# ---- design 1 ----
**Design 1: clock wiring as the flow saved it**

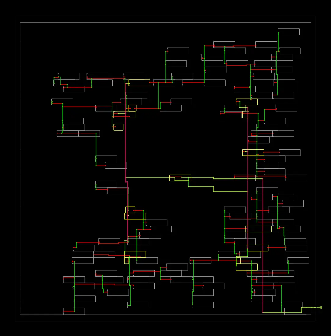
**Design 1: wiring by layer**

Only two layers are drawn.
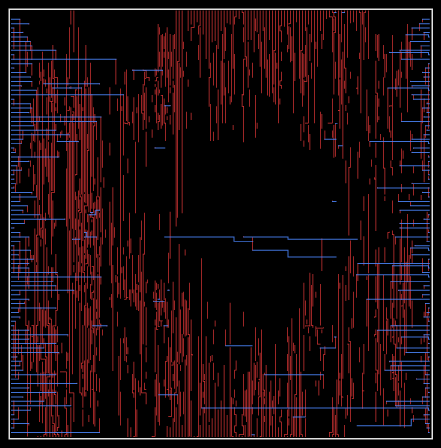
### src/rtl/mem_stage.sv
// MEM pipeline stage: drives the data-memory handshake, shapes stores, extracts loads,
// aborts hung accesses after WAIT_LIMIT wait cycles and holds the MEM/WB register.
module mem_stage #(
    parameter int WAIT_LIMIT = 15
) (
    input  logic        clk,
    input  logic        reset,
    input  logic        valid_m,
    input  logic        regwrite_m,
    input  logic [1:0]  result_src_m,
    input  logic        memwrite_m,
    input  logic [2:0]  mem_size_m,
    input  logic [31:0] alu_result_m,
    input  logic [31:0] writedata_m,
    input  logic [4:0]  rd_m,
    input  logic [31:0] pc_plus_4_m,
    output logic        dmem_req,
    output logic        dmem_we,
    output logic [31:0] dmem_addr,
    output logic [3:0]  dmem_be,
    output logic [31:0] dmem_wdata,
    input  logic        dmem_ready,
    input  logic [31:0] dmem_rdata,
    output logic        stall_m,
    output logic        misaligned_m,
    output logic        bus_error_m,
    output logic        mem_wb_valid,
    output logic        mem_wb_regwrite,
    output logic [1:0]  mem_wb_result_src,
    output logic [31:0] mem_wb_alu_result,
    output logic [31:0] mem_wb_read_data,
    output logic [31:0] mem_wb_pc_plus_4,
    output logic [4:0]  mem_wb_rd
);
    localparam int CNT_W = $clog2(WAIT_LIMIT + 2);
    localparam logic [CNT_W-1:0] LIMIT = CNT_W'(WAIT_LIMIT);

    typedef enum logic {IDLE, BUSY} state_t;

    state_t           state_q, state_d;
    logic [CNT_W-1:0] wait_cnt_q, wait_cnt_d;

    logic        wb_valid_q, wb_valid_d;
    logic        wb_regwrite_q, wb_regwrite_d;
    logic [1:0]  wb_result_src_q, wb_result_src_d;
    logic [31:0] wb_alu_result_q, wb_alu_result_d;
    logic [31:0] wb_read_data_q, wb_read_data_d;
    logic [31:0] wb_pc_plus_4_q, wb_pc_plus_4_d;
    logic [4:0]  wb_rd_q, wb_rd_d;

    logic        is_load, is_access, misaligned;
    logic [1:0]  off;
    logic [7:0]  ld_byte;
    logic [15:0] ld_half;
    logic [31:0] ld_data;
    logic        req, stall, mis, berr, kill;

    assign is_load   = (result_src_m == 2'b01);
    assign is_access = is_load | memwrite_m;
    assign off       = alu_result_m[1:0];
    assign misaligned = (mem_size_m == 3'b011) || (mem_size_m == 3'b110) || (mem_size_m == 3'b111)
                     || (mem_size_m[1:0] == 2'b01 && off[0])
                     || (mem_size_m[1:0] == 2'b10 && off != 2'b00);

    assign dmem_addr = {alu_result_m[31:2], 2'b00};
    assign dmem_we   = memwrite_m;

    // Store lane shaping: narrow data is replicated so any lane picked by dmem_be sees it.
    always_comb begin
        dmem_be    = 4'b0000;
        dmem_wdata = writedata_m;
        case (mem_size_m[1:0])
            2'b00: begin
                dmem_be    = 4'b0001 << off;
                dmem_wdata = {4{writedata_m[7:0]}};
            end
            2'b01: begin
                dmem_be    = 4'b0011 << {off[1], 1'b0};
                dmem_wdata = {2{writedata_m[15:0]}};
            end
            default: dmem_be = 4'b1111;
        endcase
        if (!memwrite_m) dmem_be = 4'b0000;
    end

    assign ld_byte = dmem_rdata[{off, 3'b000} +: 8];
    assign ld_half = dmem_rdata[{off[1], 4'b0000} +: 16];

    always_comb begin
        case (mem_size_m)
            3'b000:  ld_data = {{24{ld_byte[7]}}, ld_byte};
            3'b001:  ld_data = {{16{ld_half[15]}}, ld_half};
            3'b100:  ld_data = {24'h0, ld_byte};
            3'b101:  ld_data = {16'h0, ld_half};
            default: ld_data = dmem_rdata;
        endcase
    end

    // Handshake FSM; kill marks an instruction that leaves the stage without writeback.
    always_comb begin
        state_d    = state_q;
        wait_cnt_d = wait_cnt_q;
        req        = 1'b0;
        stall      = 1'b0;
        mis        = 1'b0;
        berr       = 1'b0;
        kill       = 1'b0;
        case (state_q)
            IDLE: begin
                if (valid_m && is_access) begin
                    if (misaligned) begin
                        mis  = 1'b1;
                        kill = 1'b1;
                    end else begin
                        req = 1'b1;
                        if (!dmem_ready) begin
                            stall      = 1'b1;
                            state_d    = BUSY;
                            wait_cnt_d = '0;
                        end
                    end
                end
            end
            BUSY: begin
                req = 1'b1;
                if (dmem_ready) begin
                    state_d = IDLE;
                end else if (wait_cnt_q == LIMIT) begin
                    berr    = 1'b1;
                    kill    = 1'b1;
                    state_d = IDLE;
                end else begin
                    stall      = 1'b1;
                    wait_cnt_d = wait_cnt_q + CNT_W'(1);
                end
            end
            default: state_d = IDLE;
        endcase
    end

    assign dmem_req     = req & ~reset;
    assign stall_m      = stall & ~reset;
    assign misaligned_m = mis & ~reset;
    assign bus_error_m  = berr & ~reset;

    // MEM/WB next value: a zero bubble unless an instruction completes cleanly this cycle.
    always_comb begin
        wb_valid_d      = 1'b0;
        wb_regwrite_d   = 1'b0;
        wb_result_src_d = 2'b00;
        wb_alu_result_d = 32'h0;
        wb_read_data_d  = 32'h0;
        wb_pc_plus_4_d  = 32'h0;
        wb_rd_d         = 5'd0;
        if (valid_m && !stall && !kill) begin
            wb_valid_d      = 1'b1;
            wb_regwrite_d   = regwrite_m;
            wb_result_src_d = result_src_m;
            wb_alu_result_d = alu_result_m;
            wb_read_data_d  = is_load ? ld_data : 32'h0;
            wb_pc_plus_4_d  = pc_plus_4_m;
            wb_rd_d         = rd_m;
        end
    end

    always_ff @(posedge clk or posedge reset) begin
        if (reset) begin
            state_q         <= IDLE;
            wait_cnt_q      <= '0;
            wb_valid_q      <= 1'b0;
            wb_regwrite_q   <= 1'b0;
            wb_result_src_q <= 2'b00;
            wb_alu_result_q <= 32'h0;
            wb_read_data_q  <= 32'h0;
            wb_pc_plus_4_q  <= 32'h0;
            wb_rd_q         <= 5'd0;
        end else begin
            state_q         <= state_d;
            wait_cnt_q      <= wait_cnt_d;
            wb_valid_q      <= wb_valid_d;
            wb_regwrite_q   <= wb_regwrite_d;
            wb_result_src_q <= wb_result_src_d;
            wb_alu_result_q <= wb_alu_result_d;
            wb_read_data_q  <= wb_read_data_d;
            wb_pc_plus_4_q  <= wb_pc_plus_4_d;
            wb_rd_q         <= wb_rd_d;
        end
    end

    assign mem_wb_valid      = wb_valid_q;
    assign mem_wb_regwrite   = wb_regwrite_q;
    assign mem_wb_result_src = wb_result_src_q;
    assign mem_wb_alu_result = wb_alu_result_q;
    assign mem_wb_read_data  = wb_read_data_q;
    assign mem_wb_pc_plus_4  = wb_pc_plus_4_q;
    assign mem_wb_rd         = wb_rd_q;
endmodule

### config.mk
export PLATFORM = sky130hd
export DESIGN_NAME = mem_stage
export DESIGN_NICKNAME = d
export VERILOG_FILES = /design/src/rtl/mem_stage.sv
export SDC_FILE = /design/constraint.sdc
export NUM_CORES = 1
export LEC_CHECK = 0
export CORE_AREA = 2 2 127 129
export DETAILED_ROUTE_END_ITERATION = 8
export DIE_AREA = 0 0 129 131
export PLACE_DENSITY = 0.7
export SKIP_LAST_GASP = 1
export SYNTH_ARGS = -nofsm -noshare
export SYNTH_HDL_FRONTEND = slang
export SYNTH_SLANG_ARGS = --single-unit
### constraint.sdc
create_clock -name clk -period 4.92 [get_ports clk]
set_input_delay 0.492 -clock clk [delete_from_list [all_inputs] [get_ports clk]]
set_output_delay 0.492 -clock clk [all_outputs]
set_load 0.1 [all_outputs]
==> results.ini <==
[final_layout]
mostFrequentLayoutCells = clkdlybuf4s50_1, dfrtp_1, and2_1
synthToLayoutAreaGrowth_pct = 67.47
nonClkBufAreaFrac = 0.3843
n_all_inverters = 10
sh_comb_area = 0.2071

[cts]
ctsResizeCount = 0
cts.htree.levels = 3
clk_pin_slew_ns = 0.07
clockBufferDepth = 2

[routing]
drt_pre_antenna_iters = 4
top_layer = met4
met1_length_mm = 5.395

[grt]
busiest_layer = met2
grt_pass1_vias = 4319
grt_first_pass_wirelength_mm = 23.36

[synthesis]
synth-edff-count = 0
ys_sh_aoi = 0.09995
synthTopCellsByCount = dfrtp_1, and2_1, buf_4
netlist_instances = 450
ys_ff = 111
synth_warnings = 0

[placed_design]
dp_hpwl_mm = 12.86

[pwr]
power_density_nw_per_um2 = 332.1
comb_power_mw = 1.04

[worst_setup_path]
crit_chain = clkdlybuf4s50_1 -> mux2i_1 -> o21ai_0 -> clkdlybuf4s50_1
crit_end = dmem_wdata[29]
arrival_ns = 2.95

[sta]
rsz0062_at_grt = no

[outcome]
status = finished clean

About 'clock wiring as the flow saved it' of design 1:
Worst-Skew Late Latency: 0.35 ns
Layout Skew: 0.008205 ns
TritonCTS Buffers: 9

About 'wiring by layer' of design 1:
legend:
  M3:
    color: blue
    wire_length: 1500 um
  M2:
    color: red
    wire_length: 8840 um
wire length per cell: 17.11 um
Tot GR Track Use: 0.1850
Routed WL: 16.09 mm
via count: 4276


# ---- design 2 ----
**Design 2: wire density map**

30 x 30 tiles, from dark purple (low) to yellow (high), scaled to the fullest tile. Values are wire area over tile area, all layers added.
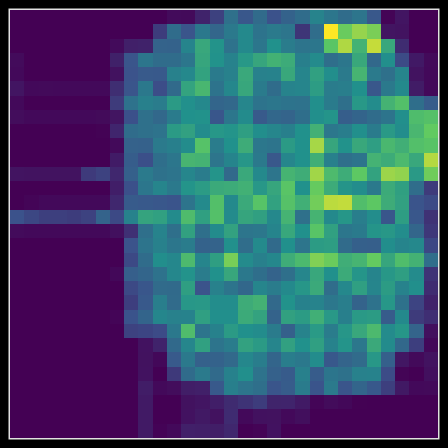
$ cat config.mk
export PLATFORM = sky130hd
export DESIGN_NAME = mem_responder
export DESIGN_NICKNAME = d
export VERILOG_FILES = /design/src/rtl/mem_responder.sv
export SDC_FILE = /design/constraint.sdc
export NUM_CORES = 2
export LEC_CHECK = 0
export CORE_MARGIN = 5
export CORE_UTILIZATION = 24
export CTS_CLUSTER_SIZE = 8
export DETAILED_ROUTE_END_ITERATION = 8
export PLACE_DENSITY = 0.45
export SLEW_MARGIN = 20
export SYNTH_ARGS = -nofsm -noshare
export SYNTH_HDL_FRONTEND = slang
export SYNTH_SLANG_ARGS = --single-unit
$ cat constraint.sdc
create_clock -name clk -period 9.63 [get_ports clk]
set_input_delay 2.4075 -clock clk [delete_from_list [all_inputs] [get_ports clk]]
set_output_delay 2.4075 -clock clk [all_outputs]
set_load 0.03 [all_outputs]
$ cat src/rtl/mem_responder.sv
// mem_responder: word-addressed data RAM for a CPU under test, plus a small
// pass/fail monitor that watches milestone/result stores, enforces store
// rules and applies a cycle budget.
module mem_responder #(
  parameter int unsigned MEM_WORDS      = 64,
  parameter logic [31:0] MILESTONE_ADDR = 32'd80,
  parameter logic [31:0] RESULT_ADDR    = 32'd84,
  parameter logic [31:0] EXPECT         = 32'd7,
  parameter bit          STRICT         = 1'b1,
  parameter logic [31:0] TIMEOUT        = 32'd90
) (
  input  logic        clk,
  input  logic        reset,
  input  logic        memwrite,
  input  logic        memread,
  input  logic [31:0] dataaddr,
  input  logic [31:0] writedata,
  output logic [31:0] readdata,
  output logic        ready,
  output logic [1:0]  status,
  output logic        done,
  output logic [31:0] fail_addr,
  output logic [31:0] cycles
);

  localparam int unsigned AW = (MEM_WORDS > 1) ? $clog2(MEM_WORDS) : 1;

  typedef enum logic [1:0] {
    ST_RUN       = 2'd0,
    ST_MILESTONE = 2'd1,
    ST_PASS      = 2'd2,
    ST_FAIL      = 2'd3
  } state_t;

  state_t      state_reg, state_next;
  logic [31:0] fail_addr_reg, fail_addr_next;
  logic [31:0] cycles_reg, cycles_next, cycles_inc;
  logic [31:0] readdata_reg;
  logic        ready_reg;
  logic        done_w, in_range, wr_en, rd_en, fail_hit, pass_hit;
  logic [31:0] word_idx;
  logic [AW-1:0] ram_addr;

  logic [31:0] ram [MEM_WORDS];

  assign word_idx = {2'b00, dataaddr[31:2]};
  assign in_range = (word_idx < 32'(MEM_WORDS));
  assign ram_addr = dataaddr[AW+1:2];
  assign done_w   = (state_reg == ST_PASS) || (state_reg == ST_FAIL);

  // A load is served in any state, but a colliding store cancels it.
  assign rd_en    = memread && !memwrite && !reset;

  // Saturating cycle counter value for the next edge.
  assign cycles_inc = (cycles_reg == 32'hFFFF_FFFF) ? cycles_reg : cycles_reg + 32'd1;

  // Next-state, RAM write decision and fail address capture.
  always_comb begin
    state_next     = state_reg;
    fail_addr_next = fail_addr_reg;
    cycles_next    = cycles_reg;
    wr_en          = 1'b0;
    fail_hit       = 1'b0;
    pass_hit       = 1'b0;
    if (!done_w && !reset) begin
      cycles_next = cycles_inc;
      if (memwrite && memread) begin
        fail_hit = 1'b1;
      end else if (memwrite) begin
        if (dataaddr[1:0] != 2'b00) begin
          fail_hit = 1'b1;
        end else if (dataaddr == MILESTONE_ADDR) begin
          if (writedata == EXPECT) begin
            if (state_reg == ST_RUN) state_next = ST_MILESTONE;
            wr_en = in_range;
          end else begin
            fail_hit = 1'b1;
          end
        end else if (dataaddr == RESULT_ADDR) begin
          if (writedata == EXPECT) begin
            pass_hit   = 1'b1;
            state_next = ST_PASS;
            wr_en      = in_range;
          end else begin
            fail_hit = 1'b1;
          end
        end else if (!in_range) begin
          fail_hit = 1'b1;
        end else if (STRICT) begin
          fail_hit = 1'b1;
        end else begin
          wr_en = 1'b1;
        end
      end
      // The store on this edge is judged before the budget check.
      if (fail_hit) begin
        state_next     = ST_FAIL;
        fail_addr_next = dataaddr;
      end else if (!pass_hit && (cycles_inc >= TIMEOUT)) begin
        state_next     = ST_FAIL;
        fail_addr_next = 32'hFFFF_FFFF;
      end
    end
  end

  // Monitor state, fail address and cycle counter registers.
  always_ff @(posedge clk) begin
    if (reset) begin
      state_reg     <= ST_RUN;
      fail_addr_reg <= 32'd0;
      cycles_reg    <= 32'd0;
    end else begin
      state_reg     <= state_next;
      fail_addr_reg <= fail_addr_next;
      cycles_reg    <= cycles_next;
    end
  end

  // RAM write port; contents deliberately survive reset.
  always_ff @(posedge clk) begin
    if (wr_en) ram[ram_addr] <= writedata;
  end

  // Registered load data and its one-cycle valid pulse.
  always_ff @(posedge clk) begin
    if (reset) begin
      readdata_reg <= 32'd0;
      ready_reg    <= 1'b0;
    end else begin
      ready_reg <= rd_en;
      if (rd_en) readdata_reg <= in_range ? ram[ram_addr] : 32'd0;
    end
  end

  assign readdata  = readdata_reg;
  assign ready     = ready_reg;
  assign status    = state_reg;
  assign done      = done_w;
  assign fail_addr = fail_addr_reg;
  assign cycles    = cycles_reg;

endmodule

==> results.ini <==
[sta]
skew_ns = 0.05152
fin_crit_ns = 5.197
rsz0062_at_grt = no
finalMaxSlewViolations = 0

[synthesis]
topCombFamilyByArea = multiplexers
yosys_area_um2 = 82550

[routing]
drt_pre_antenna_iters = 6
post-route-drc-count = 0
drtIter0Drc = 2606

[outcome]
status = finished clean

[worst_setup_path]
critical_path.startpoint_type = input pin
crit_chain = clkdlybuf4s50_1 -> nor4_1 -> nand4_1 -> or4_1 -> nand2_1 -> o21ai_0 -> a21oi_1
crit_end = fail_addr[28]
slowest_stage = or4_1

[pwr]
pwr-share-clk = 0.443
leakage_nw = 37.90
finalPower_mw = 22.47
internal_power_mw = 17.74

[final_layout]
drive_gt1_frac = 0.1785
largest_register = ram
flop-count = 2147

[cts]
cts_sinks = 2147

[placed_design]
gp_congestion = 0.7273

[hold_path]
hold_path_end = readdata[23]
whs_path_depth = 2

About 'wire density map' of design 2:
mean over tiles: 0.078
densest ninth of the die: east
fullest tile: 0.27
nearly empty tiles: 26%
via count: 40210
Routed WL: 176.4 mm
wire length per cell: 16.44 um
Tot GR Track Use: 0.09820


# ---- design 3 ----
**Design 3: wiring by layer**

Only two layers are drawn.
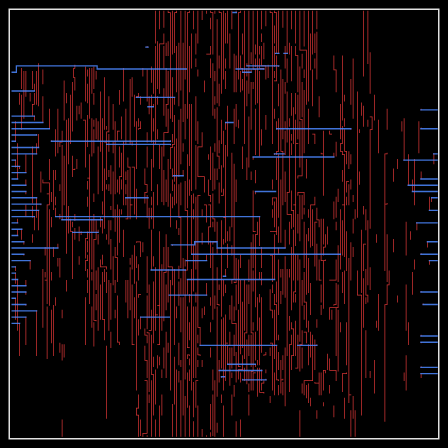
**Design 3: wire density map**

19 x 19 tiles, from dark purple (low) to yellow (high), scaled to the fullest tile. Values are wire area over tile area, all layers added.
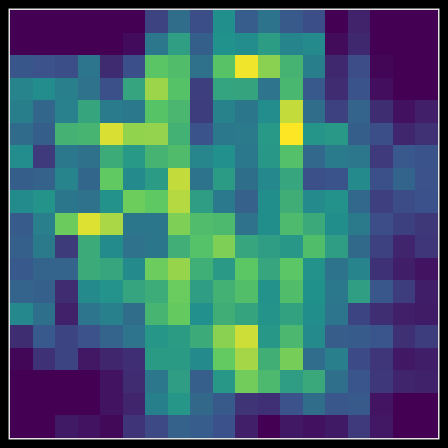
**Design 3: clock wiring as the flow saved it**

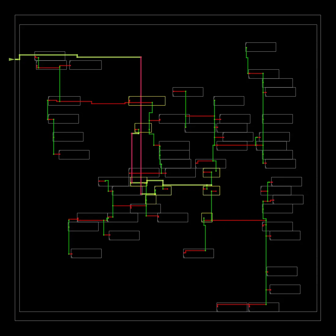
`src/rtl/pixel_req_arbiter.sv`:
```
// pixel_req_arbiter: round-robin share of the frame-buffer pixel read port among N_REQ decoders.
// Optional read timeout is built only when ARB_TIMEOUT_EN is defined.
module pixel_req_arbiter #(
  parameter int N_REQ       = 4,
  parameter int LINE_W      = 640,
  parameter int N_LINES     = 480,
  parameter int ADDR_W      = 20,
  parameter int TIMEOUT_CYC = 255
) (
  input  logic                 clk,
  input  logic                 rst_n,
  input  logic [N_REQ-1:0]     pt_req,
  input  logic [N_REQ*10-1:0]  location_x,
  input  logic [N_REQ*10-1:0]  location_y,
  output logic [N_REQ-1:0]     ans_valid,
  output logic                 pixl_value,
  output logic                 rd_req,
  output logic [ADDR_W-1:0]    rd_addr,
  input  logic                 rd_ack,
  input  logic                 rd_valid,
  input  logic                 rd_data,
  output logic [2:0]           grant_id,
  output logic                 busy,
  output logic                 timeout_err
);
  localparam logic [2:0] S_IDLE  = 3'd0;
  localparam logic [2:0] S_GRANT = 3'd1;
  localparam logic [2:0] S_ISSUE = 3'd2;
  localparam logic [2:0] S_WAIT  = 3'd3;
  localparam logic [2:0] S_DONE  = 3'd4;
  logic [2:0]        r_state, r_grant, r_last;
  logic [9:0]        r_x, r_y;
  logic              r_pix;
  logic [2:0]        w_win;
  logic [9:0]        w_x, w_y;
  logic [3:0]        w_d, w_best;
  logic [ADDR_W-1:0] w_lin;
  logic              w_oor, w_to;
  // Lowest rotated distance from last_grant+1 wins.
  always_comb begin
    w_win  = r_last;
    w_x    = '0;
    w_y    = '0;
    w_d    = '0;
    w_best = 4'hF;
    for (int i = 0; i < N_REQ; i++) begin
      w_d = 4'(i + N_REQ - 1) - {1'b0, r_last};
      w_d = (w_d >= 4'(N_REQ)) ? w_d - 4'(N_REQ) : w_d;
      if (pt_req[i] && w_d < w_best) begin
        w_best = w_d;
        w_win  = 3'(i);
        w_x    = location_x[10*i +: 10];
        w_y    = location_y[10*i +: 10];
      end
    end
  end
  assign w_lin = ADDR_W'(32'(r_y) * 32'(LINE_W) + 32'(r_x));
  assign w_oor = (32'(r_x) >= 32'(LINE_W)) || (32'(r_y) >= 32'(N_LINES));
`ifdef ARB_TIMEOUT_EN
  localparam int CW = $clog2(TIMEOUT_CYC + 1);
  logic [CW-1:0] r_cnt;
  logic          r_to;
  logic          w_rd_phase;
  assign w_rd_phase  = (r_state == S_ISSUE) || (r_state == S_WAIT);
  assign w_to        = w_rd_phase && (32'(r_cnt) >= 32'(TIMEOUT_CYC - 1));
  assign timeout_err = (r_state == S_DONE) && r_to;
  always_ff @(posedge clk or negedge rst_n) begin
    if (!rst_n) begin
      r_cnt <= '0;
      r_to  <= 1'b0;
    end else begin
      r_cnt <= (r_state == S_GRANT) ? '0 : w_rd_phase ? r_cnt + CW'(1) : r_cnt;
      r_to  <= w_to;
    end
  end
`else
  assign w_to        = 1'b0;
  assign timeout_err = 1'b0;
`endif
  always_ff @(posedge clk or negedge rst_n) begin
    if (!rst_n) begin
      r_state <= S_IDLE;
      r_grant <= '0;
      r_last  <= 3'(N_REQ - 1);
      r_x     <= '0;
      r_y     <= '0;
      r_pix   <= 1'b0;
      rd_addr <= '0;
    end else begin
      case (r_state)
        S_IDLE: if (|pt_req) begin
          r_state <= S_GRANT;
          r_grant <= w_win;
          r_x     <= w_x;
          r_y     <= w_y;
        end
        S_GRANT: begin
          rd_addr <= w_lin;
          r_pix   <= 1'b0;
          r_state <= w_oor ? S_DONE : S_ISSUE;
        end
        S_ISSUE: if (w_to) begin
          r_state <= S_DONE;
        end else if (rd_ack) begin
          r_pix   <= rd_valid ? rd_data : r_pix;
          r_state <= rd_valid ? S_DONE : S_WAIT;
        end
        S_WAIT: if (w_to) begin
          r_state <= S_DONE;
        end else if (rd_valid) begin
          r_pix   <= rd_data;
          r_state <= S_DONE;
        end
        S_DONE: begin
          r_last  <= r_grant;
          r_state <= S_IDLE;
        end
        default: r_state <= S_IDLE;
      endcase
    end
  end
  assign rd_req     = r_state == S_ISSUE;
  assign busy       = r_state != S_IDLE;
  assign grant_id   = r_grant;
  assign pixl_value = (r_state == S_DONE) && r_pix;
  assign ans_valid  = (r_state == S_DONE) ? N_REQ'(1) << r_grant : '0;
endmodule

```
`config.mk`:
```
export PLATFORM = sky130hd
export DESIGN_NAME = pixel_req_arbiter
export DESIGN_NICKNAME = d
export VERILOG_FILES = /design/src/rtl/pixel_req_arbiter.sv
export SDC_FILE = /design/constraint.sdc
export NUM_CORES = 1
export LEC_CHECK = 0
export CAP_MARGIN = 20
export CORE_UTILIZATION = 49
export CTS_BUF_LIST = sky130_fd_sc_hd__clkbuf_4 sky130_fd_sc_hd__clkbuf_8
export CTS_CLUSTER_DIAMETER = 50
export DETAILED_ROUTE_END_ITERATION = 8
export GPL_TIMING_DRIVEN = 1
export PLACE_DENSITY = 0.86
export SLEW_MARGIN = 40
export SYNTH_ARGS = -nofsm -noshare
export SYNTH_HDL_FRONTEND = slang
export SYNTH_SLANG_ARGS = --single-unit
```
`constraint.sdc`:
```
create_clock -name clk -period 5.81 [get_ports clk]
set_clock_uncertainty 0.05 [all_clocks]
set_input_delay 1.4525 -clock clk [delete_from_list [all_inputs] [get_ports clk]]
set_output_delay 1.4525 -clock clk [all_outputs]
set_load 0.02 [all_outputs]
```
==> results.ini <==
[sta]
slew_headroom = 0.4790

[cts]
cts_tree = yes
post_cts_buffers = 0
cts.htree.levels = 2

[final_layout]
sh_comb_area = 0.4633
nonClkBufAreaFrac = 0.2349
largestRegisters = rd_addr: 20 flops, r_x: 10 flops, r_y: 10 flops
largest_register = rd_addr
logic_gates = 361

[pwr]
pwr-share-clk = 0.090
power_density_nw_per_um2 = 515.6
comb_power_mw = 1.88

[placed_design]
placedCellCount = 679
placement.io_buffers = 118

[synthesis]
syn_area_um2 = 4030
yosysCellCount = 476
synth-edff-count = 0

[worst_setup_path]
crit_end = r_x[3]
crit_cells = 20

[routing]
top_layer = met4
drtIter0Drc = 283
drt_pre_antenna_iters = 5

[grt]
grt_util_met2 = 0.4407
grt_start_max_net_pins = 51

[hold_path]
hold_class = register to register

[outcome]
status = finished clean

About 'wiring by layer' of design 3:
legend:
  M2:
    color: red
    wire_length: 5470 um
  M3:
    color: blue
    wire_length: 543 um
Routed WL: 10.56 mm
wire length per cell: 15.38 um
via count: 3835
Tot GR Track Use: 0.2542

About 'wire density map' of design 3:
fullest tile: 0.53
nearly empty tiles: 11%
mean over tiles: 0.20
densest ninth of the die: center
tiles over half the peak: 31%

About 'clock wiring as the flow saved it' of design 3:
TritonCTS Buffers: 5
clk pwr: 252 uW
Clock Sinks: 50
Worst-Skew Late Latency: 0.30 ns
Clock buffer cells: 5


# ---- design 4 ----
### config.mk
export PLATFORM = sky130hd
export DESIGN_NAME = cvt_batch_sched
export DESIGN_NICKNAME = d
export VERILOG_FILES = /design/src/rtl/cvt_batch_sched.sv
export SDC_FILE = /design/constraint.sdc
export NUM_CORES = 1
export LEC_CHECK = 0
export ABC_AREA = 1
export CAP_MARGIN = 0
export CORE_MARGIN = 8
export CORE_UTILIZATION = 54
export CTS_BUF_LIST = sky130_fd_sc_hd__clkbuf_4 sky130_fd_sc_hd__clkbuf_8
export DETAILED_ROUTE_END_ITERATION = 10
export PLACE_DENSITY_LB_ADDON = 0.1
export SLEW_MARGIN = 20
export SYNTH_ARGS = -nofsm -noshare
export SYNTH_HDL_FRONTEND = slang
export SYNTH_SLANG_ARGS = --single-unit
export TNS_END_PERCENT = 1
### constraint.sdc
create_clock -name clk -period 2.9 [get_ports clk]
set_input_delay 0.87 -clock clk [delete_from_list [all_inputs] [get_ports clk]]
set_output_delay 0.87 -clock clk [all_outputs]
set_load 0.01 [all_outputs]
### src/rtl/cvt_batch_sched.sv
// Batch sequencer: reads fixed(8.8) operands from byte memory, runs the converter, writes float16 results.
// Latency 8 cycles/operand plus converter wait; no backpressure, start is ignored unless IDLE.
module cvt_batch_sched #(
  parameter int ADDR_W  = 8,
  parameter int CNT_W   = 6,
  parameter int TIMEOUT = 64
) (
  input  logic              clk,
  input  logic              reset,
  input  logic              start,
  input  logic [ADDR_W-1:0] src_base,
  input  logic [ADDR_W-1:0] dst_base,
  input  logic [CNT_W-1:0]  count,
  output logic              busy,
  output logic              done,
  output logic              err,
  output logic [ADDR_W-1:0] mem_addr,
  output logic              mem_wr_en,
  output logic [7:0]        mem_wdata,
  input  logic [7:0]        mem_rdata,
  output logic              cvt_start,
  output logic [15:0]       cvt_operand,
  input  logic              cvt_done,
  input  logic [15:0]       cvt_result
);

  localparam int TW = $clog2(TIMEOUT + 1);

  typedef enum logic [3:0] {
    S_IDLE, S_RD_LO, S_RD_HI, S_CAPT, S_CVT_GO,
    S_CVT_WAIT, S_WR_LO, S_WR_HI, S_NEXT, S_DONE
  } state_t;

  state_t            state;
  logic [ADDR_W-1:0] src_q;
  logic [ADDR_W-1:0] dst_q;
  logic [CNT_W-1:0]  cnt_q;
  logic [CNT_W-1:0]  index;
  logic [TW-1:0]     tmo;
  logic [7:0]        res_hi;

  logic [CNT_W-1:0]  index_nxt;
  logic [ADDR_W-1:0] off;
  logic [ADDR_W-1:0] off_nxt;

  // Byte offset of the current / following operand; wraps with the address space.
  assign index_nxt = index + 1'b1;
  assign off       = ADDR_W'({index, 1'b0});
  assign off_nxt   = ADDR_W'({index_nxt, 1'b0});

  // Outputs are registered, so each is loaded on the transition into the state that owns it.
  always_ff @(posedge clk) begin
    if (!reset) begin
      state       <= S_IDLE;
      busy        <= 1'b0;
      done        <= 1'b0;
      err         <= 1'b0;
      mem_addr    <= '0;
      mem_wr_en   <= 1'b0;
      mem_wdata   <= '0;
      cvt_start   <= 1'b0;
      cvt_operand <= '0;
      src_q       <= '0;
      dst_q       <= '0;
      cnt_q       <= '0;
      index       <= '0;
      tmo         <= '0;
      res_hi      <= '0;
    end else begin
      done      <= 1'b0;
      mem_wr_en <= 1'b0;
      cvt_start <= 1'b0;
      case (state)
        S_IDLE: begin
          if (start) begin
            src_q <= src_base;
            dst_q <= dst_base;
            cnt_q <= count;
            err   <= 1'b0;
            index <= '0;
            if (count == '0) begin
              state <= S_DONE;
              done  <= 1'b1;
              busy  <= 1'b0;
            end else begin
              state    <= S_RD_LO;
              busy     <= 1'b1;
              mem_addr <= src_base;
            end
          end
        end
        S_RD_LO: begin
          mem_addr <= src_q + off + 1'b1;
          state    <= S_RD_HI;
        end
        S_RD_HI: begin
          cvt_operand[7:0] <= mem_rdata;
          state            <= S_CAPT;
        end
        S_CAPT: begin
          cvt_operand[15:8] <= mem_rdata;
          cvt_start         <= 1'b1;
          tmo               <= '0;
          state             <= S_CVT_GO;
        end
        S_CVT_GO: begin
          tmo   <= '0;
          state <= S_CVT_WAIT;
        end
        S_CVT_WAIT: begin
          if (cvt_done) begin
            res_hi    <= cvt_result[15:8];
            mem_wr_en <= 1'b1;
            mem_addr  <= dst_q + off;
            mem_wdata <= cvt_result[7:0];
            state     <= S_WR_LO;
          end else if ((tmo + 1'b1) == TW'(TIMEOUT)) begin
            // Abort: the stalled operand leaves memory untouched.
            err   <= 1'b1;
            done  <= 1'b1;
            busy  <= 1'b0;
            state <= S_DONE;
          end else begin
            tmo <= tmo + 1'b1;
          end
        end
        S_WR_LO: begin
          mem_wr_en <= 1'b1;
          mem_addr  <= dst_q + off + 1'b1;
          mem_wdata <= res_hi;
          state     <= S_WR_HI;
        end
        S_WR_HI: begin
          state <= S_NEXT;
        end
        S_NEXT: begin
          index <= index_nxt;
          if (index_nxt == cnt_q) begin
            done  <= 1'b1;
            busy  <= 1'b0;
            state <= S_DONE;
          end else begin
            mem_addr <= src_q + off_nxt;
            state    <= S_RD_LO;
          end
        end
        S_DONE: begin
          state <= S_IDLE;
        end
        default: begin
          state <= S_IDLE;
          busy  <= 1'b0;
        end
      endcase
    end
  end

endmodule

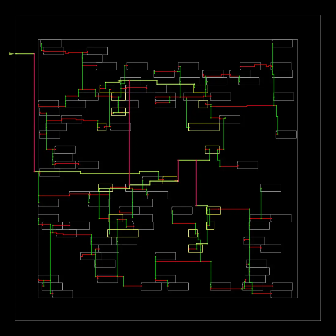
**Above:** design 4 (clock wiring as the flow saved it).
TritonCTS Buffers: 9
Clock buffer cells: 10

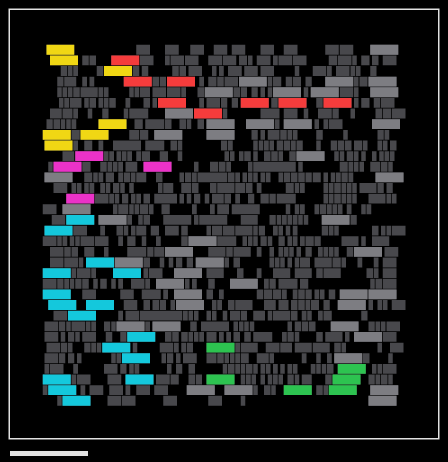
**Above:** design 4 (sequential cells grouped by signal name).
The bar under the picture is 20 um long. Other sequential cells in the stronger gray, the rest of the logic in the fainter gray.
legend:
  cvt_operand:
    color: cyan
    sequential_cells: 16
  state:
    color: magenta
    sequential_cells: 4
  index:
    color: green
    sequential_cells: 6
  tmo:
    color: yellow
    sequential_cells: 7
    where: north-west
  res_hi:
    color: red
    sequential_cells: 8
Seq. pwr: 1.33 mW
Final Util: 0.6907
sequential cell area share: 0.2833

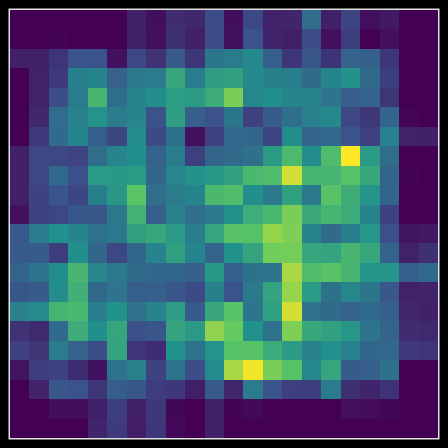
**Above:** design 4 (wire density map).
22 x 22 tiles, from dark purple (low) to yellow (high), scaled to the fullest tile. Values are wire area over tile area, all layers added.
fullest tile: 0.61
tiles over half the peak: 22%
nearly empty tiles: 14%
Tot GR Track Use: 0.2360
Routed WL: 14.00 mm
via count: 4935

==> results.ini <==
[pwr]
power_density_nw_per_um2 = 521.9
finalPower_mw = 3.098
comb_power_uw = 788
power_leader = sequential cells

[cts]
worstSkewPairLatency_ns = 0.37
ctsResizeCount = 0
clockBufferDepth = 2

[worst_setup_path]
crit_cells = 14

[synthesis]
topCombFamilyByArea = simple AND/OR/NAND/NOR gates
ys_sh_adder = 0.06847
synth-edff-count = 0
ys_sh_aoi = 0.1561
yosysCellCount = 705

[outcome]
status = finished clean

[sta]
period_used_share = 0.8515

[final_layout]
largest_class = multi-input combinational cells
mostFrequentLayoutCells = nand2_1, nor2_1, clkdlybuf4s50_1

[grt]
grt_util_met2 = 0.3923

[routing]
post-route-drc-count = 0

[flow_run]
tool_warnings = 27


# ---- design 5 ----
**Design 5: wire density map**

33 x 34 tiles, from dark purple (low) to yellow (high), scaled to the fullest tile. Values are wire area over tile area, all layers added.
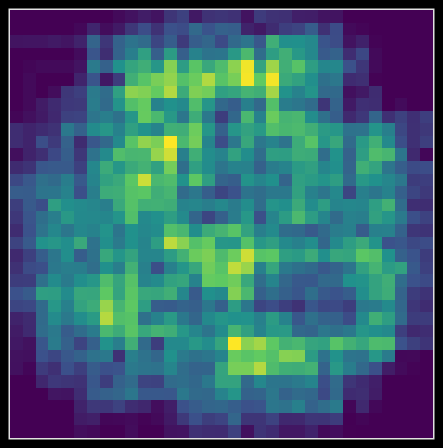
File: config.mk
export PLATFORM = sky130hd
export DESIGN_NAME = wb_write_arbiter
export DESIGN_NICKNAME = d
export VERILOG_FILES = /design/src/rtl/dual_issue_pkg.sv /design/src/rtl/wb_pending_fifo.sv /design/src/rtl/wb_write_arbiter.sv
export SDC_FILE = /design/constraint.sdc
export NUM_CORES = 1
export LEC_CHECK = 0
export CAP_MARGIN = 20
export CORE_AREA = 2 2 165 167
export DETAILED_ROUTE_END_ITERATION = 10
export DIE_AREA = 0 0 167 169
export PLACE_DENSITY = 0.84
export RECOVER_POWER = 100
export SLEW_MARGIN = 0
export SYNTH_ARGS = -nofsm -noshare
export SYNTH_HDL_FRONTEND = slang
export SYNTH_SLANG_ARGS = --single-unit
File: constraint.sdc
create_clock -name clk -period 7.4 [get_ports clk]
set_input_delay 1.48 -clock clk [delete_from_list [all_inputs] [get_ports clk]]
set_output_delay 1.48 -clock clk [all_outputs]
set_load 0.02 [all_outputs]
File: src/rtl/dual_issue_pkg.sv
// Shared definitions for the dual-issue pipeline writeback path.
//   DEFAULT_ADDR_W : default register address width
//   DEFAULT_DATA_W : default register data width
//   wb_entry_t     : one pending register write {dest, data} at default widths
package dual_issue_pkg;

  localparam int DEFAULT_ADDR_W = 5;
  localparam int DEFAULT_DATA_W = 32;

  typedef struct packed {
    logic [DEFAULT_ADDR_W-1:0] dest;
    logic [DEFAULT_DATA_W-1:0] data;
  } wb_entry_t;

endpackage

File: src/rtl/wb_pending_fifo.sv
// Circular pending-write queue: up to two pushes and one pop per cycle.
//   clk, reset       : clock, asynchronous active-low reset
//   push_cnt         : number of entries to push this cycle (0..2)
//   push_data[0..1]  : entries to push, oldest first
//   pop              : remove the head this cycle (only when count != 0)
//   head             : oldest entry
//   count            : occupancy
//   entry[i]         : i-th entry counted from the head (age order)
//   entry_valid[i]   : entry[i] holds a live write
module wb_pending_fifo #(
  parameter int DEPTH = 4,
  parameter int W     = 37,
  localparam int PTR_W = $clog2(DEPTH),
  localparam int CNT_W = $clog2(DEPTH + 1)
) (
  input  logic             clk,
  input  logic             reset,
  input  logic [1:0]       push_cnt,
  input  logic [W-1:0]     push_data [2],
  input  logic             pop,
  output logic [W-1:0]     head,
  output logic [CNT_W-1:0] count,
  output logic [W-1:0]     entry [DEPTH],
  output logic [DEPTH-1:0] entry_valid
);

  logic [W-1:0]     mem [DEPTH];
  logic [PTR_W-1:0] rd_ptr_reg, rd_ptr_next;
  logic [PTR_W-1:0] wr_ptr_reg, wr_ptr_next;
  logic [CNT_W-1:0] count_reg, count_next;

  // Pointer advance modulo DEPTH (DEPTH need not be a power of two).
  function automatic logic [PTR_W-1:0] wrap_add(input logic [PTR_W-1:0] p,
                                               input logic [PTR_W:0]   k);
    logic [PTR_W:0] s;
    s = {1'b0, p} + k;
    if (s >= (PTR_W+1)'(DEPTH)) s = s - (PTR_W+1)'(DEPTH);
    return s[PTR_W-1:0];
  endfunction

  always_comb begin
    rd_ptr_next = pop ? wrap_add(rd_ptr_reg, (PTR_W+1)'(1)) : rd_ptr_reg;
    wr_ptr_next = wrap_add(wr_ptr_reg, (PTR_W+1)'(push_cnt));
    count_next  = count_reg + CNT_W'(push_cnt) - CNT_W'(pop);
  end

  always_ff @(posedge clk or negedge reset) begin
    if (!reset) begin
      rd_ptr_reg <= '0;
      wr_ptr_reg <= '0;
      count_reg  <= '0;
    end else begin
      rd_ptr_reg <= rd_ptr_next;
      wr_ptr_reg <= wr_ptr_next;
      count_reg  <= count_next;
    end
  end

  // Storage is not reset: liveness is carried entirely by count_reg.
  always_ff @(posedge clk) begin
    if (push_cnt != 2'd0) mem[wr_ptr_reg] <= push_data[0];
    if (push_cnt == 2'd2) mem[wrap_add(wr_ptr_reg, (PTR_W+1)'(1))] <= push_data[1];
  end

  assign head  = mem[rd_ptr_reg];
  assign count = count_reg;

  // Present the contents in age order so the lookup can scan oldest to youngest.
  for (genvar gi = 0; gi < DEPTH; gi++) begin : g_entry
    assign entry[gi]       = mem[wrap_add(rd_ptr_reg, (PTR_W+1)'(gi))];
    assign entry_valid[gi] = CNT_W'(gi) < count_reg;
  end

endmodule

File: src/rtl/wb_write_arbiter.sv
// Merges the inst1/inst2 writeback streams onto the single register-file
// write port through an in-order pending queue, with a decode lookup port.
//   clk, reset                 : clock, asynchronous active-low reset
//   wb1_en/dest/data           : inst1 writeback (older)
//   wb2_en/dest/data           : inst2 writeback (younger)
//   stall                      : hold MEM/WB; inputs ignored while high
//   rf_we/rf_waddr/rf_wdata    : register-file write port (zeros when idle)
//   lk_addr_a/b                : decode lookup addresses
//   lk_hit_a/b, lk_data_a/b    : youngest pending/in-flight match
//   pending_cnt                : queue occupancy
module wb_write_arbiter
  import dual_issue_pkg::*;
#(
  parameter int DEPTH  = 4,
  parameter int ADDR_W = DEFAULT_ADDR_W,
  parameter int DATA_W = DEFAULT_DATA_W,
  localparam int CNT_W = $clog2(DEPTH + 1)
) (
  input  logic              clk,
  input  logic              reset,
  input  logic              wb1_en,
  input  logic [ADDR_W-1:0] wb1_dest,
  input  logic [DATA_W-1:0] wb1_data,
  input  logic              wb2_en,
  input  logic [ADDR_W-1:0] wb2_dest,
  input  logic [DATA_W-1:0] wb2_data,
  output logic              stall,
  output logic              rf_we,
  output logic [ADDR_W-1:0] rf_waddr,
  output logic [DATA_W-1:0] rf_wdata,
  input  logic [ADDR_W-1:0] lk_addr_a,
  input  logic [ADDR_W-1:0] lk_addr_b,
  output logic              lk_hit_a,
  output logic              lk_hit_b,
  output logic [DATA_W-1:0] lk_data_a,
  output logic [DATA_W-1:0] lk_data_b,
  output logic [CNT_W-1:0]  pending_cnt
);

  localparam int EW = ADDR_W + DATA_W;

  typedef struct packed {
    logic [ADDR_W-1:0] dest;
    logic [DATA_W-1:0] data;
  } entry_t;

  entry_t     e1, e2, rf_ent;
  logic       accept, c1_v, c2_v;
  logic [1:0] n_cand, push_cnt;
  logic       pop;
  logic [EW-1:0]    cand0, cand1;
  logic [EW-1:0]    push_data [2];
  logic [EW-1:0]    q_head;
  logic [CNT_W-1:0] q_count;
  logic [EW-1:0]    q_entry [DEPTH];
  logic [DEPTH-1:0] q_valid;

  assign e1 = '{dest: wb1_dest, data: wb1_data};
  assign e2 = '{dest: wb2_dest, data: wb2_data};

  // Stall depends on registered occupancy only; the queue is guaranteed room
  // for a worst-case cycle (+2 pushes, -1 pop) whenever stall is low.
  assign stall  = q_count >= CNT_W'(DEPTH - 1);
  // Gating with reset keeps the bypass path quiet while reset is held.
  assign accept = reset & ~stall;

  // Filtering: r0 writes vanish; on a same-dest pair the younger inst2 wins.
  assign c1_v = accept & wb1_en & (wb1_dest != '0) & ~(wb2_en & (wb2_dest == wb1_dest));
  assign c2_v = accept & wb2_en & (wb2_dest != '0);

  always_comb begin
    cand0  = c1_v ? e1 : e2;
    cand1  = e2;
    n_cand = {1'b0, c1_v} + {1'b0, c2_v};
  end

  // Queue empty: bypass the first candidate, queue the second.
  // Queue busy: drain the head, queue every candidate behind it.
  always_comb begin
    rf_ent       = '0;
    rf_we        = 1'b0;
    pop          = 1'b0;
    push_cnt     = 2'd0;
    push_data[0] = cand0;
    push_data[1] = cand1;
    if (q_count != '0) begin
      rf_we    = 1'b1;
      rf_ent   = q_head;
      pop      = 1'b1;
      push_cnt = n_cand;
    end else if (n_cand != 2'd0) begin
      rf_we        = 1'b1;
      rf_ent       = cand0;
      push_cnt     = n_cand - 2'd1;
      push_data[0] = cand1;
    end
  end

  assign rf_waddr    = rf_ent.dest;
  assign rf_wdata    = rf_ent.data;
  assign pending_cnt = q_count;

  wb_pending_fifo #(.DEPTH(DEPTH), .W(EW)) u_fifo (
    .clk         (clk),
    .reset       (reset),
    .push_cnt    (push_cnt),
    .push_data   (push_data),
    .pop         (pop),
    .head        (q_head),
    .count       (q_count),
    .entry       (q_entry),
    .entry_valid (q_valid)
  );

  // Scan oldest to youngest so the last match wins. The queue head covers the
  // in-flight write when the queue is busy; when it is empty the in-flight
  // write is one of this cycle's candidates.
  function automatic logic [DATA_W:0] lookup(input logic [ADDR_W-1:0] a);
    logic              hit;
    logic [DATA_W-1:0] data;
    hit  = 1'b0;
    data = '0;
    if (a != '0) begin
      for (int i = 0; i < DEPTH; i++) begin
        if (q_valid[i] && (q_entry[i][EW-1 -: ADDR_W] == a)) begin
          hit  = 1'b1;
          data = q_entry[i][DATA_W-1:0];
        end
      end
      if (c1_v && (e1.dest == a)) begin
        hit  = 1'b1;
        data = e1.data;
      end
      if (c2_v && (e2.dest == a)) begin
        hit  = 1'b1;
        data = e2.data;
      end
    end
    return {hit, data};
  endfunction

  always_comb begin
    {lk_hit_a, lk_data_a} = lookup(lk_addr_a);
    {lk_hit_b, lk_data_b} = lookup(lk_addr_b);
  end

endmodule

==> results.ini <==
[synthesis]
netlist_instances = 1583
top_cell_area_share = 0.2840
async_flop_share = 0.04516
yosysMostFrequentCell = mux2_2
synth-main-ff-cell = edfxtp_1

[worst_setup_path]
cp.buffers_inverters = 3
arrival_ns = 7.40
cp_top_family = AND-OR/OR-AND gates

[final_layout]
fin_util = 0.6864

[pwr]
p_sw_mw = 3.363
comb_power_mw = 4.62

[sta]
finalMaxSlewViolations = 105
fin_tns_setup_ns = 0
worst_pin_slew_ns = 3.463

[hold_path]
hold_class = register to register

[floorplanning]
ios = 196

[routing]
avgViaCountPerCell = 7.401

[outcome]
violations = capacitance limit, slew limit
status = complete, but fails checks

[flow_run]
maxCapViolCount = 5

About 'wire density map' of design 5:
nearly empty tiles: 11%
mean over tiles: 0.35
tiles over half the peak: 29%
via count: 15160
wire length per cell: 26.58 um
Routed WL: 54.44 mm
Tot GR Track Use: 0.3741


# ---- design 6 ----
`src/rtl/v6525_pkg.sv`:
```
// rtl/v6525_pkg.sv - register map and control-register bit positions for the 6525-style PIO
package v6525_pkg;

  localparam logic [2:0] REG_PRA  = 3'd0;
  localparam logic [2:0] REG_PRB  = 3'd1;
  localparam logic [2:0] REG_PRC  = 3'd2;
  localparam logic [2:0] REG_DDRA = 3'd3;
  localparam logic [2:0] REG_DDRB = 3'd4;
  localparam logic [2:0] REG_DDRC = 3'd5;
  localparam logic [2:0] REG_CR   = 3'd6;
  localparam logic [2:0] REG_AIR  = 3'd7;

  localparam int CR_MC = 0;
  localparam int CR_EP = 1;
  localparam int CR_W  = 2;

endpackage

```
`src/rtl/v6525_pio_if.sv`:
```
// rtl/v6525_pio_if.sv - CPU register bus of the PIO
interface v6525_pio_if #(
  parameter int WIDTH = 8
);
  logic             cs;
  logic             r_w;
  logic [2:0]       rs;
  logic [WIDTH-1:0] data_in;
  logic [WIDTH-1:0] data_out;
  logic             data_oe;

  modport master (output cs, r_w, rs, data_in, input  data_out, data_oe);
  modport slave  (input  cs, r_w, rs, data_in, output data_out, data_oe);
endinterface

```
`src/rtl/v6525_port.sv`:
```
// rtl/v6525_port.sv - one bidirectional port: PR, DDR, pin drive and read-back mux
module v6525_port #(
  parameter int WIDTH = 8
) (
  input  logic             phi2,
  input  logic             reset,
  input  logic             wr_pr,
  input  logic             wr_ddr,
  input  logic [WIDTH-1:0] data_in,
  input  logic [WIDTH-1:0] pin,
  output logic [WIDTH-1:0] ddr,
  output logic [WIDTH-1:0] port_out,
  output logic [WIDTH-1:0] port_oe,
  output logic [WIDTH-1:0] rd_val
);

  logic [WIDTH-1:0] pr;

  // PR and DDR load from the CPU bus; reset wins over any write
  always_ff @(posedge phi2) begin
    if (reset) begin
      pr  <= '0;
      ddr <= '0;
    end else begin
      if (wr_pr)  pr  <= data_in;
      if (wr_ddr) ddr <= data_in;
    end
  end

  assign port_out = pr;
  assign port_oe  = ddr;
  // output bits read back the latch, input bits read the pin
  assign rd_val   = (ddr & pr) | (~ddr & pin);

endmodule

```
`src/rtl/v6525_pio.sv`:
```
// rtl/v6525_pio.sv - three-port PIO with edge-latched port C interrupts and priority AIR
module v6525_pio
  import v6525_pkg::*;
#(
  parameter int WIDTH = 8,
  parameter int NIRQ  = 5
) (
  input  logic             phi2,
  input  logic             reset,
  v6525_pio_if.slave       bus,
  input  logic [WIDTH-1:0] pa_in,
  input  logic [WIDTH-1:0] pb_in,
  input  logic [WIDTH-1:0] pc_in,
  output logic [WIDTH-1:0] pa_out,
  output logic [WIDTH-1:0] pb_out,
  output logic [WIDTH-1:0] pc_out,
  output logic [WIDTH-1:0] pa_oe,
  output logic [WIDTH-1:0] pb_oe,
  output logic [WIDTH-1:0] pc_oe
);

  logic             wr, rd;
  logic [WIDTH-1:0] ddra, ddrb, ddrc;
  logic [WIDTH-1:0] pra_rd, prb_rd, prc_rd;
  logic [WIDTH-1:0] pc_out_port, pc_oe_port;
  logic [CR_W-1:0]  cr;
  logic             mc, ep, mc_drop, air_rd, irq_act;
  logic [NIRQ-1:0]  sync1, sync2, prev, edge_det, ilr, pend, air, air_clr;

  assign wr = bus.cs & ~bus.r_w;
  assign rd = bus.cs & bus.r_w;

  v6525_port #(.WIDTH(WIDTH)) u_port_a (
    .phi2(phi2), .reset(reset),
    .wr_pr(wr && bus.rs == REG_PRA), .wr_ddr(wr && bus.rs == REG_DDRA),
    .data_in(bus.data_in), .pin(pa_in), .ddr(ddra),
    .port_out(pa_out), .port_oe(pa_oe), .rd_val(pra_rd)
  );

  v6525_port #(.WIDTH(WIDTH)) u_port_b (
    .phi2(phi2), .reset(reset),
    .wr_pr(wr && bus.rs == REG_PRB), .wr_ddr(wr && bus.rs == REG_DDRB),
    .data_in(bus.data_in), .pin(pb_in), .ddr(ddrb),
    .port_out(pb_out), .port_oe(pb_oe), .rd_val(prb_rd)
  );

  v6525_port #(.WIDTH(WIDTH)) u_port_c (
    .phi2(phi2), .reset(reset),
    .wr_pr(wr && bus.rs == REG_PRC), .wr_ddr(wr && bus.rs == REG_DDRC),
    .data_in(bus.data_in), .pin(pc_in), .ddr(ddrc),
    .port_out(pc_out_port), .port_oe(pc_oe_port), .rd_val(prc_rd)
  );

  assign mc      = cr[CR_MC];
  assign ep      = cr[CR_EP];
  assign mc_drop = mc & wr & (bus.rs == REG_CR) & ~bus.data_in[CR_MC];
  assign air_rd  = rd & (bus.rs == REG_AIR);

  // control register keeps only the mode and edge-polarity bits
  always_ff @(posedge phi2) begin
    if (reset)                         cr <= '0;
    else if (wr && bus.rs == REG_CR)   cr <= bus.data_in[CR_W-1:0];
  end

  // two-stage synchronizer plus previous-value stage for edge detection
  always_ff @(posedge phi2) begin
    if (reset) begin
      sync1 <= '0;
      sync2 <= '0;
      prev  <= '0;
    end else begin
      sync1 <= pc_in[NIRQ-1:0];
      sync2 <= sync1;
      prev  <= sync2;
    end
  end

  assign edge_det = ep ? (sync2 & ~prev) : (~sync2 & prev);
  assign air_clr  = air_rd ? air : '0;

  // ILR: new edges (only in interrupt mode) override the acknowledge clear
  always_ff @(posedge phi2) begin
    if (reset || mc_drop) ilr <= '0;
    else                  ilr <= (ilr & ~air_clr) | (mc ? edge_det : '0);
  end

  assign pend    = ilr & ddrc[NIRQ-1:0];
  assign irq_act = mc & (|pend);

  // priority encoder: the highest pending index ends up as the one-hot AIR value
  always_comb begin
    air = '0;
    for (int i = 0; i < NIRQ; i++) begin
      if (pend[i]) begin
        air    = '0;
        air[i] = 1'b1;
      end
    end
  end

  // port C pins switch to interrupt inputs plus irq_n in interrupt mode
  always_comb begin
    pc_out = pc_out_port;
    pc_oe  = pc_oe_port;
    if (mc) begin
      pc_out[NIRQ-1:0] = '0;
      pc_oe[NIRQ-1:0]  = '0;
      pc_out[NIRQ]     = 1'b0;
      pc_oe[NIRQ]      = irq_act;
    end
  end

  // register read mux, combinational from rs and current state
  always_comb begin
    bus.data_out = '0;
    case (bus.rs)
      REG_PRA:  bus.data_out = pra_rd;
      REG_PRB:  bus.data_out = prb_rd;
      REG_PRC: begin
        bus.data_out = prc_rd;
        if (mc) bus.data_out[NIRQ-1:0] = ilr;
      end
      REG_DDRA: bus.data_out = ddra;
      REG_DDRB: bus.data_out = ddrb;
      REG_DDRC: bus.data_out = ddrc;
      REG_CR:   bus.data_out[CR_W-1:0] = cr;
      default:  bus.data_out[NIRQ-1:0] = air;
    endcase
  end

  assign bus.data_oe = rd;

endmodule

```
`src/flat_wrapper.sv`:
```
// flat-port wrapper written by rule: the top's interface ports become plain ports
module v6525_pio_flat import v6525_pkg::*;
#(
  parameter int WIDTH = 8,
  parameter int NIRQ  = 5
)
  (phi2, reset, pa_in, pb_in, pc_in, pa_out, pb_out, pc_out, pa_oe, pb_oe, pc_oe, bus_cs, bus_r_w, bus_rs, bus_data_in, bus_data_out, bus_data_oe);
  v6525_pio_if #(.WIDTH(WIDTH)) bus_i ();
  input  logic phi2;
  input  logic reset;
  input  logic [WIDTH-1:0] pa_in;
  input  logic [WIDTH-1:0] pb_in;
  input  logic [WIDTH-1:0] pc_in;
  output logic [WIDTH-1:0] pa_out;
  output logic [WIDTH-1:0] pb_out;
  output logic [WIDTH-1:0] pc_out;
  output logic [WIDTH-1:0] pa_oe;
  output logic [WIDTH-1:0] pb_oe;
  output logic [WIDTH-1:0] pc_oe;
  input wire logic [$bits(bus_i.cs)-1:0] bus_cs;
  input wire logic [$bits(bus_i.r_w)-1:0] bus_r_w;
  input wire logic [$bits(bus_i.rs)-1:0] bus_rs;
  input wire logic [$bits(bus_i.data_in)-1:0] bus_data_in;
  output wire logic [$bits(bus_i.data_out)-1:0] bus_data_out;
  output wire logic [$bits(bus_i.data_oe)-1:0] bus_data_oe;
  assign bus_i.cs = bus_cs;
  assign bus_i.r_w = bus_r_w;
  assign bus_i.rs = bus_rs;
  assign bus_i.data_in = bus_data_in;
  assign bus_data_out = bus_i.data_out;
  assign bus_data_oe = bus_i.data_oe;
  v6525_pio #(.WIDTH(WIDTH), .NIRQ(NIRQ)) u_core (.phi2(phi2), .reset(reset), .bus(bus_i), .pa_in(pa_in), .pb_in(pb_in), .pc_in(pc_in), .pa_out(pa_out), .pb_out(pb_out), .pc_out(pc_out), .pa_oe(pa_oe), .pb_oe(pb_oe), .pc_oe(pc_oe));
endmodule
```
`config.mk`:
```
export PLATFORM = sky130hd
export DESIGN_NAME = v6525_pio_flat
export DESIGN_NICKNAME = d
export VERILOG_FILES = /design/src/rtl/v6525_pkg.sv /design/src/rtl/v6525_pio_if.sv /design/src/rtl/v6525_port.sv /design/src/rtl/v6525_pio.sv /design/src/flat_wrapper.sv
export SDC_FILE = /design/constraint.sdc
export NUM_CORES = 1
export LEC_CHECK = 0
export ABC_AREA = 1
export CAP_MARGIN = 30
export CORE_ASPECT_RATIO = 1.75
export CORE_MARGIN = 1
export CORE_UTILIZATION = 48
export CTS_CLUSTER_DIAMETER = 200
export CTS_CLUSTER_SIZE = 14
export DETAILED_ROUTE_END_ITERATION = 7
export PLACE_DENSITY = 0.83
export SLEW_MARGIN = 20
export SYNTH_ARGS = -nofsm -noshare
export SYNTH_HDL_FRONTEND = slang
export SYNTH_SLANG_ARGS = --single-unit
```
`constraint.sdc`:
```
create_clock -name phi2 -period 1.46 [get_ports phi2]
set_clock_uncertainty 0.2 [all_clocks]
set_input_delay 0.146 -clock phi2 [delete_from_list [all_inputs] [get_ports phi2]]
set_output_delay 0.146 -clock phi2 [all_outputs]
set_load 0.02 [all_outputs]
```
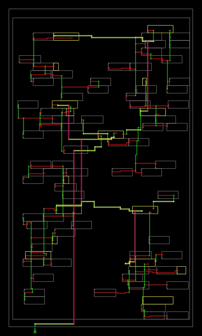
**Above:** design 6 (clock wiring as the flow saved it).
clk pwr: 2.18 mW
Clock Sinks: 70
flop count: 70
Clock buffer cells: 10
TritonCTS Buffers: 9

==> results.ini <==
[synthesis]
ys_sh_simple = 0.3191
synth.area.top_cells = dfxtp_1, nand2_1, nor2_1, o21ai_0, inv_1
ys_sh_aoi = 0.1651

[cts]
cts_root_buffer = clkbuf_16
clockBufferDepth = 2

[worst_setup_path]
crit_end = bus_data_out[3]
path_max_fanout = 5

[placed_design]
placedCellCount = 801
gp_congestion = 1.003

[sta]
setup_viol = 27
fin_ws_ns = -0.6173
hold_violations = 0
fin_tns_setup_ns = -6.501

[final_layout]
nonClkBufAreaFrac = 0.3238
final_area_um2 = 5966

[grt]
antenna_found_initial = 0
grt_pass1_vias = 4603

[floorplanning]
ios = 96
dieArea_um2 = 7621

[hold_path]
hold_path_end = u_core.sync1[1]

[outcome]
status = complete, but fails checks
violations = setup timing

[routing]
met1_length_mm = 5.136


# ---- design 7 ----
**Design 7: placement density heat map**

The bar under the picture is 20 um long. 12 x 12 tiles, from dark purple (low) to yellow (high), 0 to 100% covered.
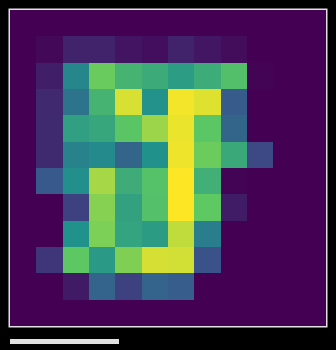
**Design 7: wiring by layer**

Only two layers are drawn.
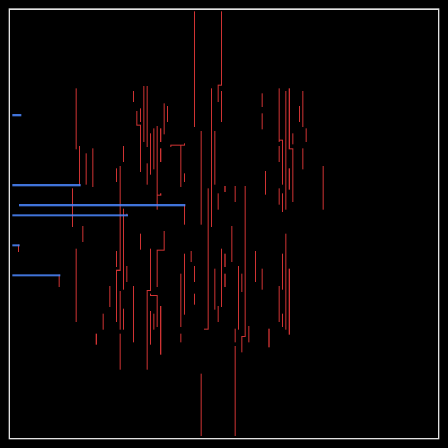
[src/rtl/gate_deb_pkg.sv]
// Shared definitions for the gate input debouncer: channel state encoding,
// default sizing constants and the counter-width helper.
package gate_deb_pkg;

    // Per-channel debounce state
    typedef enum logic {
        STABLE   = 1'b0,
        COUNTING = 1'b1
    } deb_state_e;

    localparam int SYNC_STAGES_DEF     = 2;
    localparam int DEBOUNCE_CYCLES_DEF = 16;

    // Counter only reaches cycles-1, so this width always leaves headroom
    function automatic int cnt_width(input int cycles);
        return $clog2(cycles + 1);
    endfunction

endpackage

[src/rtl/deb_channel.sv]
// One debounce channel: synchroniser chain, debounce FSM/counter, registered
// level output and one-cycle change pulse.
// Build option GATE_DEB_BYPASS_EN: drops the FSM/counter, the level follows the
// synchroniser directly and the pulse marks any synchronised transition.
module deb_channel
    import gate_deb_pkg::*;
#(
    parameter int SYNC_STAGES     = SYNC_STAGES_DEF,
    parameter int DEBOUNCE_CYCLES = DEBOUNCE_CYCLES_DEF
) (
    input  logic clk_in,
    input  logic rst_n_in,
    input  logic sw_in,
    output logic level_out,
    output logic changed_out,
    output logic counting_out
);

    logic [SYNC_STAGES-1:0] sync_pipe;
    logic                   s;

    // Synchroniser shift register; bit 0 takes the raw asynchronous input
    always_ff @(posedge clk_in) begin
        if (!rst_n_in) sync_pipe <= '0;
        else           sync_pipe <= {sync_pipe[SYNC_STAGES-2:0], sw_in};
    end

    assign s = sync_pipe[SYNC_STAGES-1];

`ifdef GATE_DEB_BYPASS_EN

    logic changed_q;

    // Pulse when the value about to shift into the last stage differs from it
    always_ff @(posedge clk_in) begin
        if (!rst_n_in) changed_q <= 1'b0;
        else           changed_q <= sync_pipe[SYNC_STAGES-2] ^ sync_pipe[SYNC_STAGES-1];
    end

    assign level_out    = s;
    assign changed_out  = changed_q;
    assign counting_out = 1'b0;

`else

    localparam int             CW   = cnt_width(DEBOUNCE_CYCLES);
    localparam logic [CW-1:0]  LAST = CW'(DEBOUNCE_CYCLES - 1);

    deb_state_e    state;
    logic [CW-1:0] cnt;
    logic          level_q;
    logic          changed_q;

    // Debounce FSM: the level only moves after DEBOUNCE_CYCLES consecutive
    // differing samples; any sample matching the level restarts the wait
    always_ff @(posedge clk_in) begin
        if (!rst_n_in) begin
            state     <= STABLE;
            cnt       <= '0;
            level_q   <= 1'b0;
            changed_q <= 1'b0;
        end else begin
            changed_q <= 1'b0;
            case (state)
                STABLE: begin
                    if (s != level_q) begin
                        state <= COUNTING;
                        cnt   <= CW'(1);
                    end else begin
                        cnt   <= '0;
                    end
                end
                COUNTING: begin
                    if (s == level_q) begin
                        state <= STABLE;
                        cnt   <= '0;
                    end else if (cnt == LAST) begin
                        level_q   <= s;
                        changed_q <= 1'b1;
                        state     <= STABLE;
                        cnt       <= '0;
                    end else begin
                        cnt <= cnt + 1'b1;
                    end
                end
                default: begin
                    state <= STABLE;
                    cnt   <= '0;
                end
            endcase
        end
    end

    assign level_out    = level_q;
    assign changed_out  = changed_q;
    assign counting_out = (state == COUNTING);

`endif

endmodule

[src/rtl/gate_input_debouncer.sv]
// Debounces the A/B board switches feeding the two-input gate block and
// reports change pulses plus an overall settled flag.
// Build option GATE_DEB_BYPASS_EN: synchronise only, no debounce; settled flag
// is then constantly high.
module gate_input_debouncer
    import gate_deb_pkg::*;
#(
    parameter int SYNC_STAGES     = SYNC_STAGES_DEF,
    parameter int DEBOUNCE_CYCLES = DEBOUNCE_CYCLES_DEF
) (
    input  logic clk_in,
    input  logic rst_n_in,
    input  logic sw_a_in,
    input  logic sw_b_in,
    output logic a_out,
    output logic b_out,
    output logic a_changed_out,
    output logic b_changed_out,
    output logic stable_out
);

    localparam int NUM_CH = 2;

    logic [NUM_CH-1:0] sw, lvl, chg, cnting;

    assign sw = {sw_b_in, sw_a_in};

    for (genvar i = 0; i < NUM_CH; i++) begin : g_ch
        deb_channel #(
            .SYNC_STAGES     (SYNC_STAGES),
            .DEBOUNCE_CYCLES (DEBOUNCE_CYCLES)
        ) u_ch (
            .clk_in       (clk_in),
            .rst_n_in     (rst_n_in),
            .sw_in        (sw[i]),
            .level_out    (lvl[i]),
            .changed_out  (chg[i]),
            .counting_out (cnting[i])
        );
    end

    assign a_out         = lvl[0];
    assign b_out         = lvl[1];
    assign a_changed_out = chg[0];
    assign b_changed_out = chg[1];
    // Built from registered channel states only, so it cannot glitch
    assign stable_out    = ~|cnting;

endmodule

[config.mk]
export PLATFORM = sky130hd
export DESIGN_NAME = gate_input_debouncer
export DESIGN_NICKNAME = d
export VERILOG_FILES = /design/src/rtl/gate_deb_pkg.sv /design/src/rtl/deb_channel.sv /design/src/rtl/gate_input_debouncer.sv
export SDC_FILE = /design/constraint.sdc
export NUM_CORES = 1
export LEC_CHECK = 0
export CORE_MARGIN = 8
export CORE_UTILIZATION = 40
export CTS_BUF_LIST = sky130_fd_sc_hd__clkbuf_4 sky130_fd_sc_hd__clkbuf_8
export DETAILED_ROUTE_END_ITERATION = 10
export DONT_BUFFER_PORTS = 1
export GPL_ROUTABILITY_DRIVEN = 0
export SYNTH_ARGS = -nofsm -noshare
export SYNTH_HDL_FRONTEND = slang
export SYNTH_SLANG_ARGS = --single-unit
[constraint.sdc]
create_clock -name clk_in -period 1.4 [get_ports clk_in]
set_input_delay 0.28 -clock clk_in [delete_from_list [all_inputs] [get_ports clk_in]]
set_output_delay 0.28 -clock clk_in [all_outputs]
set_load 0.02 [all_outputs]
==> results.ini <==
[pwr]
comb_power_uw = 18.2
p_comb_frac = 0.017
power_leader = sequential cells
finalPower_mw = 1.059

[sta]
period_used_share = 0.9356
worst_pin_slew_ns = 0.3931

[floorplanning]
ios = 9
nWellTaps = 25

[grt]
gr-total-overflow = 0

[synthesis]
syn-num-nets = 80
synth-main-ff-cell = dfxtp_1
ys_sh_aoi = 0.04930

[final_layout]
instances_no_fill = 108
clock_buffers = 3

[outcome]
status = finished clean

[placed_design]
placement.io_buffers = 0

[worst_setup_path]
cp_data_required_time_ns = 1.63
r2r_setup_slack_ns = 0.09

[routing]
drt_pre_antenna_iters = 4

Notes on 'placement density heat map' of design 7 above:
tiles over 75% full: 12%
mean over tiles: 26%
fullest tile: 100%
core area: 1708 um^2
floorplan utilization: 0.4161
Final Util: 0.5297

Notes on 'wiring by layer' of design 7 above:
legend:
  M2:
    color: red
    wire_length: 547 um
  M3:
    color: blue
    wire_length: 54.5 um
via count: 488
wire length per cell: 10.81 um
Routed WL: 1.168 mm
Tot GR Track Use: 0.07494


# ---- design 8 ----
[src/rtl/arith_pkg.sv]
// Shared arithmetic-datapath definitions: serial subtractor state encoding,
// default operand width and a constant-evaluable clog2.
package arith_pkg;

  localparam int unsigned SUB_WIDTH = 16;

  localparam logic [1:0] SUB_IDLE = 2'd0;
  localparam logic [1:0] SUB_RUN  = 2'd1;
  localparam logic [1:0] SUB_DONE = 2'd2;

  function automatic int unsigned clog2(input int unsigned v);
    int unsigned r;
    r = 0;
    for (int unsigned i = 0; i < 32; i++) begin
      if ((64'd1 << i) < 64'(v)) r = i + 1;
    end
    return r;
  endfunction

endpackage

[src/rtl/binary_sub_16_serial_fs_bit.sv]
// One-bit combinational full subtractor cell: diff = a - b - bin.
module fs_bit (
  input  logic a,
  input  logic b,
  input  logic bin,
  output logic diff,
  output logic bout
);

  always_comb begin
    diff = a ^ b ^ bin;
    bout = (~a & b) | (~(a ^ b) & bin);
  end

endmodule

[src/rtl/binary_sub_16_serial.sv]
// Bit-serial WIDTH-bit subtractor D = A - B, one bit per clock through a single
// full-subtractor cell, with start/busy/done handshake.
module binary_sub_16_serial
  import arith_pkg::*;
#(
  parameter int unsigned WIDTH = SUB_WIDTH
) (
  input  logic             clk,
  input  logic             rst,
  input  logic             start,
  input  logic [WIDTH-1:0] A,
  input  logic [WIDTH-1:0] B,
  output logic             busy,
  output logic             done,
  output logic [WIDTH-1:0] D,
  output logic             borrow,
  output logic             ovf
);

  localparam int unsigned CW = clog2(WIDTH);

  logic [1:0]       state;
  logic [WIDTH-1:0] a_sh;
  logic [WIDTH-1:0] b_sh;
  logic [WIDTH-1:0] r_sh;
  logic [CW-1:0]    cnt;
  logic             bin;

  logic             cell_diff;
  logic             cell_bout;
  logic [WIDTH-1:0] r_next;
  logic             last_bit;

  fs_bit u_fs_bit (
    .a    (a_sh[0]),
    .b    (b_sh[0]),
    .bin  (bin),
    .diff (cell_diff),
    .bout (cell_bout)
  );

  always_comb begin
    r_next   = {cell_diff, r_sh[WIDTH-1:1]};
    last_bit = (cnt == CW'(WIDTH - 1));
  end

  // On the final bit the operand LSBs are the original MSBs, which is what
  // the overflow rule needs.
  always_ff @(posedge clk) begin
    if (rst) begin
      state  <= SUB_IDLE;
      a_sh   <= '0;
      b_sh   <= '0;
      r_sh   <= '0;
      cnt    <= '0;
      bin    <= 1'b0;
      D      <= '0;
      borrow <= 1'b0;
      ovf    <= 1'b0;
    end else begin
      case (state)
        SUB_IDLE: begin
          if (start) begin
            a_sh  <= A;
            b_sh  <= B;
            cnt   <= '0;
            bin   <= 1'b0;
            state <= SUB_RUN;
          end
        end
        SUB_RUN: begin
          a_sh <= a_sh >> 1;
          b_sh <= b_sh >> 1;
          r_sh <= r_next;
          bin  <= cell_bout;
          if (last_bit) begin
            D      <= r_next;
            borrow <= cell_bout;
            ovf    <= (a_sh[0] != b_sh[0]) && (cell_diff != a_sh[0]);
            cnt    <= '0;
            state  <= SUB_DONE;
          end else begin
            cnt <= cnt + CW'(1);
          end
        end
        SUB_DONE: state <= SUB_IDLE;
        default:  state <= SUB_IDLE;
      endcase
    end
  end

  always_comb begin
    busy = (state == SUB_RUN) || (state == SUB_DONE);
    done = (state == SUB_DONE);
  end

endmodule

[config.mk]
export PLATFORM = sky130hd
export DESIGN_NAME = binary_sub_16_serial
export DESIGN_NICKNAME = d
export VERILOG_FILES = /design/src/rtl/arith_pkg.sv /design/src/rtl/binary_sub_16_serial_fs_bit.sv /design/src/rtl/binary_sub_16_serial.sv
export SDC_FILE = /design/constraint.sdc
export NUM_CORES = 1
export LEC_CHECK = 0
export CAP_MARGIN = 40
export CORE_MARGIN = 5
export CORE_UTILIZATION = 30
export CTS_CLUSTER_DIAMETER = 120
export DETAILED_ROUTE_END_ITERATION = 12
export PLACE_DENSITY = 0.63
export SYNTH_ARGS = -nofsm -noshare
export SYNTH_HDL_FRONTEND = slang
export SYNTH_SLANG_ARGS = --single-unit
[constraint.sdc]
create_clock -name clk -period 1.61 [get_ports clk]
set_clock_uncertainty 0.1 [all_clocks]
set_input_delay 0.483 -clock clk [delete_from_list [all_inputs] [get_ports clk]]
set_output_delay 0.483 -clock clk [all_outputs]
set_load 0.01 [all_outputs]
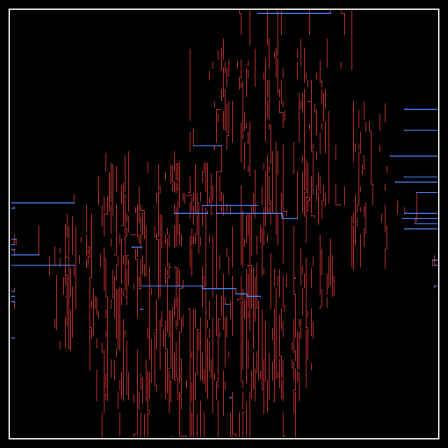
**Above:** design 8 (wiring by layer).
Only two layers are drawn.
legend:
  M2:
    color: red
    wire_length: 4070 um
  M3:
    color: blue
    wire_length: 243 um
via count: 2610
Routed WL: 7.843 mm

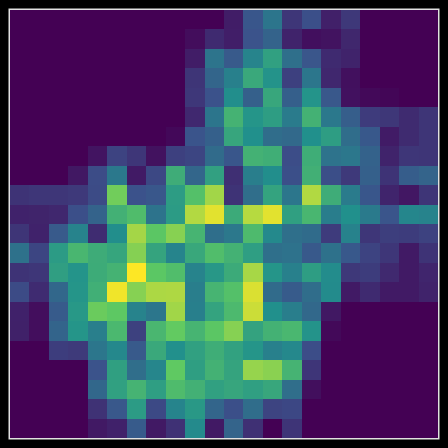
**Above:** design 8 (wire density map).
22 x 22 tiles, from dark purple (low) to yellow (high), scaled to the fullest tile. Values are wire area over tile area, all layers added.
fullest tile: 0.36
tiles over half the peak: 23%
emptiest ninth of the die: north-west
mean over tiles: 0.096
wire length per cell: 14.11 um
Tot GR Track Use: 0.1150

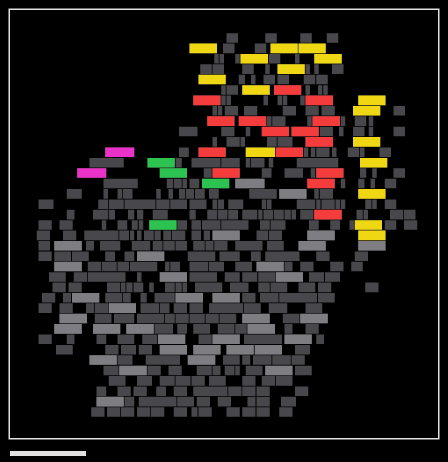
**Above:** design 8 (sequential cells grouped by signal name).
The bar under the picture is 20 um long. Other sequential cells in the stronger gray, the rest of the logic in the fainter gray.
legend:
  state:
    color: magenta
    sequential_cells: 2
  r_sh:
    color: red
    sequential_cells: 15
  cnt:
    color: green
    sequential_cells: 4
  D:
    color: yellow
    sequential_cells: 16
not colored: 35
Register Area: 1446 um^2
Final Util: 0.4745
Seq. pwr: 1.97 mW

==> results.ini <==
[outcome]
status = complete, but fails checks
violations = setup timing

[worst_setup_path]
path_max_fanout = 5
r2r-start = state[1]
critical-path-max-stage-delay_ns = 0.36

[final_layout]
num-fill-cells = 953
synthToLayoutAreaGrowth_pct = 55.39

[grt]
grt_pass1_vias = 2607
grt_util_met2 = 0.1914

[sta]
slew_headroom = 0.6833
setup_viol = 10
fin_ws_ns = -0.07947

[hold_path]
whs_path_depth = 2

[placed_design]
dpl_worst_slack_ns = -0.3488

[synthesis]
synthTopCellsByCount = dfxtp_1, nor2_1, mux2i_1
netlist_instances = 329
ys_ff = 72
top_area_cell = dfxtp_1

[pwr]
finalPower_mw = 4.485

[routing]
wl_met2_mm = 4.072
drt_pre_antenna_iters = 4

[cts]
clk_pin_slew_ns = 0.08
cts_buffers = 9

[floorplanning]
fp_util = 0.3054

[flow_run]
maxCapViolCount = 0


# ---- design 9 ----
### config.mk
export PLATFORM = sky130hd
export DESIGN_NAME = eth_tx_arbiter
export DESIGN_NICKNAME = d
export VERILOG_FILES = /design/src/rtl/eth_tx_arbiter.sv
export SDC_FILE = /design/constraint.sdc
export NUM_CORES = 1
export LEC_CHECK = 0
export CAP_MARGIN = 40
export CORE_ASPECT_RATIO = 1.25
export CORE_UTILIZATION = 33
export CTS_CLUSTER_SIZE = 24
export DETAILED_ROUTE_END_ITERATION = 8
export PLACE_DENSITY = 0.86
export SLEW_MARGIN = 5
export SYNTH_ARGS = -nofsm -noshare
export SYNTH_HDL_FRONTEND = slang
export SYNTH_SLANG_ARGS = --single-unit
### constraint.sdc
create_clock -name clk_i -period 1.7 [get_ports clk_i]
set_input_delay 0.51 -clock clk_i [delete_from_list [all_inputs] [get_ports clk_i]]
set_output_delay 0.51 -clock clk_i [all_outputs]
set_load 0.03 [all_outputs]
### src/rtl/eth_tx_arbiter.sv
// Packet-granular round-robin arbiter that shares one 8-bit Ethernet TX AXI-Stream
// between NUM_SRC producers and enforces an inter-packet gap after every tlast.
module eth_tx_arbiter #(
    parameter int NUM_SRC    = 2,
    parameter int USER_W     = 12,
    parameter int GAP_CYCLES = 4
) (
    input  logic                        clk_i,
    input  logic                        rst_i,
    input  logic [NUM_SRC-1:0]          s_axis_tvalid_i,
    input  logic [8*NUM_SRC-1:0]        s_axis_tdata_i,
    input  logic [NUM_SRC-1:0]          s_axis_tlast_i,
    input  logic [USER_W*NUM_SRC-1:0]   s_axis_tuser_i,
    output logic [NUM_SRC-1:0]          s_axis_tready_o,
    output logic                        m_axis_tvalid_o,
    output logic [7:0]                  m_axis_tdata_o,
    output logic                        m_axis_tlast_o,
    output logic [USER_W-1:0]           m_axis_tuser_o,
    input  logic                        m_axis_tready_i,
    output logic [$clog2(NUM_SRC)-1:0]  grant_o,
    output logic                        busy_o
);

    localparam int DATA_W = 8;
    localparam int GNT_W  = $clog2(NUM_SRC);
    localparam int GAP_W  = (GAP_CYCLES > 1) ? $clog2(GAP_CYCLES + 1) : 1;

    localparam logic [GNT_W-1:0] PTR_RST  = GNT_W'(NUM_SRC - 1);
    localparam logic [GAP_W-1:0] GAP_LOAD = GAP_W'(GAP_CYCLES);
    localparam logic [GAP_W-1:0] GAP_ONE  = GAP_W'(1'b1);

    typedef enum logic [1:0] {
        ST_IDLE = 2'd0,
        ST_PASS = 2'd1,
        ST_GAP  = 2'd2
    } state_t;

    state_t             state_r, state_s;
    logic [GNT_W-1:0]   grant_r, grant_s;
    logic [GNT_W-1:0]   ptr_r, ptr_s;
    logic [GAP_W-1:0]   gap_cnt_r, gap_cnt_s;

    logic [DATA_W-1:0]  src_data_s [NUM_SRC];
    logic [USER_W-1:0]  src_user_s [NUM_SRC];
    logic               sel_valid_s;
    logic               sel_last_s;
    logic               beat_done_s;

    // First requester after ptr, scanning ptr+1, ptr+2, ... modulo NUM_SRC.
    function automatic logic [GNT_W-1:0] rr_pick(
        input logic [NUM_SRC-1:0] req,
        input logic [GNT_W-1:0]   ptr
    );
        logic [GNT_W-1:0] pick;
        logic             found;
        int               idx;
        pick  = ptr;
        found = 1'b0;
        for (int i = 1; i <= NUM_SRC; i++) begin
            idx = (int'(ptr) + i) % NUM_SRC;
            if (!found && req[idx[GNT_W-1:0]]) begin
                pick  = idx[GNT_W-1:0];
                found = 1'b1;
            end else begin
                pick  = pick;
            end
        end
        return pick;
    endfunction

    for (genvar k = 0; k < NUM_SRC; k++) begin : g_src
        assign src_data_s[k] = s_axis_tdata_i[DATA_W*k +: DATA_W];
        assign src_user_s[k] = s_axis_tuser_i[USER_W*k +: USER_W];
    end

    assign sel_valid_s = s_axis_tvalid_i[grant_r];
    assign sel_last_s  = s_axis_tlast_i[grant_r];
    assign beat_done_s = sel_valid_s & m_axis_tready_i;
    assign grant_o     = grant_r;

    // Next-state decision and the zero-latency pass-through mux of the granted source.
    always_comb begin
        state_s         = state_r;
        grant_s         = grant_r;
        ptr_s           = ptr_r;
        gap_cnt_s       = gap_cnt_r;
        s_axis_tready_o = {NUM_SRC{1'b0}};
        m_axis_tvalid_o = 1'b0;
        m_axis_tdata_o  = {DATA_W{1'b0}};
        m_axis_tlast_o  = 1'b0;
        m_axis_tuser_o  = {USER_W{1'b0}};
        busy_o          = (state_r == ST_PASS) || (state_r == ST_GAP);

        case (state_r)
            ST_IDLE: begin
                if (|s_axis_tvalid_i) begin
                    grant_s = rr_pick(s_axis_tvalid_i, ptr_r);
                    state_s = ST_PASS;
                end else begin
                    state_s = ST_IDLE;
                end
            end
            ST_PASS: begin
                m_axis_tvalid_o          = sel_valid_s;
                m_axis_tdata_o           = src_data_s[grant_r];
                m_axis_tlast_o           = sel_last_s;
                m_axis_tuser_o           = src_user_s[grant_r];
                s_axis_tready_o[grant_r] = m_axis_tready_i;
                if (beat_done_s && sel_last_s) begin
                    ptr_s = grant_r;
                    if (GAP_CYCLES == 0) begin
                        state_s   = ST_IDLE;
                        gap_cnt_s = {GAP_W{1'b0}};
                    end else begin
                        state_s   = ST_GAP;
                        gap_cnt_s = GAP_LOAD;
                    end
                end else begin
                    state_s = ST_PASS;
                end
            end
            ST_GAP: begin
                // A zero count can only come from corruption; leave GAP rather than wrap.
                if (gap_cnt_r <= GAP_ONE) begin
                    state_s   = ST_IDLE;
                    gap_cnt_s = {GAP_W{1'b0}};
                end else begin
                    state_s   = ST_GAP;
                    gap_cnt_s = gap_cnt_r - GAP_ONE;
                end
            end
            default: begin
                state_s   = ST_IDLE;
                gap_cnt_s = {GAP_W{1'b0}};
            end
        endcase
    end

    // State, grant, round-robin pointer and gap counter registers.
    always_ff @(posedge clk_i or posedge rst_i) begin
        if (rst_i) begin
            state_r   <= ST_IDLE;
            grant_r   <= {GNT_W{1'b0}};
            ptr_r     <= PTR_RST;
            gap_cnt_r <= {GAP_W{1'b0}};
        end else begin
            state_r   <= state_s;
            grant_r   <= grant_s;
            ptr_r     <= ptr_s;
            gap_cnt_r <= gap_cnt_s;
        end
    end

endmodule

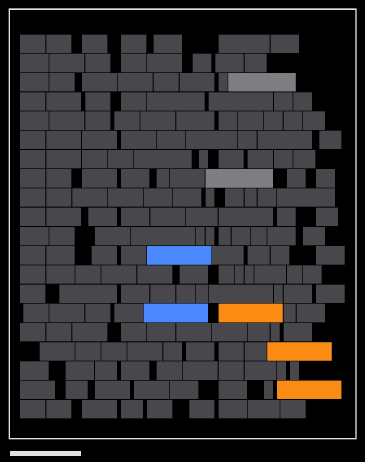
**Above:** design 9 (sequential cells grouped by signal name).
The bar under the picture is 10 um long. Other sequential cells in the stronger gray, the rest of the logic in the fainter gray.
legend:
  gap_cnt_r:
    color: orange
    sequential_cells: 3
  state_r:
    color: blue
    sequential_cells: 2
not colored: 2
Final Util: 0.8610
sequential cell area share: 0.08246
Register Area: 177.7 um^2

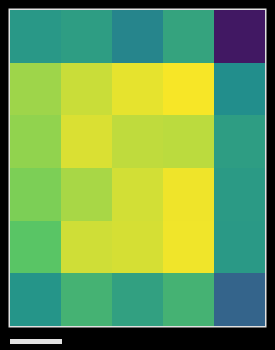
**Above:** design 9 (placement density heat map).
The bar under the picture is 10 um long. 5 x 6 tiles, from dark purple (low) to yellow (high), 0 to 100% covered.
tiles over 75% full: 50%
fullest tile: 99%
emptiest ninth of the die: north-east
mean over tiles: 72%
floorplan utilization: 0.3615
core area: 2502 um^2

==> results.ini <==
[worst_setup_path]
r2r_setup_slack_ns = 0.05
crit_chain = clkbuf_16 -> mux2i_2 -> nor2b_4 -> buf_6

[floorplanning]
num_rows = 20
dieArea_um2 = 2956

[sta]
setup_viol = 25
slew_headroom = 0.8181
fin_ws_ns = -0.2608
fin_tns_setup_ns = -5.081
hold-worst-slack_ns = 0.4781

[final_layout]
logic_gates = 80
num_antenna_cells = 0
drive_gt1_frac = 0.5215

[grt]
grt_pass1_vias = 1257
busiest_layer = met2
gr-total-overflow = 0

[routing]
avgViaCountPerCell = 5.196
wl_met3_um = 326

[flow_run]
maxCapViolCount = 0

[cts]
post_cts_buffers = 2
cts_tree = yes

[pwr]
power_leader = combinational cells
powerSeq_uw = 299

[synthesis]
yosysCellCount = 98
synth.area.top_cells = mux2i_1, dfrtp_1, nor2b_1, ha_1, dfstp_2
synth.avg_cell_area_um2 = 9.231
synthTopCellsByCount = mux2i_1, nor2b_1, dfrtp_1, ha_1, inv_1

[outcome]
violations = setup timing
status = complete, but fails checks

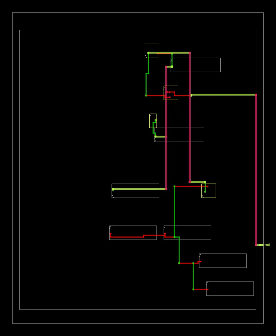
**Above:** design 9 (clock wiring as the flow saved it).
Worst-Skew Late Latency: 0.28 ns
Layout Skew: 0.003845 ns
Clock Sinks: 7
flop count: 7
clk pwr: 178 uW


# ---- design 10 ----
**Design 10: wiring by layer**

Only two layers are drawn.
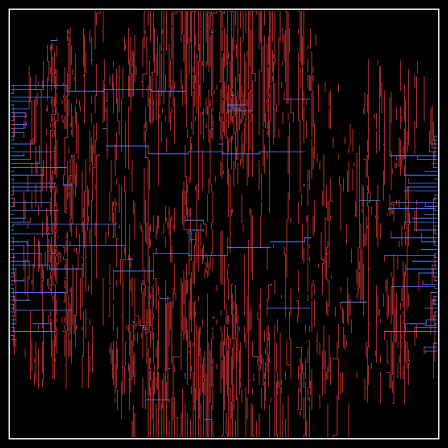
**Design 10: wire density map**

30 x 30 tiles, from dark purple (low) to yellow (high), scaled to the fullest tile. Values are wire area over tile area, all layers added.
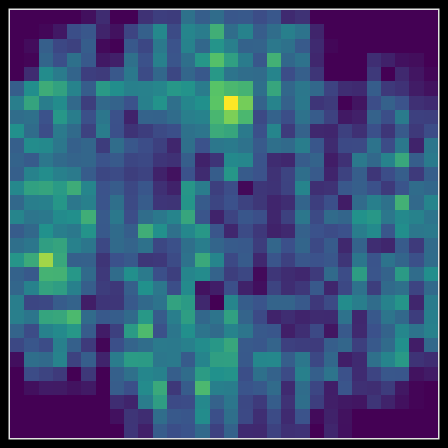
**Design 10: clock wiring as the flow saved it**

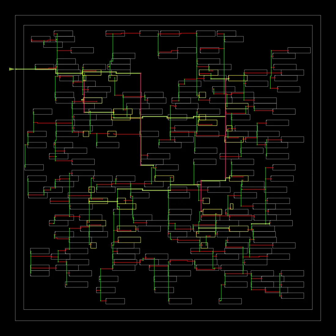
<file path="config.mk">
export PLATFORM = sky130hd
export DESIGN_NAME = instr_fetch_queue
export DESIGN_NICKNAME = d
export VERILOG_FILES = /design/src/rtl/instr_fetch_queue.sv
export SDC_FILE = /design/constraint.sdc
export NUM_CORES = 1
export LEC_CHECK = 0
export CAP_MARGIN = 10
export CELL_PAD_IN_SITES_DETAIL_PLACEMENT = 1
export CELL_PAD_IN_SITES_GLOBAL_PLACEMENT = 1
export CORE_MARGIN = 4
export CORE_UTILIZATION = 40
export DETAILED_ROUTE_END_ITERATION = 16
export HOLD_SLACK_MARGIN = 0.1
export PLACE_DENSITY = 0.89
export RECOVER_POWER = 100
export SYNTH_ARGS = -nofsm -noshare
export SYNTH_HDL_FRONTEND = slang
export SYNTH_SLANG_ARGS = --single-unit
</file>
<file path="constraint.sdc">
create_clock -name clk -period 15.3 [get_ports clk]
set_input_delay 3.06 -clock clk [delete_from_list [all_inputs] [get_ports clk]]
set_output_delay 3.06 -clock clk [all_outputs]
set_load 0.01 [all_outputs]
</file>
<file path="src/rtl/instr_fetch_queue.sv">
// Fetch stage: owns the fetch PC, issues one imem request at a time and buffers
// {pc, instr} pairs in a small circular FIFO drained by decode; branches flush.
module instr_fetch_queue #(
    parameter logic [0:31] RESET_PC = 32'h0000_0000,
    parameter int          DEPTH    = 2
) (
    input  logic        clk,
    input  logic        rst,
    output logic [0:31] cur_pc,
    input  logic [0:31] next_pc,
    output logic        imem_req,
    output logic [0:31] imem_addr,
    input  logic        imem_ack,
    input  logic [0:31] imem_rdata,
    input  logic        br_taken,
    input  logic [0:31] br_target,
    output logic        instr_valid,
    output logic [0:31] instr_out,
    output logic [0:31] instr_pc,
    input  logic        instr_ready
);

    localparam int           AW   = $clog2(DEPTH);
    localparam logic [AW:0]  FULL = (AW+1)'(DEPTH);

    typedef enum logic [1:0] {SETTLE, ISSUE, WAIT, DRAIN} state_e;

    state_e        state_q, state_d;
    logic [0:31]   cur_pc_q, cur_pc_d;
    logic          req_q, req_d;
    logic [0:31]   addr_q, addr_d;
    logic [AW-1:0] wr_ptr_q, wr_ptr_d;
    logic [AW-1:0] rd_ptr_q, rd_ptr_d;
    logic [AW:0]   count_q, count_d;
    logic [0:31]   fifo_pc_q   [DEPTH];
    logic [0:31]   fifo_data_q [DEPTH];
    logic          push, pop;

    always_comb begin
        state_d  = state_q;
        cur_pc_d = cur_pc_q;
        req_d    = req_q;
        addr_d   = addr_q;
        push     = 1'b0;
        case (state_q)
            SETTLE: state_d = ISSUE;
            ISSUE: begin
                if (count_q < FULL) begin
                    req_d   = 1'b1;
                    addr_d  = cur_pc_q;
                    state_d = WAIT;
                end
            end
            WAIT: begin
                if (imem_ack) begin
                    push     = 1'b1;
                    cur_pc_d = next_pc;
                    req_d    = 1'b0;
                    state_d  = SETTLE;
                end
            end
            DRAIN: begin
                if (imem_ack) begin
                    req_d   = 1'b0;
                    state_d = SETTLE;
                end
            end
            default: state_d = SETTLE;
        endcase
        // Redirect wins over everything; an unacked request must still be drained.
        if (br_taken) begin
            push     = 1'b0;
            cur_pc_d = br_target;
            case (state_q)
                SETTLE, ISSUE: begin
                    req_d   = 1'b0;
                    state_d = SETTLE;
                end
                WAIT:    state_d = imem_ack ? SETTLE : DRAIN;
                default: ;
            endcase
        end
    end

    always_comb begin
        pop      = instr_valid && instr_ready && !br_taken;
        wr_ptr_d = wr_ptr_q;
        rd_ptr_d = rd_ptr_q;
        count_d  = count_q;
        if (br_taken) begin
            wr_ptr_d = '0;
            rd_ptr_d = '0;
            count_d  = '0;
        end else begin
            if (push) wr_ptr_d = wr_ptr_q + 1'b1;
            if (pop)  rd_ptr_d = rd_ptr_q + 1'b1;
            if (push && !pop)      count_d = count_q + 1'b1;
            else if (!push && pop) count_d = count_q - 1'b1;
        end
    end

    always_ff @(posedge clk or negedge rst) begin
        if (!rst) begin
            state_q  <= SETTLE;
            cur_pc_q <= RESET_PC;
            req_q    <= 1'b0;
            addr_q   <= '0;
            wr_ptr_q <= '0;
            rd_ptr_q <= '0;
            count_q  <= '0;
        end else begin
            state_q  <= state_d;
            cur_pc_q <= cur_pc_d;
            req_q    <= req_d;
            addr_q   <= addr_d;
            wr_ptr_q <= wr_ptr_d;
            rd_ptr_q <= rd_ptr_d;
            count_q  <= count_d;
        end
    end

    // Storage needs no reset: the head is masked whenever the FIFO is empty.
    always_ff @(posedge clk) begin
        if (push) begin
            fifo_pc_q[wr_ptr_q]   <= cur_pc_q;
            fifo_data_q[wr_ptr_q] <= imem_rdata;
        end
    end

    assign cur_pc      = cur_pc_q;
    assign imem_req    = req_q;
    assign imem_addr   = addr_q;
    assign instr_valid = (count_q != '0);
    assign instr_out   = instr_valid ? fifo_data_q[rd_ptr_q] : '0;
    assign instr_pc    = instr_valid ? fifo_pc_q[rd_ptr_q]   : '0;

endmodule

</file>
==> results.ini <==
[outcome]
status = complete, but fails checks
violations = capacitance limit, slew limit

[pwr]
internal_power_mw = 1.083
power_density_nw_per_um2 = 138.4
leakage_nw = 4.062

[cts]
cts_tree = yes
cts.htree.levels = 4

[sta]
setup_viol = 0
finalMaxSlewViolations = 346

[final_layout]
largest_class = flip-flops and latches
signal_buffers = 237
num-fill-cells = 1928
synthToLayoutAreaGrowth_pct = 36.83

[worst_setup_path]
crit_top_cell = clkbuf_1
cp_top_family = buffers and inverters
crit_end = fifo_pc_q[1][23]
ff2ff_path_depth = 3
crit_chain = dlygate4sd3_1 -> clkbuf_1 -> clkinv_1 -> clkbuf_1 -> and3_1

[floorplanning]
ios = 231
num_rows = 51

[grt]
busiest_layer = met2

[flow_run]
maxCapViolCount = 7

[routing]
wl_met3_mm = 1.082

[synthesis]
ys_seq_share = 0.7067

[placed_design]
gp_congestion = 0.7693

Notes on 'wiring by layer' of design 10 above:
legend:
  M3:
    color: blue
    wire_length: 1080 um
  M2:
    color: red
    wire_length: 11600 um
wire length per cell: 21.20 um
Routed WL: 21.63 mm
via count: 5169
Tot GR Track Use: 0.1964

Notes on 'wire density map' of design 10 above:
tiles over half the peak: 9.1%
emptiest ninth of the die: north-east
mean over tiles: 0.15
nearly empty tiles: 11%
fullest tile: 0.55

Notes on 'clock wiring as the flow saved it' of design 10 above:
flop count: 199
TritonCTS Buffers: 17
Clock Sinks: 199
Clock buffer cells: 17


# ---- design 11 ----
**Design 11: placement density heat map**

The bar under the picture is 20 um long. 9 x 5 tiles, from dark purple (low) to yellow (high), 0 to 100% covered.
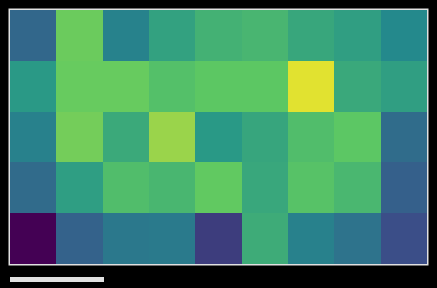
**Design 11: clock wiring as the flow saved it**

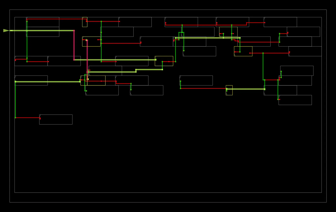
**src/rtl/logic_unit_acc_pkg.sv**
```systemverilog
// Shared definitions for the logic unit: op encodings used by the core and the top.
package logic_unit_acc_pkg;

  localparam logic [2:0] OP_AND    = 3'd0;
  localparam logic [2:0] OP_OR     = 3'd1;
  localparam logic [2:0] OP_XOR    = 3'd2;
  localparam logic [2:0] OP_NAND   = 3'd3;
  localparam logic [2:0] OP_NOR    = 3'd4;
  localparam logic [2:0] OP_XNOR   = 3'd5;
  localparam logic [2:0] OP_PASS_X = 3'd6;
  localparam logic [2:0] OP_NOT_X  = 3'd7;

endpackage

```
**src/rtl/logic_unit_acc_core.sv**
```systemverilog
// WIDTH-bit bitwise gate f(op,x,y); purely combinational, zero latency.
// No handshake of its own: the caller decides when the result is used.
module logic_op_core
  import logic_unit_acc_pkg::*;
#(
  parameter int WIDTH = 8
) (
  input  logic [2:0]       op,
  input  logic [WIDTH-1:0] x,
  input  logic [WIDTH-1:0] y,
  output logic [WIDTH-1:0] f
);

  always_comb begin
    f = '0;
    case (op)
      OP_AND:    f = x & y;
      OP_OR:     f = x | y;
      OP_XOR:    f = x ^ y;
      OP_NAND:   f = ~(x & y);
      OP_NOR:    f = ~(x | y);
      OP_XNOR:   f = ~(x ^ y);
      OP_PASS_X: f = x;
      default:   f = ~x;
    endcase
  end

endmodule

```
**src/rtl/logic_unit_acc.sv**
```systemverilog
// Registered bitwise logic unit with burst accumulate and reduction flags; latency 1 cycle.
// in_ready drops only while a result is held and the consumer is not taking it.
module logic_unit_acc
  import logic_unit_acc_pkg::*;
#(
  parameter int WIDTH = 8,
  parameter int CNT_W = 4
) (
  input  logic             clk,
  input  logic             rst_n,
  input  logic             in_valid,
  output logic             in_ready,
  input  logic [WIDTH-1:0] a,
  input  logic [WIDTH-1:0] b,
  input  logic [2:0]       op,
  input  logic             acc_en,
  input  logic             acc_first,
  input  logic             acc_last,
  output logic             out_valid,
  input  logic             out_ready,
  output logic [WIDTH-1:0] out,
  output logic             out_any,
  output logic             out_all,
  output logic             out_parity,
  output logic [CNT_W-1:0] beat_cnt
);

  localparam logic [CNT_W-1:0] CNT_MAX = '1;
  localparam logic [CNT_W-1:0] CNT_ONE = CNT_W'(1);

  logic             accept;
  logic             produce;
  logic             restart;
  logic [WIDTH-1:0] core_x;
  logic [WIDTH-1:0] core_y;
  logic [WIDTH-1:0] core_f;
  logic [WIDTH-1:0] combined;
  logic [WIDTH-1:0] acc_q;
  logic             burst_open;
  logic [CNT_W-1:0] cnt_q;
  logic [CNT_W-1:0] base_cnt;
  logic [CNT_W-1:0] inc_cnt;

  assign in_ready = !out_valid || out_ready;
  assign accept   = in_valid && in_ready;
  assign produce  = accept && (!acc_en || acc_last);

  // In accumulate mode the running value takes the x slot and the new beat the y slot.
  assign core_x = acc_en ? acc_q : a;
  assign core_y = acc_en ? a : b;

  logic_op_core #(.WIDTH(WIDTH)) u_core (
    .op (op),
    .x  (core_x),
    .y  (core_y),
    .f  (core_f)
  );

  // acc_first on an open burst silently drops it and seeds a fresh one.
  assign restart  = acc_first || !burst_open;
  assign combined = (acc_en && restart) ? a : core_f;
  assign base_cnt = restart ? '0 : cnt_q;
  assign inc_cnt  = (base_cnt == CNT_MAX) ? base_cnt : base_cnt + CNT_ONE;

  always_ff @(posedge clk or negedge rst_n) begin
    if (!rst_n) begin
      acc_q      <= '0;
      burst_open <= 1'b0;
      cnt_q      <= '0;
    end else if (accept && acc_en) begin
      if (acc_last) begin
        acc_q      <= '0;
        burst_open <= 1'b0;
        cnt_q      <= '0;
      end else begin
        acc_q      <= combined;
        burst_open <= 1'b1;
        cnt_q      <= inc_cnt;
      end
    end
  end

  // A new result overwrites a result being handed off in the same edge, so no bubble.
  always_ff @(posedge clk or negedge rst_n) begin
    if (!rst_n) begin
      out_valid  <= 1'b0;
      out        <= '0;
      out_any    <= 1'b0;
      out_all    <= 1'b0;
      out_parity <= 1'b0;
      beat_cnt   <= '0;
    end else if (produce) begin
      out_valid  <= 1'b1;
      out        <= combined;
      out_any    <= |combined;
      out_all    <= &combined;
      out_parity <= ^combined;
      beat_cnt   <= acc_en ? inc_cnt : CNT_ONE;
    end else if (out_ready) begin
      out_valid  <= 1'b0;
    end
  end

endmodule

```
**config.mk**
```make
export PLATFORM = sky130hd
export DESIGN_NAME = logic_unit_acc
export DESIGN_NICKNAME = d
export VERILOG_FILES = /design/src/rtl/logic_unit_acc_pkg.sv /design/src/rtl/logic_unit_acc_core.sv /design/src/rtl/logic_unit_acc.sv
export SDC_FILE = /design/constraint.sdc
export NUM_CORES = 1
export LEC_CHECK = 0
export ABC_AREA = 1
export ABC_CLOCK_PERIOD_IN_PS = 5300
export CAP_MARGIN = 20
export CORE_ASPECT_RATIO = 0.6
export CORE_UTILIZATION = 60
export CTS_CLUSTER_SIZE = 30
export DETAILED_ROUTE_END_ITERATION = 7
export DONT_BUFFER_PORTS = 1
export PLACE_DENSITY = 0.76
export SYNTH_ARGS = -nofsm -noshare
export SYNTH_HDL_FRONTEND = slang
export SYNTH_SLANG_ARGS = --single-unit
```
**constraint.sdc**
```tcl
create_clock -name clk -period 5.3 [get_ports clk]
set_input_delay 0.795 -clock clk [delete_from_list [all_inputs] [get_ports clk]]
set_output_delay 0.795 -clock clk [all_outputs]
set_load 0.02 [all_outputs]
```
==> results.ini <==
[synthesis]
syn-num-nets = 477
synth-main-ff-cell = dfrtp_1
ys_ff = 29
top_cell_area_share = 0.2706
yosys_area_um2 = 2681
top_area_cell = dfrtp_1

[pwr]
p_sw_uw = 262.3
finalPower_uw = 684.4
comb_power_uw = 211
leakage_nw = 1.597

[worst_setup_path]
ff2ff_path_depth = 16
crit_top_cell = nand2_1
crit_cells = 16

[grt]
grt_first_pass_wirelength_mm = 10.14
grt_pass1_vias = 2106

[floorplanning]
die_height_um = 53.78
nWellTaps = 60

[final_layout]
lay_top_count = nand2_1
nonClkBufAreaFrac = 0
drive_gt1_frac = 0.07857

[outcome]
status = finished clean

[cts]
clockBufferDepth = 2
hold_buffers = 0
ctsResizeCount = 0

[sta]
fin_ws_ns = 2.587

[placed_design]
gp_congestion = 0.9064

[routing]
post_drt_wl_per_cell_um = 12.91
drt_pre_antenna_iters = 4

About 'placement density heat map' of design 11:
emptiest ninth of the die: south-west
nearly empty tiles: 2.2%
tiles over 75% full: 16%
mean over tiles: 56%
fullest tile: 96%
floorplan utilization: 0.6401
Final Util: 0.6553
core area: 4189 um^2

About 'clock wiring as the flow saved it' of design 11:
clk pwr: 174 uW
Clock buffer cells: 6
Worst-Skew Late Latency: 0.27 ns
Layout Skew: 0.003623 ns


# ---- design 12 ----
## src/rtl/dmem_responder_pkg.sv

```systemverilog
// Shared definitions for the data-memory responder: FSM encoding and
// offsets of the registers inside the memory-mapped I/O window.
package dmem_responder_pkg;

    typedef enum logic [1:0] {
        IDLE = 2'd0,
        WAIT = 2'd1,
        DONE = 2'd2
    } state_t;

    localparam logic [15:0] IO_LEDS  = 16'h0;
    localparam logic [15:0] IO_TIMER = 16'h2;

endpackage

```

## src/rtl/dmem_ram.sv

```systemverilog
// Single-port DEPTH x 16 data RAM: synchronous write, combinational read so
// the responder can capture load data on the same edge a transaction commits.
module dmem_ram #(
    parameter int unsigned DEPTH = 64,
    parameter int unsigned AW    = $clog2(DEPTH)
) (
    input  logic          clk,
    input  logic          we,
    input  logic [AW-1:0] addr,
    input  logic [15:0]   wdata,
    output logic [15:0]   rdata
);

    // NOTE: the array has no reset; clearing it would force flops instead of RAM.
    logic [15:0] mem [DEPTH];

    always_ff @(posedge clk) begin
        if (we) begin
            mem[addr] <= wdata;
        end
    end

    assign rdata = mem[addr];

endmodule

```

## src/rtl/dmem_responder.sv

```systemverilog
// Load/store responder for the 16-bit MIPS core: fixed wait states, busy stall,
// RAM below IO_BASE and an I/O window with an LED register and free-running timer.
module dmem_responder
    import dmem_responder_pkg::*;
#(
    parameter int unsigned DEPTH       = 64,
    parameter int unsigned WAIT_CYCLES = 2,
    parameter logic [15:0] IO_BASE     = 16'hFF00
) (
    input  logic        clk,
    input  logic        reset,
    input  logic        memread,
    input  logic        memwrite,
    input  logic [15:0] addr,
    input  logic [15:0] wdata,
    output logic [15:0] rdata,
    output logic        busy,
    output logic        ready,
    output logic [15:0] leds
);

    localparam int unsigned AW       = $clog2(DEPTH);
    localparam logic [3:0]  CNT_INIT = (WAIT_CYCLES == 0) ? 4'd0 : 4'(WAIT_CYCLES - 1);

    state_t      state, next_state;
    logic [3:0]  cnt;
    logic [15:0] addr_q, wdata_q;
    logic        we_q;
    logic [15:0] timer;

    logic        req;
    logic        commit;
    logic [15:0] cmd_addr, cmd_wdata;
    logic        cmd_we;
    logic        is_io;
    logic [15:0] io_off;
    logic        ram_we;
    logic [15:0] ram_rdata;
    logic [15:0] read_data;

    assign req = memread | memwrite;

    // In IDLE the request commits straight from the ports when there are no
    // wait states; otherwise the values latched at acceptance are used.
    assign cmd_addr  = (state == IDLE) ? addr     : addr_q;
    assign cmd_wdata = (state == IDLE) ? wdata    : wdata_q;
    assign cmd_we    = (state == IDLE) ? memwrite : we_q;

    assign is_io  = (cmd_addr >= IO_BASE);
    assign io_off = (cmd_addr - IO_BASE) & 16'hFFFE;

    // Only IDLE and WAIT can step into DONE, so this marks the DONE-entry edge.
    assign commit = (next_state == DONE);
    assign ram_we = commit & cmd_we & ~is_io;

    dmem_ram #(
        .DEPTH (DEPTH),
        .AW    (AW)
    ) u_ram (
        .clk   (clk),
        .we    (ram_we),
        .addr  (cmd_addr[AW:1]),
        .wdata (cmd_wdata),
        .rdata (ram_rdata)
    );

    always_comb begin
        if (!is_io) begin
            read_data = ram_rdata;
        end else if (io_off == IO_LEDS) begin
            read_data = leds;
        end else if (io_off == IO_TIMER) begin
            read_data = timer;
        end else begin
            read_data = 16'h0;
        end
    end

    // NOTE: sequential state uses non-blocking assignments so every flop
    // samples the pre-edge values regardless of process ordering.
    always_ff @(posedge clk or posedge reset) begin
        if (reset) begin
            state <= IDLE;
        end else begin
            state <= next_state;
        end
    end

    always_comb begin
        // NOTE: default first so no path leaves next_state unassigned (no latch).
        next_state = state;
        case (state)
            IDLE: if (req) next_state = (WAIT_CYCLES == 0) ? DONE : WAIT;
            WAIT: if (cnt == 4'd0) next_state = DONE;
            DONE: next_state = IDLE;
            default: next_state = IDLE;
        endcase
    end

    always_comb begin
        busy  = ((state == IDLE) && req) || (state == WAIT);
        ready = (state == DONE);
    end

    always_ff @(posedge clk or posedge reset) begin
        if (reset) begin
            cnt     <= 4'd0;
            addr_q  <= 16'h0;
            wdata_q <= 16'h0;
            we_q    <= 1'b0;
            rdata   <= 16'h0;
        end else begin
            if ((state == IDLE) && req) begin
                addr_q  <= addr;
                wdata_q <= wdata;
                we_q    <= memwrite;
                cnt     <= CNT_INIT;
            end else if ((state == WAIT) && (cnt != 4'd0)) begin
                cnt <= cnt - 4'd1;
            end
            if (commit) begin
                rdata <= cmd_we ? 16'h0 : read_data;
            end
        end
    end

    always_ff @(posedge clk or posedge reset) begin
        if (reset) begin
            leds  <= 16'h0;
            timer <= 16'h0;
        end else begin
            if (commit && cmd_we && is_io && (io_off == IO_LEDS)) begin
                leds <= cmd_wdata;
            end
            if (commit && cmd_we && is_io && (io_off == IO_TIMER)) begin
                timer <= cmd_wdata;
            end else begin
                timer <= timer + 16'd1;
            end
        end
    end

endmodule

```

## config.mk

```make
export PLATFORM = sky130hd
export DESIGN_NAME = dmem_responder
export DESIGN_NICKNAME = d
export VERILOG_FILES = /design/src/rtl/dmem_responder_pkg.sv /design/src/rtl/dmem_ram.sv /design/src/rtl/dmem_responder.sv
export SDC_FILE = /design/constraint.sdc
export NUM_CORES = 1
export LEC_CHECK = 0
export ABC_AREA = 1
export CORE_MARGIN = 2
export CORE_UTILIZATION = 43
export CTS_CLUSTER_DIAMETER = 150
export DETAILED_ROUTE_END_ITERATION = 16
export PLACE_DENSITY_LB_ADDON = 0.25
export SETUP_SLACK_MARGIN = 0.02
export SKIP_CTS_REPAIR_TIMING = 1
export SYNTH_ARGS = -nofsm -noshare
export SYNTH_HDL_FRONTEND = slang
export SYNTH_SLANG_ARGS = --single-unit
```

## constraint.sdc

```tcl
create_clock -name clk -period 4.6 [get_ports clk]
set_input_delay 1.38 -clock clk [delete_from_list [all_inputs] [get_ports clk]]
set_output_delay 1.38 -clock clk [all_outputs]
set_load 0.1 [all_outputs]
```

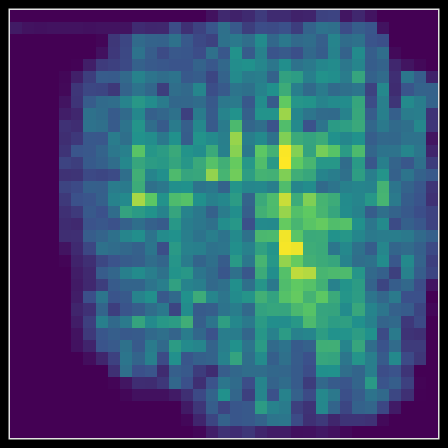
**Above:** design 12 (wire density map).
35 x 35 tiles, from dark purple (low) to yellow (high), scaled to the fullest tile. Values are wire area over tile area, all layers added.
tiles over half the peak: 17%
fullest tile: 0.62
mean over tiles: 0.18
densest ninth of the die: center
wire length per cell: 17.89 um
Routed WL: 138.9 mm
Tot GR Track Use: 0.2246

==> results.ini <==
[synthesis]
top_cell_area_share = 0.5913
ys_sh_aoi = 0.01001
synthTopCellsByCount = nand2_1, inv_1, edfxtp_1
syn_area_um2 = 52010
netlist_instances = 5935
syn-num-nets = 5974
xor_share = 0.002189

[grt]
antenna_found_initial = 1
gr-total-overflow = 0

[placed_design]
gp_congestion = 0.8943
placedCellCount = 7543

[hold_path]
hold_start = addr_q[12]

[worst_setup_path]
end_kind = primary output

[final_layout]
num_antenna_cells = 1

[floorplanning]
dieArea_um2 = 123700

[outcome]
status = finished clean

[sta]
skew_ns = 0.02985

[routing]
drtIter0Drc = 3360

[cts]
worstSkewPairLatency_ns = 0.71
clockBufferDepth = 3


# ---- design 13 ----
### src/rtl/ssp_pkg.sv
// Shared types for the synchronous serial port: Tx/Rx state encoding and
// the FIFO pointer width helper.
package ssp_pkg;

    typedef enum logic [1:0] {
        ST_IDLE  = 2'd0,
        ST_SYNC  = 2'd1,
        ST_SHIFT = 2'd2
    } ssp_state_e;

    // One extra MSB beyond the address bits distinguishes full from empty.
    function automatic int ptr_w(input int depth);
        return $clog2(depth) + 1;
    endfunction

endpackage

### src/rtl/ssp_fifo.sv
// Synchronous FIFO used for both the transmit and receive queues.
// Head word is shown combinationally; reads as zero while empty.
module ssp_fifo
    import ssp_pkg::*;
#(
    parameter int DW    = 8,
    parameter int DEPTH = 4
) (
    input  logic          clk,
    input  logic          rst_n,
    input  logic          push,
    input  logic [DW-1:0] din,
    input  logic          pop,
    output logic [DW-1:0] dout,
    output logic          full,
    output logic          empty
);

    localparam int PW = ptr_w(DEPTH);
    localparam int AW = PW - 1;

    logic [PW-1:0] wp, rp;
    logic [DW-1:0] mem [DEPTH];
    logic          do_push, do_pop;

    assign empty = (wp == rp);
    assign full  = (wp[AW] != rp[AW]) && (wp[AW-1:0] == rp[AW-1:0]);

    // A pop on a full FIFO frees the slot the same-cycle push lands in.
    assign do_pop  = pop & ~empty;
    assign do_push = push & (~full | do_pop);

    assign dout = empty ? '0 : mem[rp[AW-1:0]];

    always_ff @(posedge clk or negedge rst_n) begin
        if (!rst_n) begin
            wp <= '0;
            rp <= '0;
        end else begin
            if (do_push) wp <= wp + PW'(1);
            if (do_pop)  rp <= rp + PW'(1);
        end
    end

    always_ff @(posedge clk) begin
        if (do_push) mem[wp[AW-1:0]] <= din;
    end

endmodule

### src/rtl/ssp_param.sv
// Synchronous serial port: bus-fed Tx FIFO + framed serializer, deserializer
// + Rx FIFO. Define SSP_LOOPBACK_EN to add the LBM internal-loopback input.
module ssp_param
    import ssp_pkg::*;
#(
    parameter int DW    = 8,
    parameter int DEPTH = 4,
    parameter int DIV   = 1
) (
    input  logic          PCLK,
    input  logic          CLEAR_B,
    input  logic          PSEL,
    input  logic          PWRITE,
    input  logic [DW-1:0] PWDATA,
    output logic [DW-1:0] PRDATA,
    input  logic          SSPCLKIN,
    input  logic          SSPFSSIN,
    input  logic          SSPRXD,
`ifdef SSP_LOOPBACK_EN
    input  logic          LBM,
`endif
    output logic          SSPCLKOUT,
    output logic          SSPFSSOUT,
    output logic          SSPTXD,
    output logic          SSPOE_B,
    output logic          SSPTXINTR,
    output logic          SSPRXINTR,
    output logic          SSPRORINTR
);

    localparam int BW = $clog2(DW);
    localparam int CW = (DIV > 1) ? $clog2(DIV) : 1;

    // ---------------- serial clock generator ----------------
    logic [CW-1:0] div_cnt;
    logic          sclk, tick, rise;

    assign tick = (div_cnt == CW'(DIV - 1));
    assign rise = tick & ~sclk;

    always_ff @(posedge PCLK or negedge CLEAR_B) begin
        if (!CLEAR_B) begin
            div_cnt <= '0;
            sclk    <= 1'b0;
        end else if (tick) begin
            div_cnt <= '0;
            sclk    <= ~sclk;
        end else begin
            div_cnt <= div_cnt + CW'(1);
        end
    end

    // ---------------- bus side and FIFOs ----------------
    logic          wr, rd;
    logic          tx_pop, tx_full, tx_empty;
    logic [DW-1:0] tx_dout;
    logic          rx_push, rx_full, rx_empty;
    logic [DW-1:0] rx_word;

    assign wr = PSEL & PWRITE;
    assign rd = PSEL & ~PWRITE;

    ssp_fifo #(.DW(DW), .DEPTH(DEPTH)) u_tx_fifo (
        .clk   (PCLK),
        .rst_n (CLEAR_B),
        .push  (wr),
        .din   (PWDATA),
        .pop   (tx_pop),
        .dout  (tx_dout),
        .full  (tx_full),
        .empty (tx_empty)
    );

    ssp_fifo #(.DW(DW), .DEPTH(DEPTH)) u_rx_fifo (
        .clk   (PCLK),
        .rst_n (CLEAR_B),
        .push  (rx_push),
        .din   (rx_word),
        .pop   (rd),
        .dout  (PRDATA),
        .full  (rx_full),
        .empty (rx_empty)
    );

    // ---------------- transmit FSM ----------------
    ssp_state_e    tx_state, tx_state_n;
    logic [DW-1:0] tx_sh, tx_nxt;
    logic [BW-1:0] tx_bit;
    logic          tx_more, tx_fss, tx_last, tx_prelast;

    assign tx_last    = (tx_bit == BW'(DW - 1));
    assign tx_prelast = (tx_bit == BW'(DW - 2));

    // The follow-on word is fetched when entering the LSB period so FSS can
    // flag it during that period and its MSB follows without a gap.
    always_comb begin
        tx_state_n = tx_state;
        tx_pop     = 1'b0;
        if (rise) begin
            case (tx_state)
                ST_IDLE: begin
                    if (!tx_empty) begin
                        tx_pop     = 1'b1;
                        tx_state_n = ST_SYNC;
                    end
                end
                ST_SYNC: tx_state_n = ST_SHIFT;
                ST_SHIFT: begin
                    if (tx_last) begin
                        if (!tx_more) tx_state_n = ST_IDLE;
                    end else if (tx_prelast && !tx_empty) begin
                        tx_pop = 1'b1;
                    end
                end
                default: tx_state_n = ST_IDLE;
            endcase
        end
    end

    always_ff @(posedge PCLK or negedge CLEAR_B) begin
        if (!CLEAR_B) begin
            tx_state <= ST_IDLE;
            tx_sh    <= '0;
            tx_nxt   <= '0;
            tx_bit   <= '0;
            tx_more  <= 1'b0;
            tx_fss   <= 1'b0;
        end else begin
            tx_state <= tx_state_n;
            if (rise) begin
                case (tx_state)
                    ST_IDLE: begin
                        if (tx_pop) begin
                            tx_sh  <= tx_dout;
                            tx_fss <= 1'b1;
                        end
                    end
                    ST_SYNC: begin
                        tx_fss <= 1'b0;
                        tx_bit <= '0;
                    end
                    ST_SHIFT: begin
                        if (tx_last) begin
                            tx_fss  <= 1'b0;
                            tx_more <= 1'b0;
                            tx_bit  <= '0;
                            tx_sh   <= tx_nxt;
                        end else begin
                            tx_sh  <= {tx_sh[DW-2:0], 1'b0};
                            tx_bit <= tx_bit + BW'(1);
                            if (tx_pop) begin
                                tx_nxt  <= tx_dout;
                                tx_more <= 1'b1;
                                tx_fss  <= 1'b1;
                            end
                        end
                    end
                    default: tx_fss <= 1'b0;
                endcase
            end
        end
    end

    assign SSPCLKOUT = sclk;
    assign SSPFSSOUT = tx_fss;
    assign SSPTXD    = (tx_state == ST_SHIFT) & tx_sh[DW-1];
    assign SSPOE_B   = (tx_state != ST_SHIFT);
    assign SSPTXINTR = tx_full;

    // ---------------- receive path ----------------
    logic rx_clk, rx_fss, rx_dat;

`ifdef SSP_LOOPBACK_EN
    assign rx_clk = LBM ? sclk   : SSPCLKIN;
    assign rx_fss = LBM ? tx_fss : SSPFSSIN;
    assign rx_dat = LBM ? SSPTXD : SSPRXD;
`else
    assign rx_clk = SSPCLKIN;
    assign rx_fss = SSPFSSIN;
    assign rx_dat = SSPRXD;
`endif

    ssp_state_e    rx_state, rx_state_n;
    logic          rx_clk_d, rx_fall, rx_last, rx_ovr, ror;
    logic [DW-2:0] rx_sh;
    logic [BW-1:0] rx_cnt;

    assign rx_fall = rx_clk_d & ~rx_clk;
    assign rx_last = (rx_state == ST_SHIFT) && (rx_cnt == BW'(DW - 1));

    // The last bit of a word completes it even when FSS re-arms on that edge.
    always_comb begin
        rx_state_n = rx_state;
        if (rx_fall) begin
            if (rx_fss)       rx_state_n = ST_SHIFT;
            else if (rx_last) rx_state_n = ST_IDLE;
        end
    end

    always_ff @(posedge PCLK or negedge CLEAR_B) begin
        if (!CLEAR_B) begin
            rx_state <= ST_IDLE;
            rx_clk_d <= 1'b0;
            rx_sh    <= '0;
            rx_cnt   <= '0;
            rx_push  <= 1'b0;
            rx_word  <= '0;
        end else begin
            rx_state <= rx_state_n;
            rx_clk_d <= rx_clk;
            rx_push  <= rx_fall & rx_last;
            if (rx_fall & rx_last) rx_word <= {rx_sh, rx_dat};
            if (rx_fall) begin
                if (rx_fss) begin
                    rx_cnt <= '0;
                end else if (rx_state == ST_SHIFT) begin
                    rx_sh  <= {rx_sh[DW-3:0], rx_dat};
                    rx_cnt <= rx_cnt + BW'(1);
                end
            end
        end
    end

    // Overrun only when the completed word cannot enter the FIFO.
    assign rx_ovr = rx_push & rx_full & ~(rd & ~rx_empty);

    always_ff @(posedge PCLK or negedge CLEAR_B) begin
        if (!CLEAR_B) ror <= 1'b0;
        else          ror <= rx_ovr | (ror & ~rd);
    end

    assign SSPRXINTR  = rx_full;
    assign SSPRORINTR = ror;

endmodule

### config.mk
export PLATFORM = sky130hd
export DESIGN_NAME = ssp_param
export DESIGN_NICKNAME = d
export VERILOG_FILES = /design/src/rtl/ssp_pkg.sv /design/src/rtl/ssp_fifo.sv /design/src/rtl/ssp_param.sv
export SDC_FILE = /design/constraint.sdc
export NUM_CORES = 1
export LEC_CHECK = 0
export CAP_MARGIN = 10
export CORE_ASPECT_RATIO = 0.9
export CORE_UTILIZATION = 59
export CTS_CLUSTER_DIAMETER = 100
export DETAILED_ROUTE_END_ITERATION = 10
export PLACE_DENSITY = 0.83
export SETUP_SLACK_MARGIN = 0.1
export SLEW_MARGIN = 20
export SYNTH_ARGS = -nofsm -noshare
export SYNTH_HDL_FRONTEND = slang
export SYNTH_SLANG_ARGS = --single-unit
### constraint.sdc
create_clock -name PCLK -period 2.9 [get_ports PCLK]
set_input_delay 0.29 -clock PCLK [delete_from_list [all_inputs] [get_ports PCLK]]
set_output_delay 0.29 -clock PCLK [all_outputs]
set_load 0.01 [all_outputs]
==> results.ini <==
[outcome]
status = finished clean

[sta]
skew_ns = 0.006715
fin_ws_ns = 0.2117

[worst_setup_path]
critical-path-max-stage-delay_ns = 0.53
crit_cells = 4
crit_chain = buf_4 -> mux4_2 -> nor2b_1 -> clkdlybuf4s50_1
startpoint = u_rx_fifo.rp[0]

[synthesis]
async_flop_share = 0.4754
yosys-mux-area-fraction = 0.1288
ys_sh_adder = 0.04222
ys_sh_aoi = 0.06803

[placed_design]
dpl_worst_slack_ns = 0.4383
placed_area_um2 = 5778

[routing]
post_drt_wl_per_cell_um = 19.77
top_layer = met4
wl_mm = 10.48

[final_layout]
nonClkBufAreaFrac = 0.05643
num_antenna_cells = 0
sh_comb_area = 0.2847

[pwr]
leakage_nw = 2.651
ir_drop_v = 0.0005456
finalPower_mw = 6.270

[cts]
clockBufferDepth = 2
cts_root_buffer = clkbuf_8

[grt]
grt.total_usage = 0.2492
gr-total-overflow = 0
grt_util_met2 = 0.4044

[hold_path]
whs_path_depth = 1
hold_class = input pin to register

[floorplanning]
ios = 30

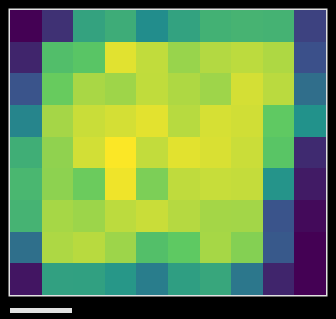
**Above:** design 13 (placement density heat map).
The bar under the picture is 20 um long. 10 x 9 tiles, from dark purple (low) to yellow (high), 0 to 100% covered.
nearly empty tiles: 3.3%
emptiest ninth of the die: south-east
fullest tile: 100%
tiles over 75% full: 54%
densest ninth of the die: center
Final Util: 0.7401
floorplan utilization: 0.6139


# ---- design 14 ----
### src/rtl/acc_sequencer_if.sv
`default_nettype none
// ============================================================================
//  Module      : acc_sequencer_if
//  Description : Operation, memory, ALU and writeback signal bundle for the
//                accumulator sequencer.
//  Revision    : 1.0  initial release
// ============================================================================
interface acc_sequencer_if;
  logic       op_valid;
  logic [2:0] op_class;
  logic       op_ready;
  logic       mem_rd_req;
  logic       mem_rd_ack;
  logic       alu_start;
  logic       alu_done;
  logic [1:0] acc_sel;
  logic       acc_write;
  logic       reg_write;
  logic [7:0] wb_count;
  logic       timeout_err;
  logic       illegal_op;
  logic       halted;

  // Drives operations and memory/ALU responses; observes sequencer outputs.
  modport master (
    output op_valid, op_class, mem_rd_ack, alu_done,
    input  op_ready, mem_rd_req, alu_start, acc_sel, acc_write, reg_write,
           wb_count, timeout_err, illegal_op, halted
  );

  // Sequencer side.
  modport slave (
    input  op_valid, op_class, mem_rd_ack, alu_done,
    output op_ready, mem_rd_req, alu_start, acc_sel, acc_write, reg_write,
           wb_count, timeout_err, illegal_op, halted
  );
endinterface
`default_nettype wire

### src/rtl/acc_sequencer.sv
`default_nettype none
// ============================================================================
//  Module      : acc_sequencer
//  Description : Accumulator load/ALU/store sequencer. Accepts one decoded
//                operation at a time in IDLE, waits for memory or ALU with a
//                bounded timeout, and issues a single accumulator writeback.
//  Revision    : 1.0  initial release
// ============================================================================
module acc_sequencer #(
  parameter int MEM_TIMEOUT = 15
) (
  input  wire logic        clk,
  input  wire logic        reset,
  acc_sequencer_if.slave   bus
);

  typedef enum logic [2:0] {
    S_IDLE      = 3'd0,
    S_MEM_WAIT  = 3'd1,
    S_ALU_WAIT  = 3'd2,
    S_WRITEBACK = 3'd3,
    S_HALT      = 3'd4
  } state_t;

  localparam logic [2:0] c_OP_LDI  = 3'd0;
  localparam logic [2:0] c_OP_LDR  = 3'd1;
  localparam logic [2:0] c_OP_LDM  = 3'd2;
  localparam logic [2:0] c_OP_ALU  = 3'd3;
  localparam logic [2:0] c_OP_STA  = 3'd4;
  localparam logic [2:0] c_OP_NOP  = 3'd5;
  localparam logic [2:0] c_OP_HALT = 3'd6;

  localparam logic [1:0] c_SEL_IMM = 2'b00;
  localparam logic [1:0] c_SEL_REG = 2'b01;
  localparam logic [1:0] c_SEL_MEM = 2'b10;
  localparam logic [1:0] c_SEL_ALU = 2'b11;

  // Counter value held during the last permitted wait cycle; a response in
  // that cycle still completes normally.
  localparam logic [7:0] c_WAIT_LAST = 8'(MEM_TIMEOUT - 1);

  state_t     r_state;
  logic [7:0] r_wait_cnt;
  logic       r_mem_rd_req;
  logic       r_alu_start;
  logic [1:0] r_acc_sel;
  logic       r_acc_write;
  logic       r_reg_write;
  logic [7:0] r_wb_count;
  logic       r_timeout_err;
  logic       r_illegal_op;
  logic       r_halted;

  state_t     w_state;
  logic [7:0] w_wait_cnt;
  logic       w_mem_rd_req;
  logic       w_alu_start;
  logic [1:0] w_acc_sel;
  logic       w_acc_write;
  logic       w_reg_write;
  logic [7:0] w_wb_count;
  logic       w_timeout_err;
  logic       w_illegal_op;
  logic       w_halted;
  logic       w_accept;

  assign w_accept = bus.op_valid && (r_state == S_IDLE);

  // State register.
  always_ff @(posedge clk or posedge reset) begin
    if (reset) begin
      r_state <= S_IDLE;
    end else begin
      r_state <= w_state;
    end
  end

  // Next-state and next-output decode.
  always_comb begin
    w_state       = r_state;
    w_wait_cnt    = r_wait_cnt;
    w_mem_rd_req  = r_mem_rd_req;
    w_alu_start   = 1'b0;
    w_acc_sel     = r_acc_sel;
    w_acc_write   = 1'b0;
    w_reg_write   = 1'b0;
    w_wb_count    = r_wb_count;
    w_timeout_err = r_timeout_err;
    w_illegal_op  = r_illegal_op;
    w_halted      = r_halted;

    case (r_state)
      S_IDLE: begin
        if (w_accept) begin
          case (bus.op_class)
            c_OP_LDI: begin
              w_acc_sel = c_SEL_IMM;
              w_state   = S_WRITEBACK;
            end
            c_OP_LDR: begin
              w_acc_sel = c_SEL_REG;
              w_state   = S_WRITEBACK;
            end
            c_OP_LDM: begin
              w_mem_rd_req = 1'b1;
              w_wait_cnt   = 8'd0;
              w_state      = S_MEM_WAIT;
            end
            c_OP_ALU: begin
              w_alu_start = 1'b1;
              w_wait_cnt  = 8'd0;
              w_state     = S_ALU_WAIT;
            end
            c_OP_STA: begin
              w_reg_write = 1'b1;
            end
            c_OP_NOP: begin
            end
            c_OP_HALT: begin
              w_halted = 1'b1;
              w_state  = S_HALT;
            end
            default: begin
              w_illegal_op = 1'b1;
            end
          endcase
        end
      end
      S_MEM_WAIT: begin
        if (bus.mem_rd_ack) begin
          w_mem_rd_req = 1'b0;
          w_acc_sel    = c_SEL_MEM;
          w_state      = S_WRITEBACK;
        end else if (r_wait_cnt == c_WAIT_LAST) begin
          w_mem_rd_req  = 1'b0;
          w_timeout_err = 1'b1;
          w_state       = S_IDLE;
        end else begin
          w_wait_cnt = r_wait_cnt + 8'd1;
        end
      end
      S_ALU_WAIT: begin
        if (bus.alu_done) begin
          w_acc_sel = c_SEL_ALU;
          w_state   = S_WRITEBACK;
        end else if (r_wait_cnt == c_WAIT_LAST) begin
          w_timeout_err = 1'b1;
          w_state       = S_IDLE;
        end else begin
          w_wait_cnt = r_wait_cnt + 8'd1;
        end
      end
      S_WRITEBACK: begin
        w_state = S_IDLE;
      end
      S_HALT: begin
        w_state = S_HALT;
      end
      default: begin
        w_state = S_IDLE;
      end
    endcase

    // The write pulse is registered on the edge that enters WRITEBACK, so it
    // coincides exactly with the single WRITEBACK cycle.
    if ((w_state == S_WRITEBACK) && (r_state != S_WRITEBACK)) begin
      w_acc_write = 1'b1;
      w_wb_count  = r_wb_count + 8'd1;
    end
  end

  // Registered outputs and wait counter.
  always_ff @(posedge clk or posedge reset) begin
    if (reset) begin
      r_wait_cnt    <= 8'd0;
      r_mem_rd_req  <= 1'b0;
      r_alu_start   <= 1'b0;
      r_acc_sel     <= c_SEL_IMM;
      r_acc_write   <= 1'b0;
      r_reg_write   <= 1'b0;
      r_wb_count    <= 8'd0;
      r_timeout_err <= 1'b0;
      r_illegal_op  <= 1'b0;
      r_halted      <= 1'b0;
    end else begin
      r_wait_cnt    <= w_wait_cnt;
      r_mem_rd_req  <= w_mem_rd_req;
      r_alu_start   <= w_alu_start;
      r_acc_sel     <= w_acc_sel;
      r_acc_write   <= w_acc_write;
      r_reg_write   <= w_reg_write;
      r_wb_count    <= w_wb_count;
      r_timeout_err <= w_timeout_err;
      r_illegal_op  <= w_illegal_op;
      r_halted      <= w_halted;
    end
  end

  assign bus.op_ready    = (r_state == S_IDLE);
  assign bus.mem_rd_req  = r_mem_rd_req;
  assign bus.alu_start   = r_alu_start;
  assign bus.acc_sel     = r_acc_sel;
  assign bus.acc_write   = r_acc_write;
  assign bus.reg_write   = r_reg_write;
  assign bus.wb_count    = r_wb_count;
  assign bus.timeout_err = r_timeout_err;
  assign bus.illegal_op  = r_illegal_op;
  assign bus.halted      = r_halted;

endmodule
`default_nettype wire

### src/flat_wrapper.sv
// flat-port wrapper written by rule: the top's interface ports become plain ports
module acc_sequencer_flat 
#(
  parameter int MEM_TIMEOUT = 15
)
  (clk, reset, bus_op_valid, bus_op_class, bus_mem_rd_ack, bus_alu_done, bus_op_ready, bus_mem_rd_req, bus_alu_start, bus_acc_sel, bus_acc_write, bus_reg_write, bus_wb_count, bus_timeout_err, bus_illegal_op, bus_halted);
  acc_sequencer_if bus_i ();
  input  wire logic clk;
  input  wire logic reset;
  input wire logic [$bits(bus_i.op_valid)-1:0] bus_op_valid;
  input wire logic [$bits(bus_i.op_class)-1:0] bus_op_class;
  input wire logic [$bits(bus_i.mem_rd_ack)-1:0] bus_mem_rd_ack;
  input wire logic [$bits(bus_i.alu_done)-1:0] bus_alu_done;
  output wire logic [$bits(bus_i.op_ready)-1:0] bus_op_ready;
  output wire logic [$bits(bus_i.mem_rd_req)-1:0] bus_mem_rd_req;
  output wire logic [$bits(bus_i.alu_start)-1:0] bus_alu_start;
  output wire logic [$bits(bus_i.acc_sel)-1:0] bus_acc_sel;
  output wire logic [$bits(bus_i.acc_write)-1:0] bus_acc_write;
  output wire logic [$bits(bus_i.reg_write)-1:0] bus_reg_write;
  output wire logic [$bits(bus_i.wb_count)-1:0] bus_wb_count;
  output wire logic [$bits(bus_i.timeout_err)-1:0] bus_timeout_err;
  output wire logic [$bits(bus_i.illegal_op)-1:0] bus_illegal_op;
  output wire logic [$bits(bus_i.halted)-1:0] bus_halted;
  assign bus_i.op_valid = bus_op_valid;
  assign bus_i.op_class = bus_op_class;
  assign bus_i.mem_rd_ack = bus_mem_rd_ack;
  assign bus_i.alu_done = bus_alu_done;
  assign bus_op_ready = bus_i.op_ready;
  assign bus_mem_rd_req = bus_i.mem_rd_req;
  assign bus_alu_start = bus_i.alu_start;
  assign bus_acc_sel = bus_i.acc_sel;
  assign bus_acc_write = bus_i.acc_write;
  assign bus_reg_write = bus_i.reg_write;
  assign bus_wb_count = bus_i.wb_count;
  assign bus_timeout_err = bus_i.timeout_err;
  assign bus_illegal_op = bus_i.illegal_op;
  assign bus_halted = bus_i.halted;
  acc_sequencer #(.MEM_TIMEOUT(MEM_TIMEOUT)) u_core (.clk(clk), .reset(reset), .bus(bus_i));
endmodule
### config.mk
export PLATFORM = sky130hd
export DESIGN_NAME = acc_sequencer_flat
export DESIGN_NICKNAME = d
export VERILOG_FILES = /design/src/rtl/acc_sequencer_if.sv /design/src/rtl/acc_sequencer.sv /design/src/flat_wrapper.sv
export SDC_FILE = /design/constraint.sdc
export NUM_CORES = 1
export LEC_CHECK = 0
export CORE_MARGIN = 2
export CORE_UTILIZATION = 44
export DETAILED_ROUTE_END_ITERATION = 6
export GPL_TIMING_DRIVEN = 0
export PLACE_DENSITY_LB_ADDON = 0.1
export SETUP_SLACK_MARGIN = 0.5
export SYNTH_ARGS = -nofsm -noshare
export SYNTH_HDL_FRONTEND = slang
export SYNTH_SLANG_ARGS = --single-unit
### constraint.sdc
create_clock -name clk -period 2.78 [get_ports clk]
set_input_delay 0.556 -clock clk [delete_from_list [all_inputs] [get_ports clk]]
set_output_delay 0.556 -clock clk [all_outputs]
set_load 0.005 [all_outputs]
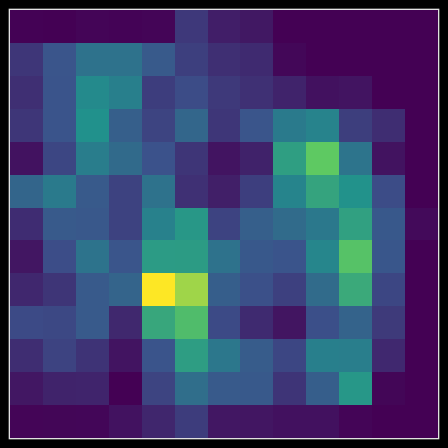
**Above:** design 14 (wire density map).
13 x 13 tiles, from dark purple (low) to yellow (high), scaled to the fullest tile. Values are wire area over tile area, all layers added.
fullest tile: 0.57
tiles over half the peak: 10%
nearly empty tiles: 20%
emptiest ninth of the die: north-east
mean over tiles: 0.13
via count: 1232
wire length per cell: 14.57 um
Routed WL: 3.206 mm
Tot GR Track Use: 0.1727

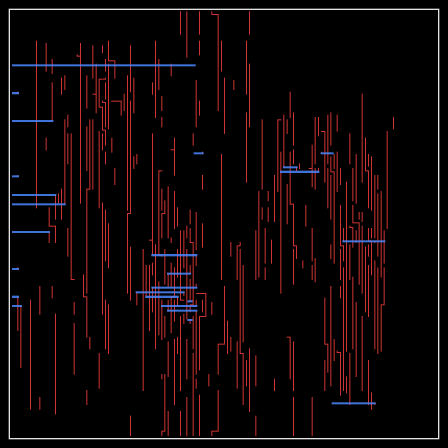
**Above:** design 14 (wiring by layer).
Only two layers are drawn.
legend:
  M3:
    color: blue
    wire_length: 115 um
  M2:
    color: red
    wire_length: 1620 um

==> results.ini <==
[final_layout]
fin_util = 0.5666
signal_buffers = 30
flop-count = 28

[routing]
drt_pre_antenna_iters = 4
wl_met3_um = 115
avgViaCountPerCell = 5.600

[synthesis]
synth-main-ff-cell = dfrtp_1
synthTopCellsByCount = dfrtp_1, nor2_1, nand2_1
yosys-mux-area-fraction = 0.01395
xor_share = 0.04594

[outcome]
status = finished clean

[cts]
cts_tree = yes
cts.htree.levels = 1
ctsResizeCount = 0

[worst_setup_path]
r2r-start = u_core.r_wait_cnt[0]
cp_top_family = buffers and inverters
r2r_setup_slack_ns = 0.62

[floorplanning]
ios = 26
coreArea_um2 = 3337

[grt]
antenna_found_initial = 0
grt_pass1_vias = 1231

[hold_path]
whs_path_depth = 1

[placed_design]
dpl_worst_slack_ns = 0.3893


# ---- design 15 ----
===== src/rtl/pgm_pkg.sv =====
// rtl/pgm_pkg.sv - shared constants and state encoding for the packet-generator scheduler
package pgm_pkg;

    localparam logic [1:0] HDR_FIRST = 2'b01;
    localparam logic [1:0] HDR_MID   = 2'b11;
    localparam logic [1:0] HDR_LAST  = 2'b10;

    localparam logic [7:0] OP_WR = 8'h01;

    localparam logic [15:0] REG_CTRL = 16'd0;
    localparam logic [15:0] REG_LEN  = 16'd1;
    localparam logic [15:0] REG_REP  = 16'd2;
    localparam logic [15:0] REG_GAP  = 16'd3;

    typedef enum logic [1:0] {
        ST_IDLE = 2'd0,
        ST_WAIT = 2'd1,
        ST_READ = 2'd2,
        ST_GAP  = 2'd3
    } sched_state_e;

endpackage


===== src/rtl/pgm_sched_cfg.sv =====
// rtl/pgm_sched_cfg.sv - config chain pass-through with register decode and start/stop pulses
module pgm_sched_cfg
    import pgm_pkg::*;
#(
    parameter logic [7:0] LMID   = 8'd6,
    parameter int         RAM_AW = 7
) (
    input  logic              clk,
    input  logic              rst_n,
    input  logic [133:0]      cin_data,
    input  logic              cin_wr,
    input  logic              fsm_idle,
    output logic [133:0]      cout_data,
    output logic              cout_wr,
    output logic [RAM_AW-1:0] pkt_lines,
    output logic [31:0]       rep_num,
    output logic [15:0]       gap_len,
    output logic              start_pulse,
    output logic              stop_pulse
);

    logic [133:0]      cout_data_q, cout_data_d;
    logic              cout_wr_q, cout_wr_d;
    logic              beat1_q, beat1_d;
    logic [RAM_AW-1:0] pkt_lines_q, pkt_lines_d;
    logic [31:0]       rep_num_q, rep_num_d;
    logic [15:0]       gap_len_q, gap_len_d;
    logic              start_q, start_d;
    logic              stop_q, stop_d;

    always_comb begin
        cout_data_d = cin_data;
        cout_wr_d   = cin_wr;
        beat1_d     = beat1_q;
        pkt_lines_d = pkt_lines_q;
        rep_num_d   = rep_num_q;
        gap_len_d   = gap_len_q;
        start_d     = 1'b0;
        stop_d      = 1'b0;
        if (cin_wr) begin
            // The beat right after a first-header beat carries the register command.
            if (beat1_q) begin
                beat1_d = 1'b0;
                if (cin_data[127:120] == LMID && cin_data[119:112] == OP_WR) begin
                    case (cin_data[111:96])
                        REG_CTRL: begin
                            start_d = cin_data[0];
                            stop_d  = cin_data[1] & ~cin_data[0];
                        end
                        REG_LEN: if (fsm_idle) pkt_lines_d = cin_data[RAM_AW-1:0];
                        REG_REP: if (fsm_idle) rep_num_d = cin_data[31:0];
                        REG_GAP: if (fsm_idle) gap_len_d = cin_data[15:0];
                        default: ;
                    endcase
                end
            end else if (cin_data[133:132] == HDR_FIRST) begin
                beat1_d = 1'b1;
            end
        end
    end

    always_ff @(posedge clk or negedge rst_n) begin
        if (!rst_n) begin
            cout_data_q <= '0;
            cout_wr_q   <= 1'b0;
            beat1_q     <= 1'b0;
            pkt_lines_q <= RAM_AW'(1);
            rep_num_q   <= 32'd1;
            gap_len_q   <= 16'd0;
            start_q     <= 1'b0;
            stop_q      <= 1'b0;
        end else begin
            cout_data_q <= cout_data_d;
            cout_wr_q   <= cout_wr_d;
            beat1_q     <= beat1_d;
            pkt_lines_q <= pkt_lines_d;
            rep_num_q   <= rep_num_d;
            gap_len_q   <= gap_len_d;
            start_q     <= start_d;
            stop_q      <= stop_d;
        end
    end

    assign cout_data   = cout_data_q;
    assign cout_wr     = cout_wr_q;
    assign pkt_lines   = pkt_lines_q;
    assign rep_num     = rep_num_q;
    assign gap_len     = gap_len_q;
    assign start_pulse = start_q;
    assign stop_pulse  = stop_q;

endmodule


===== src/rtl/pgm_sched.sv =====
// rtl/pgm_sched.sv - replay scheduler: sequences RAM reads to emit the stored packet N times
module pgm_sched
    import pgm_pkg::*;
#(
    parameter logic [7:0] LMID   = 8'd6,
    parameter int         RAM_AW = 7,
    parameter int         RAM_DW = 144
) (
    input  logic              clk,
    input  logic              rst_n,
    input  logic [133:0]      cin_sched_data,
    input  logic              cin_sched_data_wr,
    output logic              cout_sched_ready,
    output logic [133:0]      cout_sched_data,
    output logic              cout_sched_data_wr,
    input  logic              cin_sched_ready,
    output logic [RAM_AW-1:0] sched2ram_addr,
    output logic              sched2ram_rd,
    input  logic [RAM_DW-1:0] ram2sched_rdata,
    output logic [133:0]      out_sched_data,
    output logic              out_sched_data_wr,
    output logic              out_sched_valid,
    output logic              out_sched_valid_wr,
    input  logic              in_sched_alf,
    output logic              out_sched_sent_start_flag,
    output logic              out_sched_sent_finish_flag
);

    logic [RAM_AW-1:0] pkt_lines;
    logic [31:0]       rep_num;
    logic [15:0]       gap_len;
    logic              start_pulse;
    logic              stop_pulse;

    sched_state_e      state_q, state_d;
    logic [RAM_AW-1:0] addr_q, addr_d;
    logic [31:0]       pkt_cnt_q, pkt_cnt_d;
    logic [15:0]       gap_cnt_q, gap_cnt_d;
    logic              stop_lat_q, stop_lat_d;
    logic              start_flag_q, start_flag_d;
    logic              run_end_q, run_end_d;
    logic              finish_q, finish_d;
    logic              out_wr_q, out_wr_d;
    logic              out_last_q, out_last_d;
    logic [1:0]        out_hdr_q, out_hdr_d;
    logic              valid_q, valid_d;
    logic              rd;
    logic              run_done;

    pgm_sched_cfg #(
        .LMID   (LMID),
        .RAM_AW (RAM_AW)
    ) u_cfg (
        .clk         (clk),
        .rst_n       (rst_n),
        .cin_data    (cin_sched_data),
        .cin_wr      (cin_sched_data_wr),
        .fsm_idle    (state_q == ST_IDLE),
        .cout_data   (cout_sched_data),
        .cout_wr     (cout_sched_data_wr),
        .pkt_lines   (pkt_lines),
        .rep_num     (rep_num),
        .gap_len     (gap_len),
        .start_pulse (start_pulse),
        .stop_pulse  (stop_pulse)
    );

    assign run_done = ((rep_num != 32'd0) && (pkt_cnt_q + 32'd1 == rep_num)) || stop_lat_q;

    always_comb begin
        state_d      = state_q;
        addr_d       = addr_q;
        pkt_cnt_d    = pkt_cnt_q;
        gap_cnt_d    = gap_cnt_q;
        stop_lat_d   = stop_lat_q;
        start_flag_d = start_flag_q;
        run_end_d    = 1'b0;
        finish_d     = run_end_q;
        out_wr_d     = 1'b0;
        out_last_d   = 1'b0;
        out_hdr_d    = 2'b00;
        valid_d      = 1'b1;
        rd           = 1'b0;

        // Flags change one cycle late so the finish pulse trails the final valid_wr.
        if (run_end_q) start_flag_d = 1'b0;
        if (stop_pulse && state_q != ST_IDLE) stop_lat_d = 1'b1;

        case (state_q)
            ST_IDLE: begin
                if (start_pulse) begin
                    pkt_cnt_d    = 32'd0;
                    stop_lat_d   = 1'b0;
                    start_flag_d = 1'b1;
                    state_d      = ST_WAIT;
                end
            end
            ST_WAIT: begin
                if (stop_lat_q) begin
                    stop_lat_d = 1'b0;
                    run_end_d  = 1'b1;
                    state_d    = ST_IDLE;
                end else if (!in_sched_alf) begin
                    addr_d  = '0;
                    state_d = ST_READ;
                end
            end
            ST_READ: begin
                rd       = 1'b1;
                out_wr_d = 1'b1;
                if (addr_q == '0)             out_hdr_d = HDR_FIRST;
                else if (addr_q == pkt_lines) out_hdr_d = HDR_LAST;
                else                          out_hdr_d = HDR_MID;
                if (addr_q == pkt_lines) begin
                    out_last_d = 1'b1;
                    pkt_cnt_d  = pkt_cnt_q + 32'd1;
                    if (run_done) begin
                        stop_lat_d = 1'b0;
                        run_end_d  = 1'b1;
                        state_d    = ST_IDLE;
                    end else if (gap_len > 16'd1) begin
                        // WAIT itself is one idle cycle, so GAP covers the remaining gap-1.
                        gap_cnt_d = 16'd1;
                        state_d   = ST_GAP;
                    end else begin
                        state_d = ST_WAIT;
                    end
                end else begin
                    addr_d = addr_q + RAM_AW'(1);
                end
            end
            ST_GAP: begin
                if (gap_cnt_q == gap_len - 16'd1) state_d = ST_WAIT;
                else                              gap_cnt_d = gap_cnt_q + 16'd1;
            end
            default: state_d = ST_IDLE;
        endcase
    end

    always_ff @(posedge clk or negedge rst_n) begin
        if (!rst_n) begin
            state_q      <= ST_IDLE;
            addr_q       <= '0;
            pkt_cnt_q    <= 32'd0;
            gap_cnt_q    <= 16'd0;
            stop_lat_q   <= 1'b0;
            start_flag_q <= 1'b0;
            run_end_q    <= 1'b0;
            finish_q     <= 1'b0;
            out_wr_q     <= 1'b0;
            out_last_q   <= 1'b0;
            out_hdr_q    <= 2'b00;
            valid_q      <= 1'b0;
        end else begin
            state_q      <= state_d;
            addr_q       <= addr_d;
            pkt_cnt_q    <= pkt_cnt_d;
            gap_cnt_q    <= gap_cnt_d;
            stop_lat_q   <= stop_lat_d;
            start_flag_q <= start_flag_d;
            run_end_q    <= run_end_d;
            finish_q     <= finish_d;
            out_wr_q     <= out_wr_d;
            out_last_q   <= out_last_d;
            out_hdr_q    <= out_hdr_d;
            valid_q      <= valid_d;
        end
    end

    logic unused_rdata;
    assign unused_rdata = ^{ram2sched_rdata[RAM_DW-1:134], ram2sched_rdata[133:132]};

    assign cout_sched_ready           = cin_sched_ready;
    assign sched2ram_addr             = addr_q;
    assign sched2ram_rd               = rd;
    assign out_sched_data             = out_wr_q ? {out_hdr_q, ram2sched_rdata[131:0]} : 134'd0;
    assign out_sched_data_wr          = out_wr_q;
    assign out_sched_valid            = valid_q;
    assign out_sched_valid_wr         = out_last_q;
    assign out_sched_sent_start_flag  = start_flag_q;
    assign out_sched_sent_finish_flag = finish_q;

endmodule

===== config.mk =====
export PLATFORM = sky130hd
export DESIGN_NAME = pgm_sched
export DESIGN_NICKNAME = d
export VERILOG_FILES = /design/src/rtl/pgm_pkg.sv /design/src/rtl/pgm_sched_cfg.sv /design/src/rtl/pgm_sched.sv
export SDC_FILE = /design/constraint.sdc
export NUM_CORES = 1
export LEC_CHECK = 0
export CAP_MARGIN = 15
export CORE_AREA = 2 2 221 223
export DETAILED_ROUTE_END_ITERATION = 6
export DIE_AREA = 0 0 223 225
export GPL_TIMING_DRIVEN = 1
export REMOVE_ABC_BUFFERS = 1
export SLEW_MARGIN = 10
export SYNTH_ARGS = -nofsm -noshare
export SYNTH_HDL_FRONTEND = slang
export SYNTH_SLANG_ARGS = --single-unit
export TNS_END_PERCENT = 30

===== constraint.sdc =====
create_clock -name clk -period 4.7 [get_ports clk]
set_input_delay 0.705 -clock clk [delete_from_list [all_inputs] [get_ports clk]]
set_output_delay 0.705 -clock clk [all_outputs]
set_load 0.01 [all_outputs]

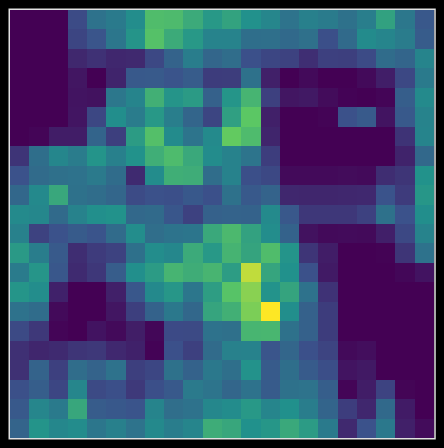
**Above:** design 15 (wire density map).
22 x 22 tiles, from dark purple (low) to yellow (high), scaled to the fullest tile. Values are wire area over tile area, all layers added.
nearly empty tiles: 17%
tiles over half the peak: 16%
mean over tiles: 0.14
Routed WL: 44.54 mm
wire length per cell: 18.56 um
Tot GR Track Use: 0.1708
via count: 11540

==> results.ini <==
[sta]
worst_pin_slew_ns = 1.102
rsz0062_at_grt = no
slew_headroom = 0.2656
setup_viol = 0

[routing]
wl_met3_mm = 2.231
drtIter0Drc = 590
avgViaCountPerCell = 4.809
met1_length_mm = 20.57

[floorplanning]
dieArea_um2 = 50180
fp_util = 0.2678

[worst_setup_path]
critical-path-max-stage-delay_ns = 0.67
r2r-start = pkt_cnt_q[0]
crit_cells = 11
crit_end = gap_cnt_q[13]

[synthesis]
ys_sh_simple = 0.2448
synth_warnings = 0
synth.area.top_cells = dfrtp_1, and2_1, mux2_2, nand2_1, xnor2_1
yosysCellCount = 1250
netlist_instances = 1250
synth-edff-count = 0

[placed_design]
dpl_worst_slack_ns = 0.5551

[pwr]
p_sw_mw = 1.868
power_leader = sequential cells

[final_layout]
fin_util = 0.4172
num-fill-cells = 4602
largest_reg_flops = 134
final_area_um2 = 19840

[outcome]
status = finished clean

[cts]
cts_sinks = 259

[grt]
grt_util_met1 = 0.2444


# ---- design 16 ----
## config.mk

```make
export PLATFORM = sky130hd
export DESIGN_NAME = text_writer
export DESIGN_NICKNAME = d
export VERILOG_FILES = /design/src/rtl/text_writer_pkg.sv /design/src/rtl/text_writer.sv
export SDC_FILE = /design/constraint.sdc
export NUM_CORES = 1
export LEC_CHECK = 0
export CAP_MARGIN = 20
export CORE_MARGIN = 8
export CORE_UTILIZATION = 51
export CTS_BUF_LIST = sky130_fd_sc_hd__clkbuf_8
export CTS_CLUSTER_SIZE = 8
export DETAILED_ROUTE_END_ITERATION = 6
export PLACE_DENSITY = 0.78
export SLEW_MARGIN = 10
export SYNTH_ARGS = -nofsm -noshare
export SYNTH_HDL_FRONTEND = slang
export SYNTH_SLANG_ARGS = --single-unit
```

## constraint.sdc

```tcl
create_clock -name px_clk -period 2.3 [get_ports px_clk]
set_input_delay 0.46 -clock px_clk [delete_from_list [all_inputs] [get_ports px_clk]]
set_output_delay 0.46 -clock px_clk [all_outputs]
set_load 0.02 [all_outputs]
```

## src/rtl/text_writer_pkg.sv

```systemverilog
// text_writer_pkg: ASCII control codes, screen geometry defaults and writer states
package text_writer_pkg;
  localparam logic [7:0] ASCII_SPACE = 8'h20;
  localparam logic [7:0] ASCII_BS    = 8'h08;
  localparam logic [7:0] ASCII_LF    = 8'h0A;
  localparam logic [7:0] ASCII_FF    = 8'h0C;
  localparam logic [7:0] ASCII_CR    = 8'h0D;
  localparam int TEXT_COLS = 20;
  localparam int TEXT_ROWS = 15;
  typedef enum logic [1:0] {IDLE, CLEAR_ALL, CLEAR_LINE} state_t;
  function automatic logic is_printable(input logic [7:0] c);
    return c >= 8'h20 && c <= 8'h7E;
  endfunction
endpackage

```

## src/rtl/text_writer.sv

```systemverilog
// text_writer: character-stream writer for the VGA text RAM write port
//   px_clk, rst (sync, active-high)
//   char_data/char_valid/char_ready : ASCII byte handshake in
//   wr_en/wr_addr/wr_data           : registered text RAM write port
//   cursor_col/cursor_row           : registered cursor position
//   busy                            : screen or line clear in progress
module text_writer
  import text_writer_pkg::*;
#(
  parameter int COLS   = TEXT_COLS,
  parameter int ROWS   = TEXT_ROWS,
  parameter int ADDR_W = 9
) (
  input  logic                     px_clk,
  input  logic                     rst,
  input  logic [7:0]               char_data,
  input  logic                     char_valid,
  output logic                     char_ready,
  output logic                     wr_en,
  output logic [ADDR_W-1:0]        wr_addr,
  output logic [7:0]               wr_data,
  output logic [$clog2(COLS)-1:0]  cursor_col,
  output logic [$clog2(ROWS)-1:0]  cursor_row,
  output logic                     busy
);
  localparam int CW = $clog2(COLS);
  localparam int RW = $clog2(ROWS);
  localparam int IW = ADDR_W + 1;
  state_t state, state_n;
  logic [IW-1:0] idx, idx_n;
  logic [CW-1:0] col_n;
  logic [RW-1:0] row_n, row_inc;
  logic [ADDR_W-1:0] row_base, base_n, base_inc, addr_n;
  logic [7:0] data_n;
  logic en_n, wrap_row, last_col, newline;
  assign char_ready = state == IDLE;
  assign busy       = state == CLEAR_ALL || state == CLEAR_LINE;
  assign wrap_row   = cursor_row == RW'(ROWS - 1);
  assign last_col   = cursor_col == CW'(COLS - 1);
  assign row_inc    = wrap_row ? '0 : cursor_row + 1'b1;
  // row_base tracks row*COLS so no multiplier is needed for addressing
  assign base_inc   = wrap_row ? '0 : row_base + ADDR_W'(COLS);
  assign newline    = char_data == ASCII_LF || (is_printable(char_data) && last_col);
  always_comb begin
    state_n = state;
    idx_n   = idx;
    col_n   = cursor_col;
    row_n   = cursor_row;
    base_n  = row_base;
    en_n    = 1'b0;
    addr_n  = wr_addr;
    data_n  = wr_data;
    case (state)
      CLEAR_ALL, CLEAR_LINE: begin
        // idx runs one past the last cell so busy covers the final visible write
        if (idx == (state == CLEAR_ALL ? IW'(COLS * ROWS) : IW'(COLS))) state_n = IDLE;
        else begin
          en_n   = 1'b1;
          addr_n = (state == CLEAR_ALL ? '0 : row_base) + ADDR_W'(idx);
          data_n = ASCII_SPACE;
          idx_n  = idx + 1'b1;
        end
      end
      IDLE: if (char_valid) begin
        if (is_printable(char_data)) begin
          en_n   = 1'b1;
          addr_n = row_base + ADDR_W'(cursor_col);
          data_n = char_data;
          col_n  = cursor_col + 1'b1;
        end else if (char_data == ASCII_CR) col_n = '0;
        else if (char_data == ASCII_BS && cursor_col != '0) begin
          col_n  = cursor_col - 1'b1;
          en_n   = 1'b1;
          addr_n = row_base + ADDR_W'(col_n);
          data_n = ASCII_SPACE;
        end else if (char_data == ASCII_FF) begin
          // cell 0 is written straight away, so the clear resumes at index 1
          state_n = CLEAR_ALL;
          col_n   = '0;
          row_n   = '0;
          base_n  = '0;
          en_n    = 1'b1;
          addr_n  = '0;
          data_n  = ASCII_SPACE;
          idx_n   = IW'(1);
        end
        if (newline) begin
          state_n = CLEAR_LINE;
          col_n   = '0;
          row_n   = row_inc;
          base_n  = base_inc;
          idx_n   = '0;
        end
      end
      default: begin
        state_n = CLEAR_ALL;
        idx_n   = '0;
      end
    endcase
  end
  always_ff @(posedge px_clk) begin
    if (rst) begin
      state      <= CLEAR_ALL;
      idx        <= '0;
      cursor_col <= '0;
      cursor_row <= '0;
      row_base   <= '0;
      wr_en      <= 1'b0;
      wr_addr    <= '0;
      wr_data    <= '0;
    end else begin
      state      <= state_n;
      idx        <= idx_n;
      cursor_col <= col_n;
      cursor_row <= row_n;
      row_base   <= base_n;
      wr_en      <= en_n;
      wr_addr    <= addr_n;
      wr_data    <= data_n;
    end
  end
endmodule

```

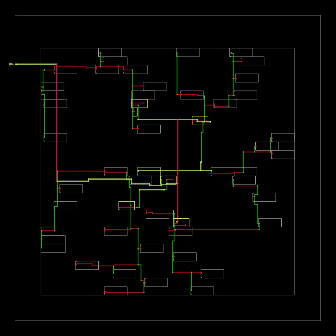
**Above:** design 16 (clock wiring as the flow saved it).
flop count: 46
Clock Sinks: 46
Clock buffer cells: 5

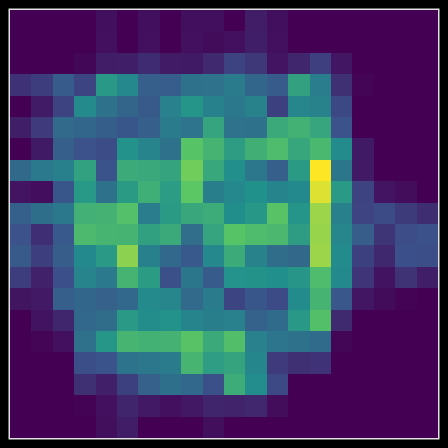
**Above:** design 16 (wire density map).
20 x 20 tiles, from dark purple (low) to yellow (high), scaled to the fullest tile. Values are wire area over tile area, all layers added.
emptiest ninth of the die: south-east
mean over tiles: 0.16
fullest tile: 0.63
wire length per cell: 16.53 um
via count: 3438
Tot GR Track Use: 0.1926
Routed WL: 9.473 mm

==> results.ini <==
[outcome]
status = finished clean

[routing]
avgViaCountPerCell = 6.000
ant_nets = 0

[floorplanning]
die_height_um = 97.54
nWellTaps = 77

[grt]
grt_start_max_net_pins = 23

[sta]
hold_violations = 0

[pwr]
swShare = 0.3175
p_comb_frac = 0.264

[cts]
cts.htree.levels = 2

[worst_setup_path]
crit_end = cursor_col[3]

[final_layout]
largest_reg_flops = 10
mostFrequentLayoutCells = buf_4, nor2_1, dfxtp_1
flop_area_um2 = 925.9

[synthesis]
ys_sh_aoi = 0.2679
ys_sh_simple = 0.2266
netlist_instances = 414
topCombFamilyByArea = AND-OR/OR-AND gates


# ---- design 17 ----
## config.mk

```make
export PLATFORM = sky130hd
export DESIGN_NAME = tod_counter
export DESIGN_NICKNAME = d
export VERILOG_FILES = /design/src/rtl/tod_pkg.sv /design/src/rtl/modn_cnt.sv /design/src/rtl/tod_counter.sv
export SDC_FILE = /design/constraint.sdc
export NUM_CORES = 1
export LEC_CHECK = 0
export ABC_CLOCK_PERIOD_IN_PS = 6000
export CAP_MARGIN = 20
export CELL_PAD_IN_SITES_DETAIL_PLACEMENT = 2
export CELL_PAD_IN_SITES_GLOBAL_PLACEMENT = 2
export CORE_MARGIN = 5
export CORE_UTILIZATION = 33
export CTS_BUF_LIST = sky130_fd_sc_hd__clkbuf_8 sky130_fd_sc_hd__clkbuf_16
export DETAILED_ROUTE_END_ITERATION = 10
export PLACE_DENSITY_LB_ADDON = 0.2
export SETUP_SLACK_MARGIN = 0.2
export SYNTH_ARGS = -nofsm -noshare
export SYNTH_HDL_FRONTEND = slang
export SYNTH_SLANG_ARGS = --single-unit
```

## constraint.sdc

```tcl
create_clock -name clk_50 -period 6 [get_ports clk_50]
set_clock_uncertainty 0.1 [all_clocks]
set_input_delay 0.6 -clock clk_50 [delete_from_list [all_inputs] [get_ports clk_50]]
set_output_delay 0.6 -clock clk_50 [all_outputs]
set_load 0.01 [all_outputs]
```

## src/rtl/tod_pkg.sv

```systemverilog
// Shared field widths and wrap limits for the time-of-day counter.
package tod_pkg;
  localparam int SC_W     = 7;
  localparam int MT_W     = 7;
  localparam int HR_W     = 5;
  localparam int SEC_MAX  = 59;
  localparam int MIN_MAX  = 59;
  localparam int HR24_MAX = 23;
  localparam int HR12_MOD = 12;
endpackage

```

## src/rtl/modn_cnt.sv

```systemverilog
// Generic mod-N wrap counter with synchronous load; tc is the qualified carry-out.
module modn_cnt #(
  parameter int N = 60,
  parameter int W = 7
) (
  input  logic         clk,
  input  logic         rst_n,
  input  logic         en,
  input  logic         load,
  input  logic [W-1:0] ld_val,
  output logic [W-1:0] cnt,
  output logic         tc
);
  localparam logic [W-1:0] MAX = W'(N - 1);

  logic [W-1:0] cnt_q, cnt_d;

  // Carry only when actually advancing, so it can enable the next stage directly.
  assign tc  = en && (cnt_q == MAX);
  assign cnt = cnt_q;

  always_comb begin
    cnt_d = cnt_q;
    if (load)    cnt_d = ld_val;
    else if (en) cnt_d = tc ? '0 : cnt_q + 1'b1;
  end

  always_ff @(posedge clk) begin
    if (!rst_n) cnt_q <= '0;
    else        cnt_q <= cnt_d;
  end
endmodule

```

## src/rtl/tod_counter.sv

```systemverilog
// Time-of-day counter: prescaled seconds tick, 24h internal time, 12h/24h display,
// range-checked preset and one-shot hh:mm alarm.
module tod_counter
  import tod_pkg::*;
#(
  parameter int TICK_DIV = 50_000_000
) (
  input  logic            clk_50,
  input  logic            rst_n,
  input  logic            en,
  input  logic            mode24,
  input  logic            load,
  input  logic [HR_W-1:0] ld_hr,
  input  logic [MT_W-1:0] ld_mt,
  input  logic [SC_W-1:0] ld_sc,
  input  logic            alarm_en,
  input  logic [HR_W-1:0] al_hr,
  input  logic [MT_W-1:0] al_mt,
  output logic [SC_W-1:0] SC,
  output logic [MT_W-1:0] MT,
  output logic [HR_W-1:0] HR,
  output logic            pm,
  output logic            tick,
  output logic            tc,
  output logic            alarm,
  output logic            load_err
);
  localparam int DIV_W = $clog2(TICK_DIV) + 1;
  localparam logic [DIV_W-1:0] PRE_MAX = DIV_W'(TICK_DIV - 1);

  logic [DIV_W-1:0] pre_q, pre_d;
  logic tick_int, adv;
  logic [SC_W-1:0] sc, ld_sc_ok;
  logic [MT_W-1:0] mt, ld_mt_ok, mt_nxt;
  logic [HR_W-1:0] hr, ld_hr_ok, hr_nxt;
  logic sc_tc, mt_tc, hr_tc;
  logic bad_sc, bad_mt, bad_hr;
  logic tick_q, tick_d, tc_q, tc_d, alarm_q, alarm_d, lerr_q, lerr_d;

  assign tick_int = en && (pre_q == PRE_MAX);
  // Load pre-empts a coincident tick so a preset is never bumped on arrival.
  assign adv      = tick_int && !load;

  always_comb begin
    pre_d = pre_q;
    if (load)    pre_d = '0;
    else if (en) pre_d = tick_int ? '0 : pre_q + 1'b1;
  end

  assign bad_sc   = ld_sc > SC_W'(SEC_MAX);
  assign bad_mt   = ld_mt > MT_W'(MIN_MAX);
  assign bad_hr   = ld_hr > HR_W'(HR24_MAX);
  assign ld_sc_ok = bad_sc ? '0 : ld_sc;
  assign ld_mt_ok = bad_mt ? '0 : ld_mt;
  assign ld_hr_ok = bad_hr ? '0 : ld_hr;

  modn_cnt #(.N(SEC_MAX + 1), .W(SC_W)) u_sec (
    .clk(clk_50), .rst_n(rst_n), .en(adv), .load(load),
    .ld_val(ld_sc_ok), .cnt(sc), .tc(sc_tc));
  modn_cnt #(.N(MIN_MAX + 1), .W(MT_W)) u_min (
    .clk(clk_50), .rst_n(rst_n), .en(sc_tc), .load(load),
    .ld_val(ld_mt_ok), .cnt(mt), .tc(mt_tc));
  modn_cnt #(.N(HR24_MAX + 1), .W(HR_W)) u_hr (
    .clk(clk_50), .rst_n(rst_n), .en(mt_tc), .load(load),
    .ld_val(ld_hr_ok), .cnt(hr), .tc(hr_tc));

  // Alarm needs sc==0 after the advance, i.e. a seconds wrap; look at post-advance mt/hr.
  assign mt_nxt = mt_tc ? '0 : mt + 1'b1;
  assign hr_nxt = hr_tc ? '0 : (mt_tc ? hr + 1'b1 : hr);

  always_comb begin
    tick_d  = adv;
    tc_d    = hr_tc;
    alarm_d = sc_tc && alarm_en && (mt_nxt == al_mt) && (hr_nxt == al_hr);
    lerr_d  = load && (bad_sc || bad_mt || bad_hr);
  end

  always_ff @(posedge clk_50) begin
    if (!rst_n) begin
      pre_q   <= '0;
      tick_q  <= 1'b0;
      tc_q    <= 1'b0;
      alarm_q <= 1'b0;
      lerr_q  <= 1'b0;
    end else begin
      pre_q   <= pre_d;
      tick_q  <= tick_d;
      tc_q    <= tc_d;
      alarm_q <= alarm_d;
      lerr_q  <= lerr_d;
    end
  end

  assign SC       = sc;
  assign MT       = mt;
  assign pm       = hr >= HR_W'(HR12_MOD);
  assign HR       = (mode24 || !pm) ? hr : hr - HR_W'(HR12_MOD);
  assign tick     = tick_q;
  assign tc       = tc_q;
  assign alarm    = alarm_q;
  assign load_err = lerr_q;
endmodule

```

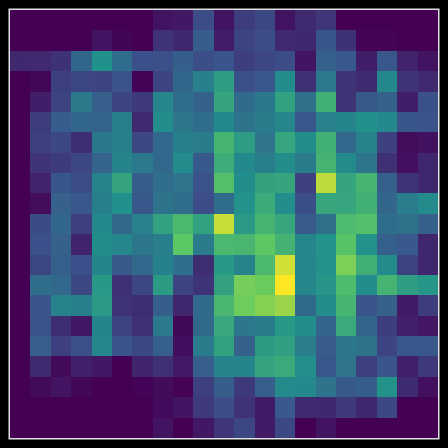
**Above:** design 17 (wire density map).
21 x 21 tiles, from dark purple (low) to yellow (high), scaled to the fullest tile. Values are wire area over tile area, all layers added.
nearly empty tiles: 16%
tiles over half the peak: 17%
densest ninth of the die: center
fullest tile: 0.48
emptiest ninth of the die: south-west
via count: 3057
Tot GR Track Use: 0.1823
wire length per cell: 18.72 um
Routed WL: 10.18 mm

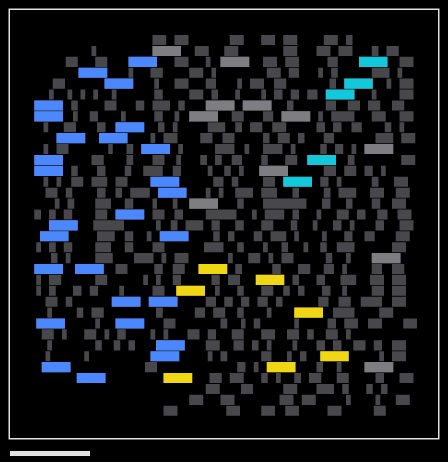
**Above:** design 17 (sequential cells grouped by signal name).
The bar under the picture is 20 um long. Other sequential cells in the stronger gray, the rest of the logic in the fainter gray.
legend:
  u_min.cnt:
    color: yellow
    sequential_cells: 7
  u_hr.cnt:
    color: cyan
    sequential_cells: 5
    where: north-east
  pre_q:
    color: blue
    sequential_cells: 27
Seq. pwr: 348 uW
sequential cell area share: 0.2587
Register Area: 1001 um^2

==> results.ini <==
[final_layout]
num-fill-cells = 1067
fin_util = 0.4207
drive_gt1_frac = 0.05081
sh_comb_area = 0.5091

[synthesis]
netlist_instances = 380
ys_sh_aoi = 0.1652
ys_seq_share = 0.3239
synth.area.top_cells = dfxtp_1, nor2_1, xor2_1, xnor2_1, nand2_1
synth_warnings = 0
async_flop_share = 0

[pwr]
swShare = 0.2585
pwr-share-seq = 0.490

[cts]
cts_buffers = 5
cts_sinks = 50

[sta]
slew_headroom = 0.4570
setup_viol = 0
hold-worst-slack_ns = 0.4061

[worst_setup_path]
slowest_stage = clkdlybuf4s50_1
r2r_setup_slack_ns = 3.04
r2r-start = u_min.cnt[0]

[hold_path]
hold_path_end = pre_q[1]
hold_class = register to register

[outcome]
status = finished clean

[placed_design]
dpl_worst_slack_ns = 2.291


# ---- design 18 ----
`src/rtl/cacheline_pkg.sv`:
```
// Shared widths, FSM state type and address helper for the cache-line
// to burst-memory adapter.
package cacheline_pkg;
  localparam int s_line   = 256;
  localparam int s_burst  = 64;
  localparam int s_beats  = s_line / s_burst;
  localparam int s_offset = 5;
  localparam int s_cnt_w  = $clog2(s_beats);

  typedef logic [s_cnt_w-1:0] beat_t;
  localparam beat_t last_beat = beat_t'(s_beats - 1);

  typedef enum logic [1:0] {IDLE, READ, WRITE, DONE} adapter_state_t;

  function automatic logic [31:0] line_align(input logic [31:0] addr);
    return {addr[31:s_offset], {s_offset{1'b0}}};
  endfunction
endpackage

```
`src/rtl/cacheline_adapter_if.sv`:
```
// Cache-side line port and memory-side burst port of the adapter.
interface cacheline_adapter_if;
  import cacheline_pkg::*;

  logic [31:0]        pmem_address;
  logic               pmem_read;
  logic               pmem_write;
  logic [s_line-1:0]  pmem_wdata;
  logic [s_line-1:0]  pmem_rdata;
  logic               pmem_resp;

  logic [31:0]        mem_address;
  logic               mem_read;
  logic               mem_write;
  logic [s_burst-1:0] mem_wdata;
  logic [s_burst-1:0] mem_rdata;
  logic               mem_resp;

  modport slave (
    input  pmem_address, pmem_read, pmem_write, pmem_wdata, mem_rdata, mem_resp,
    output pmem_rdata, pmem_resp, mem_address, mem_read, mem_write, mem_wdata
  );

  modport master (
    output pmem_address, pmem_read, pmem_write, pmem_wdata, mem_rdata, mem_resp,
    input  pmem_rdata, pmem_resp, mem_address, mem_read, mem_write, mem_wdata
  );
endinterface

```
`src/rtl/line_buffer.sv`:
```
// One cache line held as beats: full-line load, per-beat write, per-beat read.
module line_buffer
  import cacheline_pkg::*;
#(
  parameter int DATA_W = s_burst
) (
  input  logic                      clk,
  input  logic                      rst_n,
  input  logic                      load,
  input  logic [s_beats*DATA_W-1:0] load_data,
  input  logic                      beat_we,
  input  beat_t                     beat_idx,
  input  logic [DATA_W-1:0]         beat_data,
  output logic [DATA_W-1:0]         beat_out,
  output logic [s_beats*DATA_W-1:0] line
);
  logic [s_beats-1:0][DATA_W-1:0] buf_q;

  // Full-line load takes priority; the FSM never asserts both together.
  always_ff @(posedge clk or negedge rst_n) begin
    if (!rst_n) begin
      buf_q <= '0;
    end else if (load) begin
      buf_q <= load_data;
    end else if (beat_we) begin
      buf_q[beat_idx] <= beat_data;
    end
  end

  assign beat_out = buf_q[beat_idx];
  assign line     = buf_q;
endmodule

```
`src/rtl/cacheline_adapter.sv`:
```
// Turns one 256-bit line read/write from the cache into a 4-beat 64-bit
// burst to memory; read beats are assembled into a line buffer.
module cacheline_adapter
  import cacheline_pkg::*;
(
  input  logic                clk,
  input  logic                rst_n,
  cacheline_adapter_if.slave  bus
);
  adapter_state_t state_q, state_d;
  beat_t          cnt_q, cnt_d;
  logic [31:0]    addr_q, addr_d;
  logic           wbuf_load;
  logic           rbuf_store;

  logic [s_burst-1:0] rbuf_beat_unused;
  logic [s_line-1:0]  wbuf_line_unused;

  always_ff @(posedge clk or negedge rst_n) begin
    if (!rst_n) begin
      state_q <= IDLE;
      cnt_q   <= '0;
      addr_q  <= '0;
    end else begin
      state_q <= state_d;
      cnt_q   <= cnt_d;
      addr_q  <= addr_d;
    end
  end

  // Write request wins over read when both arrive together.
  always_comb begin
    state_d    = state_q;
    cnt_d      = cnt_q;
    addr_d     = addr_q;
    wbuf_load  = 1'b0;
    rbuf_store = 1'b0;
    case (state_q)
      IDLE: begin
        if (bus.pmem_write) begin
          state_d   = WRITE;
          addr_d    = line_align(bus.pmem_address);
          cnt_d     = '0;
          wbuf_load = 1'b1;
        end else if (bus.pmem_read) begin
          state_d = READ;
          addr_d  = line_align(bus.pmem_address);
          cnt_d   = '0;
        end
      end
      READ: begin
        if (bus.mem_resp) begin
          rbuf_store = 1'b1;
          cnt_d      = cnt_q + beat_t'(1);
          if (cnt_q == last_beat) state_d = DONE;
        end
      end
      WRITE: begin
        if (bus.mem_resp) begin
          cnt_d = cnt_q + beat_t'(1);
          if (cnt_q == last_beat) state_d = DONE;
        end
      end
      DONE:    state_d = IDLE;
      default: state_d = IDLE;
    endcase
  end

  // Bus controls come from registered state only.
  assign bus.mem_read    = (state_q == READ);
  assign bus.mem_write   = (state_q == WRITE);
  assign bus.pmem_resp   = (state_q == DONE);
  assign bus.mem_address = addr_q;

  line_buffer #(.DATA_W(s_burst)) u_rbuf (
    .clk       (clk),
    .rst_n     (rst_n),
    .load      (1'b0),
    .load_data ('0),
    .beat_we   (rbuf_store),
    .beat_idx  (cnt_q),
    .beat_data (bus.mem_rdata),
    .beat_out  (rbuf_beat_unused),
    .line      (bus.pmem_rdata)
  );

  line_buffer #(.DATA_W(s_burst)) u_wbuf (
    .clk       (clk),
    .rst_n     (rst_n),
    .load      (wbuf_load),
    .load_data (bus.pmem_wdata),
    .beat_we   (1'b0),
    .beat_idx  (cnt_q),
    .beat_data ('0),
    .beat_out  (bus.mem_wdata),
    .line      (wbuf_line_unused)
  );
endmodule

```
`src/flat_wrapper.sv`:
```
// flat-port wrapper written by rule: the top's interface ports become plain ports
module cacheline_adapter_flat import cacheline_pkg::*;
  (clk, rst_n, bus_pmem_address, bus_pmem_read, bus_pmem_write, bus_pmem_wdata, bus_mem_rdata, bus_mem_resp, bus_pmem_rdata, bus_pmem_resp, bus_mem_address, bus_mem_read, bus_mem_write, bus_mem_wdata);
  cacheline_adapter_if bus_i ();
  input  logic clk;
  input  logic rst_n;
  input wire logic [$bits(bus_i.pmem_address)-1:0] bus_pmem_address;
  input wire logic [$bits(bus_i.pmem_read)-1:0] bus_pmem_read;
  input wire logic [$bits(bus_i.pmem_write)-1:0] bus_pmem_write;
  input wire logic [$bits(bus_i.pmem_wdata)-1:0] bus_pmem_wdata;
  input wire logic [$bits(bus_i.mem_rdata)-1:0] bus_mem_rdata;
  input wire logic [$bits(bus_i.mem_resp)-1:0] bus_mem_resp;
  output wire logic [$bits(bus_i.pmem_rdata)-1:0] bus_pmem_rdata;
  output wire logic [$bits(bus_i.pmem_resp)-1:0] bus_pmem_resp;
  output wire logic [$bits(bus_i.mem_address)-1:0] bus_mem_address;
  output wire logic [$bits(bus_i.mem_read)-1:0] bus_mem_read;
  output wire logic [$bits(bus_i.mem_write)-1:0] bus_mem_write;
  output wire logic [$bits(bus_i.mem_wdata)-1:0] bus_mem_wdata;
  assign bus_i.pmem_address = bus_pmem_address;
  assign bus_i.pmem_read = bus_pmem_read;
  assign bus_i.pmem_write = bus_pmem_write;
  assign bus_i.pmem_wdata = bus_pmem_wdata;
  assign bus_i.mem_rdata = bus_mem_rdata;
  assign bus_i.mem_resp = bus_mem_resp;
  assign bus_pmem_rdata = bus_i.pmem_rdata;
  assign bus_pmem_resp = bus_i.pmem_resp;
  assign bus_mem_address = bus_i.mem_address;
  assign bus_mem_read = bus_i.mem_read;
  assign bus_mem_write = bus_i.mem_write;
  assign bus_mem_wdata = bus_i.mem_wdata;
  cacheline_adapter u_core (.clk(clk), .rst_n(rst_n), .bus(bus_i));
endmodule
```
`config.mk`:
```
export PLATFORM = sky130hd
export DESIGN_NAME = cacheline_adapter_flat
export DESIGN_NICKNAME = d
export VERILOG_FILES = /design/src/rtl/cacheline_pkg.sv /design/src/rtl/cacheline_adapter_if.sv /design/src/rtl/line_buffer.sv /design/src/rtl/cacheline_adapter.sv /design/src/flat_wrapper.sv
export SDC_FILE = /design/constraint.sdc
export NUM_CORES = 1
export LEC_CHECK = 0
export CAP_MARGIN = 5
export CORE_MARGIN = 1
export CORE_UTILIZATION = 27
export CTS_BUF_LIST = sky130_fd_sc_hd__clkbuf_4 sky130_fd_sc_hd__clkbuf_8
export CTS_CLUSTER_DIAMETER = 30
export CTS_CLUSTER_SIZE = 16
export DETAILED_ROUTE_END_ITERATION = 8
export PLACE_DENSITY = 0.55
export SYNTH_ARGS = -nofsm -noshare
export SYNTH_HDL_FRONTEND = slang
export SYNTH_HIERARCHICAL = 1
export SYNTH_SLANG_ARGS = --single-unit
```
`constraint.sdc`:
```
create_clock -name clk -period 2.12 [get_ports clk]
set_input_delay 0.424 -clock clk [delete_from_list [all_inputs] [get_ports clk]]
set_output_delay 0.424 -clock clk [all_outputs]
set_load 0.02 [all_outputs]
```
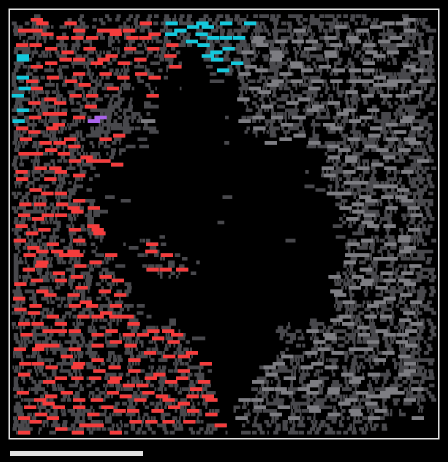
**Above:** design 18 (sequential cells grouped by signal name).
The bar under the picture is 100 um long. Other sequential cells in the stronger gray, the rest of the logic in the fainter gray.
legend:
  u_core/u_rbuf/line:
    color: red
    sequential_cells: 256
  u_core/state_q:
    color: purple
    sequential_cells: 2
  u_core/bus.mem_address:
    color: cyan
    sequential_cells: 27
sequential cell area share: 0.3229
Register Area: 13600 um^2
Seq. pwr: 16.2 mW
Final Util: 0.4186

==> results.ini <==
[final_layout]
synthToLayoutAreaGrowth_pct = 52.80
instances_no_fill = 5767

[floorplanning]
coreArea_um2 = 100600

[hold_path]
hold_class = input pin to asynchronous set/reset pin

[sta]
finalMaxSlewViolations = 628
worst_pin_slew_ns = 5.275
setup_viol = 64
fin_ws_ns = -0.7138

[routing]
vias = 25170
drtIter0Drc = 1827

[grt]
busiest_layer = met2

[outcome]
status = complete, but fails checks
violations = slew limit, setup timing

[pwr]
internal_power_mw = 36.02
leakage_nw = 19.86
pwr-share-seq = 0.287

[synthesis]
netlist_instances = 2983

[cts]
cts.htree.levels = 4

[worst_setup_path]
r2r-start = u_core/state_q[0]


# ---- design 19 ----
**Design 19: wire density map**

36 x 36 tiles, from dark purple (low) to yellow (high), scaled to the fullest tile. Values are wire area over tile area, all layers added.
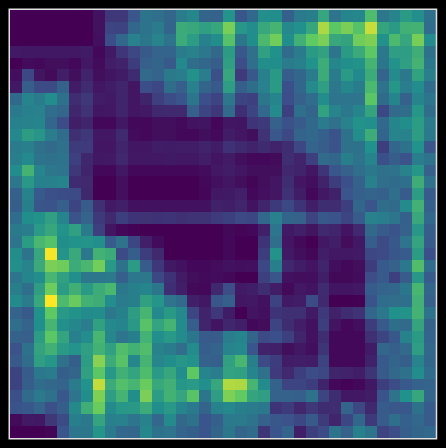
**src/rtl/matmult_stream_ctrl_pkg.sv**
```systemverilog
// Shared constants and state encoding for the matmult stream controller.
// Imported by the controller top and its result buffer.
package matmult_stream_ctrl_pkg;

  localparam int DATA_W_DEF    = 32;
  localparam int MM_N          = 3;
  localparam int MM_ELEMS      = MM_N * MM_N;
  localparam int OPERAND_WORDS = 2 * MM_ELEMS;
  localparam int IDX_W         = 5;
  localparam int OCNT_W        = 4;

  typedef enum logic [1:0] {
    ST_LOAD  = 2'd0,
    ST_WAIT  = 2'd1,
    ST_DRAIN = 2'd2
  } state_t;

  function automatic logic [IDX_W-1:0] idx_next(
    input logic [IDX_W-1:0] i
  );
    if (i == IDX_W'(OPERAND_WORDS - 1))
      return '0;
    return i + IDX_W'(1);
  endfunction

  function automatic logic [OCNT_W-1:0] ocnt_next(
    input logic [OCNT_W-1:0] i
  );
    if (i == OCNT_W'(MM_ELEMS - 1))
      return '0;
    return i + OCNT_W'(1);
  endfunction

endpackage

```
**src/rtl/matmult_stream_ctrl_result_buf.sv**
```systemverilog
// Result snapshot for the matmult stream controller: parallel load
// of all nine C words, word-select read on the drain counter.
module mm_result_buf
  import matmult_stream_ctrl_pkg::*;
#(
  parameter int DATA_W = DATA_W_DEF
) (
  input  logic                       clk,
  input  logic                       rst_n,
  input  logic                       load,
  input  logic [MM_ELEMS*DATA_W-1:0] c,
  input  logic [OCNT_W-1:0]          sel,
  output logic [DATA_W-1:0]          data
);

  logic [DATA_W-1:0] mem [MM_ELEMS];

  always_ff @(posedge clk or negedge rst_n) begin
    if (!rst_n) begin
      for (int k = 0; k < MM_ELEMS; k++)
        mem[k] <= '0;
    end else if (load) begin
      for (int k = 0; k < MM_ELEMS; k++)
        mem[k] <= c[k*DATA_W +: DATA_W];
    end
  end

  always_comb begin
    data = '0;
    for (int k = 0; k < MM_ELEMS; k++)
      if (sel == OCNT_W'(k))
        data = mem[k];
  end

endmodule

```
**src/rtl/matmult_stream_ctrl.sv**
```systemverilog
// Stream front/back end for the 3x3 registered matmult: loads 18
// operand words, waits out matmult latency, drains 9 results.
module matmult_stream_ctrl
  import matmult_stream_ctrl_pkg::*;
#(
  parameter int DATA_W     = DATA_W_DEF,
  parameter int MM_LATENCY = 1
) (
  input  logic                       clk,
  input  logic                       rst_n,
  input  logic                       abort,
  input  logic [DATA_W-1:0]          in_data,
  input  logic                       in_valid,
  output logic                       in_ready,
  output logic [MM_ELEMS*DATA_W-1:0] mm_a,
  output logic [MM_ELEMS*DATA_W-1:0] mm_b,
  input  logic [MM_ELEMS*DATA_W-1:0] mm_c,
  output logic [DATA_W-1:0]          out_data,
  output logic                       out_valid,
  input  logic                       out_ready,
  output logic                       out_last,
  output logic                       busy
);

  localparam int WCNT_W = $clog2(MM_LATENCY + 2);

  state_t            state_q;
  state_t            state_d;
  logic [IDX_W-1:0]  idx_q;
  logic [WCNT_W-1:0] wcnt_q;
  logic [OCNT_W-1:0] ocnt_q;
  logic [DATA_W-1:0] a_q [MM_ELEMS];
  logic [DATA_W-1:0] b_q [MM_ELEMS];

  logic in_fire;
  logic out_fire;
  logic last_in;
  logic last_out;
  logic wait_done;
  logic capture;

  // abort masks both handshakes so a word seen that cycle is dropped
  assign in_fire   = in_valid & in_ready & ~abort;
  assign out_fire  = out_valid & out_ready & ~abort;
  assign last_in   = idx_q == IDX_W'(OPERAND_WORDS - 1);
  assign last_out  = ocnt_q == OCNT_W'(MM_ELEMS - 1);
  assign wait_done = (state_q == ST_WAIT) &&
                     (wcnt_q == WCNT_W'(MM_LATENCY));
  assign capture   = wait_done & ~abort;

  always_ff @(posedge clk or negedge rst_n) begin
    if (!rst_n)
      state_q <= ST_LOAD;
    else
      state_q <= state_d;
  end

  always_comb begin
    state_d = state_q;
    if (abort) begin
      state_d = ST_LOAD;
    end else begin
      unique case (state_q)
        ST_LOAD:
          if (in_fire && last_in)
            state_d = ST_WAIT;
        ST_WAIT:
          if (wait_done)
            state_d = ST_DRAIN;
        ST_DRAIN:
          if (out_fire && last_out)
            state_d = ST_LOAD;
        default:
          state_d = ST_LOAD;
      endcase
    end
  end

  always_comb begin
    in_ready  = 1'b0;
    out_valid = 1'b0;
    out_last  = 1'b0;
    busy      = 1'b0;
    unique case (state_q)
      ST_LOAD: begin
        in_ready = 1'b1;
      end
      ST_WAIT: begin
        busy = 1'b1;
      end
      ST_DRAIN: begin
        out_valid = 1'b1;
        out_last  = last_out;
        busy      = 1'b1;
      end
      default: begin
        in_ready = 1'b0;
      end
    endcase
  end

  always_ff @(posedge clk or negedge rst_n) begin
    if (!rst_n) begin
      idx_q  <= '0;
      wcnt_q <= '0;
      ocnt_q <= '0;
    end else if (abort) begin
      idx_q  <= '0;
      wcnt_q <= '0;
      ocnt_q <= '0;
    end else begin
      if (in_fire)
        idx_q <= idx_next(idx_q);
      if (in_fire && last_in)
        wcnt_q <= '0;
      else if (wait_done)
        wcnt_q <= '0;
      else if (state_q == ST_WAIT)
        wcnt_q <= wcnt_q + WCNT_W'(1);
      if (capture)
        ocnt_q <= '0;
      else if (out_fire)
        ocnt_q <= ocnt_next(ocnt_q);
    end
  end

  // operands persist across jobs until overwritten slot by slot
  always_ff @(posedge clk or negedge rst_n) begin
    if (!rst_n) begin
      for (int k = 0; k < MM_ELEMS; k++) begin
        a_q[k] <= '0;
        b_q[k] <= '0;
      end
    end else if (in_fire) begin
      for (int k = 0; k < MM_ELEMS; k++) begin
        if (idx_q == IDX_W'(k))
          a_q[k] <= in_data;
        if (idx_q == IDX_W'(k + MM_ELEMS))
          b_q[k] <= in_data;
      end
    end
  end

  for (genvar g = 0; g < MM_ELEMS; g++) begin : g_pack
    assign mm_a[g*DATA_W +: DATA_W] = a_q[g];
    assign mm_b[g*DATA_W +: DATA_W] = b_q[g];
  end

  mm_result_buf #(
    .DATA_W (DATA_W)
  ) u_buf (
    .clk   (clk),
    .rst_n (rst_n),
    .load  (capture),
    .c     (mm_c),
    .sel   (ocnt_q),
    .data  (out_data)
  );

endmodule

```
**config.mk**
```make
export PLATFORM = sky130hd
export DESIGN_NAME = matmult_stream_ctrl
export DESIGN_NICKNAME = d
export VERILOG_FILES = /design/src/rtl/matmult_stream_ctrl_pkg.sv /design/src/rtl/matmult_stream_ctrl_result_buf.sv /design/src/rtl/matmult_stream_ctrl.sv
export SDC_FILE = /design/constraint.sdc
export NUM_CORES = 1
export LEC_CHECK = 0
export CELL_PAD_IN_SITES_DETAIL_PLACEMENT = 1
export CELL_PAD_IN_SITES_GLOBAL_PLACEMENT = 1
export CORE_AREA = 2 2 361 363
export DETAILED_ROUTE_END_ITERATION = 7
export DIE_AREA = 0 0 363 365
export PLACE_DENSITY = 0.69
export SYNTH_ARGS = -nofsm -noshare
export SYNTH_HDL_FRONTEND = slang
export SYNTH_SLANG_ARGS = --single-unit
```
**constraint.sdc**
```tcl
create_clock -name clk -period 3.5 [get_ports clk]
set_input_delay 1.05 -clock clk [delete_from_list [all_inputs] [get_ports clk]]
set_output_delay 1.05 -clock clk [all_outputs]
set_load 0.02 [all_outputs]
```
==> results.ini <==
[final_layout]
clockNetworkAreaShare = 0.06381
instances_no_fill = 5326
mostFrequentLayoutCells = clkdlybuf4s50_1, dfrtp_1, mux2_2

[worst_setup_path]
arrival_ns = 2.78
crit_end = out_data[31]

[sta]
hold-worst-slack_ns = 0.3472
fin_ws_ns = -0.3299
setup_viol = 32
fin_crit_ns = 3.830

[outcome]
status = complete, but fails checks
violations = setup timing

[placed_design]
placedCellCount = 5077

[grt]
busiest_layer = met2

[cts]
cts_tree = yes
cts_buffers = 100

[floorplanning]
coreArea_um2 = 128700

[routing]
wl_met3_mm = 11.81

Notes on 'wire density map' of design 19 above:
emptiest ninth of the die: center
fullest tile: 0.65
nearly empty tiles: 5.9%
mean over tiles: 0.19
tiles over half the peak: 18%
via count: 26220
wire length per cell: 28.61 um
Tot GR Track Use: 0.2238


# ---- design 20 ----
**Design 20: wire density map**

16 x 16 tiles, from dark purple (low) to yellow (high), scaled to the fullest tile. Values are wire area over tile area, all layers added.
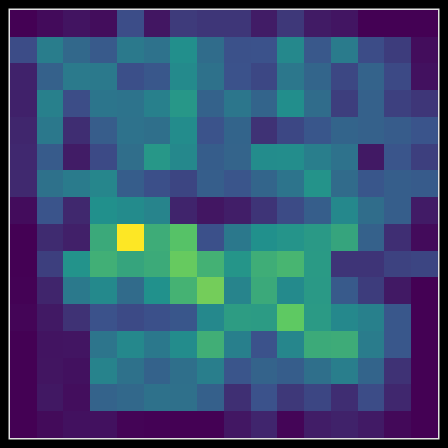
$ cat src/rtl/pt_dec.sv
`timescale 1ns/1ps
// pt_dec: decodes a PT2262-style serial waveform into 24-bit code words.
//
// The raw line is synchronised, then high and low runs are measured in clock
// cycles and classified as short (1..2U-1), long (2U..4U) or over (>4U).
// A (long,short) pair is a 1, a (short,long) pair a 0, and a short high
// followed by a low of at least SYNC_MIN units is the sync that closes a
// 24-bit frame (sent MSB first).
//
// Ports:
//   clk   - system clock, rising edge
//   rst   - synchronous active-high reset
//   q     - raw encoded line, asynchronous, idles low
//   data  - last accepted code word, first received bit in data[23]
//   valid - one-cycle pulse, data updated this cycle
//   err   - one-cycle pulse, frame aborted on illegal width or sequence
//
// SYNC_MIN must exceed 4 so that an over-length low is distinguishable from
// a sync gap.
module pt_dec #(
  parameter int UNIT     = 4,
  parameter int SYNC_MIN = 16
) (
  input  logic        clk,
  input  logic        rst,
  input  logic        q,
  output logic [23:0] data,
  output logic        valid,
  output logic        err
);

  localparam int CMAX = SYNC_MIN * UNIT;
  localparam int CW   = $clog2(CMAX + 1);

  localparam logic [CW-1:0] C_SYNC      = CW'(CMAX);
  localparam logic [CW-1:0] C_SHORT_MAX = CW'(2 * UNIT - 1);
  localparam logic [CW-1:0] C_LONG_MAX  = CW'(4 * UNIT);
  localparam logic [CW-1:0] C_ONE       = CW'(1);

  localparam logic [1:0] ST_HUNT = 2'd0;
  localparam logic [1:0] ST_GAP  = 2'd1;
  localparam logic [1:0] ST_HIGH = 2'd2;
  localparam logic [1:0] ST_LOW  = 2'd3;

  logic          s1;
  logic          s;
  logic          s_d;
  logic          rise;
  logic          fall;
  logic [CW-1:0] hcnt;
  logic [CW-1:0] lcnt;
  logic [1:0]    state;
  logic [23:0]   sr;
  logic [4:0]    bc;
  logic          h_short;
  logic          h_long;
  logic          l_short;
  logic          l_long;

  assign rise = s & ~s_d;
  assign fall = ~s & s_d;

  always_comb begin
    h_short = (hcnt != '0) && (hcnt <= C_SHORT_MAX);
    h_long  = (hcnt > C_SHORT_MAX) && (hcnt <= C_LONG_MAX);
    l_short = (lcnt != '0) && (lcnt <= C_SHORT_MAX);
    l_long  = (lcnt > C_SHORT_MAX) && (lcnt <= C_LONG_MAX);
  end

  // Synchroniser and run counters. hcnt holds the last high length while the
  // line is low, so the pair can be classified on the following rising edge.
  always_ff @(posedge clk) begin
    if (rst) begin
      s1   <= 1'b0;
      s    <= 1'b0;
      s_d  <= 1'b0;
      hcnt <= '0;
      lcnt <= '0;
    end else begin
      s1  <= q;
      s   <= s1;
      s_d <= s;
      if (s) begin
        if (rise)
          hcnt <= C_ONE;
        else if (hcnt != C_SYNC)
          hcnt <= hcnt + C_ONE;
        lcnt <= '0;
      end else begin
        if (fall)
          lcnt <= C_ONE;
        else if (lcnt != C_SYNC)
          lcnt <= lcnt + C_ONE;
      end
    end
  end

  // A sync gap that completes in the same cycle as the next rising edge goes
  // straight to HIGH instead of via GAP, so that edge is not lost.
  always_ff @(posedge clk) begin
    if (rst) begin
      state <= ST_HUNT;
      sr    <= '0;
      bc    <= '0;
      data  <= '0;
      valid <= 1'b0;
      err   <= 1'b0;
    end else begin
      valid <= 1'b0;
      err   <= 1'b0;
      case (state)
        ST_HUNT: begin
          if (lcnt == C_SYNC) begin
            if (rise) begin
              state <= ST_HIGH;
              bc    <= '0;
            end else begin
              state <= ST_GAP;
            end
          end
        end
        ST_GAP: begin
          if (rise) begin
            state <= ST_HIGH;
            bc    <= '0;
          end
        end
        ST_HIGH: begin
          if (hcnt > C_LONG_MAX) begin
            err   <= 1'b1;
            state <= ST_HUNT;
          end else if (fall) begin
            state <= ST_LOW;
          end
        end
        default: begin // ST_LOW
          if (bc != 5'd24) begin
            if (lcnt > C_LONG_MAX) begin
              err   <= 1'b1;
              state <= ST_HUNT;
            end else if (rise) begin
              if (h_long && l_short) begin
                sr    <= {sr[22:0], 1'b1};
                bc    <= bc + 5'd1;
                state <= ST_HIGH;
              end else if (h_short && l_long) begin
                sr    <= {sr[22:0], 1'b0};
                bc    <= bc + 5'd1;
                state <= ST_HIGH;
              end else begin
                err   <= 1'b1;
                state <= ST_HUNT;
              end
            end
          end else begin
            if (!h_short) begin
              err   <= 1'b1;
              state <= ST_HUNT;
            end else if (lcnt == C_SYNC) begin
              data  <= sr;
              valid <= 1'b1;
              if (rise) begin
                state <= ST_HIGH;
                bc    <= '0;
              end else begin
                state <= ST_GAP;
              end
            end else if (rise) begin
              err   <= 1'b1;
              state <= ST_HUNT;
            end
          end
        end
      endcase
    end
  end

endmodule

$ cat config.mk
export PLATFORM = sky130hd
export DESIGN_NAME = pt_dec
export DESIGN_NICKNAME = d
export VERILOG_FILES = /design/src/rtl/pt_dec.sv
export SDC_FILE = /design/constraint.sdc
export NUM_CORES = 1
export LEC_CHECK = 0
export ABC_AREA = 1
export CAP_MARGIN = 5
export CORE_UTILIZATION = 55
export CTS_BUF_LIST = sky130_fd_sc_hd__clkbuf_2 sky130_fd_sc_hd__clkbuf_4 sky130_fd_sc_hd__clkbuf_8
export DETAILED_ROUTE_END_ITERATION = 10
export PLACE_DENSITY = 0.76
export SLEW_MARGIN = 5
export SYNTH_ARGS = -nofsm -noshare
export SYNTH_HDL_FRONTEND = slang
export SYNTH_SLANG_ARGS = --single-unit
$ cat constraint.sdc
create_clock -name clk -period 2.27 [get_ports clk]
set_clock_uncertainty 0.2 [all_clocks]
set_input_delay 0.5675 -clock clk [delete_from_list [all_inputs] [get_ports clk]]
set_output_delay 0.5675 -clock clk [all_outputs]
set_load 0.05 [all_outputs]
==> results.ini <==
[grt]
grt_util_met1 = 0.2861
grt_start_max_net_pins = 56
antenna_found_initial = 0

[sta]
slew_headroom = 0.6576
finalMaxSlewViolations = 0
fin_tns_setup_ns = 0

[placed_design]
placement.io_buffers = 28

[worst_setup_path]
arrival_ns = 1.45
r2r-start = bc[0]

[synthesis]
topCombFamilyByArea = simple AND/OR/NAND/NOR gates
synth_warnings = 0
yosysCellCount = 489
synth.area.top_cells = dfxtp_1, nor2_1, nand2_1, inv_1, o21ai_0

[cts]
hold_buffers = 0

[final_layout]
flop_area_um2 = 1483
largest_class = multi-input combinational cells

[floorplanning]
num_rows = 28
fp_util = 0.5748

[pwr]
ir_drop_v = 0.0004925
finalPower_mw = 3.424

[hold_path]
whs_path_depth = 2

[outcome]
status = finished clean

[routing]
ant_nets = 0

[flow_run]
maxCapViolCount = 0

## Picture notes: 'wire density map' of design 20
densest ninth of the die: center
nearly empty tiles: 9.0%
emptiest ninth of the die: south-west
tiles over half the peak: 13%
wire length per cell: 11.34 um
via count: 3012
Tot GR Track Use: 0.2160
Routed WL: 6.738 mm


# ---- design 21 ----
**Design 21: clock wiring as the flow saved it**

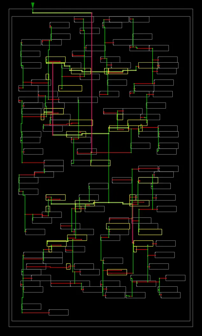
**Design 21: placement density heat map**

The bar under the picture is 20 um long. 9 x 15 tiles, from dark purple (low) to yellow (high), 0 to 100% covered.
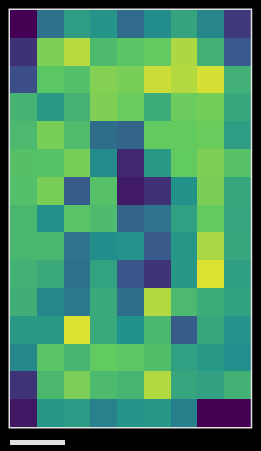
--- config.mk ---
export PLATFORM = sky130hd
export DESIGN_NAME = axi_lite_master
export DESIGN_NICKNAME = d
export VERILOG_FILES = /design/src/rtl/axi_lite_master_pkg.sv /design/src/rtl/axi_lite_master.sv
export SDC_FILE = /design/constraint.sdc
export NUM_CORES = 1
export LEC_CHECK = 0
export ABC_AREA = 0
export CAP_MARGIN = 40
export CORE_ASPECT_RATIO = 1.75
export CORE_UTILIZATION = 37
export DETAILED_ROUTE_END_ITERATION = 8
export PLACE_DENSITY = 0.77
export SETUP_SLACK_MARGIN = 0.15
export SLEW_MARGIN = 20
export SYNTH_ARGS = -nofsm -noshare
export SYNTH_HDL_FRONTEND = slang
export SYNTH_SLANG_ARGS = --single-unit
--- constraint.sdc ---
create_clock -name M_AXI_ACLK -period 10.9 [get_ports M_AXI_ACLK]
set_input_delay 1.635 -clock M_AXI_ACLK [delete_from_list [all_inputs] [get_ports M_AXI_ACLK]]
set_output_delay 1.635 -clock M_AXI_ACLK [all_outputs]
set_load 0.05 [all_outputs]
--- src/rtl/axi_lite_master_pkg.sv ---
// Shared definitions for the AXI4-Lite single-outstanding master: FSM states,
// AXI response codes and register-map addresses used by the host software.
package axi_lite_master_pkg;

    typedef enum logic [2:0] {
        ST_IDLE     = 3'd0,
        ST_WR_REQ   = 3'd1,
        ST_WR_RESP  = 3'd2,
        ST_RD_REQ   = 3'd3,
        ST_RD_RESP  = 3'd4,
        ST_HOST_RSP = 3'd5
    } state_e;

    localparam logic [1:0] RESP_OKAY   = 2'b00;
    localparam logic [1:0] RESP_EXOKAY = 2'b01;
    localparam logic [1:0] RESP_SLVERR = 2'b10;
    localparam logic [1:0] RESP_DECERR = 2'b11;

    localparam logic [31:0] ADDR_STATUS = 32'h0000_0004;
    localparam logic [31:0] ADDR_DATA   = 32'h0000_0040;

endpackage

--- src/rtl/axi_lite_master.sv ---
// Host-command to AXI4-Lite bridge: one transaction in flight, AW and W issued
// together and retired independently, response held for the host until consumed.
module axi_lite_master
    import axi_lite_master_pkg::*;
(
    input  logic        M_AXI_ACLK,
    input  logic        M_AXI_ARESET,
    input  logic        cmd_valid,
    output logic        cmd_ready,
    input  logic        cmd_write,
    input  logic [31:0] cmd_addr,
    input  logic [31:0] cmd_wdata,
    input  logic [3:0]  cmd_wstrb,
    output logic        rsp_valid,
    input  logic        rsp_ready,
    output logic [31:0] rsp_rdata,
    output logic [1:0]  rsp_resp,
    output logic [31:0] M_AXI_AWADDR,
    output logic        M_AXI_AWVALID,
    input  logic        M_AXI_AWREADY,
    output logic [31:0] M_AXI_WDATA,
    output logic [3:0]  M_AXI_WSTRB,
    output logic        M_AXI_WVALID,
    input  logic        M_AXI_WREADY,
    input  logic [1:0]  M_AXI_BRESP,
    input  logic        M_AXI_BVALID,
    output logic        M_AXI_BREADY,
    output logic [31:0] M_AXI_ARADDR,
    output logic        M_AXI_ARVALID,
    input  logic        M_AXI_ARREADY,
    input  logic [31:0] M_AXI_RDATA,
    input  logic [1:0]  M_AXI_RRESP,
    input  logic        M_AXI_RVALID,
    output logic        M_AXI_RREADY
);

    state_e      state_r, next_state_s;
    logic        aw_done_r, w_done_r;
    logic [31:0] addr_r, wdata_r;
    logic [3:0]  wstrb_r;
    logic        awvalid_r, wvalid_r, arvalid_r, bready_r, rready_r, rsp_valid_r;
    logic [31:0] rsp_rdata_r;
    logic [1:0]  rsp_resp_r;
    logic        accept_s, aw_hs_s, w_hs_s, ar_hs_s, b_hs_s, r_hs_s, host_hs_s;

    assign cmd_ready = (state_r == ST_IDLE);
    assign accept_s  = cmd_valid & cmd_ready;
    assign aw_hs_s   = awvalid_r & M_AXI_AWREADY;
    assign w_hs_s    = wvalid_r & M_AXI_WREADY;
    assign ar_hs_s   = arvalid_r & M_AXI_ARREADY;
    assign b_hs_s    = bready_r & M_AXI_BVALID;
    assign r_hs_s    = rready_r & M_AXI_RVALID;
    assign host_hs_s = rsp_valid_r & rsp_ready;

    assign M_AXI_AWADDR  = addr_r;
    assign M_AXI_ARADDR  = addr_r;
    assign M_AXI_WDATA   = wdata_r;
    assign M_AXI_WSTRB   = wstrb_r;
    assign M_AXI_AWVALID = awvalid_r;
    assign M_AXI_WVALID  = wvalid_r;
    assign M_AXI_ARVALID = arvalid_r;
    assign M_AXI_BREADY  = bready_r;
    assign M_AXI_RREADY  = rready_r;
    assign rsp_valid     = rsp_valid_r;
    assign rsp_rdata     = rsp_rdata_r;
    assign rsp_resp      = rsp_resp_r;

    // FSM state register
    always_ff @(posedge M_AXI_ACLK or posedge M_AXI_ARESET) begin
        if (M_AXI_ARESET) begin
            state_r <= ST_IDLE;
        end else begin
            state_r <= next_state_s;
        end
    end

    // Next-state decode; write phase completes when both channels have retired,
    // counting a handshake happening in the current cycle.
    always_comb begin
        next_state_s = state_r;
        case (state_r)
            ST_IDLE: begin
                if (accept_s) begin
                    next_state_s = cmd_write ? ST_WR_REQ : ST_RD_REQ;
                end else begin
                    next_state_s = ST_IDLE;
                end
            end
            ST_WR_REQ: begin
                if ((aw_done_r | aw_hs_s) & (w_done_r | w_hs_s)) begin
                    next_state_s = ST_WR_RESP;
                end else begin
                    next_state_s = ST_WR_REQ;
                end
            end
            ST_WR_RESP: begin
                if (b_hs_s) begin
                    next_state_s = ST_HOST_RSP;
                end else begin
                    next_state_s = ST_WR_RESP;
                end
            end
            ST_RD_REQ: begin
                if (ar_hs_s) begin
                    next_state_s = ST_RD_RESP;
                end else begin
                    next_state_s = ST_RD_REQ;
                end
            end
            ST_RD_RESP: begin
                if (r_hs_s) begin
                    next_state_s = ST_HOST_RSP;
                end else begin
                    next_state_s = ST_RD_RESP;
                end
            end
            ST_HOST_RSP: begin
                if (host_hs_s) begin
                    next_state_s = ST_IDLE;
                end else begin
                    next_state_s = ST_HOST_RSP;
                end
            end
            default: next_state_s = ST_IDLE;
        endcase
    end

    // Command capture and request channels; fields only change on accept so they
    // stay stable while any VALID is up.
    always_ff @(posedge M_AXI_ACLK or posedge M_AXI_ARESET) begin
        if (M_AXI_ARESET) begin
            addr_r    <= 32'h0;
            wdata_r   <= 32'h0;
            wstrb_r   <= 4'h0;
            awvalid_r <= 1'b0;
            wvalid_r  <= 1'b0;
            arvalid_r <= 1'b0;
            aw_done_r <= 1'b0;
            w_done_r  <= 1'b0;
        end else if (accept_s) begin
            addr_r    <= cmd_addr;
            wdata_r   <= cmd_wdata;
            wstrb_r   <= cmd_wstrb;
            awvalid_r <= cmd_write;
            wvalid_r  <= cmd_write;
            arvalid_r <= ~cmd_write;
            aw_done_r <= 1'b0;
            w_done_r  <= 1'b0;
        end else begin
            if (aw_hs_s) begin
                awvalid_r <= 1'b0;
                aw_done_r <= 1'b1;
            end
            if (w_hs_s) begin
                wvalid_r <= 1'b0;
                w_done_r <= 1'b1;
            end
            if (ar_hs_s) begin
                arvalid_r <= 1'b0;
            end
        end
    end

    // Response-side readies and host response capture, decoded from next state
    always_ff @(posedge M_AXI_ACLK or posedge M_AXI_ARESET) begin
        if (M_AXI_ARESET) begin
            bready_r    <= 1'b0;
            rready_r    <= 1'b0;
            rsp_valid_r <= 1'b0;
            rsp_rdata_r <= 32'h0;
            rsp_resp_r  <= 2'b00;
        end else begin
            bready_r    <= (next_state_s == ST_WR_RESP);
            rready_r    <= (next_state_s == ST_RD_RESP);
            rsp_valid_r <= (next_state_s == ST_HOST_RSP);
            if (b_hs_s) begin
                rsp_rdata_r <= 32'h0;
                rsp_resp_r  <= M_AXI_BRESP;
            end else if (r_hs_s) begin
                rsp_rdata_r <= M_AXI_RDATA;
                rsp_resp_r  <= M_AXI_RRESP;
            end
        end
    end

endmodule

==> results.ini <==
[outcome]
status = finished clean

[grt]
gr-total-overflow = 0
grt_first_pass_wirelength_mm = 19.18
busiest_layer = met2

[worst_setup_path]
r2r_setup_slack_ns = 9.02
slowest_stage = clkdlybuf4s50_1
critical-path-max-stage-delay_ns = 0.85

[sta]
rsz0062_at_grt = no
fin_crit_ns = 3.602

[routing]
post-route-drc-count = 0
drt_pre_antenna_iters = 4
top_layer = met4
wl_met2_mm = 7.235

[final_layout]
flop_area_um2 = 2828
seq_share = 0.3663

[placed_design]
gp_congestion = 0.7730
placed_area_um2 = 7117

[synthesis]
top_cell_area_share = 0.6067

[cts]
cts_buffers = 17

About 'clock wiring as the flow saved it' of design 21:
Layout Skew: 0.007791 ns
Worst-Skew Late Latency: 0.40 ns
Clock buffer cells: 21

About 'placement density heat map' of design 21:
nearly empty tiles: 2.2%
tiles over 75% full: 22%
mean over tiles: 57%
emptiest ninth of the die: center
core area: 12140 um^2
Final Util: 0.6361


# ---- design 22 ----
===== src/rtl/ex_wb_pipe_regs_if.sv =====
// Bundle of control, data and observation signals between the EX stage,
// the EX/MEM + MEM/WB pipeline registers and their consumers (forwarding
// unit, ALU operand muxes, data memory and register-file write port).
// The master side drives the EX-stage fields and hazard controls; the
// slave side is the pipeline-register block itself.
interface ex_wb_pipe_regs_if #(
   parameter int DATA_W     = 32,
   parameter int REG_ADDR_W = 5
);

   // Hazard-unit controls
   logic                  stall_i;
   logic                  flush_i;

   // EX-stage instruction presented for capture
   logic                  ex_valid_i;
   logic                  ex_RegWrite_i;
   logic                  ex_MemtoReg_i;
   logic                  ex_MemRead_i;
   logic                  ex_MemWrite_i;
   logic [REG_ADDR_W-1:0] ex_RegisterRd_i;
   logic [DATA_W-1:0]     ex_ALUResult_i;
   logic [DATA_W-1:0]     ex_WriteData_i;

   // Data-memory read data, addressed by EX_MEM_ALUResult_o
   logic [DATA_W-1:0]     mem_ReadData_i;

   // EX/MEM register view
   logic                  EX_MEM_RegWrite_o;
   logic [REG_ADDR_W-1:0] EX_MEM_RegisterRd_o;
   logic [DATA_W-1:0]     EX_MEM_ALUResult_o;
   logic                  EX_MEM_MemRead_o;
   logic                  EX_MEM_MemWrite_o;
   logic [DATA_W-1:0]     EX_MEM_WriteData_o;

   // MEM/WB register view
   logic                  MEM_WB_RegWrite_o;
   logic [REG_ADDR_W-1:0] MEM_WB_RegisterRd_o;
   logic [DATA_W-1:0]     MEM_WB_WriteData_o;

   // Retirement statistics
   logic [31:0]           retired_cnt_o;

   // Upstream pipeline / hazard unit / memory model side
   modport master (
      output stall_i, flush_i,
      output ex_valid_i, ex_RegWrite_i, ex_MemtoReg_i, ex_MemRead_i, ex_MemWrite_i,
      output ex_RegisterRd_i, ex_ALUResult_i, ex_WriteData_i,
      output mem_ReadData_i,
      input  EX_MEM_RegWrite_o, EX_MEM_RegisterRd_o, EX_MEM_ALUResult_o,
      input  EX_MEM_MemRead_o, EX_MEM_MemWrite_o, EX_MEM_WriteData_o,
      input  MEM_WB_RegWrite_o, MEM_WB_RegisterRd_o, MEM_WB_WriteData_o,
      input  retired_cnt_o
   );

   // Pipeline-register block side
   modport slave (
      input  stall_i, flush_i,
      input  ex_valid_i, ex_RegWrite_i, ex_MemtoReg_i, ex_MemRead_i, ex_MemWrite_i,
      input  ex_RegisterRd_i, ex_ALUResult_i, ex_WriteData_i,
      input  mem_ReadData_i,
      output EX_MEM_RegWrite_o, EX_MEM_RegisterRd_o, EX_MEM_ALUResult_o,
      output EX_MEM_MemRead_o, EX_MEM_MemWrite_o, EX_MEM_WriteData_o,
      output MEM_WB_RegWrite_o, MEM_WB_RegisterRd_o, MEM_WB_WriteData_o,
      output retired_cnt_o
   );

endinterface


===== src/rtl/ex_wb_pipe_regs.sv =====
// EX/MEM and MEM/WB pipeline registers of the 5-stage MIPS pipeline.
// Every output is either a register or a register ANDed with its stored
// valid bit, so there is no combinational path from any input to any
// output. Stall freezes both stages, flush turns the EX/MEM capture into a
// bubble (and wins over stall for EX/MEM only), and a 32-bit counter
// tallies instructions leaving the WB stage.
module ex_wb_pipe_regs #(
   parameter int DATA_W     = 32,
   parameter int REG_ADDR_W = 5
) (
   input logic             clk_i,
   input logic             rst_i,
   ex_wb_pipe_regs_if.slave bus
);

   // Contents of the EX/MEM register
   typedef struct packed {
      logic                  valid;
      logic                  regWrite;
      logic                  memtoReg;
      logic                  memRead;
      logic                  memWrite;
      logic [REG_ADDR_W-1:0] rd;
      logic [DATA_W-1:0]     aluResult;
      logic [DATA_W-1:0]     writeData;
   } memStageT;

   // Contents of the MEM/WB register
   typedef struct packed {
      logic                  valid;
      logic                  regWrite;
      logic [REG_ADDR_W-1:0] rd;
      logic [DATA_W-1:0]     data;
   } wbStageT;

   // A bubble is the all-zero encoding of each stage
   localparam memStageT MEM_BUBBLE = '0;
   localparam wbStageT  WB_BUBBLE  = '0;

   memStageT    memStage;
   memStageT    memNext;
   wbStageT     wbStage;
   wbStageT     wbNext;
   logic [DATA_W-1:0] wbCaptureData;
   logic        retireNow;
   logic [31:0] retiredCnt;
   logic [31:0] retiredCntNext;

   // Writeback data is chosen when MEM/WB captures, so the memory read data
   // only has to be valid in the cycle the load sits in EX/MEM
   assign wbCaptureData = memStage.memtoReg ? bus.mem_ReadData_i : memStage.aluResult;

   // An instruction leaves WB whenever the pipe advances with a real one there,
   // regardless of whether it writes the register file
   assign retireNow      = ~bus.stall_i & wbStage.valid;
   assign retiredCntNext = retiredCnt + {31'b0, retireNow};

   // Next EX/MEM contents: flush beats stall, stall holds, otherwise capture EX
   always_comb begin
      memNext = memStage;
      if (bus.flush_i) begin
         memNext = MEM_BUBBLE;
      end else if (!bus.stall_i) begin
         if (bus.ex_valid_i) begin
            memNext.valid     = 1'b1;
            memNext.regWrite  = bus.ex_RegWrite_i;
            memNext.memtoReg  = bus.ex_MemtoReg_i;
            memNext.memRead   = bus.ex_MemRead_i;
            memNext.memWrite  = bus.ex_MemWrite_i;
            memNext.rd        = bus.ex_RegisterRd_i;
            memNext.aluResult = bus.ex_ALUResult_i;
            memNext.writeData = bus.ex_WriteData_i;
         end else begin
            memNext = MEM_BUBBLE;
         end
      end
   end

   // Next MEM/WB contents: advance from EX/MEM unless stalled (flush does not touch WB)
   always_comb begin
      wbNext = wbStage;
      if (!bus.stall_i) begin
         wbNext.valid    = memStage.valid;
         wbNext.regWrite = memStage.regWrite;
         wbNext.rd       = memStage.rd;
         wbNext.data     = wbCaptureData;
      end
   end

   // State register for both stages and the retirement counter; reset wins over everything
   always_ff @(posedge clk_i) begin
      if (rst_i) begin
         memStage   <= MEM_BUBBLE;
         wbStage    <= WB_BUBBLE;
         retiredCnt <= '0;
      end else begin
         memStage   <= memNext;
         wbStage    <= wbNext;
         retiredCnt <= retiredCntNext;
      end
   end

   // Control outputs are gated by valid so a bubble can never write or access memory
   assign bus.EX_MEM_RegWrite_o   = memStage.regWrite & memStage.valid;
   assign bus.EX_MEM_MemRead_o    = memStage.memRead  & memStage.valid;
   assign bus.EX_MEM_MemWrite_o   = memStage.memWrite & memStage.valid;
   assign bus.EX_MEM_RegisterRd_o = memStage.rd;
   assign bus.EX_MEM_ALUResult_o  = memStage.aluResult;
   assign bus.EX_MEM_WriteData_o  = memStage.writeData;

   assign bus.MEM_WB_RegWrite_o   = wbStage.regWrite & wbStage.valid;
   assign bus.MEM_WB_RegisterRd_o = wbStage.rd;
   assign bus.MEM_WB_WriteData_o  = wbStage.data;

   assign bus.retired_cnt_o       = retiredCnt;

endmodule


===== src/flat_wrapper.sv =====
// flat-port wrapper written by rule: the top's interface ports become plain ports
module ex_wb_pipe_regs_flat 
#(
   parameter int DATA_W     = 32,
   parameter int REG_ADDR_W = 5
)
  (clk_i, rst_i, bus_stall_i, bus_flush_i, bus_ex_valid_i, bus_ex_RegWrite_i, bus_ex_MemtoReg_i, bus_ex_MemRead_i, bus_ex_MemWrite_i, bus_ex_RegisterRd_i, bus_ex_ALUResult_i, bus_ex_WriteData_i, bus_mem_ReadData_i, bus_EX_MEM_RegWrite_o, bus_EX_MEM_RegisterRd_o, bus_EX_MEM_ALUResult_o, bus_EX_MEM_MemRead_o, bus_EX_MEM_MemWrite_o, bus_EX_MEM_WriteData_o, bus_MEM_WB_RegWrite_o, bus_MEM_WB_RegisterRd_o, bus_MEM_WB_WriteData_o, bus_retired_cnt_o);
  ex_wb_pipe_regs_if #(.DATA_W(DATA_W), .REG_ADDR_W(REG_ADDR_W)) bus_i ();
  input logic clk_i;
  input logic rst_i;
  input wire logic [$bits(bus_i.stall_i)-1:0] bus_stall_i;
  input wire logic [$bits(bus_i.flush_i)-1:0] bus_flush_i;
  input wire logic [$bits(bus_i.ex_valid_i)-1:0] bus_ex_valid_i;
  input wire logic [$bits(bus_i.ex_RegWrite_i)-1:0] bus_ex_RegWrite_i;
  input wire logic [$bits(bus_i.ex_MemtoReg_i)-1:0] bus_ex_MemtoReg_i;
  input wire logic [$bits(bus_i.ex_MemRead_i)-1:0] bus_ex_MemRead_i;
  input wire logic [$bits(bus_i.ex_MemWrite_i)-1:0] bus_ex_MemWrite_i;
  input wire logic [$bits(bus_i.ex_RegisterRd_i)-1:0] bus_ex_RegisterRd_i;
  input wire logic [$bits(bus_i.ex_ALUResult_i)-1:0] bus_ex_ALUResult_i;
  input wire logic [$bits(bus_i.ex_WriteData_i)-1:0] bus_ex_WriteData_i;
  input wire logic [$bits(bus_i.mem_ReadData_i)-1:0] bus_mem_ReadData_i;
  output wire logic [$bits(bus_i.EX_MEM_RegWrite_o)-1:0] bus_EX_MEM_RegWrite_o;
  output wire logic [$bits(bus_i.EX_MEM_RegisterRd_o)-1:0] bus_EX_MEM_RegisterRd_o;
  output wire logic [$bits(bus_i.EX_MEM_ALUResult_o)-1:0] bus_EX_MEM_ALUResult_o;
  output wire logic [$bits(bus_i.EX_MEM_MemRead_o)-1:0] bus_EX_MEM_MemRead_o;
  output wire logic [$bits(bus_i.EX_MEM_MemWrite_o)-1:0] bus_EX_MEM_MemWrite_o;
  output wire logic [$bits(bus_i.EX_MEM_WriteData_o)-1:0] bus_EX_MEM_WriteData_o;
  output wire logic [$bits(bus_i.MEM_WB_RegWrite_o)-1:0] bus_MEM_WB_RegWrite_o;
  output wire logic [$bits(bus_i.MEM_WB_RegisterRd_o)-1:0] bus_MEM_WB_RegisterRd_o;
  output wire logic [$bits(bus_i.MEM_WB_WriteData_o)-1:0] bus_MEM_WB_WriteData_o;
  output wire logic [$bits(bus_i.retired_cnt_o)-1:0] bus_retired_cnt_o;
  assign bus_i.stall_i = bus_stall_i;
  assign bus_i.flush_i = bus_flush_i;
  assign bus_i.ex_valid_i = bus_ex_valid_i;
  assign bus_i.ex_RegWrite_i = bus_ex_RegWrite_i;
  assign bus_i.ex_MemtoReg_i = bus_ex_MemtoReg_i;
  assign bus_i.ex_MemRead_i = bus_ex_MemRead_i;
  assign bus_i.ex_MemWrite_i = bus_ex_MemWrite_i;
  assign bus_i.ex_RegisterRd_i = bus_ex_RegisterRd_i;
  assign bus_i.ex_ALUResult_i = bus_ex_ALUResult_i;
  assign bus_i.ex_WriteData_i = bus_ex_WriteData_i;
  assign bus_i.mem_ReadData_i = bus_mem_ReadData_i;
  assign bus_EX_MEM_RegWrite_o = bus_i.EX_MEM_RegWrite_o;
  assign bus_EX_MEM_RegisterRd_o = bus_i.EX_MEM_RegisterRd_o;
  assign bus_EX_MEM_ALUResult_o = bus_i.EX_MEM_ALUResult_o;
  assign bus_EX_MEM_MemRead_o = bus_i.EX_MEM_MemRead_o;
  assign bus_EX_MEM_MemWrite_o = bus_i.EX_MEM_MemWrite_o;
  assign bus_EX_MEM_WriteData_o = bus_i.EX_MEM_WriteData_o;
  assign bus_MEM_WB_RegWrite_o = bus_i.MEM_WB_RegWrite_o;
  assign bus_MEM_WB_RegisterRd_o = bus_i.MEM_WB_RegisterRd_o;
  assign bus_MEM_WB_WriteData_o = bus_i.MEM_WB_WriteData_o;
  assign bus_retired_cnt_o = bus_i.retired_cnt_o;
  ex_wb_pipe_regs #(.DATA_W(DATA_W), .REG_ADDR_W(REG_ADDR_W)) u_core (.clk_i(clk_i), .rst_i(rst_i), .bus(bus_i));
endmodule

===== config.mk =====
export PLATFORM = sky130hd
export DESIGN_NAME = ex_wb_pipe_regs_flat
export DESIGN_NICKNAME = d
export VERILOG_FILES = /design/src/rtl/ex_wb_pipe_regs_if.sv /design/src/rtl/ex_wb_pipe_regs.sv /design/src/flat_wrapper.sv
export SDC_FILE = /design/constraint.sdc
export NUM_CORES = 1
export LEC_CHECK = 0
export ABC_CLOCK_PERIOD_IN_PS = 3300
export CAP_MARGIN = 30
export CORE_ASPECT_RATIO = 1.25
export CORE_MARGIN = 4
export CORE_UTILIZATION = 25
export CTS_BUF_LIST = sky130_fd_sc_hd__clkbuf_2 sky130_fd_sc_hd__clkbuf_4 sky130_fd_sc_hd__clkbuf_8
export CTS_CLUSTER_DIAMETER = 150
export CTS_CLUSTER_SIZE = 8
export DETAILED_ROUTE_END_ITERATION = 10
export GPL_TIMING_DRIVEN = 0
export HOLD_SLACK_MARGIN = 0.15
export SETUP_SLACK_MARGIN = 0.3
export SLEW_MARGIN = 20
export SYNTH_ARGS = -nofsm -noshare
export SYNTH_HDL_FRONTEND = slang
export SYNTH_SLANG_ARGS = --single-unit
export TNS_END_PERCENT = 100

===== constraint.sdc =====
create_clock -name clk_i -period 3.3 [get_ports clk_i]
set_clock_uncertainty 0.2 [all_clocks]
set_input_delay 0.495 -clock clk_i [delete_from_list [all_inputs] [get_ports clk_i]]
set_output_delay 0.495 -clock clk_i [all_outputs]
set_load 0.005 [all_outputs]

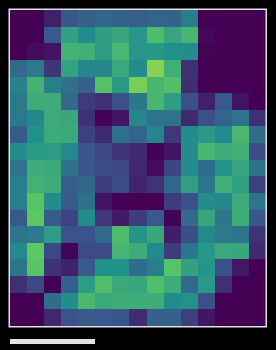
**Above:** design 22 (placement density heat map).
The bar under the picture is 50 um long. 15 x 19 tiles, from dark purple (low) to yellow (high), 0 to 100% covered.
mean over tiles: 33%
densest ninth of the die: north
emptiest ninth of the die: north-east
fullest tile: 82%
core area: 25210 um^2
Final Util: 0.3907

==> results.ini <==
[final_layout]
instances_no_fill = 1351
lay_top_count = clkdlybuf4s50_1
mostFrequentLayoutCells = clkdlybuf4s50_1, nor2_1, dfxtp_1
final_area_um2 = 9849

[flow_run]
tool_warnings = 27

[worst_setup_path]
crit_type = input pin to register

[hold_path]
hold_start = u_core.bus.MEM_WB_WriteData_o[1]
hold_class = register to register

[floorplanning]
dieArea_um2 = 28220

[sta]
fin_crit_ns = 2.791
worst_pin_slew_ns = 0.6709
max_freq_mhz = 358.2
hold-worst-slack_ns = 0.2937

[synthesis]
xor_share = 0.01506
ys_ff = 145

[routing]
post-route-drc-count = 0
ant_nets = 0
drtIter0Drc = 215

[cts]
cts_sinks = 145
hold_buffers = 0

[pwr]
swShare = 0.2387
internal_power_mw = 2.878
comb_power_uw = 382
leakage_nw = 3.655

[outcome]
status = finished clean


# ---- design 23 ----
**Design 23: wire density map**

15 x 15 tiles, from dark purple (low) to yellow (high), scaled to the fullest tile. Values are wire area over tile area, all layers added.
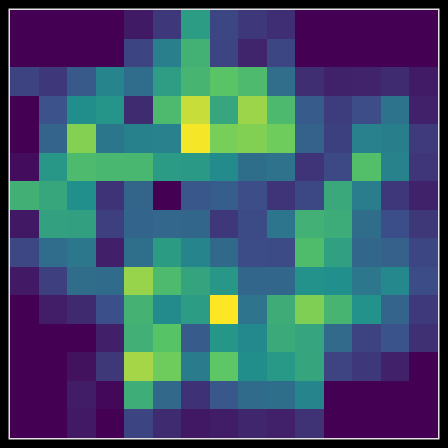
**Design 23: placement density heat map**

The bar under the picture is 20 um long. 7 x 7 tiles, from dark purple (low) to yellow (high), 0 to 100% covered.
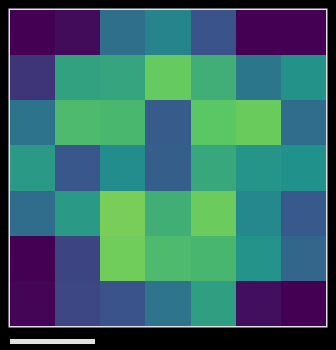
**Design 23: clock wiring as the flow saved it**

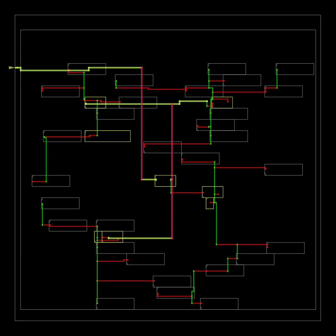
[config.mk]
export PLATFORM = sky130hd
export DESIGN_NAME = mult_seq_ctrl
export DESIGN_NICKNAME = d
export VERILOG_FILES = /design/src/rtl/mult_pkg.sv /design/src/rtl/mult_step_row.sv /design/src/rtl/mult_seq_ctrl.sv
export SDC_FILE = /design/constraint.sdc
export NUM_CORES = 1
export LEC_CHECK = 0
export CORE_UTILIZATION = 35
export CTS_CLUSTER_SIZE = 28
export DETAILED_ROUTE_END_ITERATION = 6
export PLACE_DENSITY = 0.56
export SETUP_SLACK_MARGIN = 0.2
export SLEW_MARGIN = 20
export SYNTH_ARGS = -nofsm -noshare
export SYNTH_HDL_FRONTEND = slang
export SYNTH_HIERARCHICAL = 1
export SYNTH_SLANG_ARGS = --single-unit
[constraint.sdc]
create_clock -name clk -period 19 [get_ports clk]
set_input_delay 3.8 -clock clk [delete_from_list [all_inputs] [get_ports clk]]
set_output_delay 3.8 -clock clk [all_outputs]
set_load 0.01 [all_outputs]
[src/rtl/mult_pkg.sv]
// Shared types and sizing helpers for the sequential radix-4 multiplier.
package mult_pkg;

   typedef enum logic [1:0] {
      IDLE = 2'd0,
      RUN  = 2'd1,
      DONE = 2'd2
   } state_t;

   localparam int DEFAULT_WIDTH = 8;
   localparam int STEPS         = DEFAULT_WIDTH / 2;

   // Two multiplier bits are retired per step.
   function automatic int steps_for(input int width);
      return width / 2;
   endfunction

   function automatic bit width_ok(input int width);
      return (width >= 4) && ((width % 2) == 0);
   endfunction

endpackage

[src/rtl/mult_step_row.sv]
// One row of two-bit multiplier cells: s = hi + q0*m + q1*(m<<1), WIDTH+2 bits.
module mult_step_row #(
   parameter int WIDTH = 8
) (
   input  logic [WIDTH-1:0] hi_i,
   input  logic [WIDTH-1:0] m_i,
   input  logic [1:0]       q_i,
   output logic [WIDTH+1:0] s_o
);

   logic [WIDTH:0] mk;
   logic [WIDTH:0] mk1;
   logic [WIDTH:0] hb;
   logic [1:0]     cy;
   logic [2:0]     tot;

   assign mk  = {1'b0, m_i} & {(WIDTH+1){q_i[0]}};
   assign mk1 = {m_i, 1'b0} & {(WIDTH+1){q_i[1]}};
   assign hb  = {1'b0, hi_i};

   // Each cell adds three one-bit terms plus a carry of up to 2, so the
   // carry never exceeds 2 and the final carry-out is a single bit.
   always_comb begin
      cy  = 2'b00;
      tot = 3'b000;
      s_o = '0;
      for (int j = 0; j <= WIDTH; j++) begin
         tot    = {2'b00, mk[j]} + {2'b00, mk1[j]} + {2'b00, hb[j]} + {1'b0, cy};
         s_o[j] = tot[0];
         cy     = tot[2:1];
      end
      s_o[WIDTH+1] = cy[0];
   end

endmodule

[src/rtl/mult_seq_ctrl.sv]
// Sequential radix-4 unsigned multiplier controller: operand capture, step count
// and start/busy/done handshake around a shared row of two-bit cells.
module mult_seq_ctrl
   import mult_pkg::*;
#(
   parameter int WIDTH = DEFAULT_WIDTH
) (
   input  logic               clk,
   input  logic               rst_n,
   input  logic               start,
   input  logic [WIDTH-1:0]   multiplicand,
   input  logic [WIDTH-1:0]   multiplier,
   output logic               busy,
   output logic               done,
   output logic [2*WIDTH-1:0] product,
   output logic [1:0]         dbg_state_o
);

   localparam int NSTEPS = steps_for(WIDTH);
   localparam int CNT_W  = (NSTEPS > 1) ? $clog2(NSTEPS) : 1;
   localparam logic [CNT_W-1:0] CNT_INIT = CNT_W'(NSTEPS - 1);

   if (!width_ok(WIDTH)) begin : g_width_check
      $error("mult_seq_ctrl: WIDTH must be even and at least 4");
   end

   // Handshake: start is sampled only in IDLE; busy is high for every step
   // cycle; done is a one-cycle strobe after the last step, never with busy.
   state_t           state_q;
   logic [WIDTH-1:0] m_q;
   logic [WIDTH-1:0] hi_q;
   logic [WIDTH-1:0] lo_q;
   logic [CNT_W-1:0] count_q;
   logic             busy_q;
   logic             done_q;

   logic [WIDTH+1:0] step_d;
   logic [WIDTH-1:0] hi_d;
   logic [WIDTH-1:0] lo_d;

   mult_step_row #(.WIDTH(WIDTH)) u_row (
      .hi_i (hi_q),
      .m_i  (m_q),
      .q_i  (lo_q[1:0]),
      .s_o  (step_d)
   );

   // The two low sum bits are final product bits and shift into lo as the
   // consumed multiplier bits leave it.
   assign hi_d = step_d[WIDTH+1:2];
   assign lo_d = {step_d[1:0], lo_q[WIDTH-1:2]};

   always_ff @(posedge clk or negedge rst_n) begin
      if (!rst_n) begin
         state_q <= IDLE;
         m_q     <= '0;
         hi_q    <= '0;
         lo_q    <= '0;
         count_q <= '0;
         busy_q  <= 1'b0;
         done_q  <= 1'b0;
      end else begin
         case (state_q)
            IDLE: begin
               done_q <= 1'b0;
               if (start) begin
                  m_q     <= multiplicand;
                  lo_q    <= multiplier;
                  hi_q    <= '0;
                  count_q <= CNT_INIT;
                  state_q <= RUN;
                  busy_q  <= 1'b1;
               end
            end
            RUN: begin
               hi_q <= hi_d;
               lo_q <= lo_d;
               if (count_q == '0) begin
                  state_q <= DONE;
                  busy_q  <= 1'b0;
                  done_q  <= 1'b1;
               end else begin
                  count_q <= count_q - 1'b1;
               end
            end
            DONE: begin
               state_q <= IDLE;
               done_q  <= 1'b0;
            end
            default: begin
               state_q <= IDLE;
               busy_q  <= 1'b0;
               done_q  <= 1'b0;
            end
         endcase
      end
   end

   assign busy        = busy_q;
   assign done        = done_q;
   assign product     = {hi_q, lo_q};
   assign dbg_state_o = state_q;

   a_busy_done_exclusive : assert property (@(posedge clk) disable iff (!rst_n)
      !(busy_q && done_q));

endmodule
==> results.ini <==
[synthesis]
ys_types = 25
yosysMostFrequentCell = dfrtp_1
synth.area.top_cells = dfrtp_1, fa_1, ha_1, inv_1, mux2_2
ys_ff = 30
netlist_instances = 157

[sta]
skew_ns = 0.007387

[cts]
hold_buffers = 0
post_cts_buffers = 0

[final_layout]
drive_gt1_frac = 0.1414
clock_buffers = 5
num-fill-cells = 463
num_antenna_cells = 0

[worst_setup_path]
r2r-start = lo_q[0]
cp_data_required_time_ns = 19.17
crit_top_cell = fa_1
ff2ff_path_depth = 38
r2r_setup_slack_ns = 9.14
reg2reg_to = hi_q[7]

[grt]
use_met3 = 0.04472
grt_util_met1 = 0.2238

[outcome]
status = finished clean

[routing]
met1_length_mm = 1.738

[hold_path]
hold_path_end = done

Notes on 'wire density map' of design 23 above:
mean over tiles: 0.11
tiles over half the peak: 25%
emptiest ninth of the die: north-east
fullest tile: 0.36
Tot GR Track Use: 0.1708
via count: 1287
Routed WL: 3.954 mm
wire length per cell: 14.92 um

Notes on 'placement density heat map' of design 23 above:
fullest tile: 79%
tiles over 75% full: 10%
emptiest ninth of the die: south-west
mean over tiles: 41%
core area: 4880 um^2
Final Util: 0.4859

Notes on 'clock wiring as the flow saved it' of design 23 above:
Clock Sinks: 30
TritonCTS Buffers: 5
flop count: 30
Worst-Skew Late Latency: 0.29 ns


# ---- design 24 ----
===== src/rtl/divide_num.sv =====
// ============================================================================
// Module   : divide_num
// Purpose  : Sequential unsigned N-bit divider (restoring shift-subtract),
//            one quotient bit per clock. A level-sensitive enable starts and
//            holds an operation; checkflag marks valid quotient/remainder.
// Options  : DIVIDE_NUM_ZERO_CHECK_EN - when defined, a zero divisor skips
//            the iteration loop and completes one edge after the start edge.
// Revision : 1.0 - initial release
// ============================================================================
`default_nettype none

module divide_num #(
    parameter int N = 16
) (
    input  logic         clk,
    input  logic         reset,
    input  logic         enable,
    input  logic [N-1:0] dividend,
    input  logic [N-1:0] divisor,
    output logic [N-1:0] quotient,
    output logic [N-1:0] remainder,
    output logic         checkflag
);

    // Counter must be able to index iterations 0..N-1.
    localparam int            CW        = $clog2(N + 1);
    localparam logic [CW-1:0] LAST_ITER = CW'(N - 1);

    typedef enum logic [1:0] {
        IDLE = 2'd0,
        BUSY = 2'd1,
        DONE = 2'd2
    } state_t;

    state_t          state_q;
    logic [N-1:0]    dvd_q;      // working dividend, becomes the quotient
    logic [N-1:0]    dsr_q;      // divisor latched at the start edge
    logic [N:0]      prem_q;     // partial remainder, one bit wider than N
    logic [CW-1:0]   cnt_q;
    logic [N-1:0]    quot_q;
    logic [N-1:0]    rem_q;
    logic            flag_q;
`ifdef DIVIDE_NUM_ZERO_CHECK_EN
    logic            zero_q;     // divisor was zero at the start edge
`endif

    logic [N+1:0]    shifted;    // {partial remainder, dividend MSB}
    logic [N+1:0]    trial;      // shifted minus divisor, sign in MSB
    logic [N:0]      prem_d;
    logic [N-1:0]    dvd_d;

    // One restoring-division iteration: shift, trial subtract, restore or keep.
    // The shifted value is always below twice the divisor, so its top bit is
    // zero and the top bit of the difference is a true sign bit.
    always_comb begin
        shifted = {prem_q, dvd_q[N-1]};
        trial   = shifted - {2'b00, dsr_q};
        if (trial[N+1]) begin
            prem_d = shifted[N:0];
            dvd_d  = {dvd_q[N-2:0], 1'b0};
        end else begin
            prem_d = trial[N:0];
            dvd_d  = {dvd_q[N-2:0], 1'b1};
        end
    end

    // Control FSM with datapath registers and registered outputs.
    always_ff @(posedge clk or negedge reset) begin
        if (!reset) begin
            state_q <= IDLE;
            dvd_q   <= '0;
            dsr_q   <= '0;
            prem_q  <= '0;
            cnt_q   <= '0;
            quot_q  <= '0;
            rem_q   <= '0;
            flag_q  <= 1'b0;
`ifdef DIVIDE_NUM_ZERO_CHECK_EN
            zero_q  <= 1'b0;
`endif
        end else begin
            case (state_q)
                IDLE: begin
                    if (enable) begin
                        dvd_q   <= dividend;
                        dsr_q   <= divisor;
                        prem_q  <= '0;
                        cnt_q   <= '0;
`ifdef DIVIDE_NUM_ZERO_CHECK_EN
                        zero_q  <= (divisor == '0);
`endif
                        state_q <= BUSY;
                    end
                end

                BUSY: begin
                    if (!enable) begin
                        // Abort: results and flag stay as they were.
                        state_q <= IDLE;
`ifdef DIVIDE_NUM_ZERO_CHECK_EN
                    end else if (zero_q) begin
                        // Same answer the full loop would produce.
                        quot_q  <= '1;
                        rem_q   <= dvd_q;
                        flag_q  <= 1'b1;
                        state_q <= DONE;
`endif
                    end else begin
                        prem_q <= prem_d;
                        dvd_q  <= dvd_d;
                        cnt_q  <= cnt_q + CW'(1);
                        if (cnt_q == LAST_ITER) begin
                            quot_q  <= dvd_d;
                            rem_q   <= prem_d[N-1:0];
                            flag_q  <= 1'b1;
                            state_q <= DONE;
                        end
                    end
                end

                DONE: begin
                    if (!enable) begin
                        flag_q  <= 1'b0;
                        state_q <= IDLE;
                    end
                end

                default: begin
                    state_q <= IDLE;
                end
            endcase
        end
    end

    assign quotient  = quot_q;
    assign remainder = rem_q;
    assign checkflag = flag_q;

endmodule

`default_nettype wire


===== config.mk =====
export PLATFORM = sky130hd
export DESIGN_NAME = divide_num
export DESIGN_NICKNAME = d
export VERILOG_FILES = /design/src/rtl/divide_num.sv
export SDC_FILE = /design/constraint.sdc
export NUM_CORES = 1
export LEC_CHECK = 0
export ABC_AREA = 1
export CORE_UTILIZATION = 55
export DETAILED_ROUTE_END_ITERATION = 10
export PLACE_DENSITY = 0.8
export SETUP_SLACK_MARGIN = 0.1
export SLEW_MARGIN = 20
export SYNTH_ARGS = -nofsm -noshare
export SYNTH_HDL_FRONTEND = slang
export SYNTH_SLANG_ARGS = --single-unit

===== constraint.sdc =====
create_clock -name clk -period 3.6 [get_ports clk]
set_input_delay 0.36 -clock clk [delete_from_list [all_inputs] [get_ports clk]]
set_output_delay 0.36 -clock clk [all_outputs]
set_load 0.02 [all_outputs]

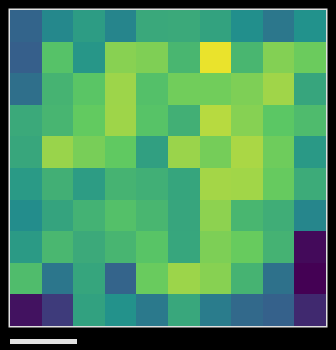
**Above:** design 24 (placement density heat map).
The bar under the picture is 20 um long. 10 x 10 tiles, from dark purple (low) to yellow (high), 0 to 100% covered.
tiles over 75% full: 30%
nearly empty tiles: 1.0%
mean over tiles: 62%
fullest tile: 97%
emptiest ninth of the die: south-east
core area: 8299 um^2
Final Util: 0.6878
floorplan utilization: 0.5736

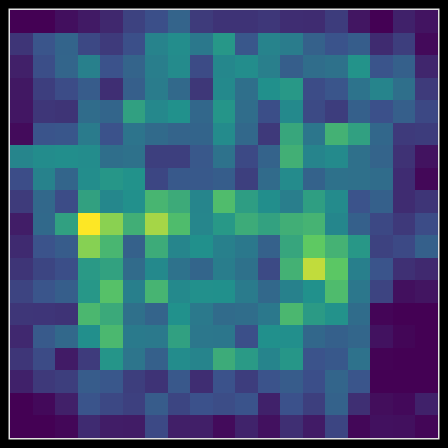
**Above:** design 24 (wire density map).
19 x 19 tiles, from dark purple (low) to yellow (high), scaled to the fullest tile. Values are wire area over tile area, all layers added.
tiles over half the peak: 15%
nearly empty tiles: 5.5%
fullest tile: 0.62
mean over tiles: 0.20
emptiest ninth of the die: south-east
wire length per cell: 14.32 um
Routed WL: 11.20 mm

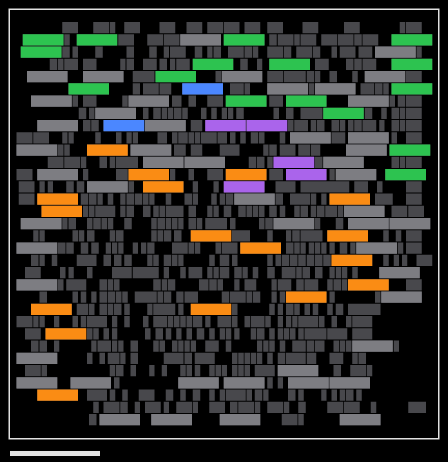
**Above:** design 24 (sequential cells grouped by signal name).
The bar under the picture is 20 um long. Other sequential cells in the stronger gray, the rest of the logic in the fainter gray.
legend:
  state_q:
    color: blue
    sequential_cells: 2
  cnt_q:
    color: purple
    sequential_cells: 5
  prem_q:
    color: orange
    sequential_cells: 17
  quotient:
    color: green
    sequential_cells: 16
not colored: 49
Register Area: 2227 um^2
Seq. pwr: 1.22 mW
sequential cell area share: 0.3902

==> results.ini <==
[outcome]
status = finished clean

[synthesis]
netlist_instances = 611
top_area_cell = dfrtp_1
synth_warnings = 0
ys_sh_simple = 0.2825
async_flop_share = 1.000
ys_sh_aoi = 0.08988

[routing]
post-route-drc-count = 0
vias = 4159
drt_pre_antenna_iters = 5

[floorplanning]
dieArea_um2 = 9032

[cts]
post_cts_buffers = 0
cts_root_buffer = clkbuf_8
cts.htree.levels = 3
clockBufferDepth = 2

[sta]
finalMaxSlewViolations = 0

[worst_setup_path]
slowest_stage = dfrtp_1
crit_top_cell = nand2_1

[final_layout]
layout.area.comb_um2 = 2111

[placed_design]
placement.io_buffers = 67

[grt]
grt_util_met2 = 0.4335

[pwr]
pwr-share-seq = 0.377
p_clk_uw = 713

[hold_path]
hold_class = input pin to asynchronous set/reset pin

[flow_run]
maxCapViolCount = 0


# ---- design 25 ----
**Design 25: clock wiring as the flow saved it**

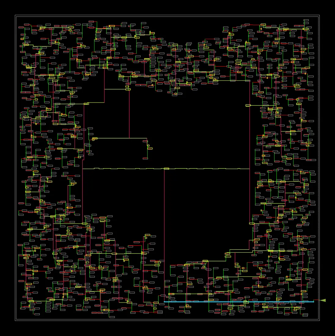
**Design 25: sequential cells grouped by signal name**

The bar under the picture is 200 um long. Other sequential cells in the stronger gray, the rest of the logic in the fainter gray.
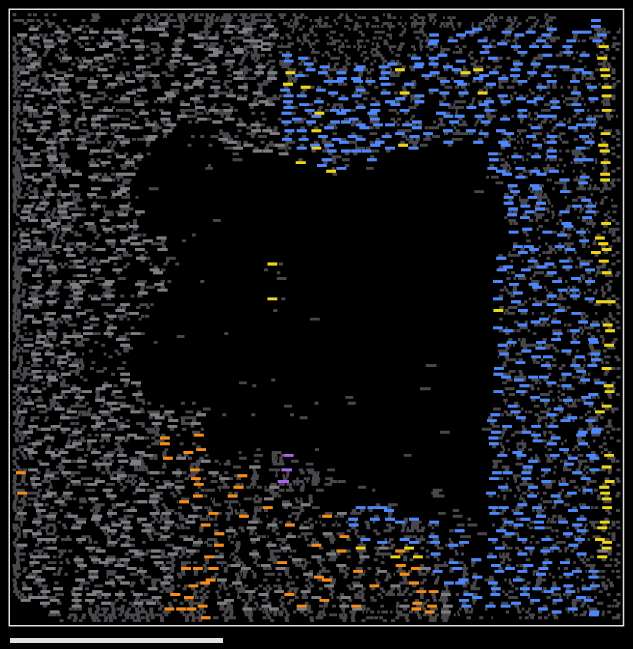
**config.mk**
```make
export PLATFORM = sky130hd
export DESIGN_NAME = cache_refill_unit
export DESIGN_NICKNAME = d
export VERILOG_FILES = /design/src/rtl/cache_refill_unit.sv
export SDC_FILE = /design/constraint.sdc
export NUM_CORES = 2
export LEC_CHECK = 0
export CELL_PAD_IN_SITES_DETAIL_PLACEMENT = 0
export CELL_PAD_IN_SITES_GLOBAL_PLACEMENT = 1
export CORE_AREA = 2 2 573 575
export CTS_CLUSTER_DIAMETER = 80
export DETAILED_ROUTE_END_ITERATION = 12
export DIE_AREA = 0 0 575 577
export PLACE_DENSITY = 0.4
export SLEW_MARGIN = 20
export SYNTH_ARGS = -nofsm -noshare
export SYNTH_HDL_FRONTEND = slang
export SYNTH_SLANG_ARGS = --single-unit
```
**constraint.sdc**
```tcl
create_clock -name clk -period 2.5 [get_ports clk]
set_clock_uncertainty 0.1 [all_clocks]
set_input_delay 0.25 -clock clk [delete_from_list [all_inputs] [get_ports clk]]
set_output_delay 0.25 -clock clk [all_outputs]
set_load 0.01 [all_outputs]
```
**src/rtl/cache_refill_unit.sv**
```systemverilog
// Miss/refill engine: writes back a dirty victim line, reads the missing line beat by beat, returns it as one fill.
// Build option CACHE_REFILL_CRITICAL_WORD_FIRST_EN: read burst starts at the missing word and wraps.
module cache_refill_unit #(
    parameter int WIDTH         = 64,
    parameter int LOGLINEOFFSET = 3,
    parameter int ADDRW         = 64
) (
    input  logic                              clk,
    input  logic                              rst_n,
    input  logic                              miss_valid,
    output logic                              miss_ready,
    input  logic [ADDRW-1:0]                  miss_addr,
    input  logic                              victim_dirty,
    input  logic [ADDRW-1:0]                  victim_addr,
    input  logic [(WIDTH<<LOGLINEOFFSET)-1:0] victim_line,
    output logic                              bus_req_valid,
    input  logic                              bus_req_ready,
    output logic                              bus_req_write,
    output logic [ADDRW-1:0]                  bus_req_addr,
    output logic [WIDTH-1:0]                  bus_req_data,
    input  logic                              bus_resp_valid,
    input  logic [WIDTH-1:0]                  bus_resp_data,
    output logic                              fill_valid,
    input  logic                              fill_ready,
    output logic [ADDRW-1:0]                  fill_addr,
    output logic [(WIDTH<<LOGLINEOFFSET)-1:0] fill_line,
    output logic                              crit_valid,
    output logic [WIDTH-1:0]                  crit_data,
    output logic                              err_resp
);
    localparam int WORDS = 1 << LOGLINEOFFSET;
    localparam int LINEW = WIDTH << LOGLINEOFFSET;
    localparam logic [ADDRW-1:0] OFFMASK = ADDRW'(WORDS - 1);

    typedef enum logic [2:0] {IDLE, WB_REQ, WB_DATA, RD_REQ, RD_DATA, FILL} stateT;

    stateT                    stateReg, stateNext;
    logic [LOGLINEOFFSET-1:0] cntReg, cntNext;
    logic [ADDRW-1:0]         missAddrReg, victimAddrReg;
    logic [LINEW-1:0]         victimLineReg;
    logic                     critValidReg, errReg;
    logic [WIDTH-1:0]         critDataReg;

    logic                     captureMiss, storeBeat, critHit, fillValid;
    logic [LOGLINEOFFSET-1:0] missOff, baseOff, slot;
    logic [ADDRW-1:0]         missLineAddr, victimLineAddr, readAddr;
    logic [LINEW-1:0]         lineBuf;

    assign missOff        = missAddrReg[LOGLINEOFFSET-1:0];
    assign missLineAddr   = missAddrReg & ~OFFMASK;
    assign victimLineAddr = victimAddrReg & ~OFFMASK;

`ifdef CACHE_REFILL_CRITICAL_WORD_FIRST_EN
    // Memory answers a word-addressed read in wrapping order starting at that word.
    assign baseOff  = missOff;
    assign readAddr = missAddrReg;
`else
    assign baseOff  = '0;
    assign readAddr = missLineAddr;
`endif

    assign slot      = cntReg + baseOff;
    assign storeBeat = (stateReg == RD_DATA) && bus_resp_valid;
    assign critHit   = storeBeat && (slot == missOff);

    always_ff @(posedge clk or negedge rst_n) begin
        if (!rst_n) begin
            stateReg      <= IDLE;
            cntReg        <= '0;
            missAddrReg   <= '0;
            victimAddrReg <= '0;
            victimLineReg <= '0;
            critValidReg  <= 1'b0;
            critDataReg   <= '0;
            errReg        <= 1'b0;
        end else begin
            stateReg     <= stateNext;
            cntReg       <= cntNext;
            critValidReg <= critHit;
            if (captureMiss) begin
                missAddrReg   <= miss_addr;
                victimAddrReg <= victim_addr;
                victimLineReg <= victim_line;
            end
            if (critHit) begin
                critDataReg <= bus_resp_data;
            end
            // Beats arriving outside the read burst are dropped but remembered.
            if (bus_resp_valid && (stateReg != RD_DATA)) begin
                errReg <= 1'b1;
            end
        end
    end

    generate
        for (genvar gi = 0; gi < WORDS; gi++) begin : gWord
            logic [WIDTH-1:0] wordReg;
            always_ff @(posedge clk or negedge rst_n) begin
                if (!rst_n) begin
                    wordReg <= '0;
                end else if (storeBeat && (slot == LOGLINEOFFSET'(gi))) begin
                    wordReg <= bus_resp_data;
                end
            end
            assign lineBuf[gi*WIDTH +: WIDTH] = wordReg;
        end
    endgenerate

    always_comb begin
        stateNext     = stateReg;
        cntNext       = cntReg;
        captureMiss   = 1'b0;
        bus_req_valid = 1'b0;
        bus_req_write = 1'b0;
        bus_req_addr  = '0;
        bus_req_data  = '0;
        fillValid     = 1'b0;
        case (stateReg)
            IDLE: begin
                if (miss_valid) begin
                    captureMiss = 1'b1;
                    stateNext   = victim_dirty ? WB_REQ : RD_REQ;
                end
            end
            WB_REQ: begin
                bus_req_valid = 1'b1;
                bus_req_write = 1'b1;
                bus_req_addr  = victimLineAddr;
                if (bus_req_ready) begin
                    stateNext = WB_DATA;
                    cntNext   = '0;
                end
            end
            WB_DATA: begin
                bus_req_valid = 1'b1;
                bus_req_data  = victimLineReg[int'(cntReg)*WIDTH +: WIDTH];
                if (bus_req_ready) begin
                    cntNext = cntReg + 1'b1;
                    if (&cntReg) begin
                        stateNext = RD_REQ;
                    end
                end
            end
            RD_REQ: begin
                bus_req_valid = 1'b1;
                bus_req_addr  = readAddr;
                if (bus_req_ready) begin
                    stateNext = RD_DATA;
                    cntNext   = '0;
                end
            end
            RD_DATA: begin
                if (bus_resp_valid) begin
                    cntNext = cntReg + 1'b1;
                    if (&cntReg) begin
                        stateNext = FILL;
                    end
                end
            end
            FILL: begin
                fillValid = 1'b1;
                if (fill_ready) begin
                    stateNext = IDLE;
                end
            end
            default: stateNext = IDLE;
        endcase
    end

    // Gated by rst_n so every output reads 0 while reset is held.
    assign miss_ready = rst_n && (stateReg == IDLE);
    assign fill_valid = fillValid;
    assign fill_addr  = fillValid ? missLineAddr : '0;
    assign fill_line  = fillValid ? lineBuf : '0;
    assign crit_valid = critValidReg;
    assign crit_data  = critDataReg;
    assign err_resp   = errReg;

endmodule

```
==> results.ini <==
[worst_setup_path]
reg2reg_to = victimLineReg[374]
crit_chain = buf_12 -> buf_16 -> buf_6 -> mux4_2 -> a22o_1 -> clkdlybuf4s50_1
critical-path-max-stage-delay_ns = 0.59

[pwr]
finalPower_mw = 89.86
pwr-share-seq = 0.370

[flow_run]
maxCapViolCount = 0

[synthesis]
top_cell_area_share = 0.5677
netlist_instances = 3643
synthTopCellsByCount = dfrtp_1, mux2_2, and2_1
ys_sh_adder = 0.001395

[final_layout]
lay_top_count = clkdlybuf4s50_1
nNetsFinal = 6691
signal_buffers = 2411
largest_class = flip-flops and latches

[cts]
clockBufferDepth = 4
cts_root_buffer = clkbuf_16

[placed_design]
gp_congestion = 0.7769

[sta]
fin_ws_ns = -0.9509
setup_viol = 1468
worst_pin_slew_ns = 0.8041
fin_tns_setup_ns = -652.33

[routing]
met1_length_mm = 118.1

[outcome]
violations = setup timing
status = complete, but fails checks

[hold_path]
hold_start = victim_line[300]

Notes on 'clock wiring as the flow saved it' of design 25 above:
TritonCTS Buffers: 171
flop count: 1221
Clock buffer cells: 266
clk pwr: 24.6 mW

Notes on 'sequential cells grouped by signal name' of design 25 above:
legend:
  stateReg:
    color: purple
    sequential_cells: 3
  crit_data:
    color: yellow
    sequential_cells: 64
  gWord.wordReg:
    color: blue
    sequential_cells: 512
  victimAddrReg:
    color: orange
    sequential_cells: 61
sequential cell area share: 0.3444
Seq. pwr: 33.2 mW
Register Area: 30570 um^2


# ---- design 26 ----
### src/rtl/ifu_fetch_if.sv
// Instruction bus between the fetch unit (master) and instruction memory (slave).
interface ifu_fetch_if #(
  parameter int unsigned ADDR_WIDTH = 32,
  parameter int unsigned INST_WIDTH = 32
);

  logic                  ibus_req_o;
  logic [ADDR_WIDTH-1:0] ibus_addr_o;
  logic                  ibus_gnt_i;
  logic                  ibus_rvalid_i;
  logic [INST_WIDTH-1:0] ibus_rdata_i;

  modport master (
    output ibus_req_o,
    output ibus_addr_o,
    input  ibus_gnt_i,
    input  ibus_rvalid_i,
    input  ibus_rdata_i
  );

  modport slave (
    input  ibus_req_o,
    input  ibus_addr_o,
    output ibus_gnt_i,
    output ibus_rvalid_i,
    output ibus_rdata_i
  );

endinterface

### src/rtl/ifu_fetch.sv
// Instruction fetch unit: owns the PC, keeps at most one fetch in flight, and
// holds the returned instruction in a one-entry buffer until IF/ID takes it.
// Redirects from execute flush the buffer and any wrong-path fetch.
module ifu_fetch #(
  parameter int unsigned           ADDR_WIDTH = 32,
  parameter int unsigned           INST_WIDTH = 32,
  parameter logic [ADDR_WIDTH-1:0] RESET_ADDR = ADDR_WIDTH'(32'h0000_0000),
  parameter logic [INST_WIDTH-1:0] NOP_INST   = INST_WIDTH'(32'h0000_0013)
) (
  input  logic                  clk,
  input  logic                  rst,
  ifu_fetch_if.master           ibus,
  input  logic                  hold_i,
  input  logic                  jump_en_i,
  input  logic [ADDR_WIDTH-1:0] jump_addr_i,
  output logic                  inst_valid_o,
  output logic [INST_WIDTH-1:0] inst_o,
  output logic [ADDR_WIDTH-1:0] inst_addr_o
);

  localparam logic [ADDR_WIDTH-1:0] PC_STEP    = ADDR_WIDTH'(4);
  localparam logic [ADDR_WIDTH-1:0] ALIGN_MASK = ~ADDR_WIDTH'(3);

  typedef enum logic [0:0] {
    ST_REQ  = 1'b0,
    ST_WAIT = 1'b1
  } state_e;

  state_e                state_q;
  state_e                state_d;
  logic [ADDR_WIDTH-1:0] pc_q;
  logic [ADDR_WIDTH-1:0] req_addr_q;
  logic                  discard_q;
  logic                  buf_valid_q;
  logic [INST_WIDTH-1:0] buf_inst_q;
  logic [ADDR_WIDTH-1:0] buf_addr_q;

  logic                  req_c;
  logic                  fire_c;
  logic                  resp_c;
  logic                  consume_c;
  logic                  buf_free_c;

  // Buffer view seen downstream; forced empty while reset is asserted.
  assign inst_valid_o = buf_valid_q & ~rst;
  assign inst_o       = inst_valid_o ? buf_inst_q : NOP_INST;
  assign inst_addr_o  = inst_valid_o ? buf_addr_q : RESET_ADDR;

  assign consume_c  = inst_valid_o & ~hold_i;
  assign buf_free_c = ~inst_valid_o | consume_c;
  assign fire_c     = req_c & ibus.ibus_gnt_i;
  assign resp_c     = (state_q == ST_WAIT) & ibus.ibus_rvalid_i;

  assign ibus.ibus_req_o  = req_c;
  assign ibus.ibus_addr_o = pc_q;

  // FSM state register.
  always_ff @(posedge clk) begin
    if (rst) begin
      state_q <= ST_REQ;
    end else begin
      state_q <= state_d;
    end
  end

  // Next state: one request in flight; a jump never blocks the response return.
  always_comb begin
    state_d = state_q;
    unique case (state_q)
      ST_REQ:  if (fire_c) state_d = ST_WAIT;
      ST_WAIT: if (ibus.ibus_rvalid_i) state_d = ST_REQ;
      default: state_d = ST_REQ;
    endcase
  end

  // FSM outputs: request only with room in the buffer and no redirect pending.
  always_comb begin
    req_c = 1'b0;
    if (state_q == ST_REQ) begin
      req_c = buf_free_c & ~jump_en_i & ~rst;
    end
  end

  // PC, in-flight tag, discard flag and output buffer.
  always_ff @(posedge clk) begin
    if (rst) begin
      pc_q        <= RESET_ADDR;
      req_addr_q  <= RESET_ADDR;
      discard_q   <= 1'b0;
      buf_valid_q <= 1'b0;
      buf_inst_q  <= NOP_INST;
      buf_addr_q  <= RESET_ADDR;
    end else if (jump_en_i) begin
      pc_q        <= jump_addr_i & ALIGN_MASK;
      buf_valid_q <= 1'b0;
      // A response still to come belongs to the old path.
      if (state_q == ST_WAIT) begin
        discard_q <= ~ibus.ibus_rvalid_i;
      end
    end else begin
      if (fire_c) begin
        req_addr_q <= pc_q;
        pc_q       <= pc_q + PC_STEP;
      end
      if (resp_c) begin
        discard_q <= 1'b0;
      end
      if (resp_c && !discard_q) begin
        buf_valid_q <= 1'b1;
        buf_inst_q  <= ibus.ibus_rdata_i;
        buf_addr_q  <= req_addr_q;
      end else if (consume_c) begin
        buf_valid_q <= 1'b0;
      end
    end
  end

endmodule

### src/flat_wrapper.sv
// flat-port wrapper written by rule: the top's interface ports become plain ports
module ifu_fetch_flat 
#(
  parameter int unsigned           ADDR_WIDTH = 32,
  parameter int unsigned           INST_WIDTH = 32,
  parameter logic [ADDR_WIDTH-1:0] RESET_ADDR = ADDR_WIDTH'(32'h0000_0000),
  parameter logic [INST_WIDTH-1:0] NOP_INST   = INST_WIDTH'(32'h0000_0013)
)
  (clk, rst, hold_i, jump_en_i, jump_addr_i, inst_valid_o, inst_o, inst_addr_o, ibus_ibus_req_o, ibus_ibus_addr_o, ibus_ibus_gnt_i, ibus_ibus_rvalid_i, ibus_ibus_rdata_i);
  ifu_fetch_if #(.ADDR_WIDTH(ADDR_WIDTH), .INST_WIDTH(INST_WIDTH)) ibus_i ();
  input  logic clk;
  input  logic rst;
  input  logic hold_i;
  input  logic jump_en_i;
  input  logic [ADDR_WIDTH-1:0] jump_addr_i;
  output logic inst_valid_o;
  output logic [INST_WIDTH-1:0] inst_o;
  output logic [ADDR_WIDTH-1:0] inst_addr_o;
  output wire logic [$bits(ibus_i.ibus_req_o)-1:0] ibus_ibus_req_o;
  output wire logic [$bits(ibus_i.ibus_addr_o)-1:0] ibus_ibus_addr_o;
  input wire logic [$bits(ibus_i.ibus_gnt_i)-1:0] ibus_ibus_gnt_i;
  input wire logic [$bits(ibus_i.ibus_rvalid_i)-1:0] ibus_ibus_rvalid_i;
  input wire logic [$bits(ibus_i.ibus_rdata_i)-1:0] ibus_ibus_rdata_i;
  assign ibus_ibus_req_o = ibus_i.ibus_req_o;
  assign ibus_ibus_addr_o = ibus_i.ibus_addr_o;
  assign ibus_i.ibus_gnt_i = ibus_ibus_gnt_i;
  assign ibus_i.ibus_rvalid_i = ibus_ibus_rvalid_i;
  assign ibus_i.ibus_rdata_i = ibus_ibus_rdata_i;
  ifu_fetch #(.ADDR_WIDTH(ADDR_WIDTH), .INST_WIDTH(INST_WIDTH), .RESET_ADDR(RESET_ADDR), .NOP_INST(NOP_INST)) u_core (.clk(clk), .rst(rst), .ibus(ibus_i), .hold_i(hold_i), .jump_en_i(jump_en_i), .jump_addr_i(jump_addr_i), .inst_valid_o(inst_valid_o), .inst_o(inst_o), .inst_addr_o(inst_addr_o));
endmodule
### config.mk
export PLATFORM = sky130hd
export DESIGN_NAME = ifu_fetch_flat
export DESIGN_NICKNAME = d
export VERILOG_FILES = /design/src/rtl/ifu_fetch_if.sv /design/src/rtl/ifu_fetch.sv /design/src/flat_wrapper.sv
export SDC_FILE = /design/constraint.sdc
export NUM_CORES = 1
export LEC_CHECK = 0
export CORE_ASPECT_RATIO = 2
export CORE_MARGIN = 4
export CORE_UTILIZATION = 25
export CTS_CLUSTER_SIZE = 20
export DETAILED_ROUTE_END_ITERATION = 7
export PLACE_DENSITY_LB_ADDON = 0.08
export SYNTH_ARGS = -nofsm -noshare
export SYNTH_HDL_FRONTEND = slang
export SYNTH_SLANG_ARGS = --single-unit
### constraint.sdc
create_clock -name clk -period 3.3 [get_ports clk]
set_input_delay 0.66 -clock clk [delete_from_list [all_inputs] [get_ports clk]]
set_output_delay 0.66 -clock clk [all_outputs]
set_load 0.005 [all_outputs]
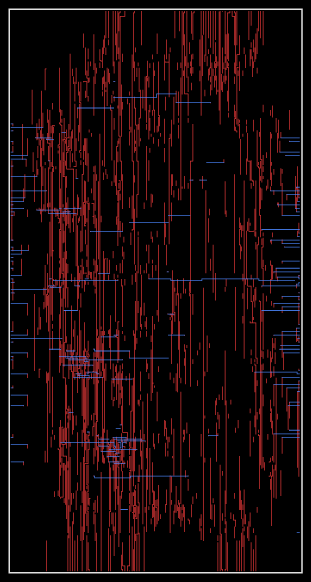
**Above:** design 26 (wiring by layer).
Only two layers are drawn.
legend:
  M3:
    color: blue
    wire_length: 988 um
  M2:
    color: red
    wire_length: 9640 um
Routed WL: 18.37 mm
via count: 5577

==> results.ini <==
[cts]
hold_buffers = 0
cts_root_buffer = clkbuf_16

[sta]
fin_tns_setup_ns = 0
fin_ws_ns = 0.4263
hold-worst-slack_ns = 0.4469
skew_ns = 0.006838
hold_violations = 0

[pwr]
p_clk_mw = 2.05
powerSeq_mw = 1.59

[synthesis]
synthTopCellsByCount = nand2_1, dfxtp_1, a21oi_1
yosys_area_um2 = 5461
ys_types = 43
synth_warnings = 0
ys_sh_simple = 0.3120

[final_layout]
sh_comb_area = 0.3401
num-fill-cells = 2296
synthToLayoutAreaGrowth_pct = 47.45
logic_gates = 539
largest_register = u_core.buf_inst_q
final_area_um2 = 8053

[worst_setup_path]
slowest_stage = clkdlybuf4s50_1
end_kind = primary output

[placed_design]
placedCellCount = 1121

[outcome]
status = finished clean

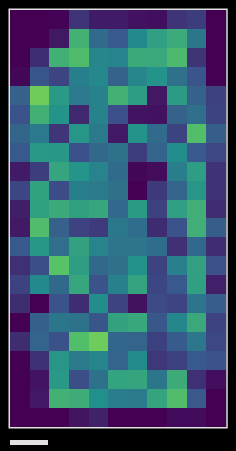
**Above:** design 26 (placement density heat map).
The bar under the picture is 20 um long. 11 x 22 tiles, from dark purple (low) to yellow (high), 0 to 100% covered.
tiles over 75% full: 0.80%
fullest tile: 78%
nearly empty tiles: 11%
core area: 21490 um^2
Final Util: 0.3747
floorplan utilization: 0.2541


# ---- design 27 ----
**Design 27: placement density heat map**

The bar under the picture is 20 um long. 12 x 12 tiles, from dark purple (low) to yellow (high), 0 to 100% covered.
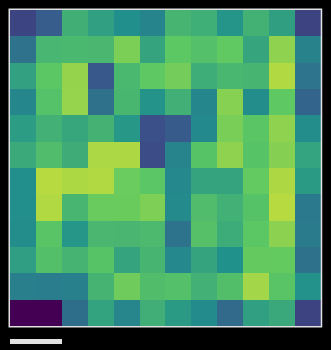
**Design 27: sequential cells grouped by signal name**

The bar under the picture is 20 um long. Other sequential cells in the stronger gray, the rest of the logic in the fainter gray.
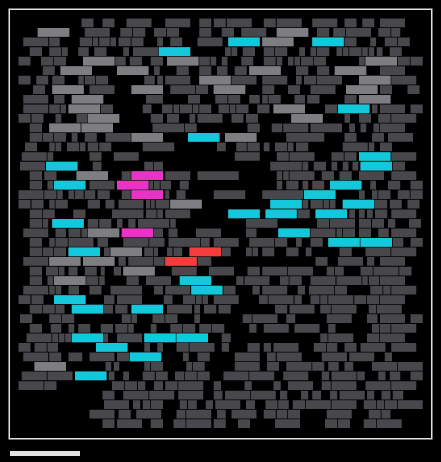
===== src/rtl/dmem_pkg.sv =====
// dmem_pkg: shared owner encoding, in-flight tag and counter width for the data memory arbiter.
package dmem_pkg;
  localparam logic OWNER_M0 = 1'b0;
  localparam logic OWNER_M1 = 1'b1;
  localparam int STARVE_CNT_W = 4;
  typedef struct packed {
    logic valid;
    logic owner;
  } rsp_tag_t;
endpackage


===== src/rtl/dmem_rsp_tracker.sv =====
// dmem_rsp_tracker: two-stage read owner pipeline steering returned memory data to the owning port.
module dmem_rsp_tracker
  import dmem_pkg::*;
#(
  parameter int DATA_WIDTH = 32
) (
  input  logic                  clk,
  input  logic                  reset_n,
  input  rsp_tag_t              tag_i,
  input  logic [DATA_WIDTH-1:0] mem_rdata_i,
  output logic                  m0_rvalid_o,
  output logic [DATA_WIDTH-1:0] m0_rdata_o,
  output logic                  m1_rvalid_o,
  output logic [DATA_WIDTH-1:0] m1_rdata_o
);
  rsp_tag_t s1_q, s2_q;
  always_ff @(posedge clk or negedge reset_n) begin
    if (!reset_n) begin
      s1_q <= '0;
      s2_q <= '0;
    end else begin
      s1_q <= tag_i;
      s2_q <= s1_q;
    end
  end
  assign m0_rvalid_o = s2_q.valid & (s2_q.owner == OWNER_M0);
  assign m1_rvalid_o = s2_q.valid & (s2_q.owner == OWNER_M1);
  assign m0_rdata_o  = m0_rvalid_o ? mem_rdata_i : '0;
  assign m1_rdata_o  = m1_rvalid_o ? mem_rdata_i : '0;
endmodule


===== src/rtl/dmem_arbiter.sv =====
// dmem_arbiter: two-port fixed-priority arbiter for the data memory with starvation protection for port 1.
module dmem_arbiter
  import dmem_pkg::*;
#(
  parameter int ADDR_WIDTH   = 32,
  parameter int DATA_WIDTH   = 32,
  parameter int STARVE_LIMIT = 4
) (
  input  logic                  clk,
  input  logic                  reset_n,
  input  logic                  m0_req,
  input  logic                  m0_we,
  input  logic [ADDR_WIDTH-1:0] m0_addr,
  input  logic [DATA_WIDTH-1:0] m0_wdata,
  output logic                  m0_gnt,
  output logic                  m0_rvalid,
  output logic [DATA_WIDTH-1:0] m0_rdata,
  input  logic                  m1_req,
  input  logic                  m1_we,
  input  logic [ADDR_WIDTH-1:0] m1_addr,
  input  logic [DATA_WIDTH-1:0] m1_wdata,
  output logic                  m1_gnt,
  output logic                  m1_rvalid,
  output logic [DATA_WIDTH-1:0] m1_rdata,
  output logic [ADDR_WIDTH-1:0] mem_addr,
  output logic [DATA_WIDTH-1:0] mem_wdata,
  output logic                  mem_read,
  output logic                  mem_write,
  input  logic [DATA_WIDTH-1:0] mem_rdata,
  output logic                  arb_stall
);
  logic [STARVE_CNT_W-1:0] starve_q, starve_d;
  logic [ADDR_WIDTH-1:0] addr_q;
  logic [DATA_WIDTH-1:0] wdata_q;
  logic read_q, write_q, force_m1, any_gnt, sel_we;
  // Force mode hands the slot to port 1 even when the pipeline is asking.
  assign force_m1  = starve_q == STARVE_CNT_W'(STARVE_LIMIT);
  assign m0_gnt    = m0_req & ~force_m1;
  assign m1_gnt    = m1_req & (force_m1 | ~m0_req);
  assign arb_stall = m0_req & ~m0_gnt;
  assign any_gnt   = m0_gnt | m1_gnt;
  assign sel_we    = m1_gnt ? m1_we : m0_we;
  always_comb starve_d = (!m1_req || m1_gnt) ? '0 : force_m1 ? starve_q : starve_q + 1'b1;
  always_ff @(posedge clk or negedge reset_n) begin
    if (!reset_n) begin
      starve_q <= '0;
      addr_q   <= '0;
      wdata_q  <= '0;
      read_q   <= 1'b0;
      write_q  <= 1'b0;
    end else begin
      starve_q <= starve_d;
      read_q   <= any_gnt & ~sel_we;
      write_q  <= any_gnt & sel_we;
      if (any_gnt) begin
        addr_q  <= m1_gnt ? m1_addr : m0_addr;
        wdata_q <= m1_gnt ? m1_wdata : m0_wdata;
      end
    end
  end
  assign mem_addr  = addr_q;
  assign mem_wdata = wdata_q;
  assign mem_read  = read_q;
  assign mem_write = write_q;
  dmem_rsp_tracker #(.DATA_WIDTH(DATA_WIDTH)) u_rsp (
    .clk         (clk),
    .reset_n     (reset_n),
    .tag_i       ('{valid: any_gnt & ~sel_we, owner: m1_gnt ? OWNER_M1 : OWNER_M0}),
    .mem_rdata_i (mem_rdata),
    .m0_rvalid_o (m0_rvalid),
    .m0_rdata_o  (m0_rdata),
    .m1_rvalid_o (m1_rvalid),
    .m1_rdata_o  (m1_rdata)
  );
endmodule


===== config.mk =====
export PLATFORM = sky130hd
export DESIGN_NAME = dmem_arbiter
export DESIGN_NICKNAME = d
export VERILOG_FILES = /design/src/rtl/dmem_pkg.sv /design/src/rtl/dmem_rsp_tracker.sv /design/src/rtl/dmem_arbiter.sv
export SDC_FILE = /design/constraint.sdc
export NUM_CORES = 1
export LEC_CHECK = 0
export CORE_AREA = 2 2 118 120
export DETAILED_ROUTE_END_ITERATION = 12
export DIE_AREA = 0 0 120 122
export PLACE_DENSITY_LB_ADDON = 0.08
export SYNTH_ARGS = -nofsm -noshare
export SYNTH_HDL_FRONTEND = slang
export SYNTH_SLANG_ARGS = --single-unit

===== constraint.sdc =====
create_clock -name clk -period 1.7 [get_ports clk]
set_input_delay 0.255 -clock clk [delete_from_list [all_inputs] [get_ports clk]]
set_output_delay 0.255 -clock clk [all_outputs]
set_load 0.1 [all_outputs]

==> results.ini <==
[cts]
clockBufferDepth = 2
post_cts_buffers = 7
cts_buffers = 9

[hold_path]
hold_class = input pin to register
whs_path_depth = 3

[placed_design]
placement.io_buffers = 300
gp_congestion = 0.7810

[synthesis]
topCombFamilyByArea = simple AND/OR/NAND/NOR gates
ys_sh_aoi = 0.1089
syn_area_um2 = 3985
ys_sh_adder = 0.006279

[final_layout]
lay_top_count = clkdlybuf4s50_1
synthToLayoutAreaGrowth_pct = 127.6
drive_gt1_frac = 0.3582
logic_gates = 277
nonClkBufAreaFrac = 0.5161

[worst_setup_path]
crit_type = register to primary output
r2r-start = starve_q[1]
arrival_ns = 1.50
cp_data_required_time_ns = 1.44

[grt]
gr-total-overflow = 0
grt.total_usage = 0.2336

[pwr]
ir_drop_v = 0.0004101

[sta]
setup_viol = 34
fin_ws_ns = -0.05056

[outcome]
status = complete, but fails checks
violations = setup timing

[routing]
wl_mm = 17.13
met1_length_mm = 6.339

[floorplanning]
die_w_um = 120

Notes on 'placement density heat map' of design 27 above:
mean over tiles: 60%
tiles over 75% full: 22%
fullest tile: 89%
emptiest ninth of the die: south-west
nearly empty tiles: 1.4%
core area: 13500 um^2
floorplan utilization: 0.2951
Final Util: 0.6715

Notes on 'sequential cells grouped by signal name' of design 27 above:
legend:
  starve_q:
    color: magenta
    sequential_cells: 4
  u_rsp.s2_q:
    color: red
    sequential_cells: 2
  mem_addr:
    color: cyan
    sequential_cells: 32
not colored: 35
Seq. pwr: 2.06 mW
Register Area: 1827 um^2



## Gallery

Wire density map.
image #1
10 x 12 tiles, from dark purple (low) to yellow (high), scaled to the fullest tile. Values are wire area over tile area, all layers added.
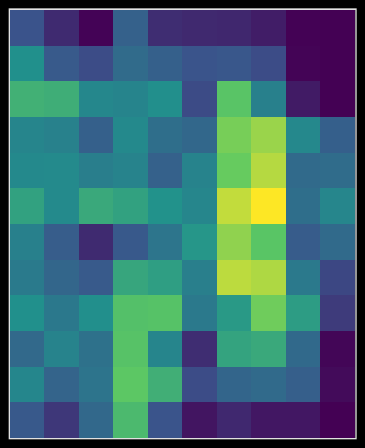
image #2
18 x 11 tiles, from dark purple (low) to yellow (high), scaled to the fullest tile. Values are wire area over tile area, all layers added.
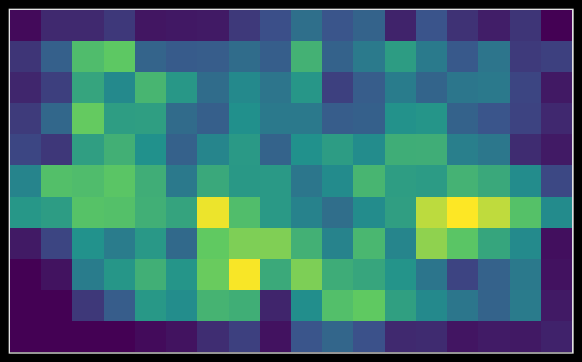
image #3
11 x 22 tiles, from dark purple (low) to yellow (high), scaled to the fullest tile. Values are wire area over tile area, all layers added.
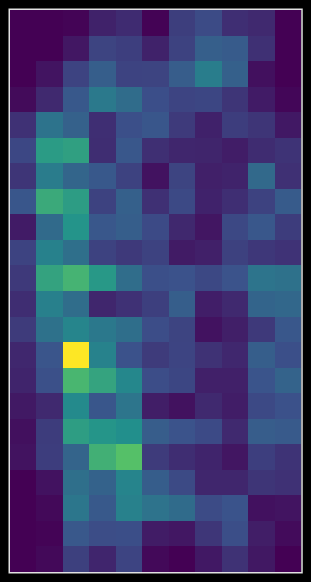
image #4
26 x 26 tiles, from dark purple (low) to yellow (high), scaled to the fullest tile. Values are wire area over tile area, all layers added.
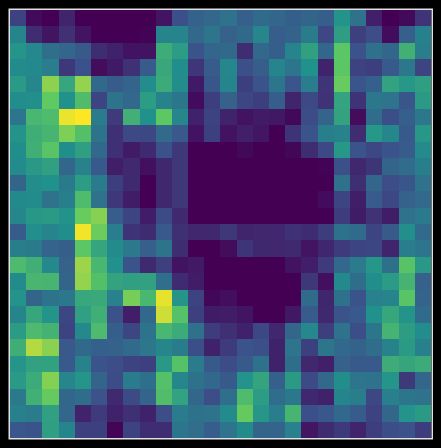
image #5
24 x 24 tiles, from dark purple (low) to yellow (high), scaled to the fullest tile. Values are wire area over tile area, all layers added.
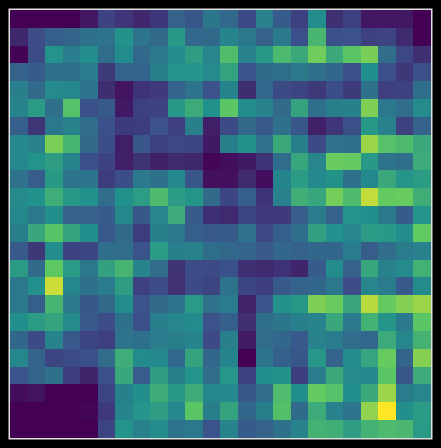
image #6
17 x 30 tiles, from dark purple (low) to yellow (high), scaled to the fullest tile. Values are wire area over tile area, all layers added.
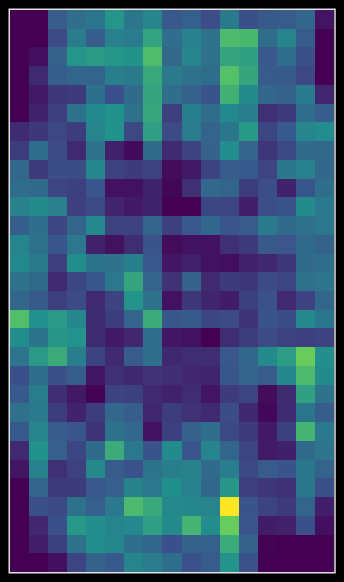
Image #3 is design 26.
Image #4 is design 1.
Image #2 is design 11.
Image #1 is design 9.
Image #5 is design 27.
Image #6 is design 21.


==> gallery <==
Wire density map.
shot_01.png
13 x 23 tiles, from dark purple (low) to yellow (high), scaled to the fullest tile. Values are wire area over tile area, all layers added.
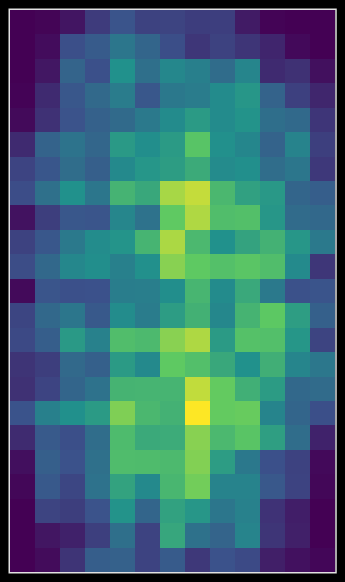
shot_02.png
12 x 12 tiles, from dark purple (low) to yellow (high), scaled to the fullest tile. Values are wire area over tile area, all layers added.
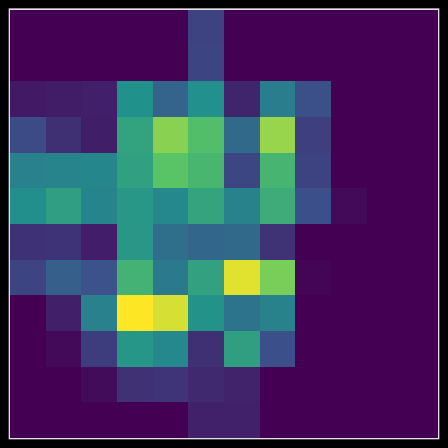
shot_03.png
20 x 18 tiles, from dark purple (low) to yellow (high), scaled to the fullest tile. Values are wire area over tile area, all layers added.
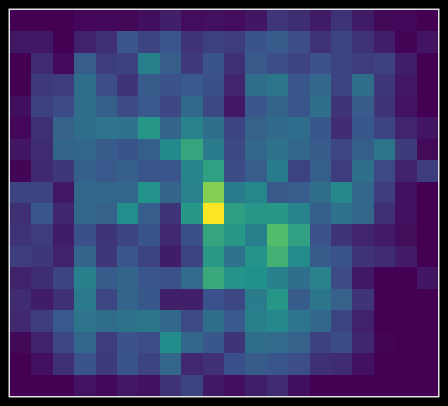
shot_04.png
29 x 29 tiles, from dark purple (low) to yellow (high), scaled to the fullest tile. Values are wire area over tile area, all layers added.
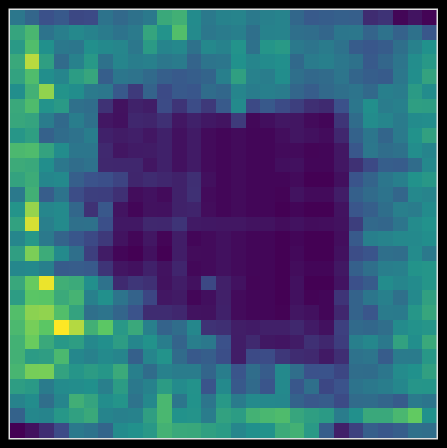
shot_05.png
30 x 37 tiles, from dark purple (low) to yellow (high), scaled to the fullest tile. Values are wire area over tile area, all layers added.
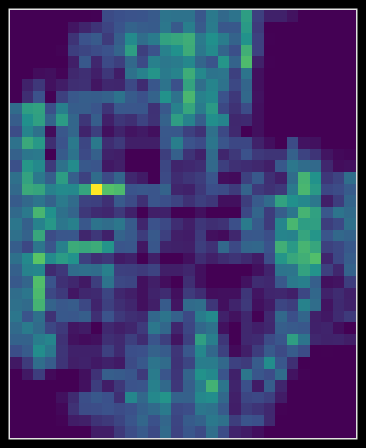
shot_06.png
32 x 32 tiles, from dark purple (low) to yellow (high), scaled to the fullest tile. Values are wire area over tile area, all layers added.
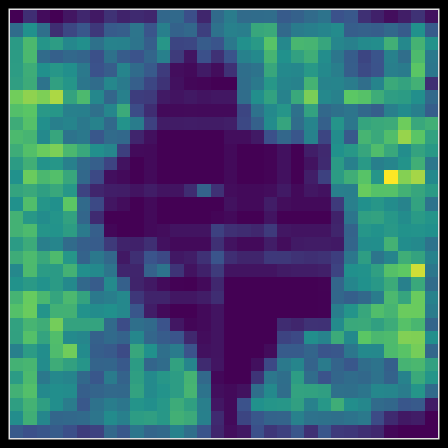
shot_06.png is design 18.
shot_05.png is design 22.
shot_04.png is design 25.
shot_03.png is design 13.
shot_02.png is design 7.
shot_01.png is design 6.

Power figures rest on the tool's default switching activity, not on a simulated workload.
